=== nibble_alu_sequencer ===
### The metal 1 layer, nibble_alu_sequencer

Bar = 20 um. Cells faint in the background.
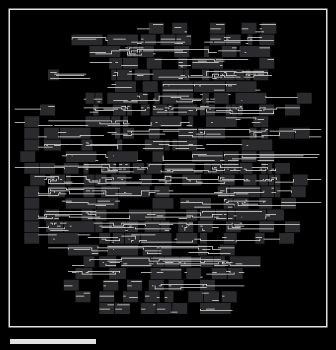
### The metal 2 layer, nibble_alu_sequencer

Cells faint in the background.
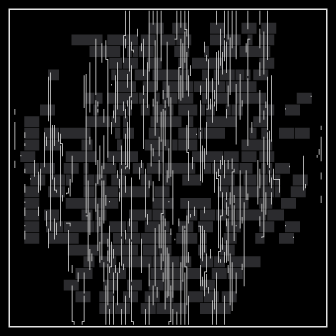
### Signal wires on met3, nibble_alu_sequencer

Bar = 20 um. Cells faint in the background.
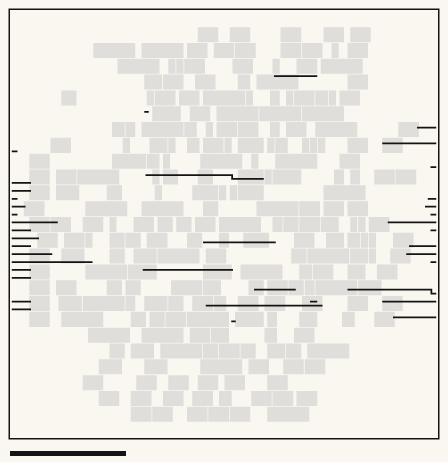
File: config.mk
export PLATFORM = sky130hd
export DESIGN_NAME = nibble_alu_sequencer
export DESIGN_NICKNAME = d
export VERILOG_FILES = /design/src/rtl/nibble_alu_sequencer.sv
export SDC_FILE = /design/constraint.sdc
export NUM_CORES = 1
export LEC_CHECK = 0
export ABC_CLOCK_PERIOD_IN_PS = 4500
export CAP_MARGIN = 0
export CORE_MARGIN = 2
export CORE_UTILIZATION = 35
export CTS_BUF_LIST = sky130_fd_sc_hd__clkbuf_8
export DETAILED_ROUTE_END_ITERATION = 12
export GPL_TIMING_DRIVEN = 0
export PLACE_DENSITY = 0.77
export RECOVER_POWER = 50
export SLEW_MARGIN = 20
export SYNTH_ARGS = -nofsm -noshare
export SYNTH_HDL_FRONTEND = slang
export SYNTH_SLANG_ARGS = --single-unit
File: constraint.sdc
create_clock -name clk -period 4.5 [get_ports clk]
set_input_delay 0.9 -clock clk [delete_from_list [all_inputs] [get_ports clk]]
set_output_delay 0.9 -clock clk [all_outputs]
set_load 0.02 [all_outputs]
File: src/rtl/nibble_alu_sequencer.sv
// Two-requester 8-bit ALU that time-shares one external 4-bit adder, doing the
// low nibble then the high nibble, with round-robin arbitration between requesters.
module nibble_alu_sequencer #(
   parameter logic RR_INIT = 1'b0
) (
   input  logic       clk,
   input  logic       reset,
   input  logic       req0,
   input  logic       req1,
   input  logic [1:0] op0,
   input  logic [1:0] op1,
   input  logic [7:0] a0,
   input  logic [7:0] b0,
   input  logic [7:0] a1,
   input  logic [7:0] b1,
   output logic       ack0,
   output logic       ack1,
   output logic [7:0] result,
   output logic       carry,
   output logic       zero,
   output logic       busy,
   output logic [3:0] add_a,
   output logic [3:0] add_b,
   output logic       add_cin,
   input  logic [3:0] add_sum,
   input  logic       add_cout
);

   typedef enum logic [1:0] {IDLE, LOW, HIGH, DONE} state_t;

   localparam logic [1:0] OP_ADD = 2'b00;
   localparam logic [1:0] OP_SUB = 2'b01;
   localparam logic [1:0] OP_NEG = 2'b10;

   state_t     state_q, state_d;
   logic       rr_q, rr_d;
   logic       gid_q, gid_d;
   logic [1:0] op_q, op_d;
   logic [7:0] a_q, a_d, b_q, b_d;
   logic       cy_q, cy_d;
   logic [7:0] res_q, res_d;
   logic       carry_q, carry_d;
   logic       zero_q, zero_d;
   logic       gnt1;
   logic [3:0] an, bn;

   always_ff @(posedge clk) begin
      if (reset) begin
         state_q <= IDLE;
         rr_q    <= RR_INIT;
         gid_q   <= 1'b0;
         op_q    <= 2'b00;
         a_q     <= 8'h00;
         b_q     <= 8'h00;
         cy_q    <= 1'b0;
         res_q   <= 8'h00;
         carry_q <= 1'b0;
         zero_q  <= 1'b0;
      end else begin
         state_q <= state_d;
         rr_q    <= rr_d;
         gid_q   <= gid_d;
         op_q    <= op_d;
         a_q     <= a_d;
         b_q     <= b_d;
         cy_q    <= cy_d;
         res_q   <= res_d;
         carry_q <= carry_d;
         zero_q  <= zero_d;
      end
   end

   // Requester 1 wins when it is alone, or when both ask and the pointer names it.
   assign gnt1 = req1 & (~req0 | rr_q);
   assign an   = (state_q == HIGH) ? a_q[7:4] : a_q[3:0];
   assign bn   = (state_q == HIGH) ? b_q[7:4] : b_q[3:0];

   always_comb begin
      state_d = state_q;
      rr_d    = rr_q;
      gid_d   = gid_q;
      op_d    = op_q;
      a_d     = a_q;
      b_d     = b_q;
      cy_d    = cy_q;
      res_d   = res_q;
      carry_d = carry_q;
      zero_d  = zero_q;
      add_a   = 4'h0;
      add_b   = 4'h0;
      add_cin = 1'b0;
      if (state_q == LOW || state_q == HIGH) begin
         add_a = (op_q == OP_NEG) ? ~an : an;
         case (op_q)
            OP_ADD:  add_b = bn;
            OP_SUB:  add_b = ~bn;
            default: add_b = 4'h0;
         endcase
         add_cin = (state_q == LOW) ? (op_q != OP_ADD) : cy_q;
      end
      case (state_q)
         IDLE: begin
            if (req0 || req1) begin
               state_d = LOW;
               gid_d   = gnt1;
               rr_d    = ~gnt1;
               op_d    = gnt1 ? op1 : op0;
               a_d     = gnt1 ? a1 : a0;
               b_d     = gnt1 ? b1 : b0;
            end
         end
         LOW: begin
            state_d    = HIGH;
            cy_d       = add_cout;
            res_d[3:0] = add_sum;
         end
         HIGH: begin
            state_d    = DONE;
            res_d[7:4] = add_sum;
            carry_d    = add_cout;
            zero_d     = ({add_sum, res_q[3:0]} == 8'h00);
         end
         default: state_d = IDLE;
      endcase
   end

   assign busy   = (state_q != IDLE);
   assign ack0   = (state_q == DONE) & ~gid_q;
   assign ack1   = (state_q == DONE) & gid_q;
   assign result = res_q;
   assign carry  = carry_q;
   assign zero   = zero_q;

endmodule

==> metrics.yaml <==
comb_share: 0.366
max_freq_ghz: 0.316
top_logic_kind: "simple AND/OR/NAND/NOR gates"
status: "finished, final reports clean"
mux_area_frac: 0.112
top_cell_area_share: 0.390
timing.rr.start: "state_q[0]"
inv_count: 3
clock_net_power_uw: 211
crit_fanout: 8
cp_num_buf_inv: 3
slew_violations: 0
fp-utilization: 0.361
register_area_um2: 661
cts_setup_buffers: 0
met1_length_um: 1950
whs_path_depth: 2
synthToLayoutAreaGrowth_pct: 45.4
setup.worst_path.start_class: "flip-flop"
most_common_cell: "dfxtp_1"
ys_sh_simple: 0.199
critPathLaunch: "state_q[0]"
sw_frac_of_total: 0.354
finalClockPeriodUsage: 0.703
worst_slew_pin_slew_ns: 1.15
bufAreaShareNonClock: 0.300
ys_warn_count: 0
timing.rr.end: "b_q[2]"
cp-end-kind: "primary output"
p_seq_uw: 391
top_layer_used: "met4"
io_pins: 67
flops: 33
worstPathArrival_ns: 2.26
synthCells: 164
final.setup.worst_slack_ns: 1.34
wl_per_cell_um: 14.4
hpwlAfterDp_um: 3240
worstPathCellList: "inv_1 > ha_1 > buf_2 > mux2i_1 > xnor2_1 > and2_1 > clkdlybuf4s50_1"
power_density_mw_per_mm2: 455
grt_util_met2: 0.261
design_area_mm2: 0.00246
nMultiInputCombCells: 115
yosys-stat-cells: 164
ys_seq_share: 0.390
yosysChipArea_mm2: 0.00170
rows: 25
comb-power_uw: 519
warnings: 30
nClkBuffers: 5
cp_slowest_cell: "clkdlybuf4s50_1"
worst-path-stages: 7
grt_antenna_before_repair: 0
synth_cell_types: 32
fin_util: 0.525
min_path_type: "reg2reg"
layout_top_cells: "clkdlybuf4s50_1, dfxtp_1, mux2i_1, nor3b_1, nor2_1"
hold_violations: 0
internal_power_uw: 724
n_fill_cell: 437
Notes on 'The metal 1 layer' of nibble_alu_sequencer above:
nets with wire on the layer: 245
share of all routed wire: 46%
longest straight run: 29.4 um
wire length on this layer: 1950 um

Notes on 'The metal 2 layer' of nibble_alu_sequencer above:
longest straight run: 36.7 um
nets with wire on the layer: 239
main direction: vertical
wire length on this layer: 1970 um
share of all routed wire: 47%

Notes on 'Signal wires on met3' of nibble_alu_sequencer above:
nets with wire on the layer: 35
main direction: horizontal
wire length on this layer: 210 um
share of all routed wire: 5.0%
vias: 1449
drt total wl: 4200 um
routing usage on met3: 0.0412


=== dm_cache ===
### The metal 1 layer, dm_cache

Bar = 100 um. Cells faint in the background.
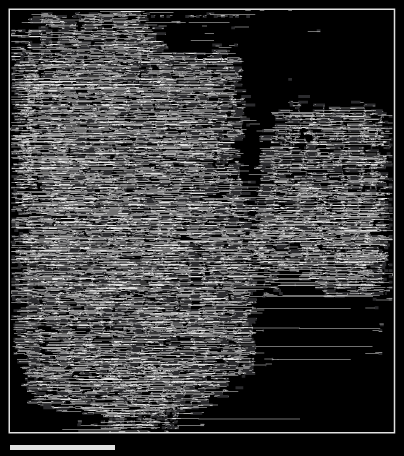
--- config.mk ---
export PLATFORM = sky130hd
export DESIGN_NAME = dm_cache
export DESIGN_NICKNAME = d
export VERILOG_FILES = /design/src/rtl/dm_cache.sv
export SDC_FILE = /design/constraint.sdc
export NUM_CORES = 1
export LEC_CHECK = 0
export ABC_AREA = 1
export ABC_CLOCK_PERIOD_IN_PS = 10700
export CAP_MARGIN = 20
export CORE_ASPECT_RATIO = 1.1
export CORE_UTILIZATION = 35
export CTS_CLUSTER_DIAMETER = 50
export CTS_CLUSTER_SIZE = 10
export DETAILED_ROUTE_END_ITERATION = 8
export PLACE_DENSITY = 0.54
export RECOVER_POWER = 100
export SLEW_MARGIN = 30
export SYNTH_ARGS = -nofsm -noshare
export SYNTH_HDL_FRONTEND = slang
export SYNTH_SLANG_ARGS = --single-unit
--- constraint.sdc ---
create_clock -name clk -period 10.7 [get_ports clk]
set_clock_uncertainty 0.2 [all_clocks]
set_input_delay 3.21 -clock clk [delete_from_list [all_inputs] [get_ports clk]]
set_output_delay 3.21 -clock clk [all_outputs]
set_load 0.005 [all_outputs]
--- src/rtl/dm_cache.sv ---
// dm_cache: direct-mapped, write-back, write-allocate cache.
//
// Each line holds a valid bit, a dirty bit, a tag and WORDS data words.
// The processor address is split as {tag, index, offset}. Hits complete
// with no wait states. A miss first writes back a dirty victim, then
// fetches the whole block, and then spends one REFILL cycle before the
// request is retried in COMPARE, where it now hits.
//
// Ports:
//   clk, rst_n            clock and asynchronous active-low reset
//   proc_read/proc_write  processor request; both set is treated as a write
//   proc_addr/proc_wdata  processor word address and write data
//   proc_rdata            read data, valid while proc_stall is low
//   proc_stall            request is not complete this cycle
//   mem_read/mem_write    block request to memory, never both at once
//   mem_addr/mem_wdata    block address and write-back block
//   mem_rdata/mem_ready   refill block (word 0 in LSBs) and one-cycle done pulse
module dm_cache #(
   parameter int ADDR_W = 30,
   parameter int DATA_W = 32,
   parameter int WORDS  = 4,
   parameter int LINES  = 8
) (
   input  logic                         clk,
   input  logic                         rst_n,
   input  logic                         proc_read,
   input  logic                         proc_write,
   input  logic [ADDR_W-1:0]            proc_addr,
   input  logic [DATA_W-1:0]            proc_wdata,
   output logic [DATA_W-1:0]            proc_rdata,
   output logic                         proc_stall,
   output logic                         mem_read,
   output logic                         mem_write,
   output logic [ADDR_W-$clog2(WORDS)-1:0] mem_addr,
   output logic [DATA_W*WORDS-1:0]      mem_wdata,
   input  logic [DATA_W*WORDS-1:0]      mem_rdata,
   input  logic                         mem_ready
);

   localparam int OFS_W = $clog2(WORDS);
   localparam int IDX_W = $clog2(LINES);
   localparam int TAG_W = ADDR_W - IDX_W - OFS_W;

   typedef enum logic [1:0] {
      COMPARE   = 2'd0,
      WRITEBACK = 2'd1,
      ALLOCATE  = 2'd2,
      REFILL    = 2'd3
   } state_t;

   state_t            state_r;
   state_t            state_s;

   logic [LINES-1:0]  valid_r;
   logic [LINES-1:0]  dirty_r;
   logic [TAG_W-1:0]  tag_r  [LINES];
   logic [DATA_W-1:0] data_r [LINES][WORDS];

   logic [TAG_W-1:0]  ptag_s;
   logic [IDX_W-1:0]  idx_s;
   logic [OFS_W-1:0]  ofs_s;
   logic              hit_s;
   logic              req_s;
   logic              fill_s;
   logic              wr_hit_s;

   assign {ptag_s, idx_s, ofs_s} = proc_addr;
   assign hit_s = valid_r[idx_s] && (tag_r[idx_s] == ptag_s);
   assign req_s = proc_read | proc_write;

   // State register; reset aborts any memory transfer in flight.
   always_ff @(posedge clk or negedge rst_n) begin
      if (!rst_n) begin
         state_r <= COMPARE;
      end else begin
         state_r <= state_s;
      end
   end

   // Next-state logic and all outputs, decoded from the current state.
   always_comb begin
      state_s    = state_r;
      proc_stall = 1'b1;
      proc_rdata = '0;
      mem_read   = 1'b0;
      mem_write  = 1'b0;
      mem_addr   = '0;
      mem_wdata  = '0;
      fill_s     = 1'b0;
      wr_hit_s   = 1'b0;
      case (state_r)
         COMPARE: begin
            if (hit_s) begin
               proc_stall = 1'b0;
               if (proc_write) begin
                  wr_hit_s = 1'b1;
               end else if (proc_read) begin
                  proc_rdata = data_r[idx_s][ofs_s];
               end else begin
                  proc_rdata = '0;
               end
            end else if (!req_s) begin
               proc_stall = 1'b0;
            end else if (valid_r[idx_s] && dirty_r[idx_s]) begin
               state_s = WRITEBACK;
            end else begin
               state_s = ALLOCATE;
            end
         end
         WRITEBACK: begin
            mem_write = 1'b1;
            mem_addr  = {tag_r[idx_s], idx_s};
            for (int w = 0; w < WORDS; w++) begin
               mem_wdata[w*DATA_W +: DATA_W] = data_r[idx_s][w];
            end
            if (mem_ready) begin
               state_s = ALLOCATE;
            end else begin
               state_s = WRITEBACK;
            end
         end
         ALLOCATE: begin
            mem_read = 1'b1;
            mem_addr = {ptag_s, idx_s};
            if (mem_ready) begin
               fill_s  = 1'b1;
               state_s = REFILL;
            end else begin
               state_s = ALLOCATE;
            end
         end
         REFILL: begin
            state_s = COMPARE;
         end
         default: begin
            state_s = COMPARE;
         end
      endcase
   end

   // Line status bits: set on refill, dirty on a write hit, cleared by reset.
   always_ff @(posedge clk or negedge rst_n) begin
      if (!rst_n) begin
         valid_r <= '0;
         dirty_r <= '0;
      end else if (fill_s) begin
         valid_r[idx_s] <= 1'b1;
         dirty_r[idx_s] <= 1'b0;
      end else if (wr_hit_s) begin
         dirty_r[idx_s] <= 1'b1;
      end else begin
         dirty_r <= dirty_r;
      end
   end

   // Tag and data arrays; not reset, since valid bits gate their use.
   always_ff @(posedge clk) begin
      if (fill_s) begin
         tag_r[idx_s] <= ptag_s;
         for (int w = 0; w < WORDS; w++) begin
            data_r[idx_s][w] <= mem_rdata[w*DATA_W +: DATA_W];
         end
      end else if (wr_hit_s) begin
         data_r[idx_s][ofs_s] <= proc_wdata;
      end
   end

endmodule

==> metrics.yaml <==
yosysChipArea_mm2: 0.0509
bufAreaShareNonClock: 0.0857
warnings: 33
pwr-share-clk: 0.393
whs_path_depth: 2
crit_path_frequent_cell: "nor2_1"
placed_cells: 6263
ys_seq_share: 0.731
grt_max_degree: 135
cp-end-kind: "primary output"
n_all_buffers: 562
slew_violations: 903
flops: 1242
clock_net_power_mw: 4.65
final.setup.worst_slack_ns: 0.0566
status: "complete, but fails checks"
met1_length_um: 77900
grt_pass1_vias: 34400
setup.worst_path.start_class: "primary input"
worst_slew_pin_slew_ns: 3.25
via_per_inst: 5.61
synthTopCellsByArea: "edfxtp_1, nand2_1, a22o_1"
fin_util: 0.431
n_antenna_cell: 4
edf_count: 1224
avgSynthCellArea_um2: 12.7
finalSetupViolCount: 0
root_buffer: "clkbuf_16"
failed_checks: "max-capacitance violations, max-slew violations"
wl_per_cell_um: 30.1
dr.first_iter.drc_count: 4324
period_minus_slack_ns: 10.64
syn_nets: 4221
inv_count: 374
design_area_mm2: 0.0621
cap_violations: 47
cts_tree: "yes"
synthCells: 4023
lay_top_count: "edfxtp_1"
wl_met3_um: 19400
synth_cell_types: 36
synthFlopType: "edfxtp_1"
required_ns: 7.29
rsz0062_at_grt: "false"
cts_hold_buf: 0
setup_tns_ns: 0
dpl_cell_area_mm2: 0.0585
overflow: 0
xor_share: 0.000172
switchingPower_mw: 3.17
max_freq_ghz: 0.0940
grt.busiest_layer: "met2"
worst-path-stages: 14
worstPathArrival_ns: 7.23
yosysTopAreaCell: "edfxtp_1"
cp_slowest_cell: "clkdlybuf4s50_1"
crit_family: "buffers and inverters"
cp-endpoint: "proc_rdata[25]"
## Picture notes: 'The metal 1 layer' of dm_cache
share of all routed wire: 40%
longest straight run: 173 um
nets with wire on the layer: 4386
vias: 36300
M1 GR Usage: 0.360
drt total wl: 195000 um


=== matmul_tile_sequencer ===
### The metal 1 layer, matmul_tile_sequencer

Bar = 10 um. Cells faint in the background.
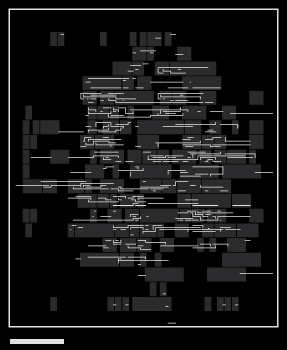
### The metal 2 layer, matmul_tile_sequencer

Cells faint in the background.
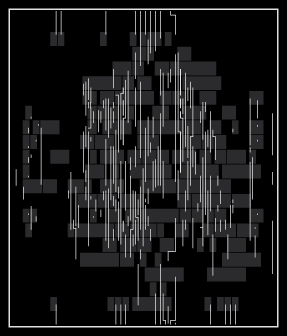
File: src/rtl/matmul_pkg.sv
// rtl/matmul_pkg.sv - shared state type and tile arithmetic for the matmul sequencer
package matmul_pkg;

   typedef enum logic [2:0] {
      S_IDLE,
      S_FETCH,
      S_LOAD,
      S_ISSUE,
      S_WAIT_STEP,
      S_WAIT_ACC,
      S_WRITE,
      S_DONE
   } seq_state_t;

   // Counter width for a count of n values; never narrower than one bit
   function automatic int cnt_width(input int n);
      return (n > 1) ? $clog2(n) : 1;
   endfunction

   function automatic int k_tiles(input int inner_dim, input int block_size);
      return inner_dim / block_size;
   endfunction

   function automatic int r_tiles(input int i_outer_dim, input int block_size, input int num_cores);
      return i_outer_dim / (block_size * num_cores);
   endfunction

   function automatic int c_tiles(input int w_outer_dim, input int block_size);
      return w_outer_dim / block_size;
   endfunction

endpackage

File: src/rtl/tile_index_counter.sv
// rtl/tile_index_counter.sv - nested row/column tile index counter with selectable loop order
module tile_index_counter
   import matmul_pkg::*;
#(
   parameter int R_TILES   = 3,
   parameter int C_TILES   = 3,
   parameter int COL_INNER = 1,
   parameter int RW        = cnt_width(R_TILES),
   parameter int CW        = cnt_width(C_TILES)
) (
   input  logic          clk,
   input  logic          rst,
   input  logic          clear,
   input  logic          advance,
   output logic [RW-1:0] r,
   output logic [CW-1:0] c,
   output logic          last_tile
);

   logic r_end;
   logic c_end;

   assign r_end     = (r == RW'(R_TILES - 1));
   assign c_end     = (c == CW'(C_TILES - 1));
   assign last_tile = r_end && c_end;

   // Step the inner index every advance; the outer index moves when the inner one wraps
   always_ff @(posedge clk) begin
      if (rst || clear) begin
         r <= '0;
         c <= '0;
      end else if (advance) begin
         if (COL_INNER != 0) begin
            c <= c_end ? '0 : c + 1'b1;
            if (c_end) r <= r_end ? '0 : r + 1'b1;
         end else begin
            r <= r_end ? '0 : r + 1'b1;
            if (r_end) c <= c_end ? '0 : c + 1'b1;
         end
      end
   end

endmodule

File: src/rtl/matmul_tile_sequencer.sv
// rtl/matmul_tile_sequencer.sv - tile-by-tile BRAM fetch, core handshake and C-tile write sequencer
module matmul_tile_sequencer
   import matmul_pkg::*;
#(
   parameter int BLOCK_SIZE        = 2,
   parameter int INNER_DIMENSION   = 4,
   parameter int I_OUTER_DIMENSION = 6,
   parameter int W_OUTER_DIMENSION = 6,
   parameter int NUM_CORES         = 1,
   parameter int COL_INNER         = 1,
   parameter int ADDR_WIDTH_I      = 14,
   parameter int ADDR_WIDTH_W      = 12,
   parameter int ADDR_WIDTH_O      = 12
) (
   input  logic                    clk,
   input  logic                    rst,
   input  logic                    start,
   output logic                    busy,
   output logic                    done,
   output logic                    err,
   output logic                    in_rd_en,
   output logic [ADDR_WIDTH_I-1:0] in_addr,
   output logic                    w_rd_en,
   output logic [ADDR_WIDTH_W-1:0] w_addr,
   output logic                    core_valid,
   output logic                    core_last,
   input  logic                    step_done,
   input  logic                    acc_done,
   output logic                    out_we,
   output logic [ADDR_WIDTH_O-1:0] out_addr,
   input  logic                    out_ready
);

   localparam int K_TILES = k_tiles(INNER_DIMENSION, BLOCK_SIZE);
   localparam int R_TILES = r_tiles(I_OUTER_DIMENSION, BLOCK_SIZE, NUM_CORES);
   localparam int C_TILES = c_tiles(W_OUTER_DIMENSION, BLOCK_SIZE);
   localparam int KW      = cnt_width(K_TILES);
   localparam int RW      = cnt_width(R_TILES);
   localparam int CW      = cnt_width(C_TILES);
   localparam int MAX_IN  = K_TILES * R_TILES - 1;
   localparam int MAX_W   = K_TILES * C_TILES - 1;
   localparam int MAX_O   = R_TILES * C_TILES - 1;

   if ((INNER_DIMENSION % BLOCK_SIZE) != 0) begin : g_bad_inner
      $error("INNER_DIMENSION must be a multiple of BLOCK_SIZE");
   end
   if ((I_OUTER_DIMENSION % (BLOCK_SIZE * NUM_CORES)) != 0) begin : g_bad_rows
      $error("I_OUTER_DIMENSION must be a multiple of BLOCK_SIZE*NUM_CORES");
   end
   if (longint'(MAX_IN) >= (longint'(1) << ADDR_WIDTH_I)) begin : g_bad_in_width
      $error("input address does not fit ADDR_WIDTH_I");
   end
   if (longint'(MAX_W) >= (longint'(1) << ADDR_WIDTH_W)) begin : g_bad_w_width
      $error("weight address does not fit ADDR_WIDTH_W");
   end
   if (longint'(MAX_O) >= (longint'(1) << ADDR_WIDTH_O)) begin : g_bad_o_width
      $error("output address does not fit ADDR_WIDTH_O");
   end

   seq_state_t    state;
   seq_state_t    state_nxt;
   logic [KW-1:0] k;
   logic          k_last;
   logic          err_q;
   logic [RW-1:0] r;
   logic [CW-1:0] c;
   logic          last_tile;
   logic          tile_clear;
   logic          tile_advance;

   assign k_last       = (k == KW'(K_TILES - 1));
   assign tile_clear   = (state == S_IDLE) && start;
   assign tile_advance = (state == S_WRITE) && out_ready;
   assign err          = err_q;

   tile_index_counter #(
      .R_TILES   (R_TILES),
      .C_TILES   (C_TILES),
      .COL_INNER (COL_INNER),
      .RW        (RW),
      .CW        (CW)
   ) u_tile_idx (
      .clk       (clk),
      .rst       (rst),
      .clear     (tile_clear),
      .advance   (tile_advance),
      .r         (r),
      .c         (c),
      .last_tile (last_tile)
   );

   // State register; reset aborts any run without a done pulse
   always_ff @(posedge clk) begin
      if (rst) state <= S_IDLE;
      else     state <= state_nxt;
   end

   // K-step counter and sticky protocol error flag
   always_ff @(posedge clk) begin
      if (rst) begin
         k     <= '0;
         err_q <= 1'b0;
      end else begin
         case (state)
            S_IDLE: begin
               if (start) begin
                  k     <= '0;
                  err_q <= 1'b0;
               end
            end
            S_WAIT_STEP: begin
               if (step_done) k <= k + 1'b1;
               if (acc_done)  err_q <= 1'b1;
            end
            S_WAIT_ACC: begin
               if (acc_done) k <= '0;
            end
            default: ;
         endcase
      end
   end

   // Next-state selection
   always_comb begin
      state_nxt = state;
      unique case (state)
         S_IDLE:      if (start) state_nxt = S_FETCH;
         S_FETCH:     state_nxt = S_LOAD;
         S_LOAD:      state_nxt = S_ISSUE;
         S_ISSUE:     state_nxt = k_last ? S_WAIT_ACC : S_WAIT_STEP;
         S_WAIT_STEP: if (step_done) state_nxt = S_FETCH;
         S_WAIT_ACC:  if (acc_done) state_nxt = S_WRITE;
         S_WRITE:     if (out_ready) state_nxt = last_tile ? S_DONE : S_FETCH;
         S_DONE:      state_nxt = S_IDLE;
         default:     state_nxt = S_IDLE;
      endcase
   end

   // Outputs decoded from state; addresses are only driven while they are consumed
   always_comb begin
      busy       = (state != S_IDLE) && (state != S_DONE);
      done       = 1'b0;
      in_rd_en   = 1'b0;
      w_rd_en    = 1'b0;
      in_addr    = '0;
      w_addr     = '0;
      core_valid = 1'b0;
      core_last  = 1'b0;
      out_we     = 1'b0;
      out_addr   = '0;
      unique case (state)
         S_FETCH: begin
            in_rd_en = 1'b1;
            w_rd_en  = 1'b1;
            in_addr  = ADDR_WIDTH_I'(k) + ADDR_WIDTH_I'(K_TILES) * ADDR_WIDTH_I'(r);
            w_addr   = ADDR_WIDTH_W'(k) + ADDR_WIDTH_W'(K_TILES) * ADDR_WIDTH_W'(c);
         end
         S_ISSUE: begin
            core_valid = 1'b1;
            core_last  = k_last;
         end
         S_WRITE: begin
            out_we   = out_ready;
            out_addr = ADDR_WIDTH_O'(r) * ADDR_WIDTH_O'(C_TILES) + ADDR_WIDTH_O'(c);
         end
         S_DONE:  done = 1'b1;
         default: ;
      endcase
   end

endmodule

File: config.mk
export PLATFORM = sky130hd
export DESIGN_NAME = matmul_tile_sequencer
export DESIGN_NICKNAME = d
export VERILOG_FILES = /design/src/rtl/matmul_pkg.sv /design/src/rtl/tile_index_counter.sv /design/src/rtl/matmul_tile_sequencer.sv
export SDC_FILE = /design/constraint.sdc
export NUM_CORES = 1
export LEC_CHECK = 0
export CORE_ASPECT_RATIO = 1.2
export CORE_MARGIN = 2
export CORE_UTILIZATION = 38
export CTS_CLUSTER_DIAMETER = 60
export DETAILED_ROUTE_END_ITERATION = 12
export PLACE_DENSITY = 0.79
export RECOVER_POWER = 25
export SLEW_MARGIN = 5
export SYNTH_ARGS = -nofsm -noshare
export SYNTH_HDL_FRONTEND = slang
export SYNTH_HIERARCHICAL = 1
export SYNTH_SLANG_ARGS = --single-unit
File: constraint.sdc
create_clock -name clk -period 2.6 [get_ports clk]
set_clock_uncertainty 0.2 [all_clocks]
set_input_delay 0.39 -clock clk [delete_from_list [all_inputs] [get_ports clk]]
set_output_delay 0.39 -clock clk [all_outputs]
set_load 0.05 [all_outputs]
==> metrics.yaml <==
yosysTopAreaCell: "buf_4"
root_buffer: "clkbuf_4"
fp-utilization: 0.406
status: "complete, but fails checks"
synthCells: 111
placed_cells: 161
yosysChipArea_um2: 937
grt.busiest_layer: "met2"
failed_checks: "negative setup slack"
p_leak_nw: 0.568
io_pins: 52
synthTopCellsByArea: "buf_4, dfxtp_1, and3_1"
final.setup.worst_slack_ns: -0.0227
cap_violations: 0
design_area_mm2: 0.00115
p_seq_uw: 191
finalSetupViolCount: 1
combGateArea_um2: 599
inv_count: 5
largest_reg_flops: 3
nMultiInputCombCells: 89
Notes on 'The metal 1 layer' of matmul_tile_sequencer above:
main direction: horizontal
longest straight run: 16.1 um
share of all routed wire: 40%
nets with wire on the layer: 106

Notes on 'The metal 2 layer' of matmul_tile_sequencer above:
share of all routed wire: 52%
main direction: vertical
nets with wire on the layer: 132


=== control_turnos_batalla ===
### The metal 1 layer, control_turnos_batalla

Bar = 50 um. Cells faint in the background.
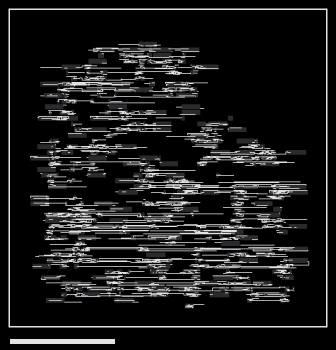
File: config.mk
export PLATFORM = sky130hd
export DESIGN_NAME = control_turnos_batalla
export DESIGN_NICKNAME = d
export VERILOG_FILES = /design/src/rtl/control_turnos_batalla.sv
export SDC_FILE = /design/constraint.sdc
export NUM_CORES = 1
export LEC_CHECK = 0
export CORE_MARGIN = 8
export CORE_UTILIZATION = 25
export CTS_CLUSTER_SIZE = 12
export DETAILED_ROUTE_END_ITERATION = 10
export DONT_BUFFER_PORTS = 1
export PLACE_DENSITY_LB_ADDON = 0.05
export SYNTH_ARGS = -nofsm -noshare
export SYNTH_HDL_FRONTEND = slang
export SYNTH_SLANG_ARGS = --single-unit
export TNS_END_PERCENT = 30
File: constraint.sdc
create_clock -name i_clk -period 5.4 [get_ports i_clk]
set_input_delay 0.54 -clock i_clk [delete_from_list [all_inputs] [get_ports i_clk]]
set_output_delay 0.54 -clock i_clk [all_outputs]
set_load 0.005 [all_outputs]
File: src/rtl/control_turnos_batalla.sv
// rtl/control_turnos_batalla.sv - turn scheduler, damage tracker and end-of-game detector for player-vs-PC battleship
module control_turnos_batalla #(
    parameter int unsigned NUM_BARCOS     = 5,
    parameter int unsigned TIMEOUT_CICLOS = 250000000
) (
    input  logic                  i_clk,
    input  logic                  i_rst_n,
    input  logic                  i_start,
    input  logic                  i_jug_disparo,
    input  logic                  i_jug_impacto,
    input  logic [2:0]            i_jug_barco,
    input  logic                  i_pc_disparo,
    input  logic                  i_pc_impacto,
    input  logic [2:0]            i_pc_barco,
    output logic                  o_turno,
    output logic [NUM_BARCOS-1:0] o_barcos_jug,
    output logic [NUM_BARCOS-1:0] o_barcos_pc,
    output logic                  o_disparo_ack,
    output logic                  o_timeout,
    output logic                  o_fin_juego,
    output logic                  o_ganador
);

    localparam int CW = (TIMEOUT_CICLOS > 1) ? $clog2(TIMEOUT_CICLOS) : 1;
    localparam logic [CW-1:0] LIMITE = CW'(TIMEOUT_CICLOS - 1);

    typedef enum logic [2:0] {
        IDLE      = 3'd0,
        TURNO_JUG = 3'd1,
        TURNO_PC  = 3'd2,
        RESOLVER  = 3'd3,
        FIN       = 3'd4
    } estado_t;

    estado_t               r_estado;
    logic                  r_turno;
    logic                  r_hit_valid;
    logic                  r_ack;
    logic                  r_timeout;
    logic                  r_fin;
    logic                  r_ganador;
    logic [CW-1:0]         r_cnt;
    logic [2:0]            r_vida_jug [NUM_BARCOS];
    logic [2:0]            r_vida_pc  [NUM_BARCOS];
    logic [NUM_BARCOS-1:0] r_mask_jug;
    logic [NUM_BARCOS-1:0] r_mask_pc;

    logic                  w_en_turno;
    logic                  w_disparo;
    logic                  w_impacto;
    logic [2:0]            w_barco;
    logic [NUM_BARCOS-1:0] w_golpe;
    logic [NUM_BARCOS-1:0] w_mask_rival;

    // Only the side holding the turn is listened to; the other side's inputs are dropped.
    assign w_en_turno   = (r_estado == TURNO_JUG) || (r_estado == TURNO_PC);
    assign w_disparo    = w_en_turno && (r_turno ? i_pc_disparo : i_jug_disparo);
    assign w_impacto    = r_turno ? i_pc_impacto : i_jug_impacto;
    assign w_barco      = r_turno ? i_pc_barco : i_jug_barco;
    assign w_mask_rival = r_turno ? r_mask_jug : r_mask_pc;

    // One-hot damage target; out-of-range index or an already-sunk ship yields no bit (a miss).
    always_comb begin
        w_golpe = '0;
        for (int i = 0; i < NUM_BARCOS; i++) begin
            if (w_impacto && (w_barco == 3'(i)) &&
                ((r_turno ? r_vida_jug[i] : r_vida_pc[i]) != 3'd0)) begin
                w_golpe[i] = 1'b1;
            end
        end
    end

    always_ff @(posedge i_clk or negedge i_rst_n) begin
        if (!i_rst_n) begin
            r_estado    <= IDLE;
            r_turno     <= 1'b0;
            r_hit_valid <= 1'b0;
            r_ack       <= 1'b0;
            r_timeout   <= 1'b0;
            r_fin       <= 1'b0;
            r_ganador   <= 1'b0;
            r_cnt       <= '0;
            r_mask_jug  <= '1;
            r_mask_pc   <= '1;
            for (int i = 0; i < NUM_BARCOS; i++) begin
                r_vida_jug[i] <= 3'(i + 1);
                r_vida_pc[i]  <= 3'(i + 1);
            end
        end else begin
            r_ack     <= 1'b0;
            r_timeout <= 1'b0;
            case (r_estado)
                IDLE, FIN: begin
                    if (i_start) begin
                        r_estado    <= TURNO_JUG;
                        r_turno     <= 1'b0;
                        r_hit_valid <= 1'b0;
                        r_fin       <= 1'b0;
                        r_ganador   <= 1'b0;
                        r_cnt       <= '0;
                        r_mask_jug  <= '1;
                        r_mask_pc   <= '1;
                        for (int i = 0; i < NUM_BARCOS; i++) begin
                            r_vida_jug[i] <= 3'(i + 1);
                            r_vida_pc[i]  <= 3'(i + 1);
                        end
                    end
                end
                TURNO_JUG, TURNO_PC: begin
                    if (w_disparo) begin
                        // Mask bit follows the new counter value on the same edge.
                        for (int i = 0; i < NUM_BARCOS; i++) begin
                            if (w_golpe[i]) begin
                                if (r_turno) begin
                                    r_vida_jug[i] <= r_vida_jug[i] - 3'd1;
                                    r_mask_jug[i] <= (r_vida_jug[i] != 3'd1);
                                end else begin
                                    r_vida_pc[i]  <= r_vida_pc[i] - 3'd1;
                                    r_mask_pc[i]  <= (r_vida_pc[i] != 3'd1);
                                end
                            end
                        end
                        r_hit_valid <= |w_golpe;
                        r_ack       <= 1'b1;
                        r_estado    <= RESOLVER;
                    end else if (r_cnt == LIMITE) begin
                        r_timeout <= 1'b1;
                        r_turno   <= ~r_turno;
                        r_cnt     <= '0;
                        r_estado  <= r_turno ? TURNO_JUG : TURNO_PC;
                    end else begin
                        r_cnt <= r_cnt + 1'b1;
                    end
                end
                RESOLVER: begin
                    r_cnt <= '0;
                    if (w_mask_rival == '0) begin
                        r_estado  <= FIN;
                        r_fin     <= 1'b1;
                        r_ganador <= r_turno;
                    end else if (r_hit_valid) begin
                        r_estado <= r_turno ? TURNO_PC : TURNO_JUG;
                    end else begin
                        r_turno  <= ~r_turno;
                        r_estado <= r_turno ? TURNO_JUG : TURNO_PC;
                    end
                end
                default: r_estado <= IDLE;
            endcase
        end
    end

    assign o_turno       = r_turno;
    assign o_barcos_jug  = r_mask_jug;
    assign o_barcos_pc   = r_mask_pc;
    assign o_disparo_ack = r_ack;
    assign o_timeout     = r_timeout;
    assign o_fin_juego   = r_fin;
    assign o_ganador     = r_ganador;

endmodule

==> metrics.yaml <==
via_per_inst: 5.10
syn_nets: 514
placed_cells: 693
synth_area_mm2: 0.00455
drive_gt1_frac: 0.125
timing.rr.end: "o_barcos_jug[0]"
path_class: "reg2reg"
met1_length_um: 6200
slew_headroom: 0.240
skew_ns: 0.00813
first_pass_iters: 4
wl_met2_um: 6200
fin_util: 0.286
p_seq_frac: 0.332
cts_made_buffers: 9
grt_util_met2: 0.192
ys_sh_aoi: 0.183
peakVddDrop_mv: 0.239
worst-path-stages: 5
dp_slack_ns: 2.38
period_minus_slack_ns: 3.03
cts_tree: "yes"
die_x_um: 151
status: "finished, final reports clean"
top_cell_area_share: 0.291
synthTopCellsByArea: "dfrtp_1, dfstp_2, ha_1"
holdWs_ns: 0.0347
die_y_um: 151
dr.first_iter.drc_count: 148
maxPowerGroup: "combinational cells"
ys_warn_count: 0
stdcell_count: 710
worstPathCellList: "xor2_2 > nand2_1 > o21ai_1 > nand3_1 > o32a_1"
met3_usage: 0.0272
comb-power_mw: 1.26
synthCells: 480
hold_violations: 0
warnings: 36
rr_worst_depth: 5
grt_antenna_before_repair: 0
clkCellAreaFrac: 0.0623
largest_reg_flops: 28
n_fill_cell: 1921
rsz0062_at_grt: "false"
grt_pass1_vias: 3652
yosys-top-cells-count: "dfrtp_1, nor2_1, inv_1"
vias: 3623
wl_per_cell_um: 18.5
cp_num_buf_inv: 0
min_path_type: "in2async"
p_seq_uw: 961
slew_violations: 0
clock_latency_ns: 0.35
io_pins: 28
About 'The metal 1 layer' of control_turnos_batalla:
longest straight run: 60.2 um
wire length on this layer: 6200 um


=== ara_store_trace_flat ===
### The metal 1 layer, ara_store_trace_flat

Bar = 200 um. Cells faint in the background.
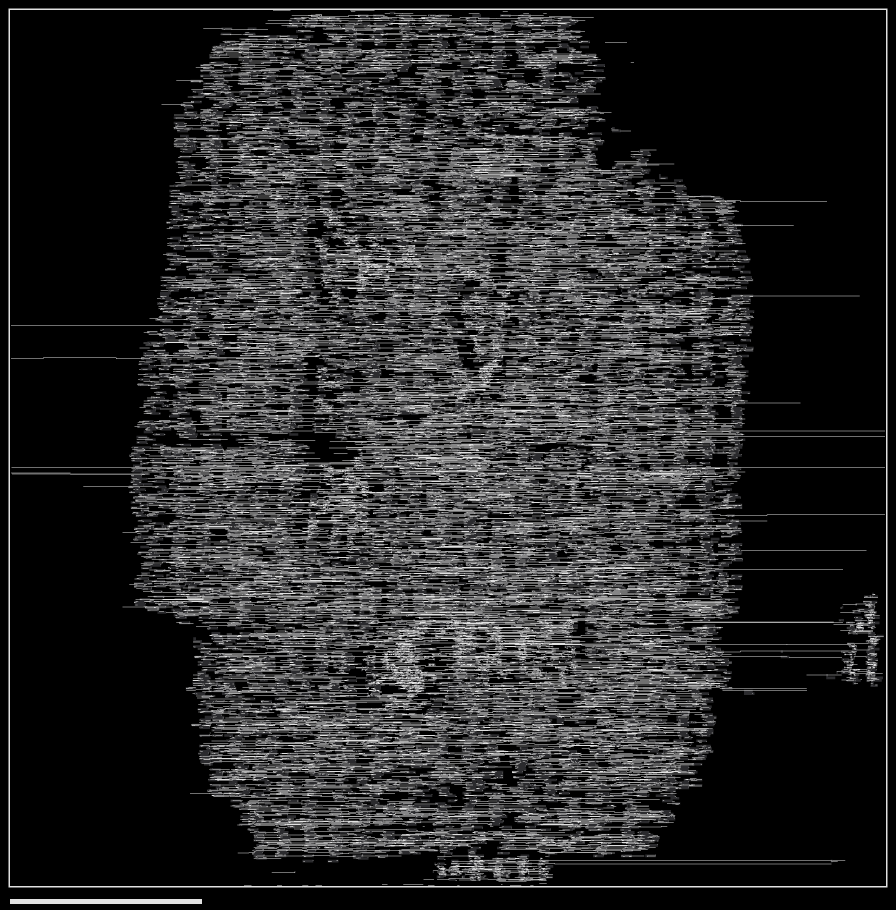
$ cat config.mk
export PLATFORM = sky130hd
export DESIGN_NAME = ara_store_trace_flat
export DESIGN_NICKNAME = d
export VERILOG_FILES = /design/src/rtl/ara_store_trace_pkg.sv /design/src/rtl/ara_store_trace_if.sv /design/src/rtl/ara_store_trace_fifo.sv /design/src/rtl/ara_store_trace.sv /design/src/flat_wrapper.sv
export SDC_FILE = /design/constraint.sdc
export NUM_CORES = 2
export LEC_CHECK = 0
export ABC_CLOCK_PERIOD_IN_PS = 24000
export CAP_MARGIN = 20
export CORE_MARGIN = 1.5
export CORE_UTILIZATION = 23
export DETAILED_ROUTE_END_ITERATION = 10
export DONT_BUFFER_PORTS = 1
export GPL_TIMING_DRIVEN = 0
export PLACE_DENSITY = 0.4
export SLEW_MARGIN = 10
export SYNTH_ARGS = -nofsm -noshare
export SYNTH_HDL_FRONTEND = slang
export SYNTH_MEMORY_MAX_BITS = 65536
export SYNTH_SLANG_ARGS = --single-unit
$ cat constraint.sdc
create_clock -name clk_i -period 24 [get_ports clk_i]
set_clock_uncertainty 0.05 [all_clocks]
set_input_delay 4.8 -clock clk_i [delete_from_list [all_inputs] [get_ports clk_i]]
set_output_delay 4.8 -clock clk_i [all_outputs]
set_load 0.005 [all_outputs]
$ cat src/rtl/ara_store_trace_pkg.sv
// Shared types for the Ara store-trace capture block: beat record, serializer
// states and the byte-lane priority helper.
package ara_store_trace_pkg;

  localparam int unsigned TraceDataWidth = 256;
  // Widest strobe the lane-index helper can scan (DataWidth up to 1024 bits).
  localparam int unsigned MaxStrbWidth   = 128;

  typedef struct packed {
    logic [TraceDataWidth-1:0]   data;
    logic [TraceDataWidth/8-1:0] strb;
  } trace_beat_t;

  typedef enum logic {
    StIdle,
    StShift
  } ser_state_e;

  function automatic logic [6:0] lowest_set_idx(input logic [MaxStrbWidth-1:0] mask);
    lowest_set_idx = '0;
    for (int i = MaxStrbWidth - 1; i >= 0; i--) begin
      if (mask[i]) lowest_set_idx = 7'(i);
    end
  endfunction

endpackage

$ cat src/rtl/ara_store_trace_if.sv
// Snooped AXI W channel plus the serialized byte stream of the store tracer.
interface ara_store_trace_if #(
  parameter int unsigned DataWidth = 256
) ();

  logic [DataWidth-1:0]   w_data;
  logic [DataWidth/8-1:0] w_strb;
  logic                   w_valid;
  logic                   w_ready;
  logic [7:0]             byte_data;
  logic                   byte_valid;
  logic                   byte_ready;

  modport master (
    output w_data, w_strb, w_valid, w_ready, byte_ready,
    input  byte_data, byte_valid
  );

  modport slave (
    input  w_data, w_strb, w_valid, w_ready, byte_ready,
    output byte_data, byte_valid
  );

endinterface

$ cat src/rtl/ara_store_trace_fifo.sv
// Beat FIFO for the store tracer; pointers carry an extra wrap bit so full and
// empty come straight from registers.
module ara_store_trace_fifo
  import ara_store_trace_pkg::*;
#(
  parameter int unsigned Depth  = 16,
  parameter type         beat_t = trace_beat_t
) (
  input  logic  clk_i,
  input  logic  rst_i,
  input  logic  push_i,
  input  beat_t wdata_i,
  input  logic  pop_i,
  output beat_t rdata_o,
  output logic  full_o,
  output logic  empty_o
);

  localparam int unsigned PtrW = $clog2(Depth);

  logic [PtrW:0] wptr_q, rptr_q;
  beat_t         mem_q [Depth];

  assign full_o  = (wptr_q[PtrW] != rptr_q[PtrW]) &&
                   (wptr_q[PtrW-1:0] == rptr_q[PtrW-1:0]);
  assign empty_o = (wptr_q == rptr_q);
  assign rdata_o = mem_q[rptr_q[PtrW-1:0]];

  always_ff @(posedge clk_i) begin
    if (rst_i) begin
      wptr_q <= '0;
      rptr_q <= '0;
    end else begin
      if (push_i && !full_o) wptr_q <= wptr_q + 1'b1;
      if (pop_i && !empty_o) rptr_q <= rptr_q + 1'b1;
    end
  end

  always_ff @(posedge clk_i) begin
    if (push_i && !full_o) mem_q[wptr_q[PtrW-1:0]] <= wdata_i;
  end

endmodule

$ cat src/rtl/ara_store_trace.sv
// Passive store-trace capture: buffers accepted VLSU W beats and streams their
// strobed bytes out one per cycle, lowest lane first.
module ara_store_trace
  import ara_store_trace_pkg::*;
#(
  parameter int unsigned DataWidth  = 256,
  parameter int unsigned DepthBeats = 16,
  parameter int unsigned CntWidth   = 32
) (
  input  logic                clk_i,
  input  logic                rst_i,
  input  logic                en_i,
  ara_store_trace_if.slave    trace,
  output logic                overflow_o,
  output logic [CntWidth-1:0] drop_cnt_o,
  output logic [CntWidth-1:0] byte_cnt_o,
  output logic                empty_o
);

  localparam int unsigned StrbWidth = DataWidth / 8;
  localparam int unsigned IdxW      = (StrbWidth > 1) ? $clog2(StrbWidth) : 1;

  typedef struct packed {
    logic [DataWidth-1:0] data;
    logic [StrbWidth-1:0] strb;
  } beat_t;

  logic                 push, push_drop;
  logic                 fifo_full, fifo_empty, fifo_pop;
  beat_t                fifo_wdata, fifo_rdata;

  ser_state_e           state_q, state_d;
  logic [DataWidth-1:0] cur_data_q, cur_data_d;
  logic [StrbWidth-1:0] cur_mask_q, cur_mask_d, mask_clr;
  logic [StrbWidth-1:0][7:0] cur_bytes;
  logic [IdxW-1:0]      idx;
  logic                 byte_valid, byte_fire;

  logic                 overflow_q;
  logic [CntWidth-1:0]  drop_cnt_q, byte_cnt_q;

  assign push       = en_i && trace.w_valid && trace.w_ready;
  // A full FIFO refuses the beat even if the serializer pops this cycle.
  assign push_drop  = push && fifo_full;
  assign fifo_wdata = '{data: trace.w_data, strb: trace.w_strb};

  ara_store_trace_fifo #(
    .Depth  (DepthBeats),
    .beat_t (beat_t)
  ) u_fifo (
    .clk_i   (clk_i),
    .rst_i   (rst_i),
    .push_i  (push),
    .wdata_i (fifo_wdata),
    .pop_i   (fifo_pop),
    .rdata_o (fifo_rdata),
    .full_o  (fifo_full),
    .empty_o (fifo_empty)
  );

  assign cur_bytes  = cur_data_q;
  assign idx        = IdxW'(lowest_set_idx(MaxStrbWidth'(cur_mask_q)));
  assign mask_clr   = cur_mask_q & ~(StrbWidth'(1) << idx);
  assign byte_valid = (state_q == StShift) && (cur_mask_q != '0);
  assign byte_fire  = byte_valid && trace.byte_ready;

  // Outputs depend only on registered state, never on byte_ready.
  assign trace.byte_valid = byte_valid;
  assign trace.byte_data  = cur_bytes[idx];

  always_comb begin
    state_d    = state_q;
    cur_data_d = cur_data_q;
    cur_mask_d = cur_mask_q;
    fifo_pop   = 1'b0;
    case (state_q)
      StIdle: begin
        if (!fifo_empty) begin
          fifo_pop = 1'b1;
          state_d  = StShift;
        end
      end
      StShift: begin
        if (cur_mask_q == '0) begin
          if (!fifo_empty) fifo_pop = 1'b1;
          else             state_d  = StIdle;
        end else if (trace.byte_ready) begin
          cur_mask_d = mask_clr;
          if (mask_clr == '0) begin
            if (!fifo_empty) fifo_pop = 1'b1;
            else             state_d  = StIdle;
          end
        end
      end
      default: state_d = StIdle;
    endcase
    if (fifo_pop) begin
      cur_data_d = fifo_rdata.data;
      cur_mask_d = fifo_rdata.strb;
    end
  end

  always_ff @(posedge clk_i) begin
    if (rst_i) begin
      state_q    <= StIdle;
      cur_data_q <= '0;
      cur_mask_q <= '0;
      overflow_q <= 1'b0;
      drop_cnt_q <= '0;
      byte_cnt_q <= '0;
    end else begin
      state_q    <= state_d;
      cur_data_q <= cur_data_d;
      cur_mask_q <= cur_mask_d;
      if (push_drop) begin
        overflow_q <= 1'b1;
        if (drop_cnt_q != '1) drop_cnt_q <= drop_cnt_q + CntWidth'(1);
      end
      if (byte_fire) byte_cnt_q <= byte_cnt_q + CntWidth'(1);
    end
  end

  assign overflow_o = overflow_q;
  assign drop_cnt_o = drop_cnt_q;
  assign byte_cnt_o = byte_cnt_q;
  assign empty_o    = fifo_empty && (state_q == StIdle);

endmodule

$ cat src/flat_wrapper.sv
// flat-port wrapper written by rule: the top's interface ports become plain ports
module ara_store_trace_flat import ara_store_trace_pkg::*;
#(
  parameter int unsigned DataWidth  = 256,
  parameter int unsigned DepthBeats = 16,
  parameter int unsigned CntWidth   = 32
)
  (clk_i, rst_i, en_i, overflow_o, drop_cnt_o, byte_cnt_o, empty_o, trace_w_data, trace_w_strb, trace_w_valid, trace_w_ready, trace_byte_ready, trace_byte_data, trace_byte_valid);
  ara_store_trace_if #(.DataWidth(DataWidth)) trace_i ();
  input  logic clk_i;
  input  logic rst_i;
  input  logic en_i;
  output logic overflow_o;
  output logic [CntWidth-1:0] drop_cnt_o;
  output logic [CntWidth-1:0] byte_cnt_o;
  output logic empty_o;
  input wire logic [$bits(trace_i.w_data)-1:0] trace_w_data;
  input wire logic [$bits(trace_i.w_strb)-1:0] trace_w_strb;
  input wire logic [$bits(trace_i.w_valid)-1:0] trace_w_valid;
  input wire logic [$bits(trace_i.w_ready)-1:0] trace_w_ready;
  input wire logic [$bits(trace_i.byte_ready)-1:0] trace_byte_ready;
  output wire logic [$bits(trace_i.byte_data)-1:0] trace_byte_data;
  output wire logic [$bits(trace_i.byte_valid)-1:0] trace_byte_valid;
  assign trace_i.w_data = trace_w_data;
  assign trace_i.w_strb = trace_w_strb;
  assign trace_i.w_valid = trace_w_valid;
  assign trace_i.w_ready = trace_w_ready;
  assign trace_i.byte_ready = trace_byte_ready;
  assign trace_byte_data = trace_i.byte_data;
  assign trace_byte_valid = trace_i.byte_valid;
  ara_store_trace #(.DataWidth(DataWidth), .DepthBeats(DepthBeats), .CntWidth(CntWidth)) u_core (.clk_i(clk_i), .rst_i(rst_i), .en_i(en_i), .trace(trace_i), .overflow_o(overflow_o), .drop_cnt_o(drop_cnt_o), .byte_cnt_o(byte_cnt_o), .empty_o(empty_o));
endmodule
==> metrics.yaml <==
crit_path_frequent_cell: "clkbuf_1"
overflow: 0
wl_met3_um: 48500
combGateArea_mm2: 0.0416
holdWs_ns: 0.405
power_density_mw_per_mm2: 107
wl_per_cell_um: 30.7
first_pass_iters: 7
critPathLaunch: "u_core.cur_mask_q[13]"
cts_setup_buffers: 0
inv_count: 21
path_class: "reg2out"
ys_sh_adder: 0.000515
ant_nets: 0
nMultiInputCombCells: 3255
p_seq_frac: 0.401
design_area_mm2: 0.230
xor_share: 0.00282
nets: 10100
ys_sh_simple: 0.0238
lay_top_count: "edfxtp_1"
cts_made_buffers: 551
io_pins: 369
cap_violations: 0
setup.worst_path.start_class: "flip-flop"
die_x_um: 910
met1_length_um: 255000
ys_warn_count: 0
setup_tns_ns: 0
synthTopCellsByArea: "edfxtp_1, mux4_2, dfxtp_1"
rr_worst_depth: 9
grt_util_met2: 0.269
timing.rr.end: "u_core.cur_bytes[124]"
clkCellAreaFrac: 0.0747
fin_util: 0.281
worstPathArrival_ns: 7.10
n_all_buffers: 1038
grt.busiest_layer: "met2"
internal_power_mw: 16.5
stdcell_count: 21200
wl_met2_um: 329000
status: "finished, final reports clean"
die_area_mm2: 0.829
grt_pass1_wl_um: 872000
slew_headroom: 0.122
largest_reg_flops: 4608
p_seq_mw: 9.91
synth_cell_types: 68
grt_antenna_before_repair: 34
synth_flops: 4976
cp_slowest_cell: "a211oi_1"
grt_pass1_vias: 99700
portBuffers: 0
maxPowerGroup: "sequential cells"
n_antenna_cell: 23
max_freq_ghz: 0.0837
cts_max_path_buffers: 4
worst-path-stages: 11
whs_endpoint: "u_core.cur_bytes[207]"
ys_sh_aoi: 0.0219
pwr-share-clk: 0.332
top_cell_area_share: 0.731
most_common_cell: "edfxtp_1"
yosysChipArea_mm2: 0.189
Notes on 'The metal 1 layer' of ara_store_trace_flat above:
main direction: horizontal
share of all routed wire: 39%
wire length on this layer: 255 mm
longest straight run: 316 um
nets with wire on the layer: 9982
M1 GR Usage: 0.185
vias: 94500
drt total wl: 650000 um


=== usb_reg_master ===
File: config.mk
export PLATFORM = sky130hd
export DESIGN_NAME = usb_reg_master
export DESIGN_NICKNAME = d
export VERILOG_FILES = /design/src/rtl/usb_reg_pkg.sv /design/src/rtl/usb_reg_master.sv
export SDC_FILE = /design/constraint.sdc
export NUM_CORES = 1
export LEC_CHECK = 0
export CAP_MARGIN = 0
export CORE_ASPECT_RATIO = 2
export CORE_MARGIN = 2
export CORE_UTILIZATION = 45
export DETAILED_ROUTE_END_ITERATION = 10
export DONT_BUFFER_PORTS = 1
export GPL_TIMING_DRIVEN = 1
export SYNTH_ARGS = -nofsm -noshare
export SYNTH_HDL_FRONTEND = slang
export SYNTH_SLANG_ARGS = --single-unit
File: constraint.sdc
create_clock -name clk_usb -period 1.9 [get_ports clk_usb]
set_clock_uncertainty 0.1 [all_clocks]
set_input_delay 0.19 -clock clk_usb [delete_from_list [all_inputs] [get_ports clk_usb]]
set_output_delay 0.19 -clock clk_usb [all_outputs]
set_load 0.03 [all_outputs]
File: src/rtl/usb_reg_pkg.sv
// Shared definitions for the USB-side register bus initiator.
//   state_t       : frame-parser / access sequencer states
//   CMD_RNW_BIT   : bit of the CMD byte that selects read (1) or write (0)
//   FRAME_HDR_LEN : CMD, ADDR and LEN bytes that precede any data
package usb_reg_pkg;

   localparam int unsigned CMD_RNW_BIT   = 7;
   localparam int unsigned FRAME_HDR_LEN = 3;

   typedef enum logic [2:0] {
      IDLE,
      ADDR,
      LEN,
      WR_DATA,
      RD_ISSUE,
      RD_WAIT,
      RD_OUT
   } state_t;

endpackage

File: src/rtl/usb_reg_master.sv
// Byte-serial register bus initiator.
// Parses CMD/ADDR/LEN(/DATA) frames from the USB command stream, issues
// one-cycle reg_write / reg_read strobes to the OR-combined slaves, and
// returns read data as a valid/ready byte stream.
// Ports:
//   clk_usb, reset_n          : clock, synchronous active-low reset
//   cmd_data/valid/ready      : inbound command/data byte stream
//   rsp_data/valid/ready      : outbound read-back byte stream
//   reg_address, reg_bytecnt  : register select and byte index to slaves
//   reg_datao, reg_datai      : write data out, OR-ed slave read data in
//   reg_read, reg_write       : per-byte access strobes
//   busy                      : frame in progress
import usb_reg_pkg::*;

module usb_reg_master #(
   parameter int unsigned pBYTECNT_SIZE = 7,
   parameter int unsigned pRD_LATENCY   = 1
) (
   input  logic                     clk_usb,
   input  logic                     reset_n,
   input  logic [7:0]               cmd_data,
   input  logic                     cmd_valid,
   output logic                     cmd_ready,
   output logic [7:0]               rsp_data,
   output logic                     rsp_valid,
   input  logic                     rsp_ready,
   output logic [7:0]               reg_address,
   output logic [pBYTECNT_SIZE-1:0] reg_bytecnt,
   output logic [7:0]               reg_datao,
   input  logic [7:0]               reg_datai,
   output logic                     reg_read,
   output logic                     reg_write,
   output logic                     busy
);

   localparam int unsigned LAT_W = 2;
   localparam logic [LAT_W-1:0] LAT_LAST = LAT_W'(pRD_LATENCY - 1);

   state_t                   state, state_n;
   logic                     rnw, rnw_n;
   logic [7:0]               count, count_n;
   logic [LAT_W-1:0]         lat, lat_n;
   logic [7:0]               reg_address_n, reg_datao_n, rsp_data_n;
   logic [pBYTECNT_SIZE-1:0] reg_bytecnt_n;
   logic                     reg_read_n, reg_write_n, rsp_valid_n;
   logic                     cmd_ready_n, busy_n;
   logic                     cmd_fire;

   assign cmd_fire = cmd_valid & cmd_ready;

   // State and registered outputs
   always_ff @(posedge clk_usb) begin
      if (!reset_n) begin
         state       <= IDLE;
         rnw         <= 1'b0;
         count       <= 8'd0;
         lat         <= '0;
         reg_address <= 8'd0;
         reg_bytecnt <= '0;
         reg_datao   <= 8'd0;
         reg_read    <= 1'b0;
         reg_write   <= 1'b0;
         rsp_data    <= 8'd0;
         rsp_valid   <= 1'b0;
         cmd_ready   <= 1'b1;
         busy        <= 1'b0;
      end else begin
         state       <= state_n;
         rnw         <= rnw_n;
         count       <= count_n;
         lat         <= lat_n;
         reg_address <= reg_address_n;
         reg_bytecnt <= reg_bytecnt_n;
         reg_datao   <= reg_datao_n;
         reg_read    <= reg_read_n;
         reg_write   <= reg_write_n;
         rsp_data    <= rsp_data_n;
         rsp_valid   <= rsp_valid_n;
         cmd_ready   <= cmd_ready_n;
         busy        <= busy_n;
      end
   end

   // Next-state and next-output logic
   always_comb begin
      state_n       = state;
      rnw_n         = rnw;
      count_n       = count;
      lat_n         = lat;
      reg_address_n = reg_address;
      reg_bytecnt_n = reg_bytecnt;
      reg_datao_n   = 8'd0;
      reg_write_n   = 1'b0;
      rsp_data_n    = rsp_data;
      rsp_valid_n   = rsp_valid;
      reg_read_n    = 1'b0;
      cmd_ready_n   = 1'b0;
      busy_n        = 1'b0;

      case (state)
         IDLE: if (cmd_fire) begin
            rnw_n   = cmd_data[CMD_RNW_BIT];
            state_n = ADDR;
         end
         ADDR: if (cmd_fire) begin
            reg_address_n = cmd_data;
            state_n       = LEN;
         end
         LEN: if (cmd_fire) begin
            count_n       = cmd_data;
            reg_bytecnt_n = '0;
            if (cmd_data == 8'd0) state_n = IDLE;
            else if (rnw)         state_n = RD_ISSUE;
            else                  state_n = WR_DATA;
         end
         // count tracks bytes still to accept; the bytecnt advances once the
         // strobe for a byte has been on the bus for its cycle.
         WR_DATA: begin
            if (reg_write) reg_bytecnt_n = reg_bytecnt + pBYTECNT_SIZE'(1);
            if (cmd_fire) begin
               reg_write_n = 1'b1;
               reg_datao_n = cmd_data;
               count_n     = count - 8'd1;
            end else if (count == 8'd0) begin
               state_n = IDLE;
            end
         end
         RD_ISSUE: begin
            lat_n   = '0;
            state_n = RD_WAIT;
         end
         RD_WAIT: begin
            if (lat == LAT_LAST) begin
               rsp_data_n  = reg_datai;
               rsp_valid_n = 1'b1;
               state_n     = RD_OUT;
            end else begin
               lat_n = lat + LAT_W'(1);
            end
         end
         RD_OUT: if (rsp_valid && rsp_ready) begin
            reg_bytecnt_n = reg_bytecnt + pBYTECNT_SIZE'(1);
            count_n       = count - 8'd1;
            rsp_valid_n   = 1'b0;
            state_n       = (count == 8'd1) ? IDLE : RD_ISSUE;
         end
         default: state_n = IDLE;
      endcase

      // Strobe/ready/busy follow the state being entered so they line up with it
      reg_read_n  = (state_n == RD_ISSUE);
      cmd_ready_n = (state_n == IDLE) || (state_n == ADDR) || (state_n == LEN) ||
                    ((state_n == WR_DATA) && (count_n != 8'd0));
      busy_n      = (state_n != IDLE);
   end

endmodule

### The metal 1 layer, usb_reg_master

Bar = 20 um. Cells faint in the background.
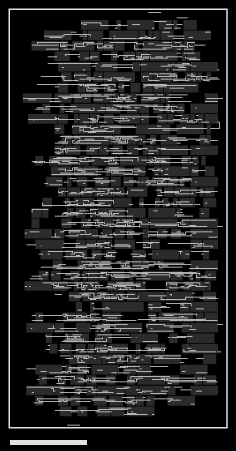
share of all routed wire: 34%
longest straight run: 23.0 um
nets with wire on the layer: 377
main direction: horizontal
wire length on this layer: 2880 um

### The metal 2 layer, usb_reg_master

Cells faint in the background.
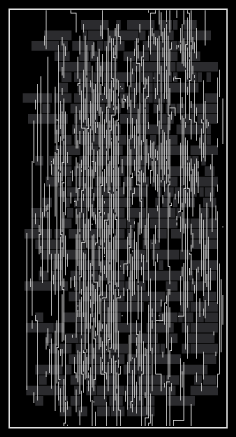
share of all routed wire: 54%
nets with wire on the layer: 356
longest straight run: 41.1 um
main direction: vertical
wire length on this layer: 4510 um
met2 Use GR: 0.511
drt total wl: 8360 um

### Signal wires on met3, usb_reg_master

Bar = 20 um. Cells faint in the background.
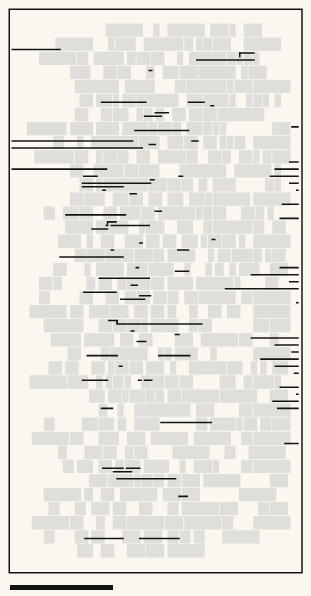
longest straight run: 25.1 um
wire length on this layer: 393 um
share of all routed wire: 4.7%
main direction: horizontal
nets with wire on the layer: 53
routing usage on met3: 0.0498
vias: 2551

==> metrics.yaml <==
status: "complete, but fails checks"
failed_checks: "negative setup slack"
cts.htree.levels: 2
cpPeakStageDelay_ns: 0.38
n_antenna_cell: 0
slew_headroom: 0.535
holdWs_ns: 0.00849
register_area_mm2: 0.00102
worstPathCellList: "buf_6 > nand3b_1 > buf_4 > o31ai_1 > o32a_1 > a2111oi_2 > and4bb_1 > a41oi_2"
required_ns: 2.05
die_x_um: 56.3
die_area_mm2: 0.00612
clkCellAreaFrac: 0.0322
whs_path_depth: 2
cp_slowest_cell: "dfxtp_2"
bufAreaShareNonClock: 0.232
p_seq_mw: 1.25
core_area_mm2: 0.00537
rrSetupSlack_ns: -0.09
top_layer_used: "met4"
hp-start: "cmd_data[3]"
peakVddDrop_mv: 0.850
clock_net_power_uw: 797
grt.busiest_layer: "met2"
hpwlAfterDp_um: 5650
gp_congestion: 0.878
crit_family: "AND-OR/OR-AND gates"
cp-endpoint: "cmd_ready"
yosys-top-cells-count: "dfxtp_1, nand2_1, a21oi_1"
comb_power_share: 0.419
first_pass_iters: 4
inv_count: 11
ys_sh_adder: 0.0254
cap_violations: 0
cts_hold_buf: 17
yosysTopAreaCell: "dfxtp_1"
dp_slack_ns: -0.247
finalSetupViolCount: 2
final.setup.worst_slack_ns: -0.0946
seq_share: 0.278
synthFlopType: "dfxtp_1"
cts_resized: 21
setup.worst_path.start_class: "flip-flop"
slew_violations: 0
path_class: "reg2reg"
grt_pass1_vias: 2528
layout_top_cells: "buf_4, dfxtp_1, nand2_1"

=== load_store_unit ===
**config.mk**
```make
export PLATFORM = sky130hd
export DESIGN_NAME = load_store_unit
export DESIGN_NICKNAME = d
export VERILOG_FILES = /design/src/rtl/lsu_pkg.sv /design/src/rtl/lsu_align.sv /design/src/rtl/load_store_unit.sv
export SDC_FILE = /design/constraint.sdc
export NUM_CORES = 1
export LEC_CHECK = 0
export ABC_AREA = 1
export CAP_MARGIN = 20
export CORE_MARGIN = 4
export CORE_UTILIZATION = 39
export CTS_CLUSTER_DIAMETER = 40
export DETAILED_ROUTE_END_ITERATION = 10
export PLACE_DENSITY = 0.75
export SLEW_MARGIN = 20
export SYNTH_ARGS = -nofsm -noshare
export SYNTH_HDL_FRONTEND = slang
export SYNTH_SLANG_ARGS = --single-unit
```
**constraint.sdc**
```tcl
create_clock -name clk -period 2 [get_ports clk]
set_input_delay 0.6 -clock clk [delete_from_list [all_inputs] [get_ports clk]]
set_output_delay 0.6 -clock clk [all_outputs]
set_load 0.05 [all_outputs]
```
**src/rtl/lsu_pkg.sv**
```systemverilog
// Shared definitions for the load/store unit: funct3 encodings and FSM states.
package lsu_pkg;

  localparam logic [2:0] F3_B  = 3'b000;
  localparam logic [2:0] F3_H  = 3'b001;
  localparam logic [2:0] F3_W  = 3'b010;
  localparam logic [2:0] F3_BU = 3'b100;
  localparam logic [2:0] F3_HU = 3'b101;

  typedef enum logic [1:0] {
    IDLE,
    ACCESS,
    DONE
  } lsu_state_e;

endpackage

```
**src/rtl/lsu_align.sv**
```systemverilog
// Combinational lane logic: request legality, store replication/byte enables,
// and load lane extraction with sign/zero extension.
module lsu_align
  import lsu_pkg::*;
(
  input  logic        req_store,
  input  logic [2:0]  req_funct3,
  input  logic [1:0]  req_addr_lo,
  input  logic [31:0] req_wdata,
  output logic        req_legal,
  output logic [3:0]  st_be,
  output logic [31:0] st_wdata,
  input  logic [2:0]  ld_funct3,
  input  logic [1:0]  ld_addr_lo,
  input  logic [31:0] ld_raw,
  output logic [31:0] ld_data
);

  logic [7:0]  ld_byte;
  logic [15:0] ld_half;

  always_comb begin
    req_legal = 1'b0;
    case (req_funct3)
      F3_B:    req_legal = 1'b1;
      F3_H:    req_legal = ~req_addr_lo[0];
      F3_W:    req_legal = (req_addr_lo == 2'b00);
      F3_BU:   req_legal = ~req_store;
      F3_HU:   req_legal = ~req_store & ~req_addr_lo[0];
      default: req_legal = 1'b0;
    endcase
  end

  always_comb begin
    st_be    = 4'b1111;
    st_wdata = req_wdata;
    case (req_funct3[1:0])
      2'b00: begin
        st_be    = 4'b0001 << req_addr_lo;
        st_wdata = {4{req_wdata[7:0]}};
      end
      2'b01: begin
        st_be    = req_addr_lo[1] ? 4'b1100 : 4'b0011;
        st_wdata = {2{req_wdata[15:0]}};
      end
      default: begin
        st_be    = 4'b1111;
        st_wdata = req_wdata;
      end
    endcase
  end

  always_comb begin
    ld_byte = ld_raw[7:0];
    case (ld_addr_lo)
      2'b00:   ld_byte = ld_raw[7:0];
      2'b01:   ld_byte = ld_raw[15:8];
      2'b10:   ld_byte = ld_raw[23:16];
      default: ld_byte = ld_raw[31:24];
    endcase
    ld_half = ld_addr_lo[1] ? ld_raw[31:16] : ld_raw[15:0];
    case (ld_funct3)
      F3_B:    ld_data = {{24{ld_byte[7]}}, ld_byte};
      F3_BU:   ld_data = {24'd0, ld_byte};
      F3_H:    ld_data = {{16{ld_half[15]}}, ld_half};
      F3_HU:   ld_data = {16'd0, ld_half};
      default: ld_data = ld_raw;
    endcase
  end

endmodule

```
**src/rtl/load_store_unit.sv**
```systemverilog
// Multi-cycle load/store unit: stalls the pipeline while a variable-latency
// memory access is outstanding, flags illegal accesses and times out the bus.
module load_store_unit
  import lsu_pkg::*;
#(
  parameter int MAX_WAIT = 8,
  parameter int ADDR_W   = 32
) (
  input  logic              clk,
  input  logic              reset,
  input  logic              rd_en,
  input  logic              wr_en,
  input  logic [2:0]        funct3,
  input  logic [ADDR_W-1:0] addr,
  input  logic [31:0]       wdata,
  output logic [31:0]       rdata,
  output logic              lsu_stall,
  output logic              lsu_done,
  output logic              misalign,
  output logic              bus_err,
  output logic              mem_req,
  output logic              mem_we,
  output logic [ADDR_W-1:0] mem_addr,
  output logic [31:0]       mem_wdata,
  output logic [3:0]        mem_be,
  input  logic              mem_ack,
  input  logic [31:0]       mem_rdata
);

  localparam int CNT_W = $clog2(MAX_WAIT + 1);

  lsu_state_e        state_reg, state_next;
  logic [CNT_W-1:0]  cnt_reg;
  logic [2:0]        funct3_reg;
  logic [1:0]        addr_lo_reg;
  logic              we_reg;
  logic              err_reg;
  logic [31:0]       rdata_reg;
  logic [ADDR_W-1:0] mem_addr_reg;
  logic [31:0]       mem_wdata_reg;
  logic [3:0]        mem_be_reg;

  logic        req;
  logic        legal;
  logic [3:0]  st_be;
  logic [31:0] st_wdata;
  logic [31:0] ld_data;
  logic        accept;
  logic        ack_take;
  logic        timeout;

  assign req = rd_en | wr_en;

  lsu_align u_align (
    .req_store   (wr_en),
    .req_funct3  (funct3),
    .req_addr_lo (addr[1:0]),
    .req_wdata   (wdata),
    .req_legal   (legal),
    .st_be       (st_be),
    .st_wdata    (st_wdata),
    .ld_funct3   (funct3_reg),
    .ld_addr_lo  (addr_lo_reg),
    .ld_raw      (mem_rdata),
    .ld_data     (ld_data)
  );

  always_comb begin
    state_next = state_reg;
    accept     = 1'b0;
    ack_take   = 1'b0;
    timeout    = 1'b0;
    misalign   = 1'b0;
    lsu_stall  = 1'b0;
    lsu_done   = 1'b0;
    bus_err    = 1'b0;
    mem_req    = 1'b0;
    case (state_reg)
      IDLE: begin
        // Gate on reset so a request held during reset is not acknowledged.
        if (req && reset) begin
          if (legal) begin
            accept     = 1'b1;
            lsu_stall  = 1'b1;
            state_next = ACCESS;
          end else begin
            misalign = 1'b1;
          end
        end
      end
      ACCESS: begin
        mem_req   = 1'b1;
        lsu_stall = 1'b1;
        if (mem_ack) begin
          ack_take   = 1'b1;
          state_next = DONE;
        end else if (cnt_reg == CNT_W'(MAX_WAIT - 1)) begin
          timeout    = 1'b1;
          state_next = DONE;
        end
      end
      DONE: begin
        lsu_done   = 1'b1;
        bus_err    = err_reg;
        state_next = IDLE;
      end
      default: state_next = IDLE;
    endcase
  end

  always_ff @(posedge clk) begin
    if (!reset) begin
      state_reg     <= IDLE;
      cnt_reg       <= '0;
      funct3_reg    <= 3'b000;
      addr_lo_reg   <= 2'b00;
      we_reg        <= 1'b0;
      err_reg       <= 1'b0;
      rdata_reg     <= 32'd0;
      mem_addr_reg  <= '0;
      mem_wdata_reg <= 32'd0;
      mem_be_reg    <= 4'b0000;
    end else begin
      state_reg <= state_next;
      if (accept) begin
        funct3_reg    <= funct3;
        addr_lo_reg   <= addr[1:0];
        we_reg        <= wr_en;
        err_reg       <= 1'b0;
        cnt_reg       <= '0;
        mem_addr_reg  <= {addr[ADDR_W-1:2], 2'b00};
        mem_wdata_reg <= st_wdata;
        mem_be_reg    <= wr_en ? st_be : 4'b1111;
      end
      if (state_reg == ACCESS && !mem_ack && !timeout) begin
        cnt_reg <= cnt_reg + 1'b1;
      end
      if (ack_take && !we_reg) begin
        rdata_reg <= ld_data;
      end
      if (timeout) begin
        err_reg <= 1'b1;
        if (!we_reg) begin
          rdata_reg <= 32'd0;
        end
      end
    end
  end

  assign rdata     = rdata_reg;
  assign mem_we    = (state_reg == ACCESS) && we_reg;
  assign mem_addr  = mem_addr_reg;
  assign mem_wdata = mem_wdata_reg;
  assign mem_be    = mem_be_reg;

endmodule

```
==> metrics.yaml <==
yosys-stat-cells: 770
internal_power_mw: 3.70
clock_latency_ns: 0.35
pwr-share-clk: 0.314
setup_tns_ns: 0
clkCellAreaFrac: 0.0367
power_mw: 5.47
final.setup.worst_slack_ns: 0.0358
avgSynthCellArea_um2: 6.70
cts_max_path_buffers: 2
ant_nets: 0
most_common_cell: "nor2_1"
cts.htree.levels: 3
cpPeakStageDelay_ns: 0.34
root_buffer: "clkbuf_16"
peakVddDrop_mv: 0.387
top_logic_kind: "simple AND/OR/NAND/NOR gates"
cts_setup_buffers: 2
synthToLayoutAreaGrowth_pct: 48.6
grt_max_degree: 54
overflow: 0
comb_power_share: 0.252
top_cell_area_share: 0.431
p_seq_mw: 2.38
n_all_buffers: 240
via_per_inst: 4.80
register_area_mm2: 0.00222
required_ns: 1.40
seq_share: 0.290
finalClockPeriodUsage: 0.982
drive_gt1_frac: 0.193
clock_net_power_mw: 1.71
cts_hold_buf: 0
track_usage: 0.211
setup.worst_path.start_class: "flip-flop"
timing.rr.start: "state_reg[0]"
grt_antenna_before_repair: 1
slew_headroom: 0.617
p_seq_frac: 0.434
largest_reg_flops: 32
portBuffers: 207
worst_slew_pin_slew_ns: 0.573
layout_top_cells: "nor2_1, buf_4, nand2_1"
grt_pass1_vias: 5039
crit_fanout: 3
core_area_mm2: 0.0128
cp-end-kind: "primary output"
lay_top_count: "nor2_1"
status: "finished, final reports clean"
bufAreaShareNonClock: 0.284
hold_violations: 0
hpwlAfterDp_um: 12100
power_density_mw_per_mm2: 714
cap_violations: 0
crit_family: "flip-flops"
top_layer_used: "met5"
nMultiInputCombCells: 551
io_pins: 210
stdcell_count: 1150
synthCells: 770
wl_per_cell_um: 14.3
async_flop_share: 0
sw_frac_of_total: 0.323
clk_pin_slew_worst_paths_ns: 0.07
switchingPower_mw: 1.77
finalSetupViolCount: 0
die_x_um: 123
ys_sh_aoi: 0.172
### The metal 1 layer, load_store_unit

Bar = 20 um. Cells faint in the background.
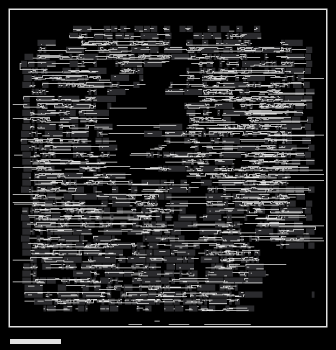
longest straight run: 35.1 um
main direction: horizontal
wire length on this layer: 6710 um
drt total wl: 16400 um
vias: 5523
M1 GR Usage: 0.251

### The metal 2 layer, load_store_unit

Cells faint in the background.
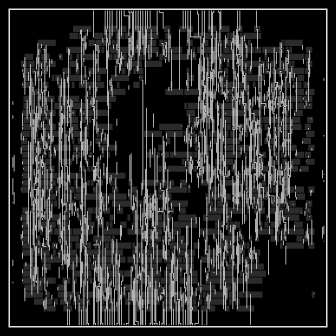
share of all routed wire: 47%
wire length on this layer: 7780 um
main direction: vertical
nets with wire on the layer: 812
longest straight run: 49.6 um
met2 Use GR: 0.352


=== onehot_scan_encoder_flat ===
### The metal 1 layer, onehot_scan_encoder_flat

Bar = 10 um. Cells faint in the background.
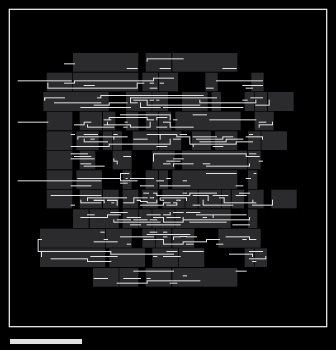
### The metal 2 layer, onehot_scan_encoder_flat

Cells faint in the background.
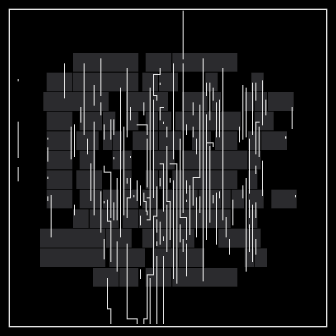
### Signal wires on met3, onehot_scan_encoder_flat

Bar = 10 um. Cells faint in the background.
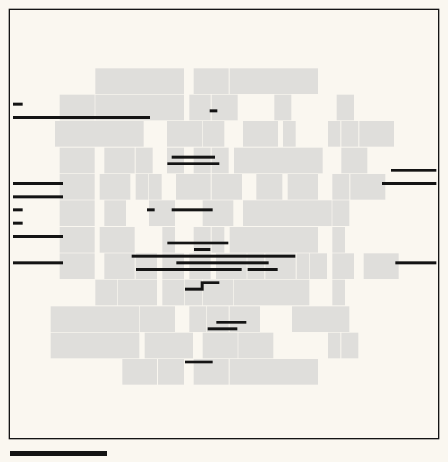
[src/rtl/onehot_scan_encoder_pkg.sv]
// onehot_scan_pkg: shared types and helpers for the one-hot scan encoder.
// Optional feature macro used across the block: SCAN_LAST_EN (adds out_last).
package onehot_scan_pkg;

    typedef enum logic {
        IDLE = 1'b0,
        SCAN = 1'b1
    } state_t;

    // Index width for an n-bit vector, never narrower than one bit.
    function automatic int idx_w(input int n);
        return ($clog2(n) < 1) ? 1 : $clog2(n);
    endfunction

endpackage

[src/rtl/onehot_scan_encoder_if.sv]
// Handshake bundle between a multi-hot request source and the scan encoder.
// With SCAN_LAST_EN defined the bundle also carries out_last.
interface onehot_scan_encoder_if
    import onehot_scan_pkg::*;
#(
    parameter int N = 8
);
    localparam int W = idx_w(N);

    logic         in_valid;
    logic         in_ready;
    logic [N-1:0] in_vec;
    logic         out_valid;
    logic         out_ready;
    logic [W-1:0] out_idx;
`ifdef SCAN_LAST_EN
    logic         out_last;
`endif
    logic         err_zero;

    // Producer/consumer side: drives requests, takes indices.
    modport master (
        output in_valid, in_vec, out_ready,
`ifdef SCAN_LAST_EN
        input  out_last,
`endif
        input  in_ready, out_valid, out_idx, err_zero
    );

    // Encoder side.
    modport slave (
        input  in_valid, in_vec, out_ready,
`ifdef SCAN_LAST_EN
        output out_last,
`endif
        output in_ready, out_valid, out_idx, err_zero
    );

endinterface

[src/rtl/onehot_scan_encoder_lsb_index.sv]
// lsb_index: combinational lowest-set-bit encoder; all-zero input yields 0.
module lsb_index
    import onehot_scan_pkg::*;
#(
    parameter int N = 8,
    localparam int W = idx_w(N)
) (
    input  logic [N-1:0] vec,
    output logic [W-1:0] idx
);

    // Scan from the top down so the lowest set bit is the last writer.
    always_comb begin
        idx = '0;
        for (int i = N - 1; i >= 0; i--) begin
            if (vec[i]) idx = W'(i);
        end
    end

endmodule

[src/rtl/onehot_scan_encoder.sv]
// onehot_scan_encoder: accepts a multi-hot vector and emits the index of each
// set bit, lowest first, one per output handshake. All-zero vectors raise a
// one-cycle err_zero pulse instead of producing output.
// Optional: SCAN_LAST_EN drives out_last on the vector's final index.
module onehot_scan_encoder
    import onehot_scan_pkg::*;
#(
    parameter int N = 8
) (
    input  logic                    clk,
    input  logic                    rst_n,
    onehot_scan_encoder_if.slave    bus
);

    localparam int W = idx_w(N);

    state_t       state_q, state_d;
    logic [N-1:0] pend_q, pend_d;
    logic         err_q, err_d;
    logic [W-1:0] low_idx;
    logic [N-1:0] pend_rest;

    lsb_index #(.N(N)) u_lsb (
        .vec (pend_q),
        .idx (low_idx)
    );

    // pend with its lowest set bit cleared; zero means the current index is final.
    assign pend_rest = pend_q & (pend_q - N'(1));

    // State, pending bits and error pulse registers.
    always_ff @(posedge clk or negedge rst_n) begin
        if (!rst_n) begin
            state_q <= IDLE;
            pend_q  <= '0;
            err_q   <= 1'b0;
        end else begin
            state_q <= state_d;
            pend_q  <= pend_d;
            err_q   <= err_d;
        end
    end

    // Next-state: capture on accept in IDLE, retire one bit per handshake in SCAN.
    always_comb begin
        state_d = state_q;
        pend_d  = pend_q;
        err_d   = 1'b0;
        case (state_q)
            IDLE: begin
                if (bus.in_valid) begin
                    if (|bus.in_vec) begin
                        pend_d  = bus.in_vec;
                        state_d = SCAN;
                    end else begin
                        err_d = 1'b1;
                    end
                end
            end
            SCAN: begin
                if (bus.out_ready) begin
                    pend_d = pend_rest;
                    if (pend_rest == '0) state_d = IDLE;
                end
            end
            default: state_d = IDLE;
        endcase
    end

    // Outputs depend on registered state only; pend is zero whenever IDLE.
    assign bus.in_ready  = (state_q == IDLE);
    assign bus.out_valid = (state_q == SCAN);
    assign bus.out_idx   = low_idx;
    assign bus.err_zero  = err_q;
`ifdef SCAN_LAST_EN
    assign bus.out_last  = (state_q == SCAN) && (pend_rest == '0);
`endif

endmodule

[src/flat_wrapper.sv]
// flat-port wrapper written by rule: the top's interface ports become plain ports
module onehot_scan_encoder_flat import onehot_scan_pkg::*;
#(
    parameter int N = 8
)
  (clk, rst_n, bus_in_valid, bus_in_vec, bus_out_ready, bus_in_ready, bus_out_valid, bus_out_idx, bus_err_zero);
  onehot_scan_encoder_if #(.N(N)) bus_i ();
  input  logic clk;
  input  logic rst_n;
  input wire logic [$bits(bus_i.in_valid)-1:0] bus_in_valid;
  input wire logic [$bits(bus_i.in_vec)-1:0] bus_in_vec;
  input wire logic [$bits(bus_i.out_ready)-1:0] bus_out_ready;
  output wire logic [$bits(bus_i.in_ready)-1:0] bus_in_ready;
  output wire logic [$bits(bus_i.out_valid)-1:0] bus_out_valid;
  output wire logic [$bits(bus_i.out_idx)-1:0] bus_out_idx;
  output wire logic [$bits(bus_i.err_zero)-1:0] bus_err_zero;
  assign bus_i.in_valid = bus_in_valid;
  assign bus_i.in_vec = bus_in_vec;
  assign bus_i.out_ready = bus_out_ready;
  assign bus_in_ready = bus_i.in_ready;
  assign bus_out_valid = bus_i.out_valid;
  assign bus_out_idx = bus_i.out_idx;
  assign bus_err_zero = bus_i.err_zero;
  onehot_scan_encoder #(.N(N)) u_core (.clk(clk), .rst_n(rst_n), .bus(bus_i));
endmodule
[config.mk]
export PLATFORM = sky130hd
export DESIGN_NAME = onehot_scan_encoder_flat
export DESIGN_NICKNAME = d
export VERILOG_FILES = /design/src/rtl/onehot_scan_encoder_pkg.sv /design/src/rtl/onehot_scan_encoder_if.sv /design/src/rtl/onehot_scan_encoder_lsb_index.sv /design/src/rtl/onehot_scan_encoder.sv /design/src/flat_wrapper.sv
export SDC_FILE = /design/constraint.sdc
export NUM_CORES = 1
export LEC_CHECK = 0
export ABC_CLOCK_PERIOD_IN_PS = 4950
export CAP_MARGIN = 20
export CORE_MARGIN = 4
export CORE_UTILIZATION = 48
export DETAILED_ROUTE_END_ITERATION = 16
export GPL_ROUTABILITY_DRIVEN = 0
export PLACE_DENSITY_LB_ADDON = 0.3
export SETUP_SLACK_MARGIN = 0.1
export SLEW_MARGIN = 20
export SYNTH_ARGS = -nofsm -noshare
export SYNTH_HDL_FRONTEND = slang
export SYNTH_SLANG_ARGS = --single-unit
export TNS_END_PERCENT = 20
[constraint.sdc]
create_clock -name clk -period 4.95 [get_ports clk]
set_input_delay 0.7425 -clock clk [delete_from_list [all_inputs] [get_ports clk]]
set_output_delay 0.7425 -clock clk [all_outputs]
set_load 0.005 [all_outputs]
==> metrics.yaml <==
combGateArea_um2: 332
wl_per_cell_um: 14.9
cp-endpoint: "bus_out_idx[2]"
drc: 0
placed_cells: 93
n_fill_cell: 95
root_buffer: "clkbuf_4"
nClkBuffers: 4
die_x_um: 44.0
syn_nets: 79
rrSetupSlack_ns: 2.98
period_minus_slack_ns: 2.89
ys_sh_adder: 0.0161
crit_family: "simple AND/OR/NAND/NOR gates"
inv_count: 4
n_antenna_cell: 0
yosysTopAreaCell: "dfrtp_1"
finalSetupViolCount: 0
dr.first_iter.drc_count: 23
hold_violations: 0
hp-start: "u_core.pend_q[7]"
cp_slowest_cell: "or4_1"
fp-utilization: 0.532
flops: 10
cts_made_buffers: 3
synth_cell_types: 26
skew_ns: 0.00458
sw_frac_of_total: 0.413
register_area_um2: 250
final.setup.worst_slack_ns: 2.06
comb_share: 0.404
worstPathCellList: "or4_1 > a21oi_1 > clkdlybuf4s50_1"
grt_pass1_wl_um: 2510
p_seq_frac: 0.348
status: "finished, final reports clean"
top_layer_used: "met4"
track_usage: 0.181
timing.rr.end: "u_core.bus.out_valid"
whs_endpoint: "u_core.pend_q[7]"
rsz0062_at_grt: "false"
ys_seq_share: 0.402
top_logic_kind: "AND-OR/OR-AND gates"
synthFlopType: "dfrtp_1"
dpl_cell_area_um2: 785
grt_pass1_vias: 536
maxPowerGroup: "combinational cells"
cp_num_buf_inv: 1
power_density_mw_per_mm2: 649
ys_sh_aoi: 0.297
most_common_cell: "dfrtp_1"
About 'The metal 1 layer' of onehot_scan_encoder_flat:
longest straight run: 14.3 um
wire length on this layer: 620 um
M1 GR Usage: 0.249
drt total wl: 1450 um
vias: 598

About 'The metal 2 layer' of onehot_scan_encoder_flat:
wire length on this layer: 674 um
longest straight run: 30.9 um

About 'Signal wires on met3' of onehot_scan_encoder_flat:
wire length on this layer: 121 um
main direction: horizontal
longest straight run: 16.6 um
routing usage on met3: 0.0488


=== ex_muldiv_seq ===
**src/rtl/ex_muldiv_seq.sv**
```systemverilog
// Iterative RV32M unit: shift-add multiplier and restoring divider, one bit per cycle.
// Holds the final result until MA accepts it; flush aborts any operation in flight.
module ex_muldiv_seq #(
    parameter int unsigned XLEN  = 32,
    parameter int unsigned CNT_W = 6
) (
    input  logic            clk_i,
    input  logic            rst_ni,
    input  logic            start_i,
    input  logic [2:0]      funct3_i,
    input  logic [XLEN-1:0] rs1_i,
    input  logic [XLEN-1:0] rs2_i,
    input  logic            flush_i,
    input  logic            ma_stall_i,
    output logic            busy_o,
    output logic            done_o,
    output logic [XLEN-1:0] result_o
);

    localparam logic [XLEN-1:0] INT_MIN = {1'b1, {(XLEN-1){1'b0}}};

    typedef enum logic [1:0] {S_IDLE, S_CALC, S_FIX, S_DONE} state_e;

    state_e              state_q, state_d;
    logic [CNT_W-1:0]    cnt_q, cnt_d;
    logic [2:0]          f3_q, f3_d;
    logic [XLEN-1:0]     op_q, op_d;
    logic [2*XLEN-1:0]   prod_q, prod_d;
    logic                neg_a_q, neg_a_d, neg_b_q, neg_b_d;
    logic                done_q, done_d;
    logic [XLEN-1:0]     result_q, result_d;

    // Operand decode at accept time
    logic            a_signed, b_signed, in_neg_a, in_neg_b;
    logic [XLEN-1:0] mag_a, mag_b, special_res;
    logic            is_div_in, div_zero, div_ovf, special;

    assign a_signed  = (funct3_i == 3'd1) || (funct3_i == 3'd2) ||
                       (funct3_i == 3'd4) || (funct3_i == 3'd6);
    assign b_signed  = (funct3_i == 3'd1) || (funct3_i == 3'd4) || (funct3_i == 3'd6);
    assign in_neg_a  = a_signed & rs1_i[XLEN-1];
    assign in_neg_b  = b_signed & rs2_i[XLEN-1];
    assign mag_a     = in_neg_a ? -rs1_i : rs1_i;
    assign mag_b     = in_neg_b ? -rs2_i : rs2_i;
    assign is_div_in = funct3_i[2];
    assign div_zero  = is_div_in & (rs2_i == '0);
    assign div_ovf   = is_div_in & ~funct3_i[0] & (rs1_i == INT_MIN) & (rs2_i == '1);
    assign special   = div_zero | div_ovf;
    assign special_res = div_zero ? (funct3_i[1] ? rs1_i : '1)
                                  : (funct3_i[1] ? '0 : INT_MIN);

    // Multiply step: product shifts right, multiplier bits consumed from the low half
    logic [XLEN:0]     mul_sum;
    logic [2*XLEN-1:0] mul_step;
    assign mul_sum  = {1'b0, prod_q[2*XLEN-1:XLEN]} + {1'b0, op_q};
    assign mul_step = prod_q[0] ? {mul_sum, prod_q[XLEN-1:1]}
                                : {1'b0, prod_q[2*XLEN-1:XLEN], prod_q[XLEN-1:1]};

    // Divide step: {remainder, dividend/quotient} shifts left, quotient bit enters at LSB
    logic [XLEN:0]     rem_sh, rem_diff;
    logic              rem_ge;
    logic [2*XLEN-1:0] div_step;
    assign rem_sh   = {prod_q[2*XLEN-1:XLEN], prod_q[XLEN-1]};
    assign rem_diff = rem_sh - {1'b0, op_q};
    assign rem_ge   = rem_sh >= {1'b0, op_q};
    assign div_step = {rem_ge ? rem_diff[XLEN-1:0] : rem_sh[XLEN-1:0],
                       prod_q[XLEN-2:0], rem_ge};

    // Sign fix-up and result selection
    logic [2*XLEN-1:0] prod_fix;
    logic [XLEN-1:0]   quo_mag, rem_mag, quo_fix, rem_fix, fix_res;
    assign prod_fix = (neg_a_q ^ neg_b_q) ? -prod_q : prod_q;
    assign quo_mag  = prod_q[XLEN-1:0];
    assign rem_mag  = prod_q[2*XLEN-1:XLEN];
    assign quo_fix  = (neg_a_q ^ neg_b_q) ? -quo_mag : quo_mag;
    assign rem_fix  = neg_a_q ? -rem_mag : rem_mag;
    assign fix_res  = f3_q[2] ? (f3_q[1] ? rem_fix : quo_fix)
                              : ((f3_q == 3'd0) ? prod_fix[XLEN-1:0] : prod_fix[2*XLEN-1:XLEN]);

    always_comb begin
        state_d  = state_q;
        cnt_d    = cnt_q;
        f3_d     = f3_q;
        op_d     = op_q;
        prod_d   = prod_q;
        neg_a_d  = neg_a_q;
        neg_b_d  = neg_b_q;
        done_d   = done_q;
        result_d = result_q;
        case (state_q)
            S_IDLE: begin
                if (start_i && !flush_i) begin
                    f3_d    = funct3_i;
                    neg_a_d = in_neg_a;
                    neg_b_d = in_neg_b;
                    cnt_d   = '0;
                    if (special) begin
                        result_d = special_res;
                        done_d   = 1'b1;
                        state_d  = S_DONE;
                    end else begin
                        op_d    = is_div_in ? mag_b : mag_a;
                        prod_d  = {{XLEN{1'b0}}, is_div_in ? mag_a : mag_b};
                        state_d = S_CALC;
                    end
                end
            end
            S_CALC: begin
                cnt_d  = cnt_q + CNT_W'(1);
                prod_d = f3_q[2] ? div_step : mul_step;
                if (cnt_q == CNT_W'(XLEN-1)) state_d = S_FIX;
            end
            S_FIX: begin
                result_d = fix_res;
                done_d   = 1'b1;
                state_d  = S_DONE;
            end
            S_DONE: begin
                if (!ma_stall_i) begin
                    done_d  = 1'b0;
                    state_d = S_IDLE;
                end
            end
            default: state_d = S_IDLE;
        endcase
        // Flush aborts from any state and leaves the last result in place
        if (flush_i) begin
            state_d  = S_IDLE;
            done_d   = 1'b0;
            result_d = result_q;
        end
    end

    always_ff @(posedge clk_i or negedge rst_ni) begin
        if (!rst_ni) begin
            state_q  <= S_IDLE;
            cnt_q    <= '0;
            f3_q     <= '0;
            op_q     <= '0;
            prod_q   <= '0;
            neg_a_q  <= 1'b0;
            neg_b_q  <= 1'b0;
            done_q   <= 1'b0;
            result_q <= '0;
        end else begin
            state_q  <= state_d;
            cnt_q    <= cnt_d;
            f3_q     <= f3_d;
            op_q     <= op_d;
            prod_q   <= prod_d;
            neg_a_q  <= neg_a_d;
            neg_b_q  <= neg_b_d;
            done_q   <= done_d;
            result_q <= result_d;
        end
    end

    assign busy_o   = rst_ni & (((state_q == S_IDLE) & start_i & ~flush_i & ~special) |
                                (state_q == S_CALC) | (state_q == S_FIX));
    assign done_o   = done_q;
    assign result_o = result_q;

endmodule
```
**config.mk**
```make
export PLATFORM = sky130hd
export DESIGN_NAME = ex_muldiv_seq
export DESIGN_NICKNAME = d
export VERILOG_FILES = /design/src/rtl/ex_muldiv_seq.sv
export SDC_FILE = /design/constraint.sdc
export NUM_CORES = 1
export LEC_CHECK = 0
export CORE_ASPECT_RATIO = 0.5
export CORE_MARGIN = 3
export CORE_UTILIZATION = 60
export CTS_CLUSTER_SIZE = 25
export DETAILED_ROUTE_END_ITERATION = 12
export PLACE_DENSITY = 0.81
export SLEW_MARGIN = 20
export SYNTH_ARGS = -nofsm -noshare
export SYNTH_HDL_FRONTEND = slang
export SYNTH_SLANG_ARGS = --single-unit
export TNS_END_PERCENT = 100
```
**constraint.sdc**
```tcl
create_clock -name clk_i -period 8.7 [get_ports clk_i]
set_input_delay 1.74 -clock clk_i [delete_from_list [all_inputs] [get_ports clk_i]]
set_output_delay 1.74 -clock clk_i [all_outputs]
set_load 0.01 [all_outputs]
```
==> metrics.yaml <==
avgSynthCellArea_um2: 7.42
timing.rr.start: "state_q[1]"
critPathLaunch: "rs2_i[25]"
synth_cell_types: 89
pwr-share-clk: 0.102
peakVddDrop_mv: 0.230
first_pass_iters: 8
maxPowerGroup: "combinational cells"
inv_count: 78
path_class: "in2out"
wl_met3_um: 8470
cts_made_buffers: 17
grt.busiest_layer: "met1"
status: "finished, final reports clean"
cts_resized: 0
largest_class: "multi-input combinational cells"
comb_share: 0.651
via_per_inst: 6.72
fp-utilization: 0.622
switchingPower_mw: 4.27
ys_sh_adder: 0.0605
whs_path_depth: 2
clkCellAreaFrac: 0.0358
### The metal 1 layer, ex_muldiv_seq

Bar = 50 um. Cells faint in the background.
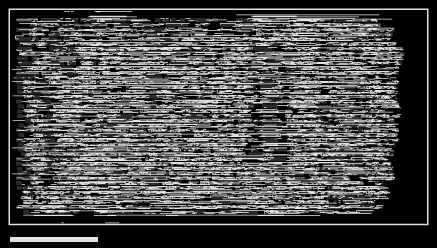
longest straight run: 81.0 um
nets with wire on the layer: 2118
main direction: horizontal
M1 GR Usage: 0.540
drt total wl: 55600 um
vias: 16800

### The metal 2 layer, ex_muldiv_seq

Cells faint in the background.
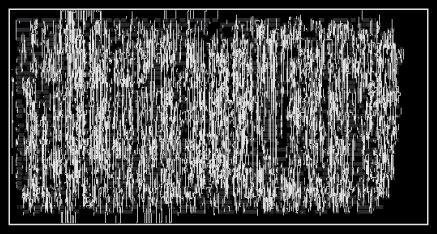
wire length on this layer: 21.6 mm
longest straight run: 74.3 um
main direction: vertical


=== decoder_stage ===
### The metal 1 layer, decoder_stage

Bar = 20 um. Cells faint in the background.
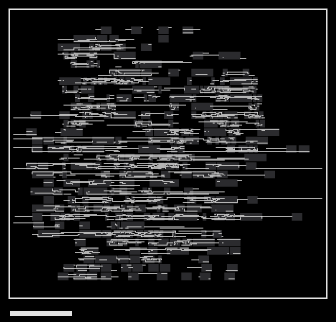
## config.mk

```make
export PLATFORM = sky130hd
export DESIGN_NAME = decoder_stage
export DESIGN_NICKNAME = d
export VERILOG_FILES = /design/src/rtl/decoder_stage.sv
export SDC_FILE = /design/constraint.sdc
export NUM_CORES = 1
export LEC_CHECK = 0
export CORE_ASPECT_RATIO = 0.9
export CORE_MARGIN = 5
export CORE_UTILIZATION = 30
export DETAILED_ROUTE_END_ITERATION = 16
export GPL_ROUTABILITY_DRIVEN = 0
export GPL_TIMING_DRIVEN = 0
export PLACE_DENSITY = 0.58
export REMOVE_ABC_BUFFERS = 1
export SKIP_CTS_REPAIR_TIMING = 1
export SLEW_MARGIN = 20
export SYNTH_ARGS = -nofsm -noshare
export SYNTH_HDL_FRONTEND = slang
export SYNTH_SLANG_ARGS = --single-unit
export TNS_END_PERCENT = 30
```

## constraint.sdc

```tcl
create_clock -name clk -period 8.55 [get_ports clk]
set_clock_uncertainty 0.2 [all_clocks]
set_input_delay 1.71 -clock clk [delete_from_list [all_inputs] [get_ports clk]]
set_output_delay 1.71 -clock clk [all_outputs]
set_load 0.05 [all_outputs]
```

## src/rtl/decoder_stage.sv

```systemverilog
// Instruction decode stage: turns a 32-bit RV32I word into a registered ALU/memory
// control bundle, stalls across memory accesses and raises traps for illegal/system/timeout cases.
module decoder_stage #(
  parameter int MEM_TIMEOUT   = 15,
  parameter int ENABLE_SYSTEM = 1,
  parameter int CNT_W         = 8
) (
  input  logic             clk,
  input  logic             rst,
  input  logic             in_valid,
  output logic             in_ready,
  input  logic [31:0]      instr,
  input  logic             mem_done,
  input  logic             trap_ack,
  output logic             out_valid,
  output logic [1:0]       srcA,
  output logic [2:0]       srcB,
  output logic [4:0]       aop,
  output logic [4:0]       memi,
  output logic             ws,
  output logic             mwe,
  output logic             rfwe,
  output logic             jal,
  output logic             jalr,
  output logic             b,
  output logic             enpc,
  output logic             trap,
  output logic [1:0]       trap_cause,
  output logic [CNT_W-1:0] illegal_cnt
);

  localparam logic [1:0] ST_RUN      = 2'd0;
  localparam logic [1:0] ST_MEM_WAIT = 2'd1;
  localparam logic [1:0] ST_TRAP     = 2'd2;

  localparam logic [1:0] CAUSE_NONE    = 2'd0;
  localparam logic [1:0] CAUSE_ILLEGAL = 2'd1;
  localparam logic [1:0] CAUSE_TIMEOUT = 2'd2;
  localparam logic [1:0] CAUSE_SYSTEM  = 2'd3;

  localparam logic [7:0] TMO_LIMIT = 8'(MEM_TIMEOUT);

  localparam logic [6:0] OP_REG    = 7'd51;
  localparam logic [6:0] OP_IMM    = 7'd19;
  localparam logic [6:0] OP_LOAD   = 7'd3;
  localparam logic [6:0] OP_STORE  = 7'd35;
  localparam logic [6:0] OP_BRANCH = 7'd99;
  localparam logic [6:0] OP_JALR   = 7'd103;
  localparam logic [6:0] OP_JAL    = 7'd111;
  localparam logic [6:0] OP_LUI    = 7'd55;
  localparam logic [6:0] OP_AUIPC  = 7'd23;
  localparam logic [6:0] OP_SYSTEM = 7'd115;

  typedef struct packed {
    logic [1:0] src_a;
    logic [2:0] src_b;
    logic [4:0] aop;
    logic [4:0] memi;
    logic       ws;
    logic       mwe;
    logic       rfwe;
    logic       jal;
    logic       jalr;
    logic       b;
  } ctrl_t;

  localparam ctrl_t CTRL_NONE = '0;

  function automatic logic [CNT_W-1:0] sat_inc(input logic [CNT_W-1:0] v);
    return (v == {CNT_W{1'b1}}) ? v : v + CNT_W'(1);
  endfunction

  logic [1:0]       state_q, state_d;
  logic [7:0]       tmo_q, tmo_d;
  ctrl_t            ctrl_q, ctrl_d;
  logic             out_valid_q, out_valid_d;
  logic             enpc_q, enpc_d;
  logic             trap_q, trap_d;
  logic [1:0]       cause_q, cause_d;
  logic [CNT_W-1:0] ill_cnt_q, ill_cnt_d;

  logic [6:0] opcode;
  logic [2:0] f3;
  logic [6:0] f7;
  ctrl_t      dec_ctrl;
  logic       dec_illegal;
  logic       dec_mem;
  logic       dec_sys;
  logic       accept;
  logic       unused_bits;

  assign opcode      = instr[6:0];
  assign f3          = instr[14:12];
  assign f7          = instr[31:25];
  assign unused_bits = ^{instr[24:15], instr[11:7]};

  assign in_ready = (state_q == ST_RUN) && !rst;
  assign accept   = in_valid && in_ready;

  // Combinational decode of the presented word
  always_comb begin
    dec_ctrl    = CTRL_NONE;
    dec_illegal = 1'b0;
    dec_mem     = 1'b0;
    dec_sys     = 1'b0;
    if (instr[1:0] != 2'b11) begin
      dec_illegal = 1'b1;
    end else begin
      case (opcode)
        OP_REG: begin
          dec_ctrl.aop  = {f7[6:5], f3};
          dec_ctrl.rfwe = 1'b1;
          if (!((f7 == 7'h00) || ((f7 == 7'h20) && ((f3 == 3'b000) || (f3 == 3'b101)))))
            dec_illegal = 1'b1;
        end
        OP_IMM: begin
          dec_ctrl.src_b = 3'd1;
          dec_ctrl.aop   = (f3 == 3'b101) ? {1'b0, f7[5], 3'b101} : {2'b00, f3};
          dec_ctrl.rfwe  = 1'b1;
          if ((f3 == 3'b001) && (f7 != 7'h00))
            dec_illegal = 1'b1;
          if ((f3 == 3'b101) && (f7 != 7'h00) && (f7 != 7'h20))
            dec_illegal = 1'b1;
        end
        OP_LOAD: begin
          dec_ctrl.src_b = 3'd1;
          dec_ctrl.memi  = {2'b10, f3};
          dec_ctrl.ws    = 1'b1;
          dec_ctrl.rfwe  = 1'b1;
          dec_mem        = 1'b1;
          if ((f3 == 3'b011) || (f3 == 3'b110) || (f3 == 3'b111))
            dec_illegal = 1'b1;
        end
        OP_STORE: begin
          dec_ctrl.src_a = 2'd3;
          dec_ctrl.src_b = 3'd3;
          dec_ctrl.memi  = {2'b01, f3};
          dec_ctrl.mwe   = 1'b1;
          dec_mem        = 1'b1;
          if (f3 > 3'b010)
            dec_illegal = 1'b1;
        end
        OP_BRANCH: begin
          dec_ctrl.aop = {2'b11, f3};
          dec_ctrl.b   = 1'b1;
          if ((f3 == 3'b010) || (f3 == 3'b011))
            dec_illegal = 1'b1;
        end
        OP_JALR: begin
          dec_ctrl.src_a = 2'd1;
          dec_ctrl.src_b = 3'd4;
          dec_ctrl.rfwe  = 1'b1;
          dec_ctrl.jalr  = 1'b1;
          if (f3 != 3'b000)
            dec_illegal = 1'b1;
        end
        OP_JAL: begin
          dec_ctrl.src_a = 2'd1;
          dec_ctrl.src_b = 3'd4;
          dec_ctrl.rfwe  = 1'b1;
          dec_ctrl.jal   = 1'b1;
        end
        OP_LUI: begin
          dec_ctrl.src_a = 2'd2;
          dec_ctrl.src_b = 3'd2;
          dec_ctrl.rfwe  = 1'b1;
        end
        OP_AUIPC: begin
          dec_ctrl.src_a = 2'd1;
          dec_ctrl.src_b = 3'd2;
          dec_ctrl.rfwe  = 1'b1;
        end
        OP_SYSTEM: begin
          if (ENABLE_SYSTEM != 0) dec_sys = 1'b1;
          else                    dec_illegal = 1'b1;
        end
        default: dec_illegal = 1'b1;
      endcase
    end
  end

  // Next-state: controls are held only while a memory access is outstanding
  always_comb begin
    state_d     = state_q;
    tmo_d       = tmo_q;
    ctrl_d      = ctrl_q;
    out_valid_d = 1'b0;
    enpc_d      = 1'b0;
    trap_d      = trap_q;
    cause_d     = cause_q;
    ill_cnt_d   = ill_cnt_q;
    case (state_q)
      ST_RUN: begin
        ctrl_d = CTRL_NONE;
        if (accept) begin
          if (dec_illegal) begin
            trap_d    = 1'b1;
            cause_d   = CAUSE_ILLEGAL;
            ill_cnt_d = sat_inc(ill_cnt_q);
            state_d   = ST_TRAP;
          end else if (dec_sys) begin
            trap_d  = 1'b1;
            cause_d = CAUSE_SYSTEM;
            state_d = ST_TRAP;
          end else begin
            out_valid_d = 1'b1;
            ctrl_d      = dec_ctrl;
            if (dec_mem) begin
              tmo_d   = 8'd0;
              state_d = ST_MEM_WAIT;
            end else begin
              enpc_d = 1'b1;
            end
          end
        end
      end
      ST_MEM_WAIT: begin
        tmo_d = tmo_q + 8'd1;
        if (mem_done) begin
          enpc_d  = 1'b1;
          ctrl_d  = CTRL_NONE;
          state_d = ST_RUN;
        end else if ((tmo_q + 8'd1) == TMO_LIMIT) begin
          trap_d  = 1'b1;
          cause_d = CAUSE_TIMEOUT;
          ctrl_d  = CTRL_NONE;
          state_d = ST_TRAP;
        end
      end
      ST_TRAP: begin
        ctrl_d = CTRL_NONE;
        if (trap_ack) begin
          trap_d  = 1'b0;
          cause_d = CAUSE_NONE;
          state_d = ST_RUN;
        end
      end
      default: begin
        ctrl_d  = CTRL_NONE;
        trap_d  = 1'b0;
        cause_d = CAUSE_NONE;
        state_d = ST_RUN;
      end
    endcase
  end

  always_ff @(posedge clk) begin
    if (rst) begin
      state_q     <= ST_RUN;
      tmo_q       <= 8'd0;
      ctrl_q      <= CTRL_NONE;
      out_valid_q <= 1'b0;
      enpc_q      <= 1'b0;
      trap_q      <= 1'b0;
      cause_q     <= CAUSE_NONE;
      ill_cnt_q   <= '0;
    end else begin
      state_q     <= state_d;
      tmo_q       <= tmo_d;
      ctrl_q      <= ctrl_d;
      out_valid_q <= out_valid_d;
      enpc_q      <= enpc_d;
      trap_q      <= trap_d;
      cause_q     <= cause_d;
      ill_cnt_q   <= ill_cnt_d;
    end
  end

  assign out_valid   = out_valid_q;
  assign srcA        = ctrl_q.src_a;
  assign srcB        = ctrl_q.src_b;
  assign aop         = ctrl_q.aop;
  assign memi        = ctrl_q.memi;
  assign ws          = ctrl_q.ws;
  assign mwe         = ctrl_q.mwe;
  assign rfwe        = ctrl_q.rfwe;
  assign jal         = ctrl_q.jal;
  assign jalr        = ctrl_q.jalr;
  assign b           = ctrl_q.b;
  assign enpc        = enpc_q;
  assign trap        = trap_q;
  assign trap_cause  = cause_q;
  assign illegal_cnt = ill_cnt_q;

endmodule

```

==> metrics.yaml <==
status: "finished, final reports clean"
power_density_mw_per_mm2: 131
min_path_type: "reg2reg"
synthTopCellsByArea: "dfxtp_1, nand2_1, o21ai_0"
slew_headroom: 0.296
synthCells: 261
via_per_inst: 5.20
clkCellAreaFrac: 0.0286
die_y_um: 92.2
worstPathCellList: "clkdlybuf4s50_1 > nor3_1 > clkdlybuf4s50_1"
clk_pin_slew_worst_paths_ns: 0.09
nMultiInputCombCells: 196
hold_violations: 0
vias: 2131
nClkBuffers: 6
grt_pass1_wl_um: 10200
cp-end-kind: "primary output"
track_usage: 0.136
dr.first_iter.drc_count: 120
die_x_um: 101
ys_sh_adder: 0.0167
ys_warn_count: 0
cap_violations: 0
comb_power_share: 0.144
synth_flops: 43
final.setup.worst_slack_ns: 2.70
cts_tree: "yes"
yosysTopAreaCell: "dfxtp_1"
internal_power_uw: 282
cpPeakStageDelay_ns: 0.90
met1_length_um: 3180
fin_util: 0.401
critPathLaunch: "rst"
worst-path-stages: 3
stdcell_count: 410
Notes on 'The metal 1 layer' of decoder_stage above:
longest straight run: 40.5 um
wire length on this layer: 3180 um
share of all routed wire: 51%


=== div_unit ===
$ cat src/rtl/div_unit.sv
// Iterative 32-bit restoring divider with FREE/BYZERO/ON/END control.
// Define DIV_SIGNED_EN to honour signed_div; otherwise every divide is unsigned.
module div_unit (
    input  logic        clk,
    input  logic        rst,
    input  logic        signed_div,
    input  logic [31:0] opdata1,
    input  logic [31:0] opdata2,
    input  logic        start,
    input  logic        annul,
    output logic [63:0] result,
    output logic        ready
);

    typedef enum logic [1:0] {
        FREE   = 2'd0,
        BYZERO = 2'd1,
        ON     = 2'd2,
        END    = 2'd3
    } state_e;

    state_e      state_q, state_d;
    logic [4:0]  cnt_q, cnt_d;
    logic [31:0] dvd_q, dvd_d;
    logic [31:0] dvs_q, dvs_d;
    logic [31:0] rem_q, rem_d;
    logic [63:0] res_q, res_d;

    logic        load;
    logic        last;
    logic [33:0] trial;
    logic        qbit;
    logic [31:0] rem_n;
    logic [31:0] quo_n;
    logic [31:0] rem_fix;
    logic [31:0] quo_fix;

`ifdef DIV_SIGNED_EN
    logic        negq_q, negq_d;
    logic        negr_q, negr_d;
    logic        neg1;
    logic        neg2;
`else
    logic        unused_signed;
`endif

    assign load = (state_q == FREE) && start && !annul;
    assign last = (cnt_q == 5'd31);

    // dvd_q shifts its bits out at the top and collects quotient bits at the bottom
    assign trial = {1'b0, rem_q, dvd_q[31]} - {2'b00, dvs_q};
    assign qbit  = ~trial[33];
    assign rem_n = qbit ? trial[31:0] : {rem_q[30:0], dvd_q[31]};
    assign quo_n = {dvd_q[30:0], qbit};

`ifdef DIV_SIGNED_EN
    assign neg1    = signed_div && opdata1[31];
    assign neg2    = signed_div && opdata2[31];
    assign quo_fix = negq_q ? (~quo_n + 32'd1) : quo_n;
    assign rem_fix = negr_q ? (~rem_n + 32'd1) : rem_n;
`else
    assign unused_signed = signed_div;
    assign quo_fix = quo_n;
    assign rem_fix = rem_n;
`endif

    always_ff @(posedge clk) begin
        if (!rst) begin
            state_q <= FREE;
            cnt_q   <= 5'd0;
            dvd_q   <= 32'd0;
            dvs_q   <= 32'd0;
            rem_q   <= 32'd0;
            res_q   <= 64'd0;
`ifdef DIV_SIGNED_EN
            negq_q  <= 1'b0;
            negr_q  <= 1'b0;
`endif
        end else begin
            state_q <= state_d;
            cnt_q   <= cnt_d;
            dvd_q   <= dvd_d;
            dvs_q   <= dvs_d;
            rem_q   <= rem_d;
            res_q   <= res_d;
`ifdef DIV_SIGNED_EN
            negq_q  <= negq_d;
            negr_q  <= negr_d;
`endif
        end
    end

    always_comb begin
        state_d = state_q;
        unique case (state_q)
            FREE: begin
                if (load) begin
                    state_d = (opdata2 == 32'd0) ? BYZERO : ON;
                end
            end
            BYZERO: begin
                state_d = annul ? FREE : END;
            end
            ON: begin
                if (annul) begin
                    state_d = FREE;
                end else if (last) begin
                    state_d = END;
                end
            end
            END: begin
                if (!start) begin
                    state_d = FREE;
                end
            end
            default: state_d = FREE;
        endcase
    end

    always_comb begin
        cnt_d  = cnt_q;
        dvd_d  = dvd_q;
        dvs_d  = dvs_q;
        rem_d  = rem_q;
        res_d  = 64'd0;
`ifdef DIV_SIGNED_EN
        negq_d = negq_q;
        negr_d = negr_q;
`endif
        unique case (state_q)
            FREE: begin
                if (load) begin
                    cnt_d  = 5'd0;
                    rem_d  = 32'd0;
`ifdef DIV_SIGNED_EN
                    dvd_d  = neg1 ? (~opdata1 + 32'd1) : opdata1;
                    dvs_d  = neg2 ? (~opdata2 + 32'd1) : opdata2;
                    negq_d = neg1 ^ neg2;
                    negr_d = neg1;
`else
                    dvd_d  = opdata1;
                    dvs_d  = opdata2;
`endif
                end
            end
            ON: begin
                if (!annul) begin
                    cnt_d = cnt_q + 5'd1;
                    dvd_d = quo_n;
                    rem_d = rem_n;
                    if (last) begin
                        res_d = {rem_fix, quo_fix};
                    end
                end
            end
            END: begin
                if (start) begin
                    res_d = res_q;
                end
            end
            default: begin
                res_d = 64'd0;
            end
        endcase
    end

    always_comb begin
        ready  = (state_q == END);
        result = res_q;
    end

endmodule

$ cat config.mk
export PLATFORM = sky130hd
export DESIGN_NAME = div_unit
export DESIGN_NICKNAME = d
export VERILOG_FILES = /design/src/rtl/div_unit.sv
export SDC_FILE = /design/constraint.sdc
export NUM_CORES = 1
export LEC_CHECK = 0
export CAP_MARGIN = 30
export CORE_MARGIN = 10
export CORE_UTILIZATION = 45
export DETAILED_ROUTE_END_ITERATION = 8
export DONT_BUFFER_PORTS = 1
export PLACE_DENSITY = 0.57
export SLEW_MARGIN = 20
export SYNTH_ARGS = -nofsm -noshare
export SYNTH_HDL_FRONTEND = slang
export SYNTH_SLANG_ARGS = --single-unit
$ cat constraint.sdc
create_clock -name clk -period 3.5 [get_ports clk]
set_input_delay 0.7 -clock clk [delete_from_list [all_inputs] [get_ports clk]]
set_output_delay 0.7 -clock clk [all_outputs]
set_load 0.02 [all_outputs]
### The metal 1 layer, div_unit

Bar = 50 um. Cells faint in the background.
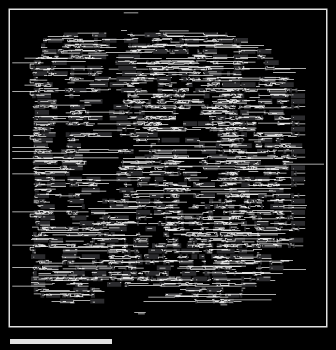
nets with wire on the layer: 1005
wire length on this layer: 9400 um

==> metrics.yaml <==
status: "finished, final reports clean"
die_x_um: 155
cts_sinks: 167
pwr-share-clk: 0.275
dpl_cell_area_mm2: 0.00836
portBuffers: 0
largest_reg_flops: 64
comb_share: 0.495
synth_area_mm2: 0.00820
layout_top_cells: "dfxtp_1, nand2_1, nor2b_1"
grt.busiest_layer: "met2"
power_mw: 6.71
n_all_buffers: 15
top_layer_used: "met4"
synth_flops: 167
dp_slack_ns: 0.480
synthCells: 969
setup_tns_ns: 0
### The metal 2 layer, div_unit

Cells faint in the background.
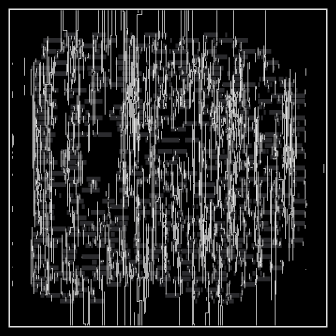
wire length on this layer: 9930 um
main direction: vertical
share of all routed wire: 46%


=== dht11_frame_receiver ===
### The metal 1 layer, dht11_frame_receiver

Bar = 50 um. Cells faint in the background.
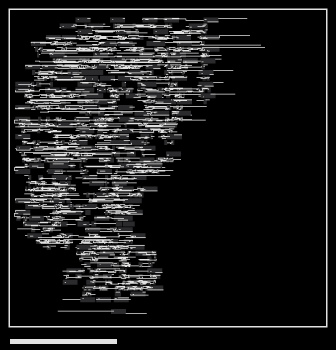
## src/rtl/dht11_pkg.sv

```systemverilog
`timescale 1ns/1ps
// Shared types and constants for the DHT11 reply decoder.
// Latency: n/a (declarations only).
// Backpressure: n/a.
package dht11_pkg;

    typedef enum logic [2:0] {
        S_IDLE      = 3'd0,
        S_WAIT_RESP = 3'd1,
        S_RESP_LOW  = 3'd2,
        S_RESP_HIGH = 3'd3,
        S_BIT_LOW   = 3'd4,
        S_BIT_HIGH  = 3'd5,
        S_CHECK     = 3'd6,
        S_ERR       = 3'd7
    } state_t;

    localparam logic [1:0] ERR_NONE    = 2'd0;
    localparam logic [1:0] ERR_RESP_TO = 2'd1;
    localparam logic [1:0] ERR_BIT_TO  = 2'd2;
    localparam logic [1:0] ERR_CSUM    = 2'd3;

    localparam int FRAME_W = 40;

    // Byte positions in arrival order; byte 0 arrives first (MSB of the frame).
    localparam int BYTE_HUM_INT  = 0;
    localparam int BYTE_HUM_DEC  = 1;
    localparam int BYTE_TEMP_INT = 2;
    localparam int BYTE_TEMP_DEC = 3;
    localparam int BYTE_CSUM     = 4;

    // Extract byte idx (arrival order) from the assembled frame.
    function automatic logic [7:0] frame_byte(input logic [FRAME_W-1:0] frame, input int idx);
        logic [FRAME_W-1:0] sh;
        sh = frame << (8 * idx);
        return sh[FRAME_W-1 -: 8];
    endfunction

endpackage

```

## src/rtl/dht11_frame_receiver_pulse_timer.sv

```systemverilog
`timescale 1ns/1ps
// Synchronises the DHT11 line, detects edges and times each phase.
// Latency: 2 cycles line->sync, edge flags valid the cycle sync changes.
// Backpressure: none; free-running, counter saturates.
module dht11_pulse_timer #(
    parameter int CNT_W         = 16,
    parameter int TIMEOUT_TICKS = 200
) (
    input  logic             clk,
    input  logic             rst,
    input  logic             dht11_in,
    input  logic             clear,
    input  logic             active,
    output logic             rise,
    output logic             fall,
    output logic [CNT_W-1:0] cnt,
    output logic             timeout
);

    localparam logic [CNT_W-1:0] TO_TICKS = CNT_W'(TIMEOUT_TICKS);

    logic sync1;
    logic sync2;
    logic line_prev;

    // Two-flop synchroniser plus one history flop; idle bus is high.
    always_ff @(posedge clk) begin
        if (!rst) begin
            sync1     <= 1'b1;
            sync2     <= 1'b1;
            line_prev <= 1'b1;
        end else begin
            sync1     <= dht11_in;
            sync2     <= sync1;
            line_prev <= sync2;
        end
    end

    assign rise = sync2 & ~line_prev;
    assign fall = ~sync2 & line_prev;

    // Phase length counter: restarts on any edge or state change, sticks at all-ones.
    always_ff @(posedge clk) begin
        if (!rst) begin
            cnt <= '0;
        end else if (clear || rise || fall) begin
            cnt <= '0;
        end else if (cnt != '1) begin
            cnt <= cnt + 1'b1;
        end
    end

    assign timeout = active && (cnt == TO_TICKS);

endmodule

```

## src/rtl/dht11_frame_receiver.sv

```systemverilog
`timescale 1ns/1ps
// Decodes the 40-bit DHT11 reply, verifies checksum, presents sensor bytes.
// Latency: data_valid/frame_err 2 cycles after the final decoding edge at sync output.
// Backpressure: none; strobes are single-cycle, start_done ignored while busy.
module dht11_frame_receiver
    import dht11_pkg::*;
#(
    parameter int CLK_PER_US     = 1,
    parameter int BIT1_THRESH_US = 50,
    parameter int TIMEOUT_US     = 200,
    parameter int CNT_W          = 16
) (
    input  logic       clk,
    input  logic       rst,
    input  logic       start_done,
    input  logic       dht11_in,
    output logic       busy,
    output logic       data_valid,
    output logic       frame_err,
    output logic [1:0] err_code,
    output logic [7:0] hum_int,
    output logic [7:0] hum_dec,
    output logic [7:0] temp_int,
    output logic [7:0] temp_dec
);

    // The counter is cleared on the edge that opens a phase, so at the closing
    // edge it reads (phase length - 1). ">= threshold" therefore decodes a
    // high phase strictly longer than the threshold as a 1.
    localparam logic [CNT_W-1:0] BIT1_TICKS = CNT_W'(BIT1_THRESH_US * CLK_PER_US);

    state_t             state;
    state_t             state_nxt;
    logic [FRAME_W-1:0] shift_reg;
    logic [5:0]         bit_idx;
    logic               rise;
    logic               fall;
    logic               timeout;
    logic [CNT_W-1:0]   cnt;
    logic               active;
    logic               state_chg;
    logic               start_acc;
    logic               shift_en;
    logic               err_set;
    logic [1:0]         err_nxt;
    logic               bit_val;
    logic               last_bit;
    logic [7:0]         csum;
    logic               csum_ok;

    assign active    = (state != S_IDLE) && (state != S_CHECK) && (state != S_ERR);
    assign state_chg = (state_nxt != state);
    assign bit_val   = (cnt >= BIT1_TICKS);
    assign last_bit  = (bit_idx == 6'(FRAME_W - 1));
    assign csum      = frame_byte(shift_reg, BYTE_HUM_INT) + frame_byte(shift_reg, BYTE_HUM_DEC)
                     + frame_byte(shift_reg, BYTE_TEMP_INT) + frame_byte(shift_reg, BYTE_TEMP_DEC);
    assign csum_ok   = (csum == frame_byte(shift_reg, BYTE_CSUM));

    dht11_pulse_timer #(
        .CNT_W         (CNT_W),
        .TIMEOUT_TICKS (TIMEOUT_US * CLK_PER_US)
    ) u_timer (
        .clk      (clk),
        .rst      (rst),
        .dht11_in (dht11_in),
        .clear    (state_chg),
        .active   (active),
        .rise     (rise),
        .fall     (fall),
        .cnt      (cnt),
        .timeout  (timeout)
    );

    // State register.
    always_ff @(posedge clk) begin
        if (!rst) begin
            state <= S_IDLE;
        end else begin
            state <= state_nxt;
        end
    end

    // Next-state and control decode; timeout wins over a coincident edge.
    always_comb begin
        state_nxt = state;
        start_acc = 1'b0;
        shift_en  = 1'b0;
        err_set   = 1'b0;
        err_nxt   = ERR_NONE;
        unique case (state)
            S_IDLE: begin
                if (start_done) begin
                    state_nxt = S_WAIT_RESP;
                    start_acc = 1'b1;
                end
            end
            S_WAIT_RESP, S_RESP_LOW, S_RESP_HIGH: begin
                if (timeout) begin
                    state_nxt = S_ERR;
                    err_set   = 1'b1;
                    err_nxt   = ERR_RESP_TO;
                end else if (state == S_WAIT_RESP && fall) begin
                    state_nxt = S_RESP_LOW;
                end else if (state == S_RESP_LOW && rise) begin
                    state_nxt = S_RESP_HIGH;
                end else if (state == S_RESP_HIGH && fall) begin
                    state_nxt = S_BIT_LOW;
                end
            end
            S_BIT_LOW: begin
                if (timeout) begin
                    state_nxt = S_ERR;
                    err_set   = 1'b1;
                    err_nxt   = ERR_BIT_TO;
                end else if (rise) begin
                    state_nxt = S_BIT_HIGH;
                end
            end
            S_BIT_HIGH: begin
                if (timeout) begin
                    state_nxt = S_ERR;
                    err_set   = 1'b1;
                    err_nxt   = ERR_BIT_TO;
                end else if (fall) begin
                    shift_en  = 1'b1;
                    state_nxt = last_bit ? S_CHECK : S_BIT_LOW;
                end
            end
            S_CHECK: begin
                if (csum_ok) begin
                    state_nxt = S_IDLE;
                end else begin
                    state_nxt = S_ERR;
                    err_set   = 1'b1;
                    err_nxt   = ERR_CSUM;
                end
            end
            S_ERR: begin
                state_nxt = S_IDLE;
            end
            default: begin
                state_nxt = S_IDLE;
            end
        endcase
    end

    // Frame assembly, status and output registers; data bytes only move on a good checksum.
    always_ff @(posedge clk) begin
        if (!rst) begin
            shift_reg  <= '0;
            bit_idx    <= '0;
            busy       <= 1'b0;
            data_valid <= 1'b0;
            frame_err  <= 1'b0;
            err_code   <= ERR_NONE;
            hum_int    <= '0;
            hum_dec    <= '0;
            temp_int   <= '0;
            temp_dec   <= '0;
        end else begin
            data_valid <= 1'b0;
            frame_err  <= 1'b0;
            if (start_acc) begin
                busy      <= 1'b1;
                err_code  <= ERR_NONE;
                shift_reg <= '0;
                bit_idx   <= '0;
            end
            if (shift_en) begin
                shift_reg <= {shift_reg[FRAME_W-2:0], bit_val};
                bit_idx   <= bit_idx + 6'd1;
            end
            if (err_set) begin
                err_code <= err_nxt;
            end
            if (state == S_CHECK && csum_ok) begin
                data_valid <= 1'b1;
                busy       <= 1'b0;
                hum_int    <= frame_byte(shift_reg, BYTE_HUM_INT);
                hum_dec    <= frame_byte(shift_reg, BYTE_HUM_DEC);
                temp_int   <= frame_byte(shift_reg, BYTE_TEMP_INT);
                temp_dec   <= frame_byte(shift_reg, BYTE_TEMP_DEC);
            end
            if (state == S_ERR) begin
                frame_err <= 1'b1;
                busy      <= 1'b0;
            end
        end
    end

endmodule

```

## config.mk

```make
export PLATFORM = sky130hd
export DESIGN_NAME = dht11_frame_receiver
export DESIGN_NICKNAME = d
export VERILOG_FILES = /design/src/rtl/dht11_pkg.sv /design/src/rtl/dht11_frame_receiver_pulse_timer.sv /design/src/rtl/dht11_frame_receiver.sv
export SDC_FILE = /design/constraint.sdc
export NUM_CORES = 1
export LEC_CHECK = 0
export CAP_MARGIN = 25
export CORE_MARGIN = 2
export CORE_UTILIZATION = 25
export DETAILED_ROUTE_END_ITERATION = 10
export DONT_BUFFER_PORTS = 1
export RECOVER_POWER = 25
export SLEW_MARGIN = 5
export SYNTH_ARGS = -nofsm -noshare
export SYNTH_HDL_FRONTEND = slang
export SYNTH_SLANG_ARGS = --single-unit
```

## constraint.sdc

```tcl
create_clock -name clk -period 5.8 [get_ports clk]
set_clock_uncertainty 0.05 [all_clocks]
set_input_delay 0.87 -clock clk [delete_from_list [all_inputs] [get_ports clk]]
set_output_delay 0.87 -clock clk [all_outputs]
set_load 0.02 [all_outputs]
```

==> metrics.yaml <==
whs_path_depth: 1
largest_reg_flops: 40
comb_share: 0.491
cpPeakStageDelay_ns: 0.54
ys_sh_simple: 0.230
cts_made_buffers: 9
io_pins: 41
bufAreaShareNonClock: 0.0106
cts_hold_buf: 0
cp_num_buf_inv: 3
crit_family: "adder cells"
tap_cells: 270
min_path_type: "reg2reg"
seq_share: 0.372
slew_violations: 0
top_logic_kind: "simple AND/OR/NAND/NOR gates"
ys_sh_adder: 0.0812
nMultiInputCombCells: 441
stdcell_count: 856
n_fill_cell: 2130
cp_slowest_cell: "fa_1"
rr_worst_depth: 13
grt_max_degree: 69
yosysChipArea_mm2: 0.00515
finalClockPeriodUsage: 0.684
setup_tns_ns: 0
nets: 610
grt_util_met2: 0.168
comb_power_share: 0.027
avgSynthCellArea_um2: 8.50
yosysTopAreaCell: "dfxtp_1"
yosys-top-cells-count: "dfxtp_1, a21oi_1, nand3_1"
crit_path_frequent_cell: "fa_1"
layout_top_cells: "dfxtp_1, a21oi_1, nand3_1"
most_common_cell: "dfxtp_1"
peakVddDrop_mv: 0.163
p_seq_uw: 730
wl_per_cell_um: 13.9
rrSetupSlack_ns: 1.83
fin_util: 0.279
ys_warn_count: 0
hp-start: "u_timer.sync1"
n_all_buffers: 8
cp-end-kind: "flip-flop"
worstPathArrival_ns: 4.13
internal_power_mw: 1.08
warnings: 28
rsz0062_at_grt: "false"
timing.rr.end: "hum_int[7]"
overflow: 0
p_leak_nw: 1.97
fp-utilization: 0.254
placed_cells: 840
status: "finished, final reports clean"
ys_seq_share: 0.408
dr.first_iter.drc_count: 271
cap_violations: 0
synth_cell_types: 54
required_ns: 5.96
cts_sinks: 105
met3_usage: 0.0173
comb-power_uw: 37.9
path_class: "reg2reg"
cts_resized: 0
grt.busiest_layer: "met2"
grt_pass1_wl_um: 20000
die_area_mm2: 0.0218
setup.worst_path.start_class: "flip-flop"
cts.htree.levels: 3
die_y_um: 148
Notes on 'The metal 1 layer' of dht11_frame_receiver above:
main direction: horizontal
share of all routed wire: 49%
longest straight run: 44.6 um
nets with wire on the layer: 577
M1 GR Usage: 0.159
vias: 4200
drt total wl: 11900 um


=== pin_entry_packer ===
--- src/rtl/pin_entry_packer.sv ---
// pin_entry_packer: gathers keypad digits into a PIN buffer and drives a masked
// six-digit BCD display packet. On confirm it hands the PIN to the lock
// controller as a one-cycle strobe. Every output is registered.

package pin_entry_pkg;
  // Display packet: BCD0 is the rightmost digit (HEX0); 0xA shows a dash, 0xB blanks the digit
  typedef struct packed {
    logic [3:0] BCD5;
    logic [3:0] BCD4;
    logic [3:0] BCD3;
    logic [3:0] BCD2;
    logic [3:0] BCD1;
    logic [3:0] BCD0;
  } bcdPac_t;
endpackage

module pin_entry_packer
  import pin_entry_pkg::*;
#(
  parameter int MIN_LEN        = 4,
  parameter int MASK_CYCLES    = 50_000_000,
  parameter int TIMEOUT_CYCLES = 250_000_000,
  parameter int HOLD_CYCLES    = 50_000_000
) (
  input  logic        clk,
  input  logic        rst,
  input  logic        active,
  input  logic        key_valid,
  input  logic [3:0]  key_code,
  output bcdPac_t     bcd_packet,
  output logic        enable_o,
  output logic [23:0] pin_out,
  output logic [2:0]  pin_len,
  output logic        pin_valid,
  output logic        timeout
);

  localparam int MW = $clog2(MASK_CYCLES + 1);
  localparam int TW = $clog2(TIMEOUT_CYCLES + 1);
  localparam int HW = $clog2(HOLD_CYCLES + 1);

  localparam logic [MW-1:0] MASK_LOAD    = MW'(MASK_CYCLES);
  localparam logic [TW-1:0] TIMEOUT_LAST = TW'(TIMEOUT_CYCLES - 1);
  localparam logic [HW-1:0] HOLD_LAST    = HW'(HOLD_CYCLES - 1);
  localparam logic [2:0]    MIN_COUNT    = 3'(MIN_LEN);
  localparam logic [23:0]   EMPTY_BUF    = 24'hFFFFFF;
  localparam logic [23:0]   ALL_BLANK    = 24'hBBBBBB;
  localparam logic [23:0]   ALL_DASH     = 24'hAAAAAA;

  typedef enum logic [1:0] {
    S_IDLE,
    S_ENTRY,
    S_HOLD
  } state_t;

  state_t          r_state;
  logic [23:0]     r_buf;
  logic [2:0]      r_count;
  logic [MW-1:0]   r_mask;
  logic [TW-1:0]   r_inact;
  logic [HW-1:0]   r_hold;

  logic [23:0]     r_packet;
  logic            r_enable;
  logic [23:0]     r_pinOut;
  logic [2:0]      r_pinLen;
  logic            r_pinValid;
  logic            r_timeout;

  state_t          w_nextState;
  logic [23:0]     w_nextBuf;
  logic [2:0]      w_nextCount;
  logic [MW-1:0]   w_nextMask;
  logic [TW-1:0]   w_nextInact;
  logic [HW-1:0]   w_nextHold;
  logic            w_pinValidNext;
  logic            w_timeoutNext;
  logic            w_latchPin;
  logic [23:0]     w_nextPacket;

  logic            w_isDigit;
  logic            w_isBack;
  logic            w_isConfirm;

  assign w_isDigit   = (key_code <= 4'd9);
  assign w_isBack    = (key_code == 4'hA);
  assign w_isConfirm = (key_code == 4'hB);

  // State register plus PIN buffer, digit count and the mask/inactivity/hold counters
  always_ff @(posedge clk or posedge rst) begin
    if (rst) begin
      r_state <= S_IDLE;
      r_buf   <= EMPTY_BUF;
      r_count <= 3'd0;
      r_mask  <= '0;
      r_inact <= '0;
      r_hold  <= '0;
    end else begin
      r_state <= w_nextState;
      r_buf   <= w_nextBuf;
      r_count <= w_nextCount;
      r_mask  <= w_nextMask;
      r_inact <= w_nextInact;
      r_hold  <= w_nextHold;
    end
  end

  // Next-state logic: key handling, inactivity expiry, hold timing; dropping active overrides all
  always_comb begin
    w_nextState    = r_state;
    w_nextBuf      = r_buf;
    w_nextCount    = r_count;
    w_nextMask     = (r_mask != '0) ? r_mask - 1'b1 : '0;
    w_nextInact    = r_inact;
    w_nextHold     = r_hold;
    w_pinValidNext = 1'b0;
    w_timeoutNext  = 1'b0;
    w_latchPin     = 1'b0;

    case (r_state)
      S_IDLE: begin
        if (active) begin
          w_nextState = S_ENTRY;
          w_nextBuf   = EMPTY_BUF;
          w_nextCount = 3'd0;
          w_nextMask  = '0;
          w_nextInact = '0;
        end
      end

      S_ENTRY: begin
        if (key_valid) begin
          w_nextInact = '0;
          if (w_isDigit && (r_count < 3'd6)) begin
            w_nextBuf   = {r_buf[19:0], key_code};
            w_nextCount = r_count + 3'd1;
            w_nextMask  = MASK_LOAD;
          end else if (w_isBack && (r_count != 3'd0)) begin
            w_nextBuf   = {4'hF, r_buf[23:4]};
            w_nextCount = r_count - 3'd1;
            w_nextMask  = '0;
          end else if (w_isConfirm && (r_count >= MIN_COUNT)) begin
            w_latchPin     = 1'b1;
            w_pinValidNext = 1'b1;
            w_nextBuf      = EMPTY_BUF;
            w_nextCount    = 3'd0;
            w_nextMask     = '0;
            w_nextHold     = '0;
            w_nextState    = S_HOLD;
          end
        end else if (r_count != 3'd0) begin
          if (r_inact == TIMEOUT_LAST) begin
            w_timeoutNext = 1'b1;
            w_nextBuf     = EMPTY_BUF;
            w_nextCount   = 3'd0;
            w_nextMask    = '0;
            w_nextInact   = '0;
          end else begin
            w_nextInact = r_inact + 1'b1;
          end
        end else begin
          w_nextInact = '0;
        end
      end

      S_HOLD: begin
        if (r_hold == HOLD_LAST) begin
          w_nextState = S_ENTRY;
          w_nextHold  = '0;
        end else begin
          w_nextHold = r_hold + 1'b1;
        end
      end

      default: begin
        w_nextState = S_IDLE;
      end
    endcase

    if (!active) begin
      w_nextState    = S_IDLE;
      w_nextBuf      = EMPTY_BUF;
      w_nextCount    = 3'd0;
      w_nextMask     = '0;
      w_nextInact    = '0;
      w_nextHold     = '0;
      w_pinValidNext = 1'b0;
      w_timeoutNext  = 1'b0;
      w_latchPin     = 1'b0;
    end
  end

  // Display packet for the upcoming cycle: blanks past the count, dashes for older digits
  always_comb begin
    w_nextPacket = ALL_BLANK;
    if (w_nextState == S_HOLD) begin
      w_nextPacket = ALL_DASH;
    end else if (w_nextState == S_ENTRY) begin
      for (int i = 0; i < 6; i++) begin
        if (i < int'(w_nextCount)) begin
          if ((i == 0) && (w_nextMask != '0)) begin
            w_nextPacket[i*4 +: 4] = w_nextBuf[3:0];
          end else begin
            w_nextPacket[i*4 +: 4] = 4'hA;
          end
        end
      end
    end
  end

  // Output registers; the PIN result holds its value until the next accepted confirm
  always_ff @(posedge clk or posedge rst) begin
    if (rst) begin
      r_packet   <= ALL_BLANK;
      r_enable   <= 1'b0;
      r_pinOut   <= EMPTY_BUF;
      r_pinLen   <= 3'd0;
      r_pinValid <= 1'b0;
      r_timeout  <= 1'b0;
    end else begin
      r_packet   <= w_nextPacket;
      r_enable   <= (w_nextState != S_IDLE);
      r_pinValid <= w_pinValidNext;
      r_timeout  <= w_timeoutNext;
      if (w_latchPin) begin
        r_pinOut <= r_buf;
        r_pinLen <= r_count;
      end
    end
  end

  assign bcd_packet = bcdPac_t'(r_packet);
  assign enable_o   = r_enable;
  assign pin_out    = r_pinOut;
  assign pin_len    = r_pinLen;
  assign pin_valid  = r_pinValid;
  assign timeout    = r_timeout;

endmodule
--- config.mk ---
export PLATFORM = sky130hd
export DESIGN_NAME = pin_entry_packer
export DESIGN_NICKNAME = d
export VERILOG_FILES = /design/src/rtl/pin_entry_packer.sv
export SDC_FILE = /design/constraint.sdc
export NUM_CORES = 1
export LEC_CHECK = 0
export ABC_CLOCK_PERIOD_IN_PS = 5000
export CORE_ASPECT_RATIO = 0.8
export CORE_UTILIZATION = 53
export DETAILED_ROUTE_END_ITERATION = 12
export GPL_TIMING_DRIVEN = 0
export PLACE_DENSITY_LB_ADDON = 0.05
export SLEW_MARGIN = 15
export SYNTH_ARGS = -nofsm -noshare
export SYNTH_HDL_FRONTEND = slang
export SYNTH_SLANG_ARGS = --single-unit
--- constraint.sdc ---
create_clock -name clk -period 5 [get_ports clk]
set_input_delay 1.25 -clock clk [delete_from_list [all_inputs] [get_ports clk]]
set_output_delay 1.25 -clock clk [all_outputs]
set_load 0.01 [all_outputs]
### The metal 1 layer, pin_entry_packer

Bar = 50 um. Cells faint in the background.
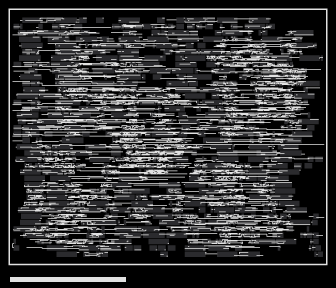
longest straight run: 40.7 um
wire length on this layer: 8430 um
share of all routed wire: 48%
vias: 6175
drt total wl: 17700 um
M1 GR Usage: 0.365

### The metal 2 layer, pin_entry_packer

Cells faint in the background.
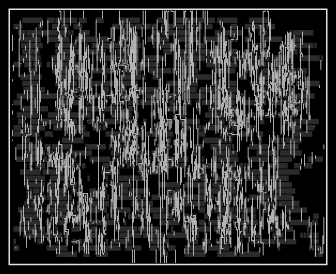
main direction: vertical
wire length on this layer: 8080 um
share of all routed wire: 46%

==> metrics.yaml <==
status: "finished, final reports clean"
final.setup.worst_slack_ns: 1.53
edf_count: 0
rows: 38
holdWs_ns: 0.465
yosys-top-cells-count: "nor2_1, dfrtp_1, dfstp_2"
max_freq_ghz: 0.289
nClkBuffers: 24
hp-start: "pin_len[2]"
cpPeakStageDelay_ns: 0.53
p_seq_mw: 1.29
largest-register: "r_inact"
slew_violations: 0
nets: 867
hpwlAfterDp_um: 12500
yosysChipArea_mm2: 0.00760
finalClockPeriodUsage: 0.693
core_area_mm2: 0.0138
cts_resized: 0
stdcell_count: 1046
grt_util_met2: 0.392
p_seq_frac: 0.406
worst_slew_pin_slew_ns: 0.729
ys_sh_simple: 0.212
design_area_mm2: 0.00906
yosysTopAreaCell: "dfrtp_1"
worstPathArrival_ns: 3.82
register_area_mm2: 0.00377
period_minus_slack_ns: 3.47
whs_path_depth: 1
avgSynthCellArea_um2: 9.84
power_density_mw_per_mm2: 350
sw_frac_of_total: 0.275
inv_count: 11
crit_path_frequent_cell: "o21ai_1"
cp_slowest_cell: "or4b_1"
rsz0062_at_grt: "false"
pwr-share-clk: 0.429
bufAreaShareNonClock: 0.0897
ant_nets: 0
clk_pin_slew_worst_paths_ns: 0.06
overflow: 0
n_fill_cell: 1095
track_usage: 0.256
reg_top3: "r_inact: 28 flops, r_hold: 26 flops, r_mask: 26 flops"
synthFlopType: "dfrtp_1"
cts_setup_buffers: 0
rr_worst_depth: 10
internal_power_mw: 2.30
gp_congestion: 0.877
wl_met3_um: 973
comb_power_share: 0.164
dpl_cell_area_mm2: 0.00841
largest_class: "sequential cells"
p_leak_nw: 3.66
synth_cell_types: 72
cts_sinks: 148
most_common_cell: "nor2_1"
dr.first_iter.drc_count: 553
synth_flops: 148
peakVddDrop_mv: 0.277
cap_violations: 0
top_layer_used: "met4"
mux_area_frac: 0.0385
power_mw: 3.17
cts.htree.levels: 4
worst-path-stages: 9
comb_share: 0.393
via_per_inst: 5.90

=== rvc_asap_5pl_vga_rx ===
### The metal 1 layer, rvc_asap_5pl_vga_rx

Bar = 20 um. Cells faint in the background.
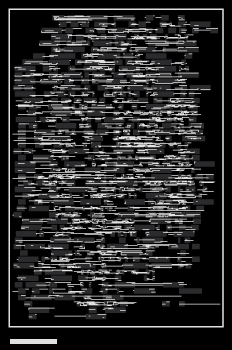
**src/rtl/rvc_asap_5pl_vga_rx.sv**
```systemverilog
// VGA capture receiver: recovers pixel coordinates from the sync pulses and writes
// a bit-packed monochrome frame (8 pixels per byte) through a byte write port.
`timescale 1ns/1ps
module rvc_asap_5pl_vga_rx #(
    parameter int CLK_PER_PIX = 2,
    parameter int H_TOTAL     = 800,
    parameter int H_START     = 144,
    parameter int H_VIS       = 640,
    parameter int V_START     = 35,
    parameter int V_VIS       = 480
) (
    input  logic        Clock,
    input  logic        Rst_N,
    input  logic        Capture_En,
    input  logic [3:0]  RED,
    input  logic [3:0]  GREEN,
    input  logic [3:0]  BLUE,
    input  logic        h_sync,
    input  logic        v_sync,
    output logic        Wr_En,
    output logic [15:0] Wr_Addr,
    output logic [7:0]  Wr_Data,
    output logic        Frame_Done,
    output logic [7:0]  Frame_Cnt,
    output logic        Locked,
    output logic        Sync_Err
);

    localparam int PW = (CLK_PER_PIX > 1) ? $clog2(CLK_PER_PIX) : 1;
    localparam logic [PW-1:0] PH_LAST  = PW'(CLK_PER_PIX - 1);
    localparam logic [PW-1:0] PH_ONE   = PW'(1);
    localparam logic [9:0]    CNT_MAX  = 10'd1023;
    localparam logic [9:0]    H_TOT_W  = 10'(H_TOTAL);
    localparam logic [9:0]    H_LO     = 10'(H_START);
    localparam logic [9:0]    H_HI     = 10'(H_START + H_VIS - 1);
    localparam logic [9:0]    V_LO     = 10'(V_START);
    localparam logic [9:0]    V_HI     = 10'(V_START + V_VIS - 1);
    localparam logic [9:0]    X_LAST   = 10'(H_VIS - 1);
    localparam logic [9:0]    Y_LAST   = 10'(V_VIS - 1);
    localparam logic [15:0]   ROW_GRP  = 16'(H_VIS / 2);

    typedef enum logic [1:0] {IDLE, WAIT_VS, CAPTURE} state_t;

    state_t          state, state_next;
    logic [3:0]      red_q, green_q, blue_q;
    logic            hs_q, vs_q, hs_prev, vs_prev;
    logic            hs_fall, vs_fall;
    logic [PW-1:0]   phase, cur_phase;
    logic [9:0]      hcnt, vcnt, cur_hcnt, cur_vcnt;
    logic            seen_hs, len_ok, mismatch, overrun;
    logic            phase_wrap, in_window, take, write, is_last, lit;
    logic [9:0]      x, y;
    logic [7:0]      pix_byte, byte_next;
    logic [15:0]     addr_next;
    logic            last_pend;

    // Sync registers reset low so a release mid-pulse never fakes a falling edge.
    // NOTE: sequential state uses non-blocking (<=) so every flop samples pre-edge values.
    always_ff @(posedge Clock or negedge Rst_N) begin
        if (!Rst_N) begin
            red_q   <= '0;
            green_q <= '0;
            blue_q  <= '0;
            hs_q    <= 1'b0;
            vs_q    <= 1'b0;
            hs_prev <= 1'b0;
            vs_prev <= 1'b0;
        end else begin
            red_q   <= RED;
            green_q <= GREEN;
            blue_q  <= BLUE;
            hs_q    <= h_sync;
            vs_q    <= v_sync;
            hs_prev <= hs_q;
            vs_prev <= vs_q;
        end
    end

    assign hs_fall = !hs_q && hs_prev;
    assign vs_fall = !vs_q && vs_prev;

    // cur_* is the position of the pixel currently in the input register; the fall
    // cycle itself is pixel 0, phase 0 of the new line.
    assign cur_phase  = hs_fall ? '0 : phase;
    assign cur_hcnt   = hs_fall ? '0 : hcnt;
    assign phase_wrap = (cur_phase == PH_LAST);

    always_comb begin
        cur_vcnt = vcnt;
        if (vs_fall)
            cur_vcnt = '0;
        else if (hs_fall && vcnt != CNT_MAX)
            cur_vcnt = vcnt + 10'd1;
    end

    // The registered counters already point one step past the last pixel, so a
    // line of exactly H_TOTAL pixels shows hcnt==H_TOTAL, phase==0 at the next fall.
    assign len_ok   = (hcnt == H_TOT_W) && (phase == '0);
    assign mismatch = seen_hs && hs_fall && !len_ok;
    assign overrun  = seen_hs && !hs_fall && len_ok;

    always_ff @(posedge Clock or negedge Rst_N) begin
        if (!Rst_N) begin
            phase   <= '0;
            hcnt    <= '0;
            vcnt    <= '0;
            seen_hs <= 1'b0;
        end else begin
            phase   <= phase_wrap ? '0 : cur_phase + PH_ONE;
            hcnt    <= (phase_wrap && cur_hcnt != CNT_MAX) ? cur_hcnt + 10'd1 : cur_hcnt;
            vcnt    <= cur_vcnt;
            seen_hs <= seen_hs | hs_fall;
        end
    end

    always_ff @(posedge Clock or negedge Rst_N) begin
        if (!Rst_N) begin
            Locked   <= 1'b0;
            Sync_Err <= 1'b0;
        end else if (mismatch || overrun) begin
            Locked   <= 1'b0;
            Sync_Err <= 1'b1;
        end else begin
            if (hs_fall && seen_hs)
                Locked <= 1'b1;
            if (vs_fall)
                Sync_Err <= 1'b0;
        end
    end

    assign in_window = (cur_hcnt >= H_LO) && (cur_hcnt <= H_HI) &&
                       (cur_vcnt >= V_LO) && (cur_vcnt <= V_HI);
    assign x         = cur_hcnt - H_LO;
    assign y         = cur_vcnt - V_LO;
    assign lit       = |{red_q, green_q, blue_q};
    assign take      = (cur_phase == '0) && in_window;
    assign write     = take && (x[2:0] == 3'd7) && (state == CAPTURE);
    assign is_last   = (x == X_LAST) && (y == Y_LAST);
    assign addr_next = 16'(y[9:2]) * ROW_GRP + 16'({x[9:3], 2'b00}) + 16'(y[1:0]);

    // NOTE: always_comb assigns a default before any conditional update, so no latch is inferred.
    always_comb begin
        byte_next         = pix_byte;
        byte_next[x[2:0]] = lit;
    end

    always_ff @(posedge Clock or negedge Rst_N) begin
        if (!Rst_N) begin
            pix_byte   <= '0;
            Wr_En      <= 1'b0;
            Wr_Addr    <= '0;
            Wr_Data    <= '0;
            last_pend  <= 1'b0;
            Frame_Done <= 1'b0;
            Frame_Cnt  <= '0;
        end else begin
            if (take)
                pix_byte <= byte_next;
            Wr_En <= write;
            if (write) begin
                Wr_Addr <= addr_next;
                Wr_Data <= byte_next;
            end
            // A frame that saw a sync error is not counted as completed.
            last_pend  <= write && is_last && !Sync_Err;
            Frame_Done <= last_pend;
            if (last_pend)
                Frame_Cnt <= Frame_Cnt + 8'd1;
        end
    end

    always_ff @(posedge Clock or negedge Rst_N) begin
        if (!Rst_N)
            state <= IDLE;
        else
            state <= state_next;
    end

    always_comb begin
        state_next = state;
        case (state)
            IDLE:    if (Capture_En && Locked) state_next = WAIT_VS;
            WAIT_VS: if (!Capture_En)          state_next = IDLE;
                     else if (vs_fall)         state_next = CAPTURE;
            CAPTURE: if (write && is_last)     state_next = Capture_En ? WAIT_VS : IDLE;
            default:                           state_next = IDLE;
        endcase
        if (!Locked)
            state_next = IDLE;
    end

endmodule
```
**config.mk**
```make
export PLATFORM = sky130hd
export DESIGN_NAME = rvc_asap_5pl_vga_rx
export DESIGN_NICKNAME = d
export VERILOG_FILES = /design/src/rtl/rvc_asap_5pl_vga_rx.sv
export SDC_FILE = /design/constraint.sdc
export NUM_CORES = 1
export LEC_CHECK = 0
export CAP_MARGIN = 15
export CELL_PAD_IN_SITES_DETAIL_PLACEMENT = 1
export CELL_PAD_IN_SITES_GLOBAL_PLACEMENT = 1
export CORE_ASPECT_RATIO = 1.5
export CORE_UTILIZATION = 40
export DETAILED_ROUTE_END_ITERATION = 7
export GPL_TIMING_DRIVEN = 0
export PLACE_DENSITY = 0.74
export SETUP_SLACK_MARGIN = 0.2
export SYNTH_ARGS = -nofsm -noshare
export SYNTH_HDL_FRONTEND = slang
export SYNTH_SLANG_ARGS = --single-unit
```
**constraint.sdc**
```tcl
create_clock -name Clock -period 4.6 [get_ports Clock]
set_input_delay 0.92 -clock Clock [delete_from_list [all_inputs] [get_ports Clock]]
set_output_delay 0.92 -clock Clock [all_outputs]
set_load 0.1 [all_outputs]
```
==> metrics.yaml <==
placed_cells: 646
die_x_um: 90.8
nMultiInputCombCells: 321
edf_count: 0
critPathLaunch: "vcnt[8]"
clk_pin_slew_worst_paths_ns: 0.07
core_area_mm2: 0.0115
flops: 85
cp_slowest_cell: "nor4_1"
xor_share: 0.0676
synth_flops: 85
required_ns: 4.83
finalClockPeriodUsage: 0.962
ant_nets: 0
syn_nets: 486
nets: 582
ys_sh_adder: 0.0719
die_area_mm2: 0.0123
internal_power_mw: 1.53
path_class: "reg2reg"
timing.rr.end: "Wr_Addr[15]"
dr.first_iter.drc_count: 131
switchingPower_uw: 639
warnings: 30
power_density_mw_per_mm2: 342
rrSetupSlack_ns: 0.18
reg_top3: "Wr_Addr: 16 flops, hcnt: 10 flops, vcnt: 10 flops"
peakVddDrop_mv: 0.206
largest_class: "multi-input combinational cells"
status: "finished, final reports clean"
maxPowerGroup: "clock"
## Picture notes: 'The metal 1 layer' of rvc_asap_5pl_vga_rx
main direction: horizontal
longest straight run: 29.4 um
share of all routed wire: 39%
nets with wire on the layer: 522
wire length on this layer: 5110 um
vias: 3836
drt total wl: 13300 um
M1 GR Usage: 0.238


=== instr_fetch_flat ===
$ cat config.mk
export PLATFORM = sky130hd
export DESIGN_NAME = instr_fetch_flat
export DESIGN_NICKNAME = d
export VERILOG_FILES = /design/src/rtl/instr_fetch_pkg.sv /design/src/rtl/instr_fetch_if.sv /design/src/rtl/instr_fetch.sv /design/src/flat_wrapper.sv
export SDC_FILE = /design/constraint.sdc
export NUM_CORES = 1
export LEC_CHECK = 0
export ABC_AREA = 0
export CORE_ASPECT_RATIO = 1.1
export CORE_MARGIN = 4
export CORE_UTILIZATION = 42
export CTS_BUF_LIST = sky130_fd_sc_hd__clkbuf_2 sky130_fd_sc_hd__clkbuf_4 sky130_fd_sc_hd__clkbuf_8
export DETAILED_ROUTE_END_ITERATION = 10
export PLACE_DENSITY = 0.75
export SLEW_MARGIN = 0
export SYNTH_ARGS = -nofsm -noshare
export SYNTH_HDL_FRONTEND = slang
export SYNTH_SLANG_ARGS = --single-unit
$ cat constraint.sdc
create_clock -name clk -period 2.4 [get_ports clk]
set_clock_uncertainty 0.1 [all_clocks]
set_input_delay 0.36 -clock clk [delete_from_list [all_inputs] [get_ports clk]]
set_output_delay 0.36 -clock clk [all_outputs]
set_load 0.01 [all_outputs]
$ cat src/rtl/instr_fetch_pkg.sv
// Shared core definitions for the instruction fetch stage: PC width, reset vector,
// increment constant, fetch FSM states and the captured instruction payload.
package instr_fetch_pkg;

  localparam int unsigned XLEN = 32;

  localparam logic [XLEN-1:0] RESET_PC_DEFAULT = 32'h0000_0000;
  localparam logic [XLEN-1:0] PC_INC           = 32'd4;

  typedef enum logic [1:0] {
    FETCH = 2'd0,
    WAIT  = 2'd1,
    HOLD  = 2'd2,
    FAULT = 2'd3
  } fetch_state_e;

  typedef struct packed {
    logic [XLEN-1:0] data;
    logic [XLEN-1:0] pc;
  } inst_t;

  // Word-aligned instruction addresses only.
  function automatic logic pc_aligned(input logic [XLEN-1:0] addr);
    return (addr[1:0] == 2'b00);
  endfunction

endpackage

$ cat src/rtl/instr_fetch_if.sv
// Fetch-stage bundle: branch redirect, instruction memory request/response and
// the decoded-instruction handoff. master = fetch unit, slave = its environment.
interface instr_fetch_if;
  import instr_fetch_pkg::*;

  logic            redirect_valid;
  logic [XLEN-1:0] redirect_pc;

  logic            imem_req_valid;
  logic            imem_req_ready;
  logic [XLEN-1:0] imem_req_addr;
  logic            imem_rsp_valid;
  logic [XLEN-1:0] imem_rsp_data;

  logic            inst_valid;
  logic            inst_ready;
  logic [XLEN-1:0] inst_data;
  logic [XLEN-1:0] inst_pc;

  logic            fault;

  modport master (
    input  redirect_valid, redirect_pc,
    input  imem_req_ready, imem_rsp_valid, imem_rsp_data,
    input  inst_ready,
    output imem_req_valid, imem_req_addr,
    output inst_valid, inst_data, inst_pc,
    output fault
  );

  modport slave (
    output redirect_valid, redirect_pc,
    output imem_req_ready, imem_rsp_valid, imem_rsp_data,
    output inst_ready,
    input  imem_req_valid, imem_req_addr,
    input  inst_valid, inst_data, inst_pc,
    input  fault
  );

endinterface

$ cat src/rtl/instr_fetch.sv
// Instruction fetch: PC register, +4 incrementer and a FETCH/WAIT/HOLD/FAULT FSM
// keeping at most one memory request in flight, with redirect and misalignment handling.
module instr_fetch
  import instr_fetch_pkg::*;
#(
  parameter logic [XLEN-1:0] RESET_PC = RESET_PC_DEFAULT
) (
  input  logic               clk,
  input  logic               rst_n,
  instr_fetch_if.master      bus
);

  fetch_state_e    state;
  logic [XLEN-1:0] pc;
  logic            drop;
  logic            req_valid;
  logic            inst_valid;
  inst_t           inst;
  logic            fault;

  logic            redirect;
  logic            redirect_ok;
  logic            rsp_valid;
  logic            req_fire;
  logic            pending;
  logic            pending_next;

  assign redirect    = bus.redirect_valid;
  assign redirect_ok = pc_aligned(bus.redirect_pc);
  assign rsp_valid   = bus.imem_rsp_valid;
  assign req_fire    = req_valid & bus.imem_req_ready;

  // A response is owed by memory if we are waiting on it or a stale one is still due;
  // after this edge it is owed if newly accepted or not yet returned.
  assign pending      = (state == WAIT) | drop;
  assign pending_next = req_fire | (pending & ~rsp_valid);

  always_ff @(posedge clk or negedge rst_n) begin
    if (!rst_n) begin
      state      <= FETCH;
      pc         <= RESET_PC;
      drop       <= 1'b0;
      req_valid  <= 1'b0;
      inst_valid <= 1'b0;
      inst       <= '0;
      fault      <= 1'b0;
    end else if (redirect) begin
      // Redirect overrides everything; any still-owed response becomes stale.
      pc         <= bus.redirect_pc;
      inst_valid <= 1'b0;
      drop       <= pending_next;
      if (!redirect_ok) begin
        state     <= FAULT;
        fault     <= 1'b1;
        req_valid <= 1'b0;
      end else begin
        fault <= 1'b0;
        if (pending_next && (state != FAULT)) begin
          state     <= WAIT;
          req_valid <= 1'b0;
        end else begin
          // Leaving FAULT with a stale response still owed: hold the request off until it lands.
          state     <= FETCH;
          req_valid <= ~pending_next;
        end
      end
    end else begin
      case (state)
        FETCH: begin
          if (drop) begin
            if (rsp_valid) begin
              drop      <= 1'b0;
              req_valid <= 1'b1;
            end
          end else if (req_fire) begin
            state     <= WAIT;
            req_valid <= 1'b0;
          end else begin
            req_valid <= 1'b1;
          end
        end
        WAIT: begin
          if (rsp_valid) begin
            if (drop) begin
              drop      <= 1'b0;
              state     <= FETCH;
              req_valid <= 1'b1;
            end else begin
              inst       <= '{data: bus.imem_rsp_data, pc: pc};
              inst_valid <= 1'b1;
              state      <= HOLD;
            end
          end
        end
        HOLD: begin
          if (bus.inst_ready) begin
            pc         <= pc + PC_INC;
            inst_valid <= 1'b0;
            state      <= FETCH;
            req_valid  <= 1'b1;
          end
        end
        FAULT: begin
          if (rsp_valid) begin
            drop <= 1'b0;
          end
        end
        default: begin
          state <= FETCH;
        end
      endcase
    end
  end

  assign bus.imem_req_valid = req_valid;
  assign bus.imem_req_addr  = pc;
  assign bus.inst_valid     = inst_valid;
  assign bus.inst_data      = inst.data;
  assign bus.inst_pc        = inst.pc;
  assign bus.fault          = fault;

endmodule

$ cat src/flat_wrapper.sv
// flat-port wrapper written by rule: the top's interface ports become plain ports
module instr_fetch_flat import instr_fetch_pkg::*;
#(
  parameter logic [XLEN-1:0] RESET_PC = RESET_PC_DEFAULT
)
  (clk, rst_n, bus_redirect_valid, bus_redirect_pc, bus_imem_req_ready, bus_imem_rsp_valid, bus_imem_rsp_data, bus_inst_ready, bus_imem_req_valid, bus_imem_req_addr, bus_inst_valid, bus_inst_data, bus_inst_pc, bus_fault);
  instr_fetch_if bus_i ();
  input  logic clk;
  input  logic rst_n;
  input wire logic [$bits(bus_i.redirect_valid)-1:0] bus_redirect_valid;
  input wire logic [$bits(bus_i.redirect_pc)-1:0] bus_redirect_pc;
  input wire logic [$bits(bus_i.imem_req_ready)-1:0] bus_imem_req_ready;
  input wire logic [$bits(bus_i.imem_rsp_valid)-1:0] bus_imem_rsp_valid;
  input wire logic [$bits(bus_i.imem_rsp_data)-1:0] bus_imem_rsp_data;
  input wire logic [$bits(bus_i.inst_ready)-1:0] bus_inst_ready;
  output wire logic [$bits(bus_i.imem_req_valid)-1:0] bus_imem_req_valid;
  output wire logic [$bits(bus_i.imem_req_addr)-1:0] bus_imem_req_addr;
  output wire logic [$bits(bus_i.inst_valid)-1:0] bus_inst_valid;
  output wire logic [$bits(bus_i.inst_data)-1:0] bus_inst_data;
  output wire logic [$bits(bus_i.inst_pc)-1:0] bus_inst_pc;
  output wire logic [$bits(bus_i.fault)-1:0] bus_fault;
  assign bus_i.redirect_valid = bus_redirect_valid;
  assign bus_i.redirect_pc = bus_redirect_pc;
  assign bus_i.imem_req_ready = bus_imem_req_ready;
  assign bus_i.imem_rsp_valid = bus_imem_rsp_valid;
  assign bus_i.imem_rsp_data = bus_imem_rsp_data;
  assign bus_i.inst_ready = bus_inst_ready;
  assign bus_imem_req_valid = bus_i.imem_req_valid;
  assign bus_imem_req_addr = bus_i.imem_req_addr;
  assign bus_inst_valid = bus_i.inst_valid;
  assign bus_inst_data = bus_i.inst_data;
  assign bus_inst_pc = bus_i.inst_pc;
  assign bus_fault = bus_i.fault;
  instr_fetch #(.RESET_PC(RESET_PC)) u_core (.clk(clk), .rst_n(rst_n), .bus(bus_i));
endmodule
### The metal 1 layer, instr_fetch_flat

Bar = 20 um. Cells faint in the background.
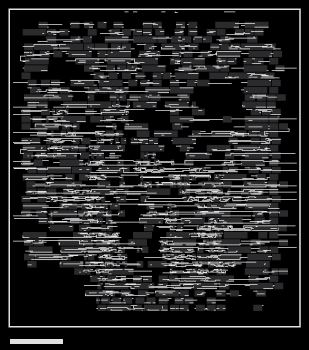
wire length on this layer: 4980 um
nets with wire on the layer: 578
main direction: horizontal
longest straight run: 29.9 um
vias: 3756
M1 GR Usage: 0.240
drt total wl: 12000 um

### The metal 2 layer, instr_fetch_flat

Cells faint in the background.
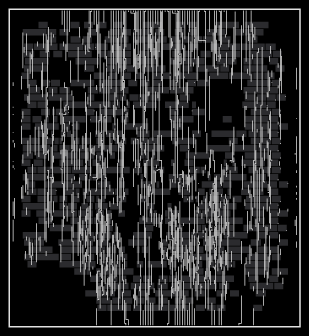
share of all routed wire: 51%
main direction: vertical
wire length on this layer: 6090 um

### Signal wires on met3, instr_fetch_flat

Bar = 20 um. Cells faint in the background.
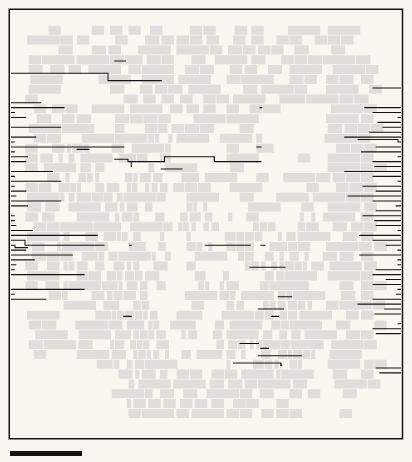
share of all routed wire: 6.5%
main direction: horizontal
longest straight run: 31.1 um
wire length on this layer: 777 um
nets with wire on the layer: 94

==> metrics.yaml <==
syn_nets: 473
dp_slack_ns: -0.151
max_freq_ghz: 0.436
nMultiInputCombCells: 264
finalSetupViolCount: 0
maxPowerGroup: "combinational cells"
inv_count: 9
grt.busiest_layer: "met2"
n_fill_cell: 930
via_per_inst: 5.15
n_all_buffers: 193
switchingPower_mw: 2.04
cts_hold_buf: 1
wl_met3_um: 776
io_pins: 169
slew_headroom: 0.551
comb_power_share: 0.437
setup_tns_ns: 0
track_usage: 0.192
hp-start: "u_core.bus.inst_data[19]"
mux_area_frac: 0.171
xor_share: 0.0226
ys_warn_count: 0
worstPathCellList: "inv_1 > ha_1 > nand4_1 > or4_4 > or4b_2 > nand3_1"
warnings: 30
final.setup.worst_slack_ns: 0.108
edf_count: 0
synthFlopType: "dfrtp_1"
yosysChipArea_mm2: 0.00466
cap_violations: 0
lay_top_count: "clkdlybuf4s50_1"
clk_pin_slew_worst_paths_ns: 0.09
top_cell_area_share: 0.548
synthTopCellsByArea: "dfrtp_1, mux2_2, o21ai_0"
power_mw: 6.73
yosysTopAreaCell: "dfrtp_1"
overflow: 0
fp-utilization: 0.427
grt_pass1_wl_um: 19800
required_ns: 2.61
synth_cell_types: 40
met3_usage: 0.0388
status: "finished, final reports clean"
drive_gt1_frac: 0.202
cpPeakStageDelay_ns: 0.65
layout_top_cells: "clkdlybuf4s50_1, dfrtp_1, mux2_2"
peakVddDrop_mv: 0.537
dpl_cell_area_mm2: 0.00665
dr.first_iter.drc_count: 90
die_area_mm2: 0.0128
cts_made_buffers: 9
cts_sinks: 102
register_area_mm2: 0.00255

=== spi_slave_if ===
### Placement view, spi_slave_if

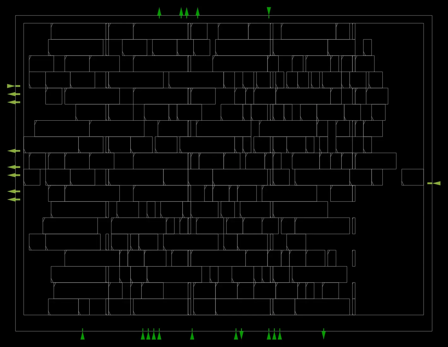
### The metal 1 layer, spi_slave_if

Bar = 20 um. Cells faint in the background.
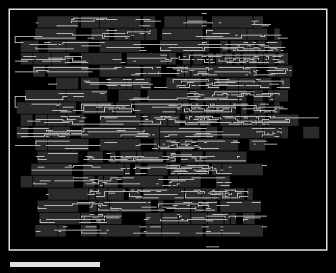
### The metal 2 layer, spi_slave_if

Cells faint in the background.
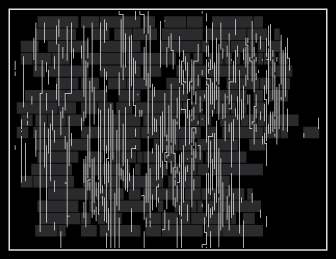
### src/rtl/spi_slave_if.sv
// SPI slave front end: MOSI frames -> 10-bit RAM commands, RAM read data -> MISO.
// Optional SPI_FRAME_ERR_EN: one-cycle frame_err strobe on an aborted frame.
module spi_slave_if #(
   parameter int RX_WIDTH = 10,
   parameter int TX_WIDTH = 8
) (
   input  logic                CLK,
   input  logic                rst_n,
   input  logic                SS_n,
   input  logic                MOSI,
   output logic                MISO,
   output logic [RX_WIDTH-1:0] rx_data,
   output logic                rx_valid,
   input  logic [TX_WIDTH-1:0] tx_data,
   input  logic                tx_valid,
   output logic                frame_err
);

   localparam logic [2:0] IDLE      = 3'd0;
   localparam logic [2:0] CHK_CMD   = 3'd1;
   localparam logic [2:0] WRITE     = 3'd2;
   localparam logic [2:0] READ_ADD  = 3'd3;
   localparam logic [2:0] READ_DATA = 3'd4;

   localparam logic [3:0] RX_LAST = 4'(RX_WIDTH - 1);
   localparam logic [3:0] TX_LAST = 4'(TX_WIDTH - 1);
   localparam logic [3:0] TX_DONE = 4'(TX_WIDTH);

   logic [2:0]          state;
   logic [3:0]          cnt;
   logic [3:0]          tx_cnt;
   logic                rx_done;
   logic                rd_addr_ok;
   logic [RX_WIDTH-2:0] rx_sh;
   logic [TX_WIDTH-2:0] tx_sh;

   always_ff @(posedge CLK or negedge rst_n) begin
      if (!rst_n) begin
         state      <= IDLE;
         cnt        <= '0;
         tx_cnt     <= '0;
         rx_done    <= 1'b0;
         rd_addr_ok <= 1'b0;
         rx_sh      <= '0;
         tx_sh      <= '0;
         rx_data    <= '0;
         rx_valid   <= 1'b0;
         MISO       <= 1'b0;
      end else begin
         rx_valid <= 1'b0;
         if (SS_n) begin
            state   <= IDLE;
            cnt     <= '0;
            tx_cnt  <= '0;
            rx_done <= 1'b0;
            tx_sh   <= '0;
            MISO    <= 1'b0;
         end else begin
            unique case (state)
               IDLE: state <= CHK_CMD;
               CHK_CMD: begin
                  rx_sh <= {rx_sh[RX_WIDTH-3:0], MOSI};
                  cnt   <= 4'd1;
                  if (!MOSI)
                     state <= WRITE;
                  else if (rd_addr_ok)
                     state <= READ_DATA;
                  else
                     state <= READ_ADD;
               end
               WRITE, READ_ADD, READ_DATA: begin
                  if (!rx_done) begin
                     if (cnt == RX_LAST) begin
                        rx_data  <= {rx_sh, MOSI};
                        rx_valid <= 1'b1;
                        rx_done  <= 1'b1;
                        if (state == READ_ADD)
                           rd_addr_ok <= 1'b1;
                     end else begin
                        rx_sh <= {rx_sh[RX_WIDTH-3:0], MOSI};
                        cnt   <= cnt + 4'd1;
                     end
                  end else if (state == READ_DATA) begin
                     // tx_cnt: 0 awaiting RAM data, 1..7 shifting, 8 done
                     if (tx_cnt == 4'd0) begin
                        if (tx_valid && !rx_valid) begin
                           MISO   <= tx_data[TX_WIDTH-1];
                           tx_sh  <= tx_data[TX_WIDTH-2:0];
                           tx_cnt <= 4'd1;
                        end
                     end else if (tx_cnt == TX_DONE) begin
                        MISO <= 1'b0;
                     end else begin
                        MISO   <= tx_sh[TX_WIDTH-2];
                        tx_sh  <= tx_sh << 1;
                        tx_cnt <= tx_cnt + 4'd1;
                        if (tx_cnt == TX_LAST)
                           rd_addr_ok <= 1'b0;
                     end
                  end
               end
               default: state <= IDLE;
            endcase
         end
      end
   end

`ifdef SPI_FRAME_ERR_EN
   logic abort;
   assign abort = (state != IDLE) &&
                  (!rx_done ||
                   (state == READ_DATA && tx_cnt != TX_DONE));

   always_ff @(posedge CLK or negedge rst_n) begin
      if (!rst_n)
         frame_err <= 1'b0;
      else
         frame_err <= SS_n && abort;
   end
`else
   assign frame_err = 1'b0;
`endif

endmodule

### config.mk
export PLATFORM = sky130hd
export DESIGN_NAME = spi_slave_if
export DESIGN_NICKNAME = d
export VERILOG_FILES = /design/src/rtl/spi_slave_if.sv
export SDC_FILE = /design/constraint.sdc
export NUM_CORES = 1
export LEC_CHECK = 0
export CAP_MARGIN = 20
export CORE_ASPECT_RATIO = 0.75
export CORE_UTILIZATION = 58
export DETAILED_ROUTE_END_ITERATION = 12
export PLACE_DENSITY = 0.94
export SLEW_MARGIN = 10
export SYNTH_ARGS = -nofsm -noshare
export SYNTH_HDL_FRONTEND = slang
export SYNTH_SLANG_ARGS = --single-unit
### constraint.sdc
create_clock -name CLK -period 2.96 [get_ports CLK]
set_input_delay 0.592 -clock CLK [delete_from_list [all_inputs] [get_ports CLK]]
set_output_delay 0.592 -clock CLK [all_outputs]
set_load 0.1 [all_outputs]
==> metrics.yaml <==
most_common_cell: "dfrtp_1"
grt.busiest_layer: "met2"
avgSynthCellArea_um2: 11.4
xor_share: 0.00872
synth_flops: 41
internal_power_uw: 945
cts.htree.levels: 2
ys_sh_simple: 0.140
yosysChipArea_mm2: 0.00201
async_flop_share: 1.00
power_density_mw_per_mm2: 551
clock_latency_ns: 0.30
seq_share: 0.441
crit_family: "AND-OR/OR-AND gates"
synthFlopType: "dfrtp_1"
largest-register: "rx_data"
bufAreaShareNonClock: 0.0946
gp_congestion: 0.867
status: "finished, final reports clean"
yosys-top-cells-count: "dfrtp_1, mux2_2, nor2_1"
required_ns: 3.14
ys_warn_count: 0
slew_headroom: 0.421
final.setup.worst_slack_ns: 0.776
rsz0062_at_grt: "false"
grt_max_degree: 42
cts_resized: 0
synthToLayoutAreaGrowth_pct: 15.9
slew_violations: 0
fp-utilization: 0.611
placed_cells: 232
track_usage: 0.242
rr_worst_depth: 4
critPathLaunch: "state[1]"
clkCellAreaFrac: 0.0435
io_pins: 26
combGateArea_um2: 901
rrSetupSlack_ns: 0.78
cts_tree: "yes"
rows: 18
timing.rr.start: "state[1]"
met3_usage: 0.0667
root_buffer: "clkbuf_8"
cp_slowest_cell: "dfrtp_1"
hpwlAfterDp_um: 2850
worstPathCellList: "nor2b_1 > o21ai_1 > a221oi_4 > mux2_2"
dpl_cell_area_mm2: 0.00223
edf_count: 0
skew_ns: 0.00616
About 'Placement view' of spi_slave_if:
final core utilization: 0.708
core area: 0.00329 mm^2
flip-flops: 41
Filler Cells Inserted: 226
Layout Cells excl Fill: 240

About 'The metal 1 layer' of spi_slave_if:
nets with wire on the layer: 202
main direction: horizontal
wire length on this layer: 1880 um
share of all routed wire: 46%
longest straight run: 20.7 um

About 'The metal 2 layer' of spi_slave_if:
share of all routed wire: 48%
nets with wire on the layer: 195
longest straight run: 36.0 um
main direction: vertical
drt total wl: 4080 um
met2 Use GR: 0.388


=== calendar_day_sequencer_flat ===
### The metal 1 layer, calendar_day_sequencer_flat

Bar = 20 um. Cells faint in the background.
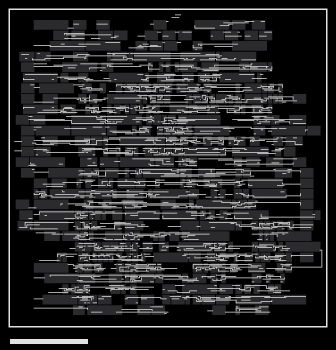
### The metal 2 layer, calendar_day_sequencer_flat

Cells faint in the background.
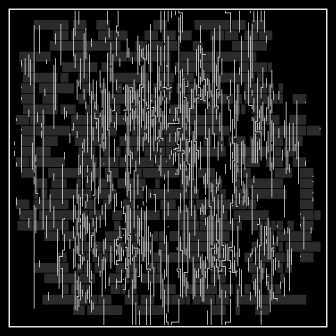
### Signal wires on met3, calendar_day_sequencer_flat

Bar = 20 um. Cells faint in the background.
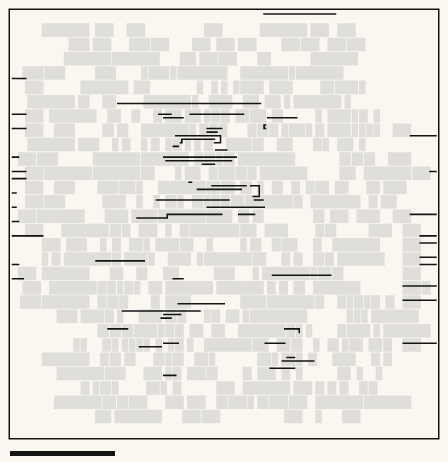
<file path="config.mk">
export PLATFORM = sky130hd
export DESIGN_NAME = calendar_day_sequencer_flat
export DESIGN_NICKNAME = d
export VERILOG_FILES = /design/src/rtl/cal_pkg.sv /design/src/rtl/calendar_day_sequencer_if.sv /design/src/rtl/calendar_next_date.sv /design/src/rtl/calendar_day_sequencer.sv /design/src/flat_wrapper.sv
export SDC_FILE = /design/constraint.sdc
export NUM_CORES = 1
export LEC_CHECK = 0
export CAP_MARGIN = 20
export CORE_UTILIZATION = 50
export CTS_BUF_LIST = sky130_fd_sc_hd__clkbuf_8
export DETAILED_ROUTE_END_ITERATION = 8
export PLACE_DENSITY = 0.76
export SLEW_MARGIN = 20
export SYNTH_ARGS = -nofsm -noshare
export SYNTH_HDL_FRONTEND = slang
export SYNTH_SLANG_ARGS = --single-unit
</file>
<file path="constraint.sdc">
create_clock -name clk -period 8.35 [get_ports clk]
set_clock_uncertainty 0.2 [all_clocks]
set_input_delay 1.2525 -clock clk [delete_from_list [all_inputs] [get_ports clk]]
set_output_delay 1.2525 -clock clk [all_outputs]
set_load 0.05 [all_outputs]
</file>
<file path="src/rtl/cal_pkg.sv">
// Shared calendar types and date helpers: FSM state encoding, month lengths,
// leap-year rule and loaded-date validation.
package cal_pkg;

    typedef enum logic [1:0] {
        ST_IDLE     = 2'd0,
        ST_VALIDATE = 2'd1,
        ST_ADVANCE  = 2'd2
    } cal_state_e;

    localparam logic [6:0] YEAR_MAX  = 7'd99;
    localparam logic [4:0] MONTH_MAX = 5'd12;

    // Indexed by month number; entry 0 and 13..15 are not months.
    localparam logic [4:0] DAYS_IN_MONTH [16] = '{
        5'd0,  5'd31, 5'd28, 5'd31, 5'd30, 5'd31, 5'd30, 5'd31,
        5'd31, 5'd30, 5'd31, 5'd30, 5'd31, 5'd0,  5'd0,  5'd0
    };

    function automatic logic is_leap(input logic [6:0] year);
        return ((year & 7'd3) == 7'd0);
    endfunction

    function automatic logic [4:0] days_in_month(input logic [4:0] month, input logic [6:0] year);
        logic [4:0] dim;
        if (month > MONTH_MAX) begin
            dim = 5'd0;
        end else if ((month == 5'd2) && is_leap(year)) begin
            dim = 5'd29;
        end else begin
            dim = DAYS_IN_MONTH[month[3:0]];
        end
        return dim;
    endfunction

    // A zero length for a bad month also rejects month 0 and 13..31.
    function automatic logic date_valid(input logic [6:0] year, input logic [4:0] month,
                                        input logic [4:0] day);
        return (year <= YEAR_MAX) && (day != 5'd0) && (day <= days_in_month(month, year));
    endfunction

endpackage

</file>
<file path="src/rtl/calendar_day_sequencer_if.sv">
// Request/status bundle between the date sequencer and its requesters and display consumers.
interface calendar_day_sequencer_if;
    logic       day_tick;
    logic       set_valid;
    logic       set_ready;
    logic [6:0] set_year;
    logic [4:0] set_month;
    logic [4:0] set_day;
    logic       set_error;
    logic       adv_valid;
    logic       adv_ready;
    logic [7:0] adv_count;
    logic [6:0] year;
    logic [4:0] month;
    logic [4:0] day;
    logic       month_end;
    logic       year_wrap;
    logic       busy;

    modport master (
        output day_tick, set_valid, set_year, set_month, set_day, adv_valid, adv_count,
        input  set_ready, set_error, adv_ready, year, month, day, month_end, year_wrap, busy
    );

    modport slave (
        input  day_tick, set_valid, set_year, set_month, set_day, adv_valid, adv_count,
        output set_ready, set_error, adv_ready, year, month, day, month_end, year_wrap, busy
    );
endinterface

</file>
<file path="src/rtl/calendar_next_date.sv">
// Combinational one-day increment of a (year, month, day) date, 00..99 wrapping.
// year_roll_o flags any Dec-31 rollover; the caller qualifies the century wrap.
module calendar_next_date
    import cal_pkg::*;
(
    input  logic [6:0] year_i,
    input  logic [4:0] month_i,
    input  logic [4:0] day_i,
    output logic [6:0] year_o,
    output logic [4:0] month_o,
    output logic [4:0] day_o,
    output logic       month_roll_o,
    output logic       year_roll_o
);
    logic [4:0] dim_s;

    // Next calendar date with month and year carry
    always_comb begin
        dim_s        = days_in_month(month_i, year_i);
        year_o       = year_i;
        month_o      = month_i;
        day_o        = day_i;
        month_roll_o = 1'b0;
        year_roll_o  = 1'b0;
        if (day_i < dim_s) begin
            day_o = day_i + 5'd1;
        end else begin
            day_o        = 5'd1;
            month_roll_o = 1'b1;
            if (month_i >= MONTH_MAX) begin
                month_o     = 5'd1;
                year_roll_o = 1'b1;
                if (year_i >= YEAR_MAX) begin
                    year_o = 7'd0;
                end else begin
                    year_o = year_i + 7'd1;
                end
            end else begin
                month_o = month_i + 5'd1;
            end
        end
    end
endmodule

</file>
<file path="src/rtl/calendar_day_sequencer.sv">
// Owner of the calendar date registers: arbitrates day ticks, date loads and
// multi-day advances onto a single shared next-date incrementer.
module calendar_day_sequencer
    import cal_pkg::*;
#(
    parameter logic [6:0]  RESET_YEAR  = 7'd1,
    parameter logic [4:0]  RESET_MONTH = 5'd1,
    parameter logic [4:0]  RESET_DAY   = 5'd1,
    parameter int unsigned PEND_W      = 4
) (
    input logic                   clk,
    input logic                   reset,
    calendar_day_sequencer_if.slave bus
);
    localparam logic [PEND_W-1:0] PEND_MAX  = {PEND_W{1'b1}};
    localparam logic [PEND_W-1:0] PEND_ONE  = {{(PEND_W-1){1'b0}}, 1'b1};
    localparam logic [PEND_W-1:0] PEND_ZERO = {PEND_W{1'b0}};

    cal_state_e        state_q;
    logic [6:0]        year_q;
    logic [4:0]        month_q;
    logic [4:0]        day_q;
    logic [6:0]        set_year_q;
    logic [4:0]        set_month_q;
    logic [4:0]        set_day_q;
    logic [7:0]        adv_cnt_q;
    logic [PEND_W-1:0] pend_q;
    logic [PEND_W-1:0] pend_d;
    logic [PEND_W-1:0] pend_tick_s;
    logic              set_error_q;
    logic              month_end_q;
    logic              year_wrap_q;

    logic [6:0]        year_d;
    logic [4:0]        month_d;
    logic [4:0]        day_d;
    logic              month_roll_s;
    logic              year_roll_s;
    logic              idle_s;
    logic              pend_nz_s;
    logic              set_ok_s;
    logic              step_s;

    calendar_next_date u_next_date (
        .year_i       (year_q),
        .month_i      (month_q),
        .day_i        (day_q),
        .year_o       (year_d),
        .month_o      (month_d),
        .day_o        (day_d),
        .month_roll_o (month_roll_s),
        .year_roll_o  (year_roll_s)
    );

    // Step-source arbitration and pending-tick bookkeeping
    always_comb begin
        idle_s    = (state_q == ST_IDLE);
        pend_nz_s = (pend_q != PEND_ZERO);
        set_ok_s  = date_valid(set_year_q, set_month_q, set_day_q);
        if (!bus.day_tick) begin
            pend_tick_s = pend_q;
        end else if (pend_q == PEND_MAX) begin
            pend_tick_s = pend_q;
        end else begin
            pend_tick_s = pend_q + PEND_ONE;
        end
        step_s = 1'b0;
        pend_d = pend_q;
        case (state_q)
            ST_IDLE: begin
                if (bus.set_valid || bus.adv_valid) begin
                    pend_d = pend_tick_s;
                end else if (bus.day_tick) begin
                    step_s = 1'b1;
                end else if (pend_nz_s) begin
                    step_s = 1'b1;
                    pend_d = pend_q - PEND_ONE;
                end else begin
                    step_s = 1'b0;
                end
            end
            ST_VALIDATE: begin
                // A successful load makes any backlog of ticks meaningless.
                if (set_ok_s) begin
                    pend_d = PEND_ZERO;
                end else begin
                    pend_d = pend_tick_s;
                end
            end
            ST_ADVANCE: begin
                pend_d = pend_tick_s;
                if (adv_cnt_q != 8'd0) begin
                    step_s = 1'b1;
                end else begin
                    step_s = 1'b0;
                end
            end
            default: begin
                pend_d = PEND_ZERO;
                step_s = 1'b0;
            end
        endcase
    end

    // FSM, date registers, pending counter and registered status pulses
    always_ff @(posedge clk or posedge reset) begin
        if (reset) begin
            state_q     <= ST_IDLE;
            year_q      <= RESET_YEAR;
            month_q     <= RESET_MONTH;
            day_q       <= RESET_DAY;
            set_year_q  <= 7'd0;
            set_month_q <= 5'd0;
            set_day_q   <= 5'd0;
            adv_cnt_q   <= 8'd0;
            pend_q      <= PEND_ZERO;
            set_error_q <= 1'b0;
            month_end_q <= 1'b0;
            year_wrap_q <= 1'b0;
        end else begin
            pend_q      <= pend_d;
            set_error_q <= 1'b0;
            month_end_q <= step_s & month_roll_s;
            year_wrap_q <= step_s & year_roll_s & (year_q == YEAR_MAX);
            if (step_s) begin
                year_q  <= year_d;
                month_q <= month_d;
                day_q   <= day_d;
            end
            case (state_q)
                ST_IDLE: begin
                    if (bus.set_valid) begin
                        set_year_q  <= bus.set_year;
                        set_month_q <= bus.set_month;
                        set_day_q   <= bus.set_day;
                        state_q     <= ST_VALIDATE;
                    end else if (bus.adv_valid) begin
                        adv_cnt_q <= bus.adv_count;
                        state_q   <= ST_ADVANCE;
                    end else begin
                        state_q <= ST_IDLE;
                    end
                end
                ST_VALIDATE: begin
                    state_q <= ST_IDLE;
                    if (set_ok_s) begin
                        year_q  <= set_year_q;
                        month_q <= set_month_q;
                        day_q   <= set_day_q;
                    end else begin
                        set_error_q <= 1'b1;
                    end
                end
                ST_ADVANCE: begin
                    if (adv_cnt_q <= 8'd1) begin
                        state_q <= ST_IDLE;
                    end else begin
                        state_q <= ST_ADVANCE;
                    end
                    if (adv_cnt_q != 8'd0) begin
                        adv_cnt_q <= adv_cnt_q - 8'd1;
                    end else begin
                        adv_cnt_q <= 8'd0;
                    end
                end
                default: begin
                    state_q <= ST_IDLE;
                end
            endcase
        end
    end

    assign bus.set_ready = idle_s;
    assign bus.adv_ready = idle_s & ~bus.set_valid;
    assign bus.busy      = ~idle_s | pend_nz_s;
    assign bus.set_error = set_error_q;
    assign bus.month_end = month_end_q;
    assign bus.year_wrap = year_wrap_q;
    assign bus.year      = year_q;
    assign bus.month     = month_q;
    assign bus.day       = day_q;
endmodule

</file>
<file path="src/flat_wrapper.sv">
// flat-port wrapper written by rule: the top's interface ports become plain ports
module calendar_day_sequencer_flat import cal_pkg::*;
#(
    parameter logic [6:0]  RESET_YEAR  = 7'd1,
    parameter logic [4:0]  RESET_MONTH = 5'd1,
    parameter logic [4:0]  RESET_DAY   = 5'd1,
    parameter int unsigned PEND_W      = 4
)
  (clk, reset, bus_day_tick, bus_set_valid, bus_set_year, bus_set_month, bus_set_day, bus_adv_valid, bus_adv_count, bus_set_ready, bus_set_error, bus_adv_ready, bus_year, bus_month, bus_day, bus_month_end, bus_year_wrap, bus_busy);
  calendar_day_sequencer_if bus_i ();
  input logic clk;
  input logic reset;
  input wire logic [$bits(bus_i.day_tick)-1:0] bus_day_tick;
  input wire logic [$bits(bus_i.set_valid)-1:0] bus_set_valid;
  input wire logic [$bits(bus_i.set_year)-1:0] bus_set_year;
  input wire logic [$bits(bus_i.set_month)-1:0] bus_set_month;
  input wire logic [$bits(bus_i.set_day)-1:0] bus_set_day;
  input wire logic [$bits(bus_i.adv_valid)-1:0] bus_adv_valid;
  input wire logic [$bits(bus_i.adv_count)-1:0] bus_adv_count;
  output wire logic [$bits(bus_i.set_ready)-1:0] bus_set_ready;
  output wire logic [$bits(bus_i.set_error)-1:0] bus_set_error;
  output wire logic [$bits(bus_i.adv_ready)-1:0] bus_adv_ready;
  output wire logic [$bits(bus_i.year)-1:0] bus_year;
  output wire logic [$bits(bus_i.month)-1:0] bus_month;
  output wire logic [$bits(bus_i.day)-1:0] bus_day;
  output wire logic [$bits(bus_i.month_end)-1:0] bus_month_end;
  output wire logic [$bits(bus_i.year_wrap)-1:0] bus_year_wrap;
  output wire logic [$bits(bus_i.busy)-1:0] bus_busy;
  assign bus_i.day_tick = bus_day_tick;
  assign bus_i.set_valid = bus_set_valid;
  assign bus_i.set_year = bus_set_year;
  assign bus_i.set_month = bus_set_month;
  assign bus_i.set_day = bus_set_day;
  assign bus_i.adv_valid = bus_adv_valid;
  assign bus_i.adv_count = bus_adv_count;
  assign bus_set_ready = bus_i.set_ready;
  assign bus_set_error = bus_i.set_error;
  assign bus_adv_ready = bus_i.adv_ready;
  assign bus_year = bus_i.year;
  assign bus_month = bus_i.month;
  assign bus_day = bus_i.day;
  assign bus_month_end = bus_i.month_end;
  assign bus_year_wrap = bus_i.year_wrap;
  assign bus_busy = bus_i.busy;
  calendar_day_sequencer #(.RESET_YEAR(RESET_YEAR), .RESET_MONTH(RESET_MONTH), .RESET_DAY(RESET_DAY), .PEND_W(PEND_W)) u_core (.clk(clk), .reset(reset), .bus(bus_i));
endmodule
</file>
==> metrics.yaml <==
cts_hold_buf: 0
comb_power_share: 0.576
internal_power_uw: 895
ys_seq_share: 0.407
whs_endpoint: "u_core.bus.year[5]"
cts_resized: 0
largest-register: "u_core.adv_cnt_q"
cp-endpoint: "bus_adv_ready"
switchingPower_uw: 859
top_layer_used: "met4"
xor_share: 0.00278
synth_area_mm2: 0.00315
ys_sh_simple: 0.209
met1_length_um: 3480
core_area_mm2: 0.00599
most_common_cell: "dfrtp_1"
cts_max_path_buffers: 2
wl_met2_um: 3460
slew_violations: 0
worst-path-stages: 3
rrSetupSlack_ns: 5.07
cap_violations: 0
crit_path_frequent_cell: "clkdlybuf4s50_1"
bufAreaShareNonClock: 0.137
syn_nets: 404
grt_antenna_before_repair: 0
peakVddDrop_mv: 0.230
drive_gt1_frac: 0.0868
clock_latency_ns: 0.31
seq_share: 0.331
status: "finished, final reports clean"
synthTopCellsByArea: "dfrtp_1, ha_1, mux2_2"
combGateArea_mm2: 0.00175
synthFlopType: "dfrtp_1"
crit_fanout: 6
dp_slack_ns: 4.17
dpl_cell_area_mm2: 0.00373
worstPathCellList: "clkdlybuf4s50_1 > nor3_1 > clkdlybuf4s50_1"
sw_frac_of_total: 0.490
ys_warn_count: 0
drc: 0
top_cell_area_share: 0.382
cts_setup_buffers: 0
cp-end-kind: "primary output"
slew_headroom: 0.412
async_flop_share: 1.00
nMultiInputCombCells: 272
setup.worst_path.start_class: "primary input"
grt_pass1_wl_um: 12000
die_x_um: 81.3
grt_max_degree: 52
inv_count: 19
holdWs_ns: 0.312
die_y_um: 81.3
clkCellAreaFrac: 0.0353
comb_share: 0.453
fp-utilization: 0.525
## Picture notes: 'The metal 1 layer' of calendar_day_sequencer_flat
longest straight run: 33.6 um
main direction: horizontal
wire length on this layer: 3480 um
share of all routed wire: 47%
nets with wire on the layer: 400
M1 GR Usage: 0.338
drt total wl: 7330 um

## Picture notes: 'The metal 2 layer' of calendar_day_sequencer_flat
main direction: vertical
wire length on this layer: 3460 um
share of all routed wire: 47%
longest straight run: 37.7 um
nets with wire on the layer: 372
met2 Use GR: 0.378
vias: 2866

## Picture notes: 'Signal wires on met3' of calendar_day_sequencer_flat
longest straight run: 27.1 um
share of all routed wire: 4.5%
wire length on this layer: 333 um
main direction: horizontal
nets with wire on the layer: 53


=== uart_rx_fifo ===
## src/rtl/uart_rx_fifo.sv

```systemverilog
// uart_rx_fifo: oversampled UART receiver with break/parity/frame detection
// feeding a receive FIFO with RTS flow control.
module uart_rx_fifo #(
    parameter int SYSCLK_RATE   = 100000000,
    parameter int BAUD_RATE     = 9600,
    parameter int OVERSAMPLE    = 16,
    parameter int DATA_BITS     = 8,
    parameter int PARITY_MODE   = 1,
    parameter int STOP_BITS     = 2,
    parameter int MSB_FIRST     = 1,
    parameter int FIFO_WIDTH    = 4,
    parameter int RTS_THRESHOLD = 2**FIFO_WIDTH - 2
) (
    input  logic                 Clk,
    input  logic                 Rst,
    input  logic                 Rx,
    input  logic                 Pop_Data,
    output logic [DATA_BITS-1:0] Data_Out,
    output logic [2:0]           Rx_Error,
    output logic                 Data_Rdy,
    output logic                 FIFO_Empty,
    output logic                 FIFO_Full,
    output logic                 FIFO_Overflow,
    output logic                 RTS,
    output logic                 Rx_Busy
);
    localparam int DIV     = SYSCLK_RATE / (BAUD_RATE * OVERSAMPLE);
    localparam int DIV_W   = (DIV > 1) ? $clog2(DIV) : 1;
    localparam int PH_W    = $clog2(OVERSAMPLE);
    localparam int BC_W    = 4;
    localparam int DEPTH   = 2**FIFO_WIDTH;
    localparam int CNT_W   = FIFO_WIDTH + 1;
    localparam int ENTRY_W = DATA_BITS + 3;
    localparam logic PAR_ODD = (PARITY_MODE == 2);

    if (DIV < 1 || OVERSAMPLE < 4 || (OVERSAMPLE % 2) != 0 ||
        DATA_BITS < 5 || DATA_BITS > 9) begin : g_param_check
        $error("uart_rx_fifo: illegal parameter combination");
    end

    typedef enum logic [2:0] {IDLE, START, DATA, PARITY, STOP, BRK_WAIT} state_t;

    logic                  rx_meta, rx_sync, rx_prev, falling;
    logic [DIV_W-1:0]      div_cnt;
    logic                  tick;
    state_t                state, state_nxt;
    logic [PH_W-1:0]       phase;
    logic [BC_W-1:0]       bit_cnt;
    logic [DATA_BITS-1:0]  shift;
    logic                  par_err, frm_err, all_zero;
    logic                  smp_half, smp_full, last_data, last_stop, brk_now;
    logic                  vld_p0;
    logic [ENTRY_W-1:0]    entry_p0;
    logic [ENTRY_W-1:0]    mem [DEPTH];
    logic [FIFO_WIDTH-1:0] wr_ptr, rd_ptr;
    logic [CNT_W-1:0]      count;
    logic                  full, do_push, do_pop;

    // Stage: line synchroniser and edge detect
    always_ff @(posedge Clk or posedge Rst) begin
        if (Rst) begin
            rx_meta <= 1'b1;
            rx_sync <= 1'b1;
            rx_prev <= 1'b1;
        end else begin
            rx_meta <= Rx;
            rx_sync <= rx_meta;
            rx_prev <= rx_sync;
        end
    end

    assign falling = rx_prev & ~rx_sync;
    assign tick    = (div_cnt == DIV_W'(DIV - 1));

    always_ff @(posedge Clk or posedge Rst) begin
        if (Rst) div_cnt <= '0;
        else     div_cnt <= tick ? '0 : div_cnt + DIV_W'(1);
    end

    assign smp_half  = tick && (phase == PH_W'(OVERSAMPLE / 2 - 1));
    assign smp_full  = tick && (phase == PH_W'(OVERSAMPLE - 1));
    assign last_data = (bit_cnt == BC_W'(DATA_BITS - 1));
    assign last_stop = (bit_cnt == BC_W'(STOP_BITS - 1));
    assign brk_now   = all_zero & ~rx_sync;

    // Stage: frame decoder
    always_ff @(posedge Clk or posedge Rst) begin
        if (Rst) state <= IDLE;
        else     state <= state_nxt;
    end

    always_comb begin
        state_nxt = state;
        case (state)
            IDLE:     if (falling) state_nxt = START;
            START:    if (smp_half) state_nxt = rx_sync ? IDLE : DATA;
            DATA:     if (smp_full && last_data) state_nxt = (PARITY_MODE == 0) ? STOP : PARITY;
            PARITY:   if (smp_full) state_nxt = STOP;
            STOP:     if (smp_full && last_stop) state_nxt = brk_now ? BRK_WAIT : IDLE;
            BRK_WAIT: if (rx_sync) state_nxt = IDLE;
            default:  state_nxt = IDLE;
        endcase
    end

    // The phase realigns to the start edge, then to mid-bit after the start sample
    always_ff @(posedge Clk or posedge Rst) begin
        if (Rst) begin
            phase   <= '0;
            bit_cnt <= '0;
            vld_p0  <= 1'b0;
        end else begin
            if (state == IDLE && falling)
                phase <= '0;
            else if (tick)
                phase <= (smp_full || (state == START && smp_half)) ? '0 : phase + PH_W'(1);
            bit_cnt <= (state_nxt != state) ? '0 : bit_cnt + BC_W'(smp_full);
            vld_p0  <= (state == STOP) && smp_full && last_stop;
        end
    end

    always_ff @(posedge Clk) begin
        if (state == START && smp_half) begin
            par_err  <= 1'b0;
            frm_err  <= 1'b0;
            all_zero <= 1'b1;
        end else if (smp_full && (state == DATA || state == PARITY || state == STOP)) begin
            all_zero <= all_zero & ~rx_sync;
            if (state == DATA) begin
                if (MSB_FIRST != 0) shift <= {shift[DATA_BITS-2:0], rx_sync};
                else                shift <= {rx_sync, shift[DATA_BITS-1:1]};
            end
            if (state == PARITY) par_err <= rx_sync ^ (^shift) ^ PAR_ODD;
            if (state == STOP) begin
                frm_err <= frm_err | ~rx_sync;
                if (last_stop)
                    entry_p0 <= brk_now ? {3'b101, {DATA_BITS{1'b0}}}
                                        : {frm_err | ~rx_sync, par_err, 1'b0, shift};
            end
        end
    end

    // Stage: receive FIFO
    assign full    = (count == CNT_W'(DEPTH));
    assign do_pop  = Pop_Data && (count != '0);
    assign do_push = vld_p0 && (!full || do_pop);

    always_ff @(posedge Clk) begin
        if (do_push) mem[wr_ptr] <= entry_p0;
    end

    always_ff @(posedge Clk or posedge Rst) begin
        if (Rst) begin
            wr_ptr        <= '0;
            rd_ptr        <= '0;
            count         <= '0;
            FIFO_Overflow <= 1'b0;
            RTS           <= 1'b1;
            Data_Out      <= '0;
            Rx_Error      <= '0;
        end else begin
            if (do_push) wr_ptr <= wr_ptr + FIFO_WIDTH'(1);
            if (do_pop) begin
                rd_ptr                <= rd_ptr + FIFO_WIDTH'(1);
                {Rx_Error, Data_Out}  <= mem[rd_ptr];
            end
            count <= count + CNT_W'(do_push) - CNT_W'(do_pop);
            if (vld_p0 && !do_push) FIFO_Overflow <= 1'b1;
            RTS <= (count < CNT_W'(RTS_THRESHOLD));
        end
    end

    assign FIFO_Empty = (count == '0);
    assign FIFO_Full  = full;
    assign Data_Rdy   = ~FIFO_Empty;
    assign Rx_Busy    = (state != IDLE);

endmodule

```

## config.mk

```make
export PLATFORM = sky130hd
export DESIGN_NAME = uart_rx_fifo
export DESIGN_NICKNAME = d
export VERILOG_FILES = /design/src/rtl/uart_rx_fifo.sv
export SDC_FILE = /design/constraint.sdc
export NUM_CORES = 1
export LEC_CHECK = 0
export CAP_MARGIN = 20
export CELL_PAD_IN_SITES_DETAIL_PLACEMENT = 0
export CELL_PAD_IN_SITES_GLOBAL_PLACEMENT = 2
export CORE_MARGIN = 2
export CORE_UTILIZATION = 50
export CTS_BUF_LIST = sky130_fd_sc_hd__clkbuf_8
export DETAILED_ROUTE_END_ITERATION = 8
export PLACE_DENSITY = 0.81
export SLEW_MARGIN = 20
export SYNTH_ARGS = -nofsm -noshare
export SYNTH_HDL_FRONTEND = slang
export SYNTH_SLANG_ARGS = --single-unit
export TNS_END_PERCENT = 20
```

## constraint.sdc

```tcl
create_clock -name Clk -period 8 [get_ports Clk]
set_clock_uncertainty 0.05 [all_clocks]
set_input_delay 2.4 -clock Clk [delete_from_list [all_inputs] [get_ports Clk]]
set_output_delay 2.4 -clock Clk [all_outputs]
set_load 0.03 [all_outputs]
```

### The metal 1 layer, uart_rx_fifo

Bar = 50 um. Cells faint in the background.
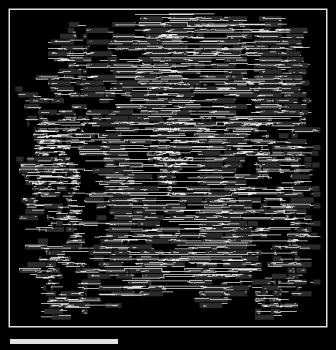
main direction: horizontal
wire length on this layer: 8560 um
longest straight run: 42.8 um

### The metal 2 layer, uart_rx_fifo

Cells faint in the background.
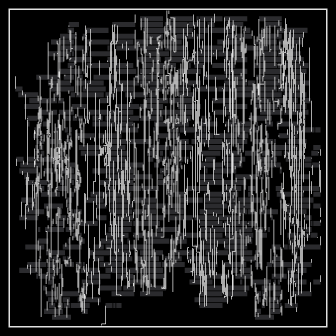
main direction: vertical
longest straight run: 85.0 um

==> metrics.yaml <==
ant_nets: 0
cpPeakStageDelay_ns: 0.66
stdcell_count: 931
power_density_mw_per_mm2: 293
largest-register: "mem"
rr_worst_depth: 7
crit_fanout: 4
power_mw: 3.35
cts_sinks: 249
synth_cell_types: 58
grt_antenna_before_repair: 0
finalClockPeriodUsage: 0.604
portBuffers: 20
cts_setup_buffers: 0
peakVddDrop_mv: 0.127
flops: 249
register_area_mm2: 0.00720
comb-power_uw: 774
internal_power_mw: 2.41
worst-path-stages: 5
synthFlopType: "edfxtp_1"
top_cell_area_share: 0.574
layout_top_cells: "edfxtp_1, nor2_1, clkbuf_8"
placed_cells: 856
comb_power_share: 0.232
synthCells: 584
status: "finished, final reports clean"
die_area_mm2: 0.0216
crit_family: "buffers and inverters"
nets: 652
cts_tree: "yes"
edf_count: 195
n_fill_cell: 1541
wl_met3_um: 1140
vias: 5074
ys_seq_share: 0.706
async_flop_share: 0.205
combGateArea_mm2: 0.00277
via_per_inst: 5.45
overflow: 0
period_minus_slack_ns: 4.83
setup_tns_ns: 0
critPathLaunch: "count[2]"
hpwlAfterDp_um: 12400
timing.rr.start: "count[2]"
synthToLayoutAreaGrowth_pct: 12.0
fin_util: 0.568
warnings: 32
grt_pass1_vias: 5321
max_freq_ghz: 0.207
yosys-stat-cells: 584
met1_length_um: 8560
ys_warn_count: 0
core_area_mm2: 0.0201
yosysTopAreaCell: "edfxtp_1"
comb_share: 0.243

=== prog_loader ===
## src/rtl/prog_loader_pkg.sv

```systemverilog
// prog_loader_pkg: constants and types shared by the program loader and the
// core's instruction-memory declaration.
//   DEPTH : instruction-memory words (largest legal image)
//   AW    : instruction-memory address width
//   IW    : instruction word width (multiple of 8)
//   BPW   : bytes per instruction word
//   BCW   : width of the per-word byte counter
//   state_t : loader FSM states
package prog_loader_pkg;

  localparam int DEPTH = 16;
  localparam int AW    = 4;
  localparam int IW    = 32;
  localparam int BPW   = IW / 8;
  localparam int BCW   = (BPW > 1) ? $clog2(BPW) : 1;

  typedef enum logic [2:0] {
    ST_IDLE,
    ST_HDR,
    ST_DATA,
    ST_WRITE,
    ST_CSUM,
    ST_RUN,
    ST_ERR
  } state_t;

endpackage

```

## src/rtl/prog_loader_asm.sv

```systemverilog
// prog_loader_asm: byte-to-word assembler for the program loader.
// Shifts accepted bytes into a word register (big-endian: the first byte of a
// word ends up in the MSBs), counts bytes within the current word and keeps
// the running XOR checksum of all data bytes of the frame.
//   clk, rst  : clock, synchronous active-high reset
//   clear     : restart a frame (word, byte count and checksum to zero)
//   shift     : a data byte is accepted this cycle
//   data      : the accepted byte
//   word      : assembled word (complete the cycle after word_full && shift)
//   csum      : XOR of all data bytes since clear
//   word_full : the next shifted byte completes the current word
module prog_loader_asm
  import prog_loader_pkg::*;
(
  input  logic          clk,
  input  logic          rst,
  input  logic          clear,
  input  logic          shift,
  input  logic [7:0]    data,
  output logic [IW-1:0] word,
  output logic [7:0]    csum,
  output logic          word_full
);

  logic [BCW-1:0] byte_cnt;

  assign word_full = (byte_cnt == BCW'(BPW - 1));

  // NOTE: sequential state is assigned with non-blocking (<=) so every
  // register samples its inputs from before the clock edge.
  always_ff @(posedge clk) begin
    if (rst || clear) begin
      word     <= '0;
      csum     <= '0;
      byte_cnt <= '0;
    end else if (shift) begin
      word     <= (word << 8) | IW'(data);
      csum     <= csum ^ data;
      byte_cnt <= word_full ? '0 : byte_cnt + 1'b1;
    end
  end

endmodule

```

## src/rtl/prog_loader.sv

```systemverilog
// prog_loader: loads the core's instruction memory from a host byte stream
// and holds the core in reset until a checksum-verified image is in place.
// Frame: header N (word count), N*BPW big-endian data bytes, one XOR
// checksum byte over the data bytes.
//   clk, rst  : clock, synchronous active-high reset
//   start     : request a (re)load; honoured in IDLE, RUN and ERR only
//   s_valid, s_ready, s_data : byte stream from the host
//   im_we, im_addr, im_wdata : instruction-memory write port
//   core_rst  : core reset, low only in RUN
//   busy      : a frame is being received
//   done      : one-cycle pulse when the image is verified
//   err       : sticky error, high in ERR
// All outputs are registered; s_ready depends only on the state register.
module prog_loader
  import prog_loader_pkg::*;
(
  input  logic          clk,
  input  logic          rst,
  input  logic          start,
  input  logic          s_valid,
  output logic          s_ready,
  input  logic [7:0]    s_data,
  output logic          im_we,
  output logic [AW-1:0] im_addr,
  output logic [IW-1:0] im_wdata,
  output logic          core_rst,
  output logic          busy,
  output logic          done,
  output logic          err
);

  state_t        state;
  state_t        state_nxt;
  logic [AW:0]   n_words;   // one bit wider than addr so N == DEPTH fits
  logic [AW-1:0] addr;
  logic [7:0]    csum;
  logic          accept;
  logic          hdr_bad;
  logic          last_word;
  logic          csum_ok;
  logic          asm_clear;
  logic          asm_shift;
  logic          word_full;

  assign accept    = s_valid && s_ready;
  assign hdr_bad   = (s_data == 8'd0) || (s_data > 8'(DEPTH));
  assign last_word = ({1'b0, addr} == n_words - (AW + 1)'(1));
  assign csum_ok   = (s_data == csum);
  assign asm_clear = (state == ST_HDR) && accept;
  assign asm_shift = (state == ST_DATA) && accept;

  // The assembler's word register is already a register holding the
  // complete word throughout the WRITE cycle, so it drives im_wdata directly.
  prog_loader_asm u_asm (
    .clk       (clk),
    .rst       (rst),
    .clear     (asm_clear),
    .shift     (asm_shift),
    .data      (s_data),
    .word      (im_wdata),
    .csum      (csum),
    .word_full (word_full)
  );

  // NOTE: every signal written in always_comb gets a default first, so no
  // path leaves it unassigned and no latch is inferred.
  always_comb begin
    state_nxt = state;
    unique case (state)
      ST_IDLE, ST_RUN, ST_ERR: if (start) state_nxt = ST_HDR;
      ST_HDR:   if (accept) state_nxt = hdr_bad ? ST_ERR : ST_DATA;
      ST_DATA:  if (accept && word_full) state_nxt = ST_WRITE;
      ST_WRITE: state_nxt = last_word ? ST_CSUM : ST_DATA;
      ST_CSUM:  if (accept) state_nxt = csum_ok ? ST_RUN : ST_ERR;
      default:  state_nxt = ST_IDLE;
    endcase
  end

  // Outputs are decoded from the next state so they change on the same edge
  // as the state register (e.g. done and the core_rst fall coincide with
  // entry to RUN).
  always_ff @(posedge clk) begin
    if (rst) begin
      state    <= ST_IDLE;
      n_words  <= '0;
      addr     <= '0;
      s_ready  <= 1'b0;
      im_we    <= 1'b0;
      im_addr  <= '0;
      core_rst <= 1'b1;
      busy     <= 1'b0;
      done     <= 1'b0;
      err      <= 1'b0;
    end else begin
      state    <= state_nxt;
      s_ready  <= (state_nxt inside {ST_HDR, ST_DATA, ST_CSUM});
      busy     <= (state_nxt inside {ST_HDR, ST_DATA, ST_WRITE, ST_CSUM});
      core_rst <= (state_nxt != ST_RUN);
      err      <= (state_nxt == ST_ERR);
      done     <= (state == ST_CSUM) && (state_nxt == ST_RUN);
      im_we    <= (state_nxt == ST_WRITE);

      if ((state == ST_DATA) && (state_nxt == ST_WRITE)) im_addr <= addr;

      if (asm_clear) begin
        n_words <= s_data[AW:0];
        addr    <= '0;
      end else if (state == ST_WRITE) begin
        addr <= addr + 1'b1;
      end
    end
  end

endmodule

```

## config.mk

```make
export PLATFORM = sky130hd
export DESIGN_NAME = prog_loader
export DESIGN_NICKNAME = d
export VERILOG_FILES = /design/src/rtl/prog_loader_pkg.sv /design/src/rtl/prog_loader_asm.sv /design/src/rtl/prog_loader.sv
export SDC_FILE = /design/constraint.sdc
export NUM_CORES = 1
export LEC_CHECK = 0
export CAP_MARGIN = 20
export CORE_ASPECT_RATIO = 0.8
export CORE_MARGIN = 2
export CORE_UTILIZATION = 36
export CTS_CLUSTER_DIAMETER = 30
export DETAILED_ROUTE_END_ITERATION = 10
export GPL_TIMING_DRIVEN = 0
export PLACE_DENSITY = 0.59
export REMOVE_ABC_BUFFERS = 1
export SETUP_SLACK_MARGIN = 0.5
export SLEW_MARGIN = 20
export SYNTH_ARGS = -nofsm -noshare
export SYNTH_HDL_FRONTEND = slang
export SYNTH_SLANG_ARGS = --single-unit
```

## constraint.sdc

```tcl
create_clock -name clk -period 4.5 [get_ports clk]
set_input_delay 0.675 -clock clk [delete_from_list [all_inputs] [get_ports clk]]
set_output_delay 0.675 -clock clk [all_outputs]
set_load 0.005 [all_outputs]
```

### The metal 1 layer, prog_loader

Bar = 20 um. Cells faint in the background.
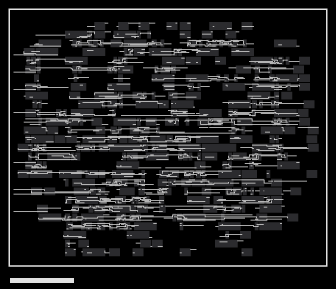
main direction: horizontal
wire length on this layer: 2690 um
vias: 2141
M1 GR Usage: 0.202
drt total wl: 5520 um

### The metal 2 layer, prog_loader

Cells faint in the background.
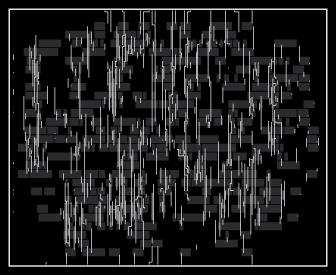
main direction: vertical
wire length on this layer: 2360 um
share of all routed wire: 43%
nets with wire on the layer: 279

==> metrics.yaml <==
yosysChipArea_mm2: 0.00258
cts.htree.levels: 3
die_y_um: 79.8
synthCells: 302
top_layer_used: "met4"
peakVddDrop_mv: 0.164
cp_slowest_cell: "clkdlybuf4s50_1"
overflow: 0
period_minus_slack_ns: 2.61
switchingPower_uw: 263
io_pins: 54
dp_slack_ns: 1.54
track_usage: 0.153
synthFlopType: "dfxtp_1"
pwr-share-clk: 0.419
hpwlAfterDp_um: 3700
stdcell_count: 440
lay_top_count: "nand2_1"
comb_power_share: 0.076
cpPeakStageDelay_ns: 0.51
worstPathArrival_ns: 2.87
yosysTopAreaCell: "dfxtp_1"
ys_warn_count: 0
synth_cell_types: 34
die_x_um: 98.7
crit_family: "simple AND/OR/NAND/NOR gates"
dpl_cell_area_mm2: 0.00319
n_antenna_cell: 0
final.setup.worst_slack_ns: 1.89
grt_max_degree: 47
nClkBuffers: 11
ant_nets: 0
hold_violations: 0
dr.first_iter.drc_count: 50
top_cell_area_share: 0.496
status: "finished, final reports clean"
register_area_mm2: 0.00128
finalClockPeriodUsage: 0.581
clk_pin_slew_worst_paths_ns: 0.07

=== miyajiro_uart_tx ===
### The metal 1 layer, miyajiro_uart_tx

Bar = 20 um. Cells faint in the background.
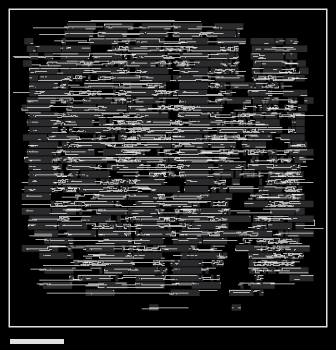
===== src/rtl/miyajiro_uart_tx.sv =====
// miyajiro_uart_tx: 8N1 LSB-first UART transmitter fed by a circular write FIFO.
module miyajiro_uart_tx #(
  parameter int CLKS_PER_BIT    = 868,
  parameter int FIFO_DEPTH_LOG2 = 4
) (
  input  logic                     clk,
  input  logic                     reset,
  input  logic                     wr_en,
  input  logic [7:0]               wr_data,
  output logic                     full,
  output logic [FIFO_DEPTH_LOG2:0] count,
  output logic                     busy,
  output logic                     overflow,
  output logic                     tx
);
  localparam int DEPTH = 1 << FIFO_DEPTH_LOG2;
  localparam int CW    = FIFO_DEPTH_LOG2 + 1;
  localparam int BW    = CLKS_PER_BIT > 2 ? $clog2(CLKS_PER_BIT) : 1;
  typedef enum logic [1:0] {IDLE, START, DATA, STOP} state_t;
  state_t                     state_q, state_d;
  logic [BW-1:0]              baud_q, baud_d;
  logic [2:0]                 bit_q, bit_d;
  logic [7:0]                 shift_q, shift_d;
  logic [FIFO_DEPTH_LOG2-1:0] wptr_q, wptr_d, rptr_q, rptr_d;
  logic [CW-1:0]              count_q, count_d;
  logic                       overflow_q, overflow_d, tx_q, tx_d;
  logic [7:0]                 mem_q [DEPTH];
  logic                       term, push, pop;
  always_comb begin
    term       = baud_q == BW'(CLKS_PER_BIT - 1);
    push       = wr_en && !full;
    pop        = count_q != '0 && (state_q == IDLE || (state_q == STOP && term));
    baud_d     = (state_q == IDLE || term) ? '0 : baud_q + 1'b1;
    bit_d      = (state_q == IDLE || pop) ? '0 : (state_q == DATA && term) ? bit_q + 3'd1 : bit_q;
    shift_d    = pop ? mem_q[rptr_q] : (state_q == DATA && term) ? shift_q >> 1 : shift_q;
    count_d    = count_q + CW'(push) - CW'(pop);
    wptr_d     = wptr_q + FIFO_DEPTH_LOG2'(push);
    rptr_d     = rptr_q + FIFO_DEPTH_LOG2'(pop);
    overflow_d = overflow_q || (wr_en && full);
    state_d    = state_q;
    case (state_q)
      IDLE:  state_d = pop ? START : IDLE;
      START: state_d = term ? DATA : START;
      DATA:  state_d = (term && bit_q == 3'd7) ? STOP : DATA;
      STOP:  state_d = term ? (pop ? START : IDLE) : STOP;
    endcase
    // tx is registered, so it is computed from the state being entered
    tx_d = state_d == START ? 1'b0 : state_d == DATA ? shift_d[0] : 1'b1;
  end
  always_ff @(posedge clk or posedge reset) begin
    if (reset) begin
      state_q    <= IDLE;
      baud_q     <= '0;
      bit_q      <= '0;
      shift_q    <= '0;
      wptr_q     <= '0;
      rptr_q     <= '0;
      count_q    <= '0;
      overflow_q <= 1'b0;
      tx_q       <= 1'b1;
    end else begin
      state_q    <= state_d;
      baud_q     <= baud_d;
      bit_q      <= bit_d;
      shift_q    <= shift_d;
      wptr_q     <= wptr_d;
      rptr_q     <= rptr_d;
      count_q    <= count_d;
      overflow_q <= overflow_d;
      tx_q       <= tx_d;
    end
  end
  always_ff @(posedge clk) begin
    if (push) mem_q[wptr_q] <= wr_data;
  end
  assign full     = count_q == CW'(DEPTH);
  assign count    = count_q;
  assign busy     = state_q != IDLE || count_q != '0;
  assign overflow = overflow_q;
  assign tx       = tx_q;
endmodule


===== config.mk =====
export PLATFORM = sky130hd
export DESIGN_NAME = miyajiro_uart_tx
export DESIGN_NICKNAME = d
export VERILOG_FILES = /design/src/rtl/miyajiro_uart_tx.sv
export SDC_FILE = /design/constraint.sdc
export NUM_CORES = 1
export LEC_CHECK = 0
export ABC_AREA = 1
export ABC_CLOCK_PERIOD_IN_PS = 4100
export CAP_MARGIN = 20
export CORE_MARGIN = 4
export CORE_UTILIZATION = 60
export CTS_CLUSTER_DIAMETER = 100
export CTS_CLUSTER_SIZE = 16
export DETAILED_ROUTE_END_ITERATION = 7
export PLACE_DENSITY = 0.78
export SYNTH_ARGS = -nofsm -noshare
export SYNTH_HDL_FRONTEND = slang
export SYNTH_SLANG_ARGS = --single-unit

===== constraint.sdc =====
create_clock -name clk -period 4.1 [get_ports clk]
set_input_delay 0.82 -clock clk [delete_from_list [all_inputs] [get_ports clk]]
set_output_delay 0.82 -clock clk [all_outputs]
set_load 0.02 [all_outputs]

==> metrics.yaml <==
status: "finished, final reports clean"
cp-end-kind: "primary output"
synth_area_mm2: 0.00703
cts_sinks: 166
maxPowerGroup: "sequential cells"
via_per_inst: 5.89
n_all_buffers: 22
portBuffers: 19
skew_ns: 0.00736
die_y_um: 116
synthTopCellsByArea: "edfxtp_1, dfrtp_1, nor2_1"
wl_met2_um: 7410
tap_cells: 143
most_common_cell: "edfxtp_1"
whs_endpoint: "baud_q[0]"
design_area_mm2: 0.00787
seq_share: 0.609
wl_met3_um: 771
worstPathArrival_ns: 2.16
timing.rr.end: "count[4]"
grt_max_degree: 66
met3_usage: 0.0637
finalSetupViolCount: 0
synthCells: 616
placed_cells: 756
root_buffer: "clkbuf_16"
hold_violations: 0
setup.worst_path.start_class: "flip-flop"
syn_nets: 641
final.setup.worst_slack_ns: 1.12
lay_top_count: "edfxtp_1"
cpPeakStageDelay_ns: 0.54
overflow: 0
inv_count: 38
cts_setup_buffers: 0
power_density_mw_per_mm2: 532
top_layer_used: "met4"
top_logic_kind: "simple AND/OR/NAND/NOR gates"
holdWs_ns: 0.465
sw_frac_of_total: 0.260
clkCellAreaFrac: 0.0734
worstPathCellList: "inv_1 > ha_1 > nand4_1 > or2_2 > clkdlybuf4s50_1"
grt_pass1_wl_um: 23200
dr.first_iter.drc_count: 569
p_leak_nw: 2.93
ys_sh_adder: 0.0260
met1_length_um: 5890
setup_tns_ns: 0
yosysTopAreaCell: "edfxtp_1"
worst_slew_pin_slew_ns: 1.03
top_cell_area_share: 0.547
register_area_mm2: 0.00480
die_x_um: 116
clock_latency_ns: 0.43
comb_share: 0.249
n_antenna_cell: 0
edf_count: 128
ant_nets: 0
max_freq_ghz: 0.335
Notes on 'The metal 1 layer' of miyajiro_uart_tx above:
nets with wire on the layer: 610
longest straight run: 57.0 um
wire length on this layer: 5890 um
M1 GR Usage: 0.296
drt total wl: 14500 um
vias: 4641


=== regfile_write_arbiter_flat ===
[src/rtl/regfile_write_arbiter_if.sv]
// regfile_write_arbiter_if: two writeback request channels plus the shared RegisterFile write port and pending bitmap.
interface regfile_write_arbiter_if #(
  parameter int REG_BITS  = 32,
  parameter int ADDR_BITS = 5
);
  logic                      req0_valid;
  logic                      req0_ready;
  logic [ADDR_BITS-1:0]      req0_addr;
  logic [REG_BITS-1:0]       req0_data;
  logic                      req1_valid;
  logic                      req1_ready;
  logic [ADDR_BITS-1:0]      req1_addr;
  logic [REG_BITS-1:0]       req1_data;
  logic                      we3;
  logic [ADDR_BITS-1:0]      a3;
  logic [REG_BITS-1:0]       wd3;
  logic [1:0]                grant;
  logic [2**ADDR_BITS-1:0]   pending;
  modport master (
    output req0_valid, req0_addr, req0_data, req1_valid, req1_addr, req1_data,
    input  req0_ready, req1_ready, we3, a3, wd3, grant, pending
  );
  modport slave (
    input  req0_valid, req0_addr, req0_data, req1_valid, req1_addr, req1_data,
    output req0_ready, req1_ready, we3, a3, wd3, grant, pending
  );
endinterface

[src/rtl/regfile_write_arbiter.sv]
// regfile_write_arbiter: round-robin share of the RegisterFile write port between two 1-entry writeback buffers.
module regfile_write_arbiter #(
  parameter int REG_BITS  = 32,
  parameter int ADDR_BITS = 5
) (
  input logic                     clk,
  input logic                     rst_n,
  regfile_write_arbiter_if.slave  bus
);
  localparam logic PRI0 = 1'b0;
  localparam logic PRI1 = 1'b1;
  logic                  full0, full1, rr;
  logic [ADDR_BITS-1:0]  addr0, addr1;
  logic [REG_BITS-1:0]   data0, data1;
  logic                  sel0, sel1, acc0, acc1;
  logic [2**ADDR_BITS-1:0] pend;
  assign sel0 = full0 & (!full1 | rr == PRI0);
  assign sel1 = full1 & (!full0 | rr == PRI1);
  assign bus.req0_ready = !full0 | sel0;
  assign bus.req1_ready = !full1 | sel1;
  // x0 writes complete the handshake but never occupy a buffer
  assign acc0 = bus.req0_valid & bus.req0_ready & (|bus.req0_addr);
  assign acc1 = bus.req1_valid & bus.req1_ready & (|bus.req1_addr);
  always_ff @(posedge clk or negedge rst_n)
    if (!rst_n) begin
      full0     <= 1'b0;
      full1     <= 1'b0;
      addr0     <= '0;
      addr1     <= '0;
      data0     <= '0;
      data1     <= '0;
      rr        <= PRI0;
      bus.we3   <= 1'b0;
      bus.a3    <= '0;
      bus.wd3   <= '0;
      bus.grant <= 2'b00;
    end else begin
      full0     <= acc0 | (full0 & !sel0);
      full1     <= acc1 | (full1 & !sel1);
      if (acc0) begin
        addr0 <= bus.req0_addr;
        data0 <= bus.req0_data;
      end
      if (acc1) begin
        addr1 <= bus.req1_addr;
        data1 <= bus.req1_data;
      end
      bus.we3   <= sel0 | sel1;
      bus.grant <= {sel1, sel0};
      if (sel0 | sel1) begin
        bus.a3  <= sel0 ? addr0 : addr1;
        bus.wd3 <= sel0 ? data0 : data1;
      end
      rr <= sel0 ? PRI1 : sel1 ? PRI0 : rr;
    end
  always_comb begin
    pend = '0;
    if (full0) pend[addr0] = 1'b1;
    if (full1) pend[addr1] = 1'b1;
    if (bus.we3) pend[bus.a3] = 1'b1;
    pend[0] = 1'b0;
  end
  assign bus.pending = pend;
endmodule

[src/flat_wrapper.sv]
// flat-port wrapper written by rule: the top's interface ports become plain ports
module regfile_write_arbiter_flat 
#(
  parameter int REG_BITS  = 32,
  parameter int ADDR_BITS = 5
)
  (clk, rst_n, bus_req0_valid, bus_req0_addr, bus_req0_data, bus_req1_valid, bus_req1_addr, bus_req1_data, bus_req0_ready, bus_req1_ready, bus_we3, bus_a3, bus_wd3, bus_grant, bus_pending);
  regfile_write_arbiter_if #(.REG_BITS(REG_BITS), .ADDR_BITS(ADDR_BITS)) bus_i ();
  input logic clk;
  input logic rst_n;
  input wire logic [$bits(bus_i.req0_valid)-1:0] bus_req0_valid;
  input wire logic [$bits(bus_i.req0_addr)-1:0] bus_req0_addr;
  input wire logic [$bits(bus_i.req0_data)-1:0] bus_req0_data;
  input wire logic [$bits(bus_i.req1_valid)-1:0] bus_req1_valid;
  input wire logic [$bits(bus_i.req1_addr)-1:0] bus_req1_addr;
  input wire logic [$bits(bus_i.req1_data)-1:0] bus_req1_data;
  output wire logic [$bits(bus_i.req0_ready)-1:0] bus_req0_ready;
  output wire logic [$bits(bus_i.req1_ready)-1:0] bus_req1_ready;
  output wire logic [$bits(bus_i.we3)-1:0] bus_we3;
  output wire logic [$bits(bus_i.a3)-1:0] bus_a3;
  output wire logic [$bits(bus_i.wd3)-1:0] bus_wd3;
  output wire logic [$bits(bus_i.grant)-1:0] bus_grant;
  output wire logic [$bits(bus_i.pending)-1:0] bus_pending;
  assign bus_i.req0_valid = bus_req0_valid;
  assign bus_i.req0_addr = bus_req0_addr;
  assign bus_i.req0_data = bus_req0_data;
  assign bus_i.req1_valid = bus_req1_valid;
  assign bus_i.req1_addr = bus_req1_addr;
  assign bus_i.req1_data = bus_req1_data;
  assign bus_req0_ready = bus_i.req0_ready;
  assign bus_req1_ready = bus_i.req1_ready;
  assign bus_we3 = bus_i.we3;
  assign bus_a3 = bus_i.a3;
  assign bus_wd3 = bus_i.wd3;
  assign bus_grant = bus_i.grant;
  assign bus_pending = bus_i.pending;
  regfile_write_arbiter #(.REG_BITS(REG_BITS), .ADDR_BITS(ADDR_BITS)) u_core (.clk(clk), .rst_n(rst_n), .bus(bus_i));
endmodule
[config.mk]
export PLATFORM = sky130hd
export DESIGN_NAME = regfile_write_arbiter_flat
export DESIGN_NICKNAME = d
export VERILOG_FILES = /design/src/rtl/regfile_write_arbiter_if.sv /design/src/rtl/regfile_write_arbiter.sv /design/src/flat_wrapper.sv
export SDC_FILE = /design/constraint.sdc
export NUM_CORES = 1
export LEC_CHECK = 0
export CAP_MARGIN = 10
export CORE_ASPECT_RATIO = 2
export CORE_MARGIN = 5
export CORE_UTILIZATION = 49
export DETAILED_ROUTE_END_ITERATION = 6
export GPL_TIMING_DRIVEN = 1
export PLACE_DENSITY_LB_ADDON = 0.2
export SYNTH_ARGS = -nofsm -noshare
export SYNTH_HDL_FRONTEND = slang
export SYNTH_SLANG_ARGS = --single-unit
[constraint.sdc]
create_clock -name clk -period 2.17 [get_ports clk]
set_clock_uncertainty 0.1 [all_clocks]
set_input_delay 0.434 -clock clk [delete_from_list [all_inputs] [get_ports clk]]
set_output_delay 0.434 -clock clk [all_outputs]
set_load 0.02 [all_outputs]
==> metrics.yaml <==
synthFlopType: "dfrtp_1"
nMultiInputCombCells: 295
sw_frac_of_total: 0.347
avgSynthCellArea_um2: 12.6
async_flop_share: 1.00
internal_power_mw: 7.89
die_x_um: 86.6
p_seq_frac: 0.296
grt_pass1_vias: 5186
io_pins: 152
pwr-share-clk: 0.259
period_minus_slack_ns: 2.31
cts_setup_buffers: 15
xor_share: 0
synthToLayoutAreaGrowth_pct: 57.9
drc: 0
overflow: 0
worstPathArrival_ns: 1.77
slew_violations: 0
failed_checks: "negative setup slack"
p_seq_mw: 3.57
finalSetupViolCount: 26
yosysTopAreaCell: "dfrtp_1"
clk_pin_slew_worst_paths_ns: 0.06
track_usage: 0.259
worst-path-stages: 6
final.setup.worst_slack_ns: -0.137
wl_met3_um: 937
bufAreaShareNonClock: 0.268
yosysChipArea_mm2: 0.00575
crit_fanout: 6
status: "complete, but fails checks"
gp_congestion: 0.957
rrSetupSlack_ns: 0.10
syn_nets: 534
top_logic_kind: "multiplexers"
grt_util_met2: 0.460
### Placement view, regfile_write_arbiter_flat

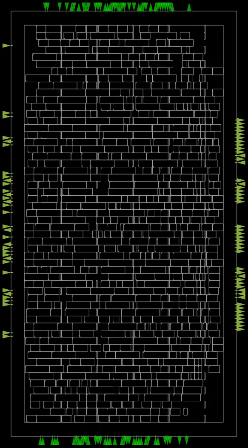
final core utilization: 0.780
flip-flops: 117
Rows: 56
sequential cell area share: 0.325
tapcell count: 145

### Signal wires on met3, regfile_write_arbiter_flat

Bar = 20 um. Cells faint in the background.
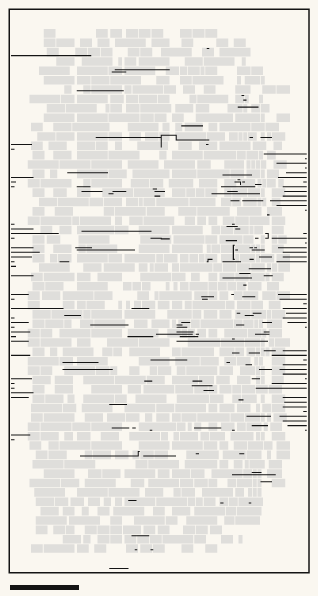
main direction: horizontal
wire length on this layer: 937 um
longest straight run: 26.2 um
nets with wire on the layer: 135
routing usage on met3: 0.0480
drt total wl: 19500 um



==> notes/layouts.md <==
Pictures saved along the way, in no particular order.

Placement view.
panel A
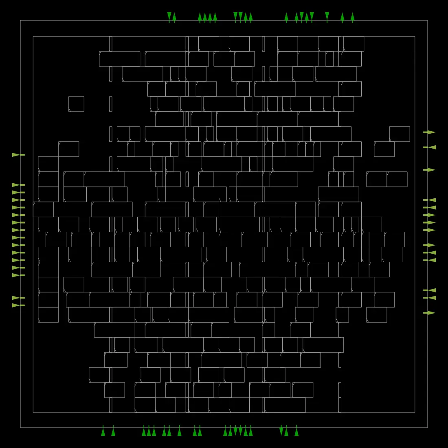
panel B
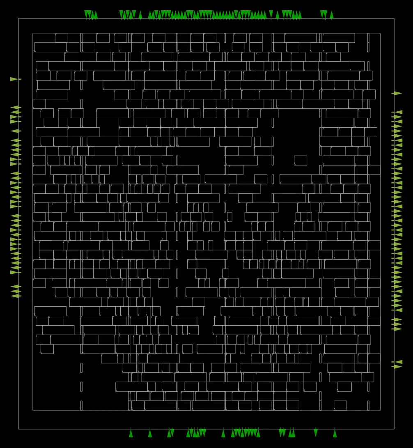
panel C
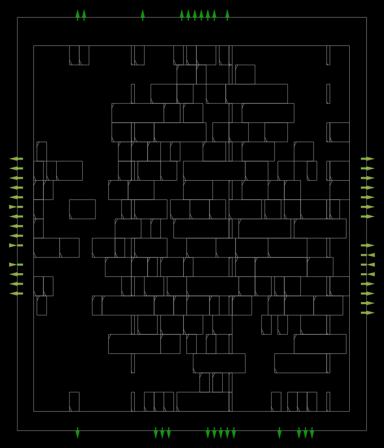
panel D
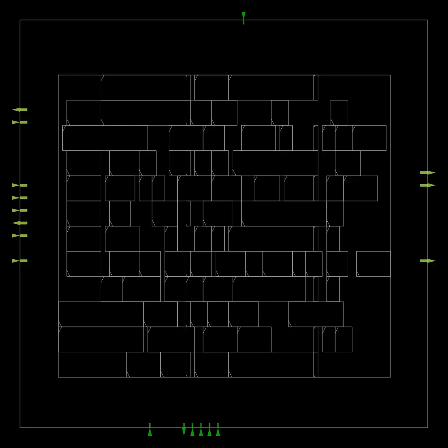
panel E
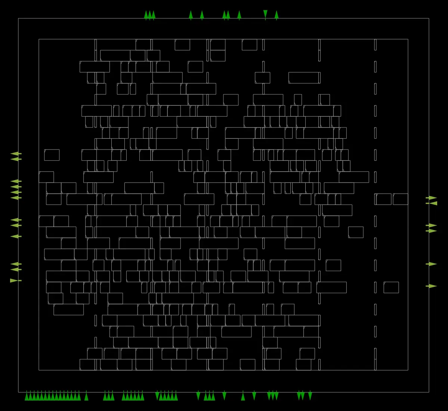
panel F
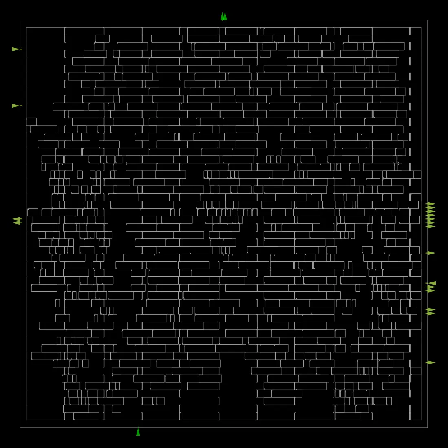
- most sequential cells: panel F
- nibble_alu_sequencer = panel A
- onehot_scan_encoder_flat = panel D
- instr_fetch_flat = panel B
- decoder_stage = panel E
- matmul_tile_sequencer = panel C
- uart_rx_fifo = panel F


==> notes/layouts.md <==
Pictures saved along the way, in no particular order.

The metal 2 layer.
Cells faint in the background.
image #1
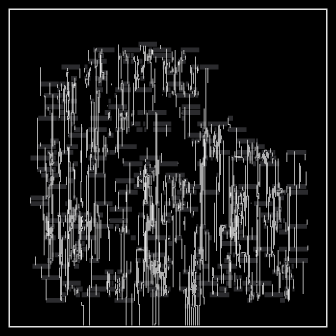
image #2
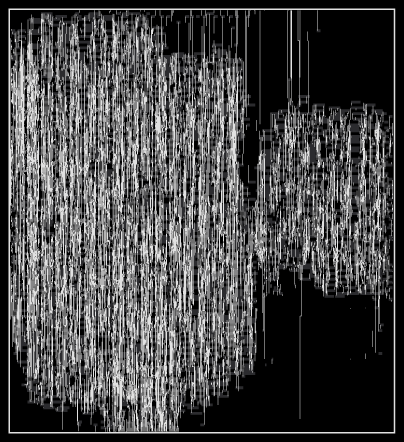
image #3
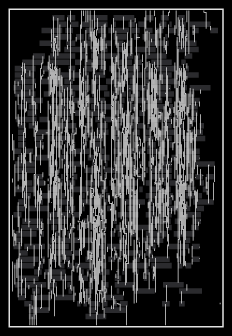
image #4
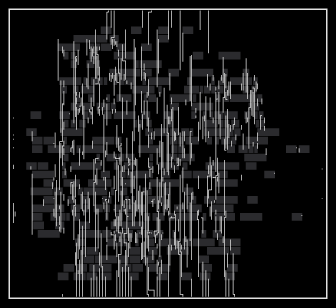
image #5
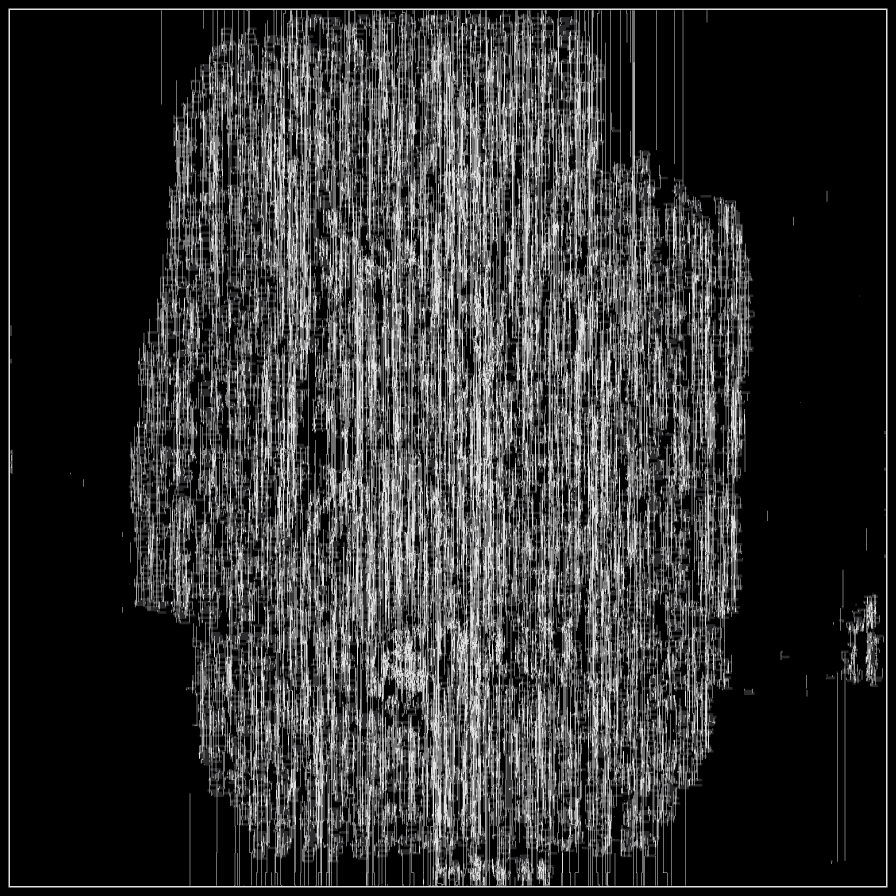
image #6
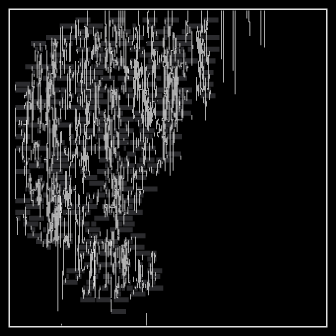
| picture | from |
|---|---|
| image #1 | control_turnos_batalla |
| image #6 | dht11_frame_receiver |
| image #3 | rvc_asap_5pl_vga_rx |
| image #5 | ara_store_trace_flat |
| image #4 | decoder_stage |
| image #2 | dm_cache |

Power and IR drop assume default switching activity.
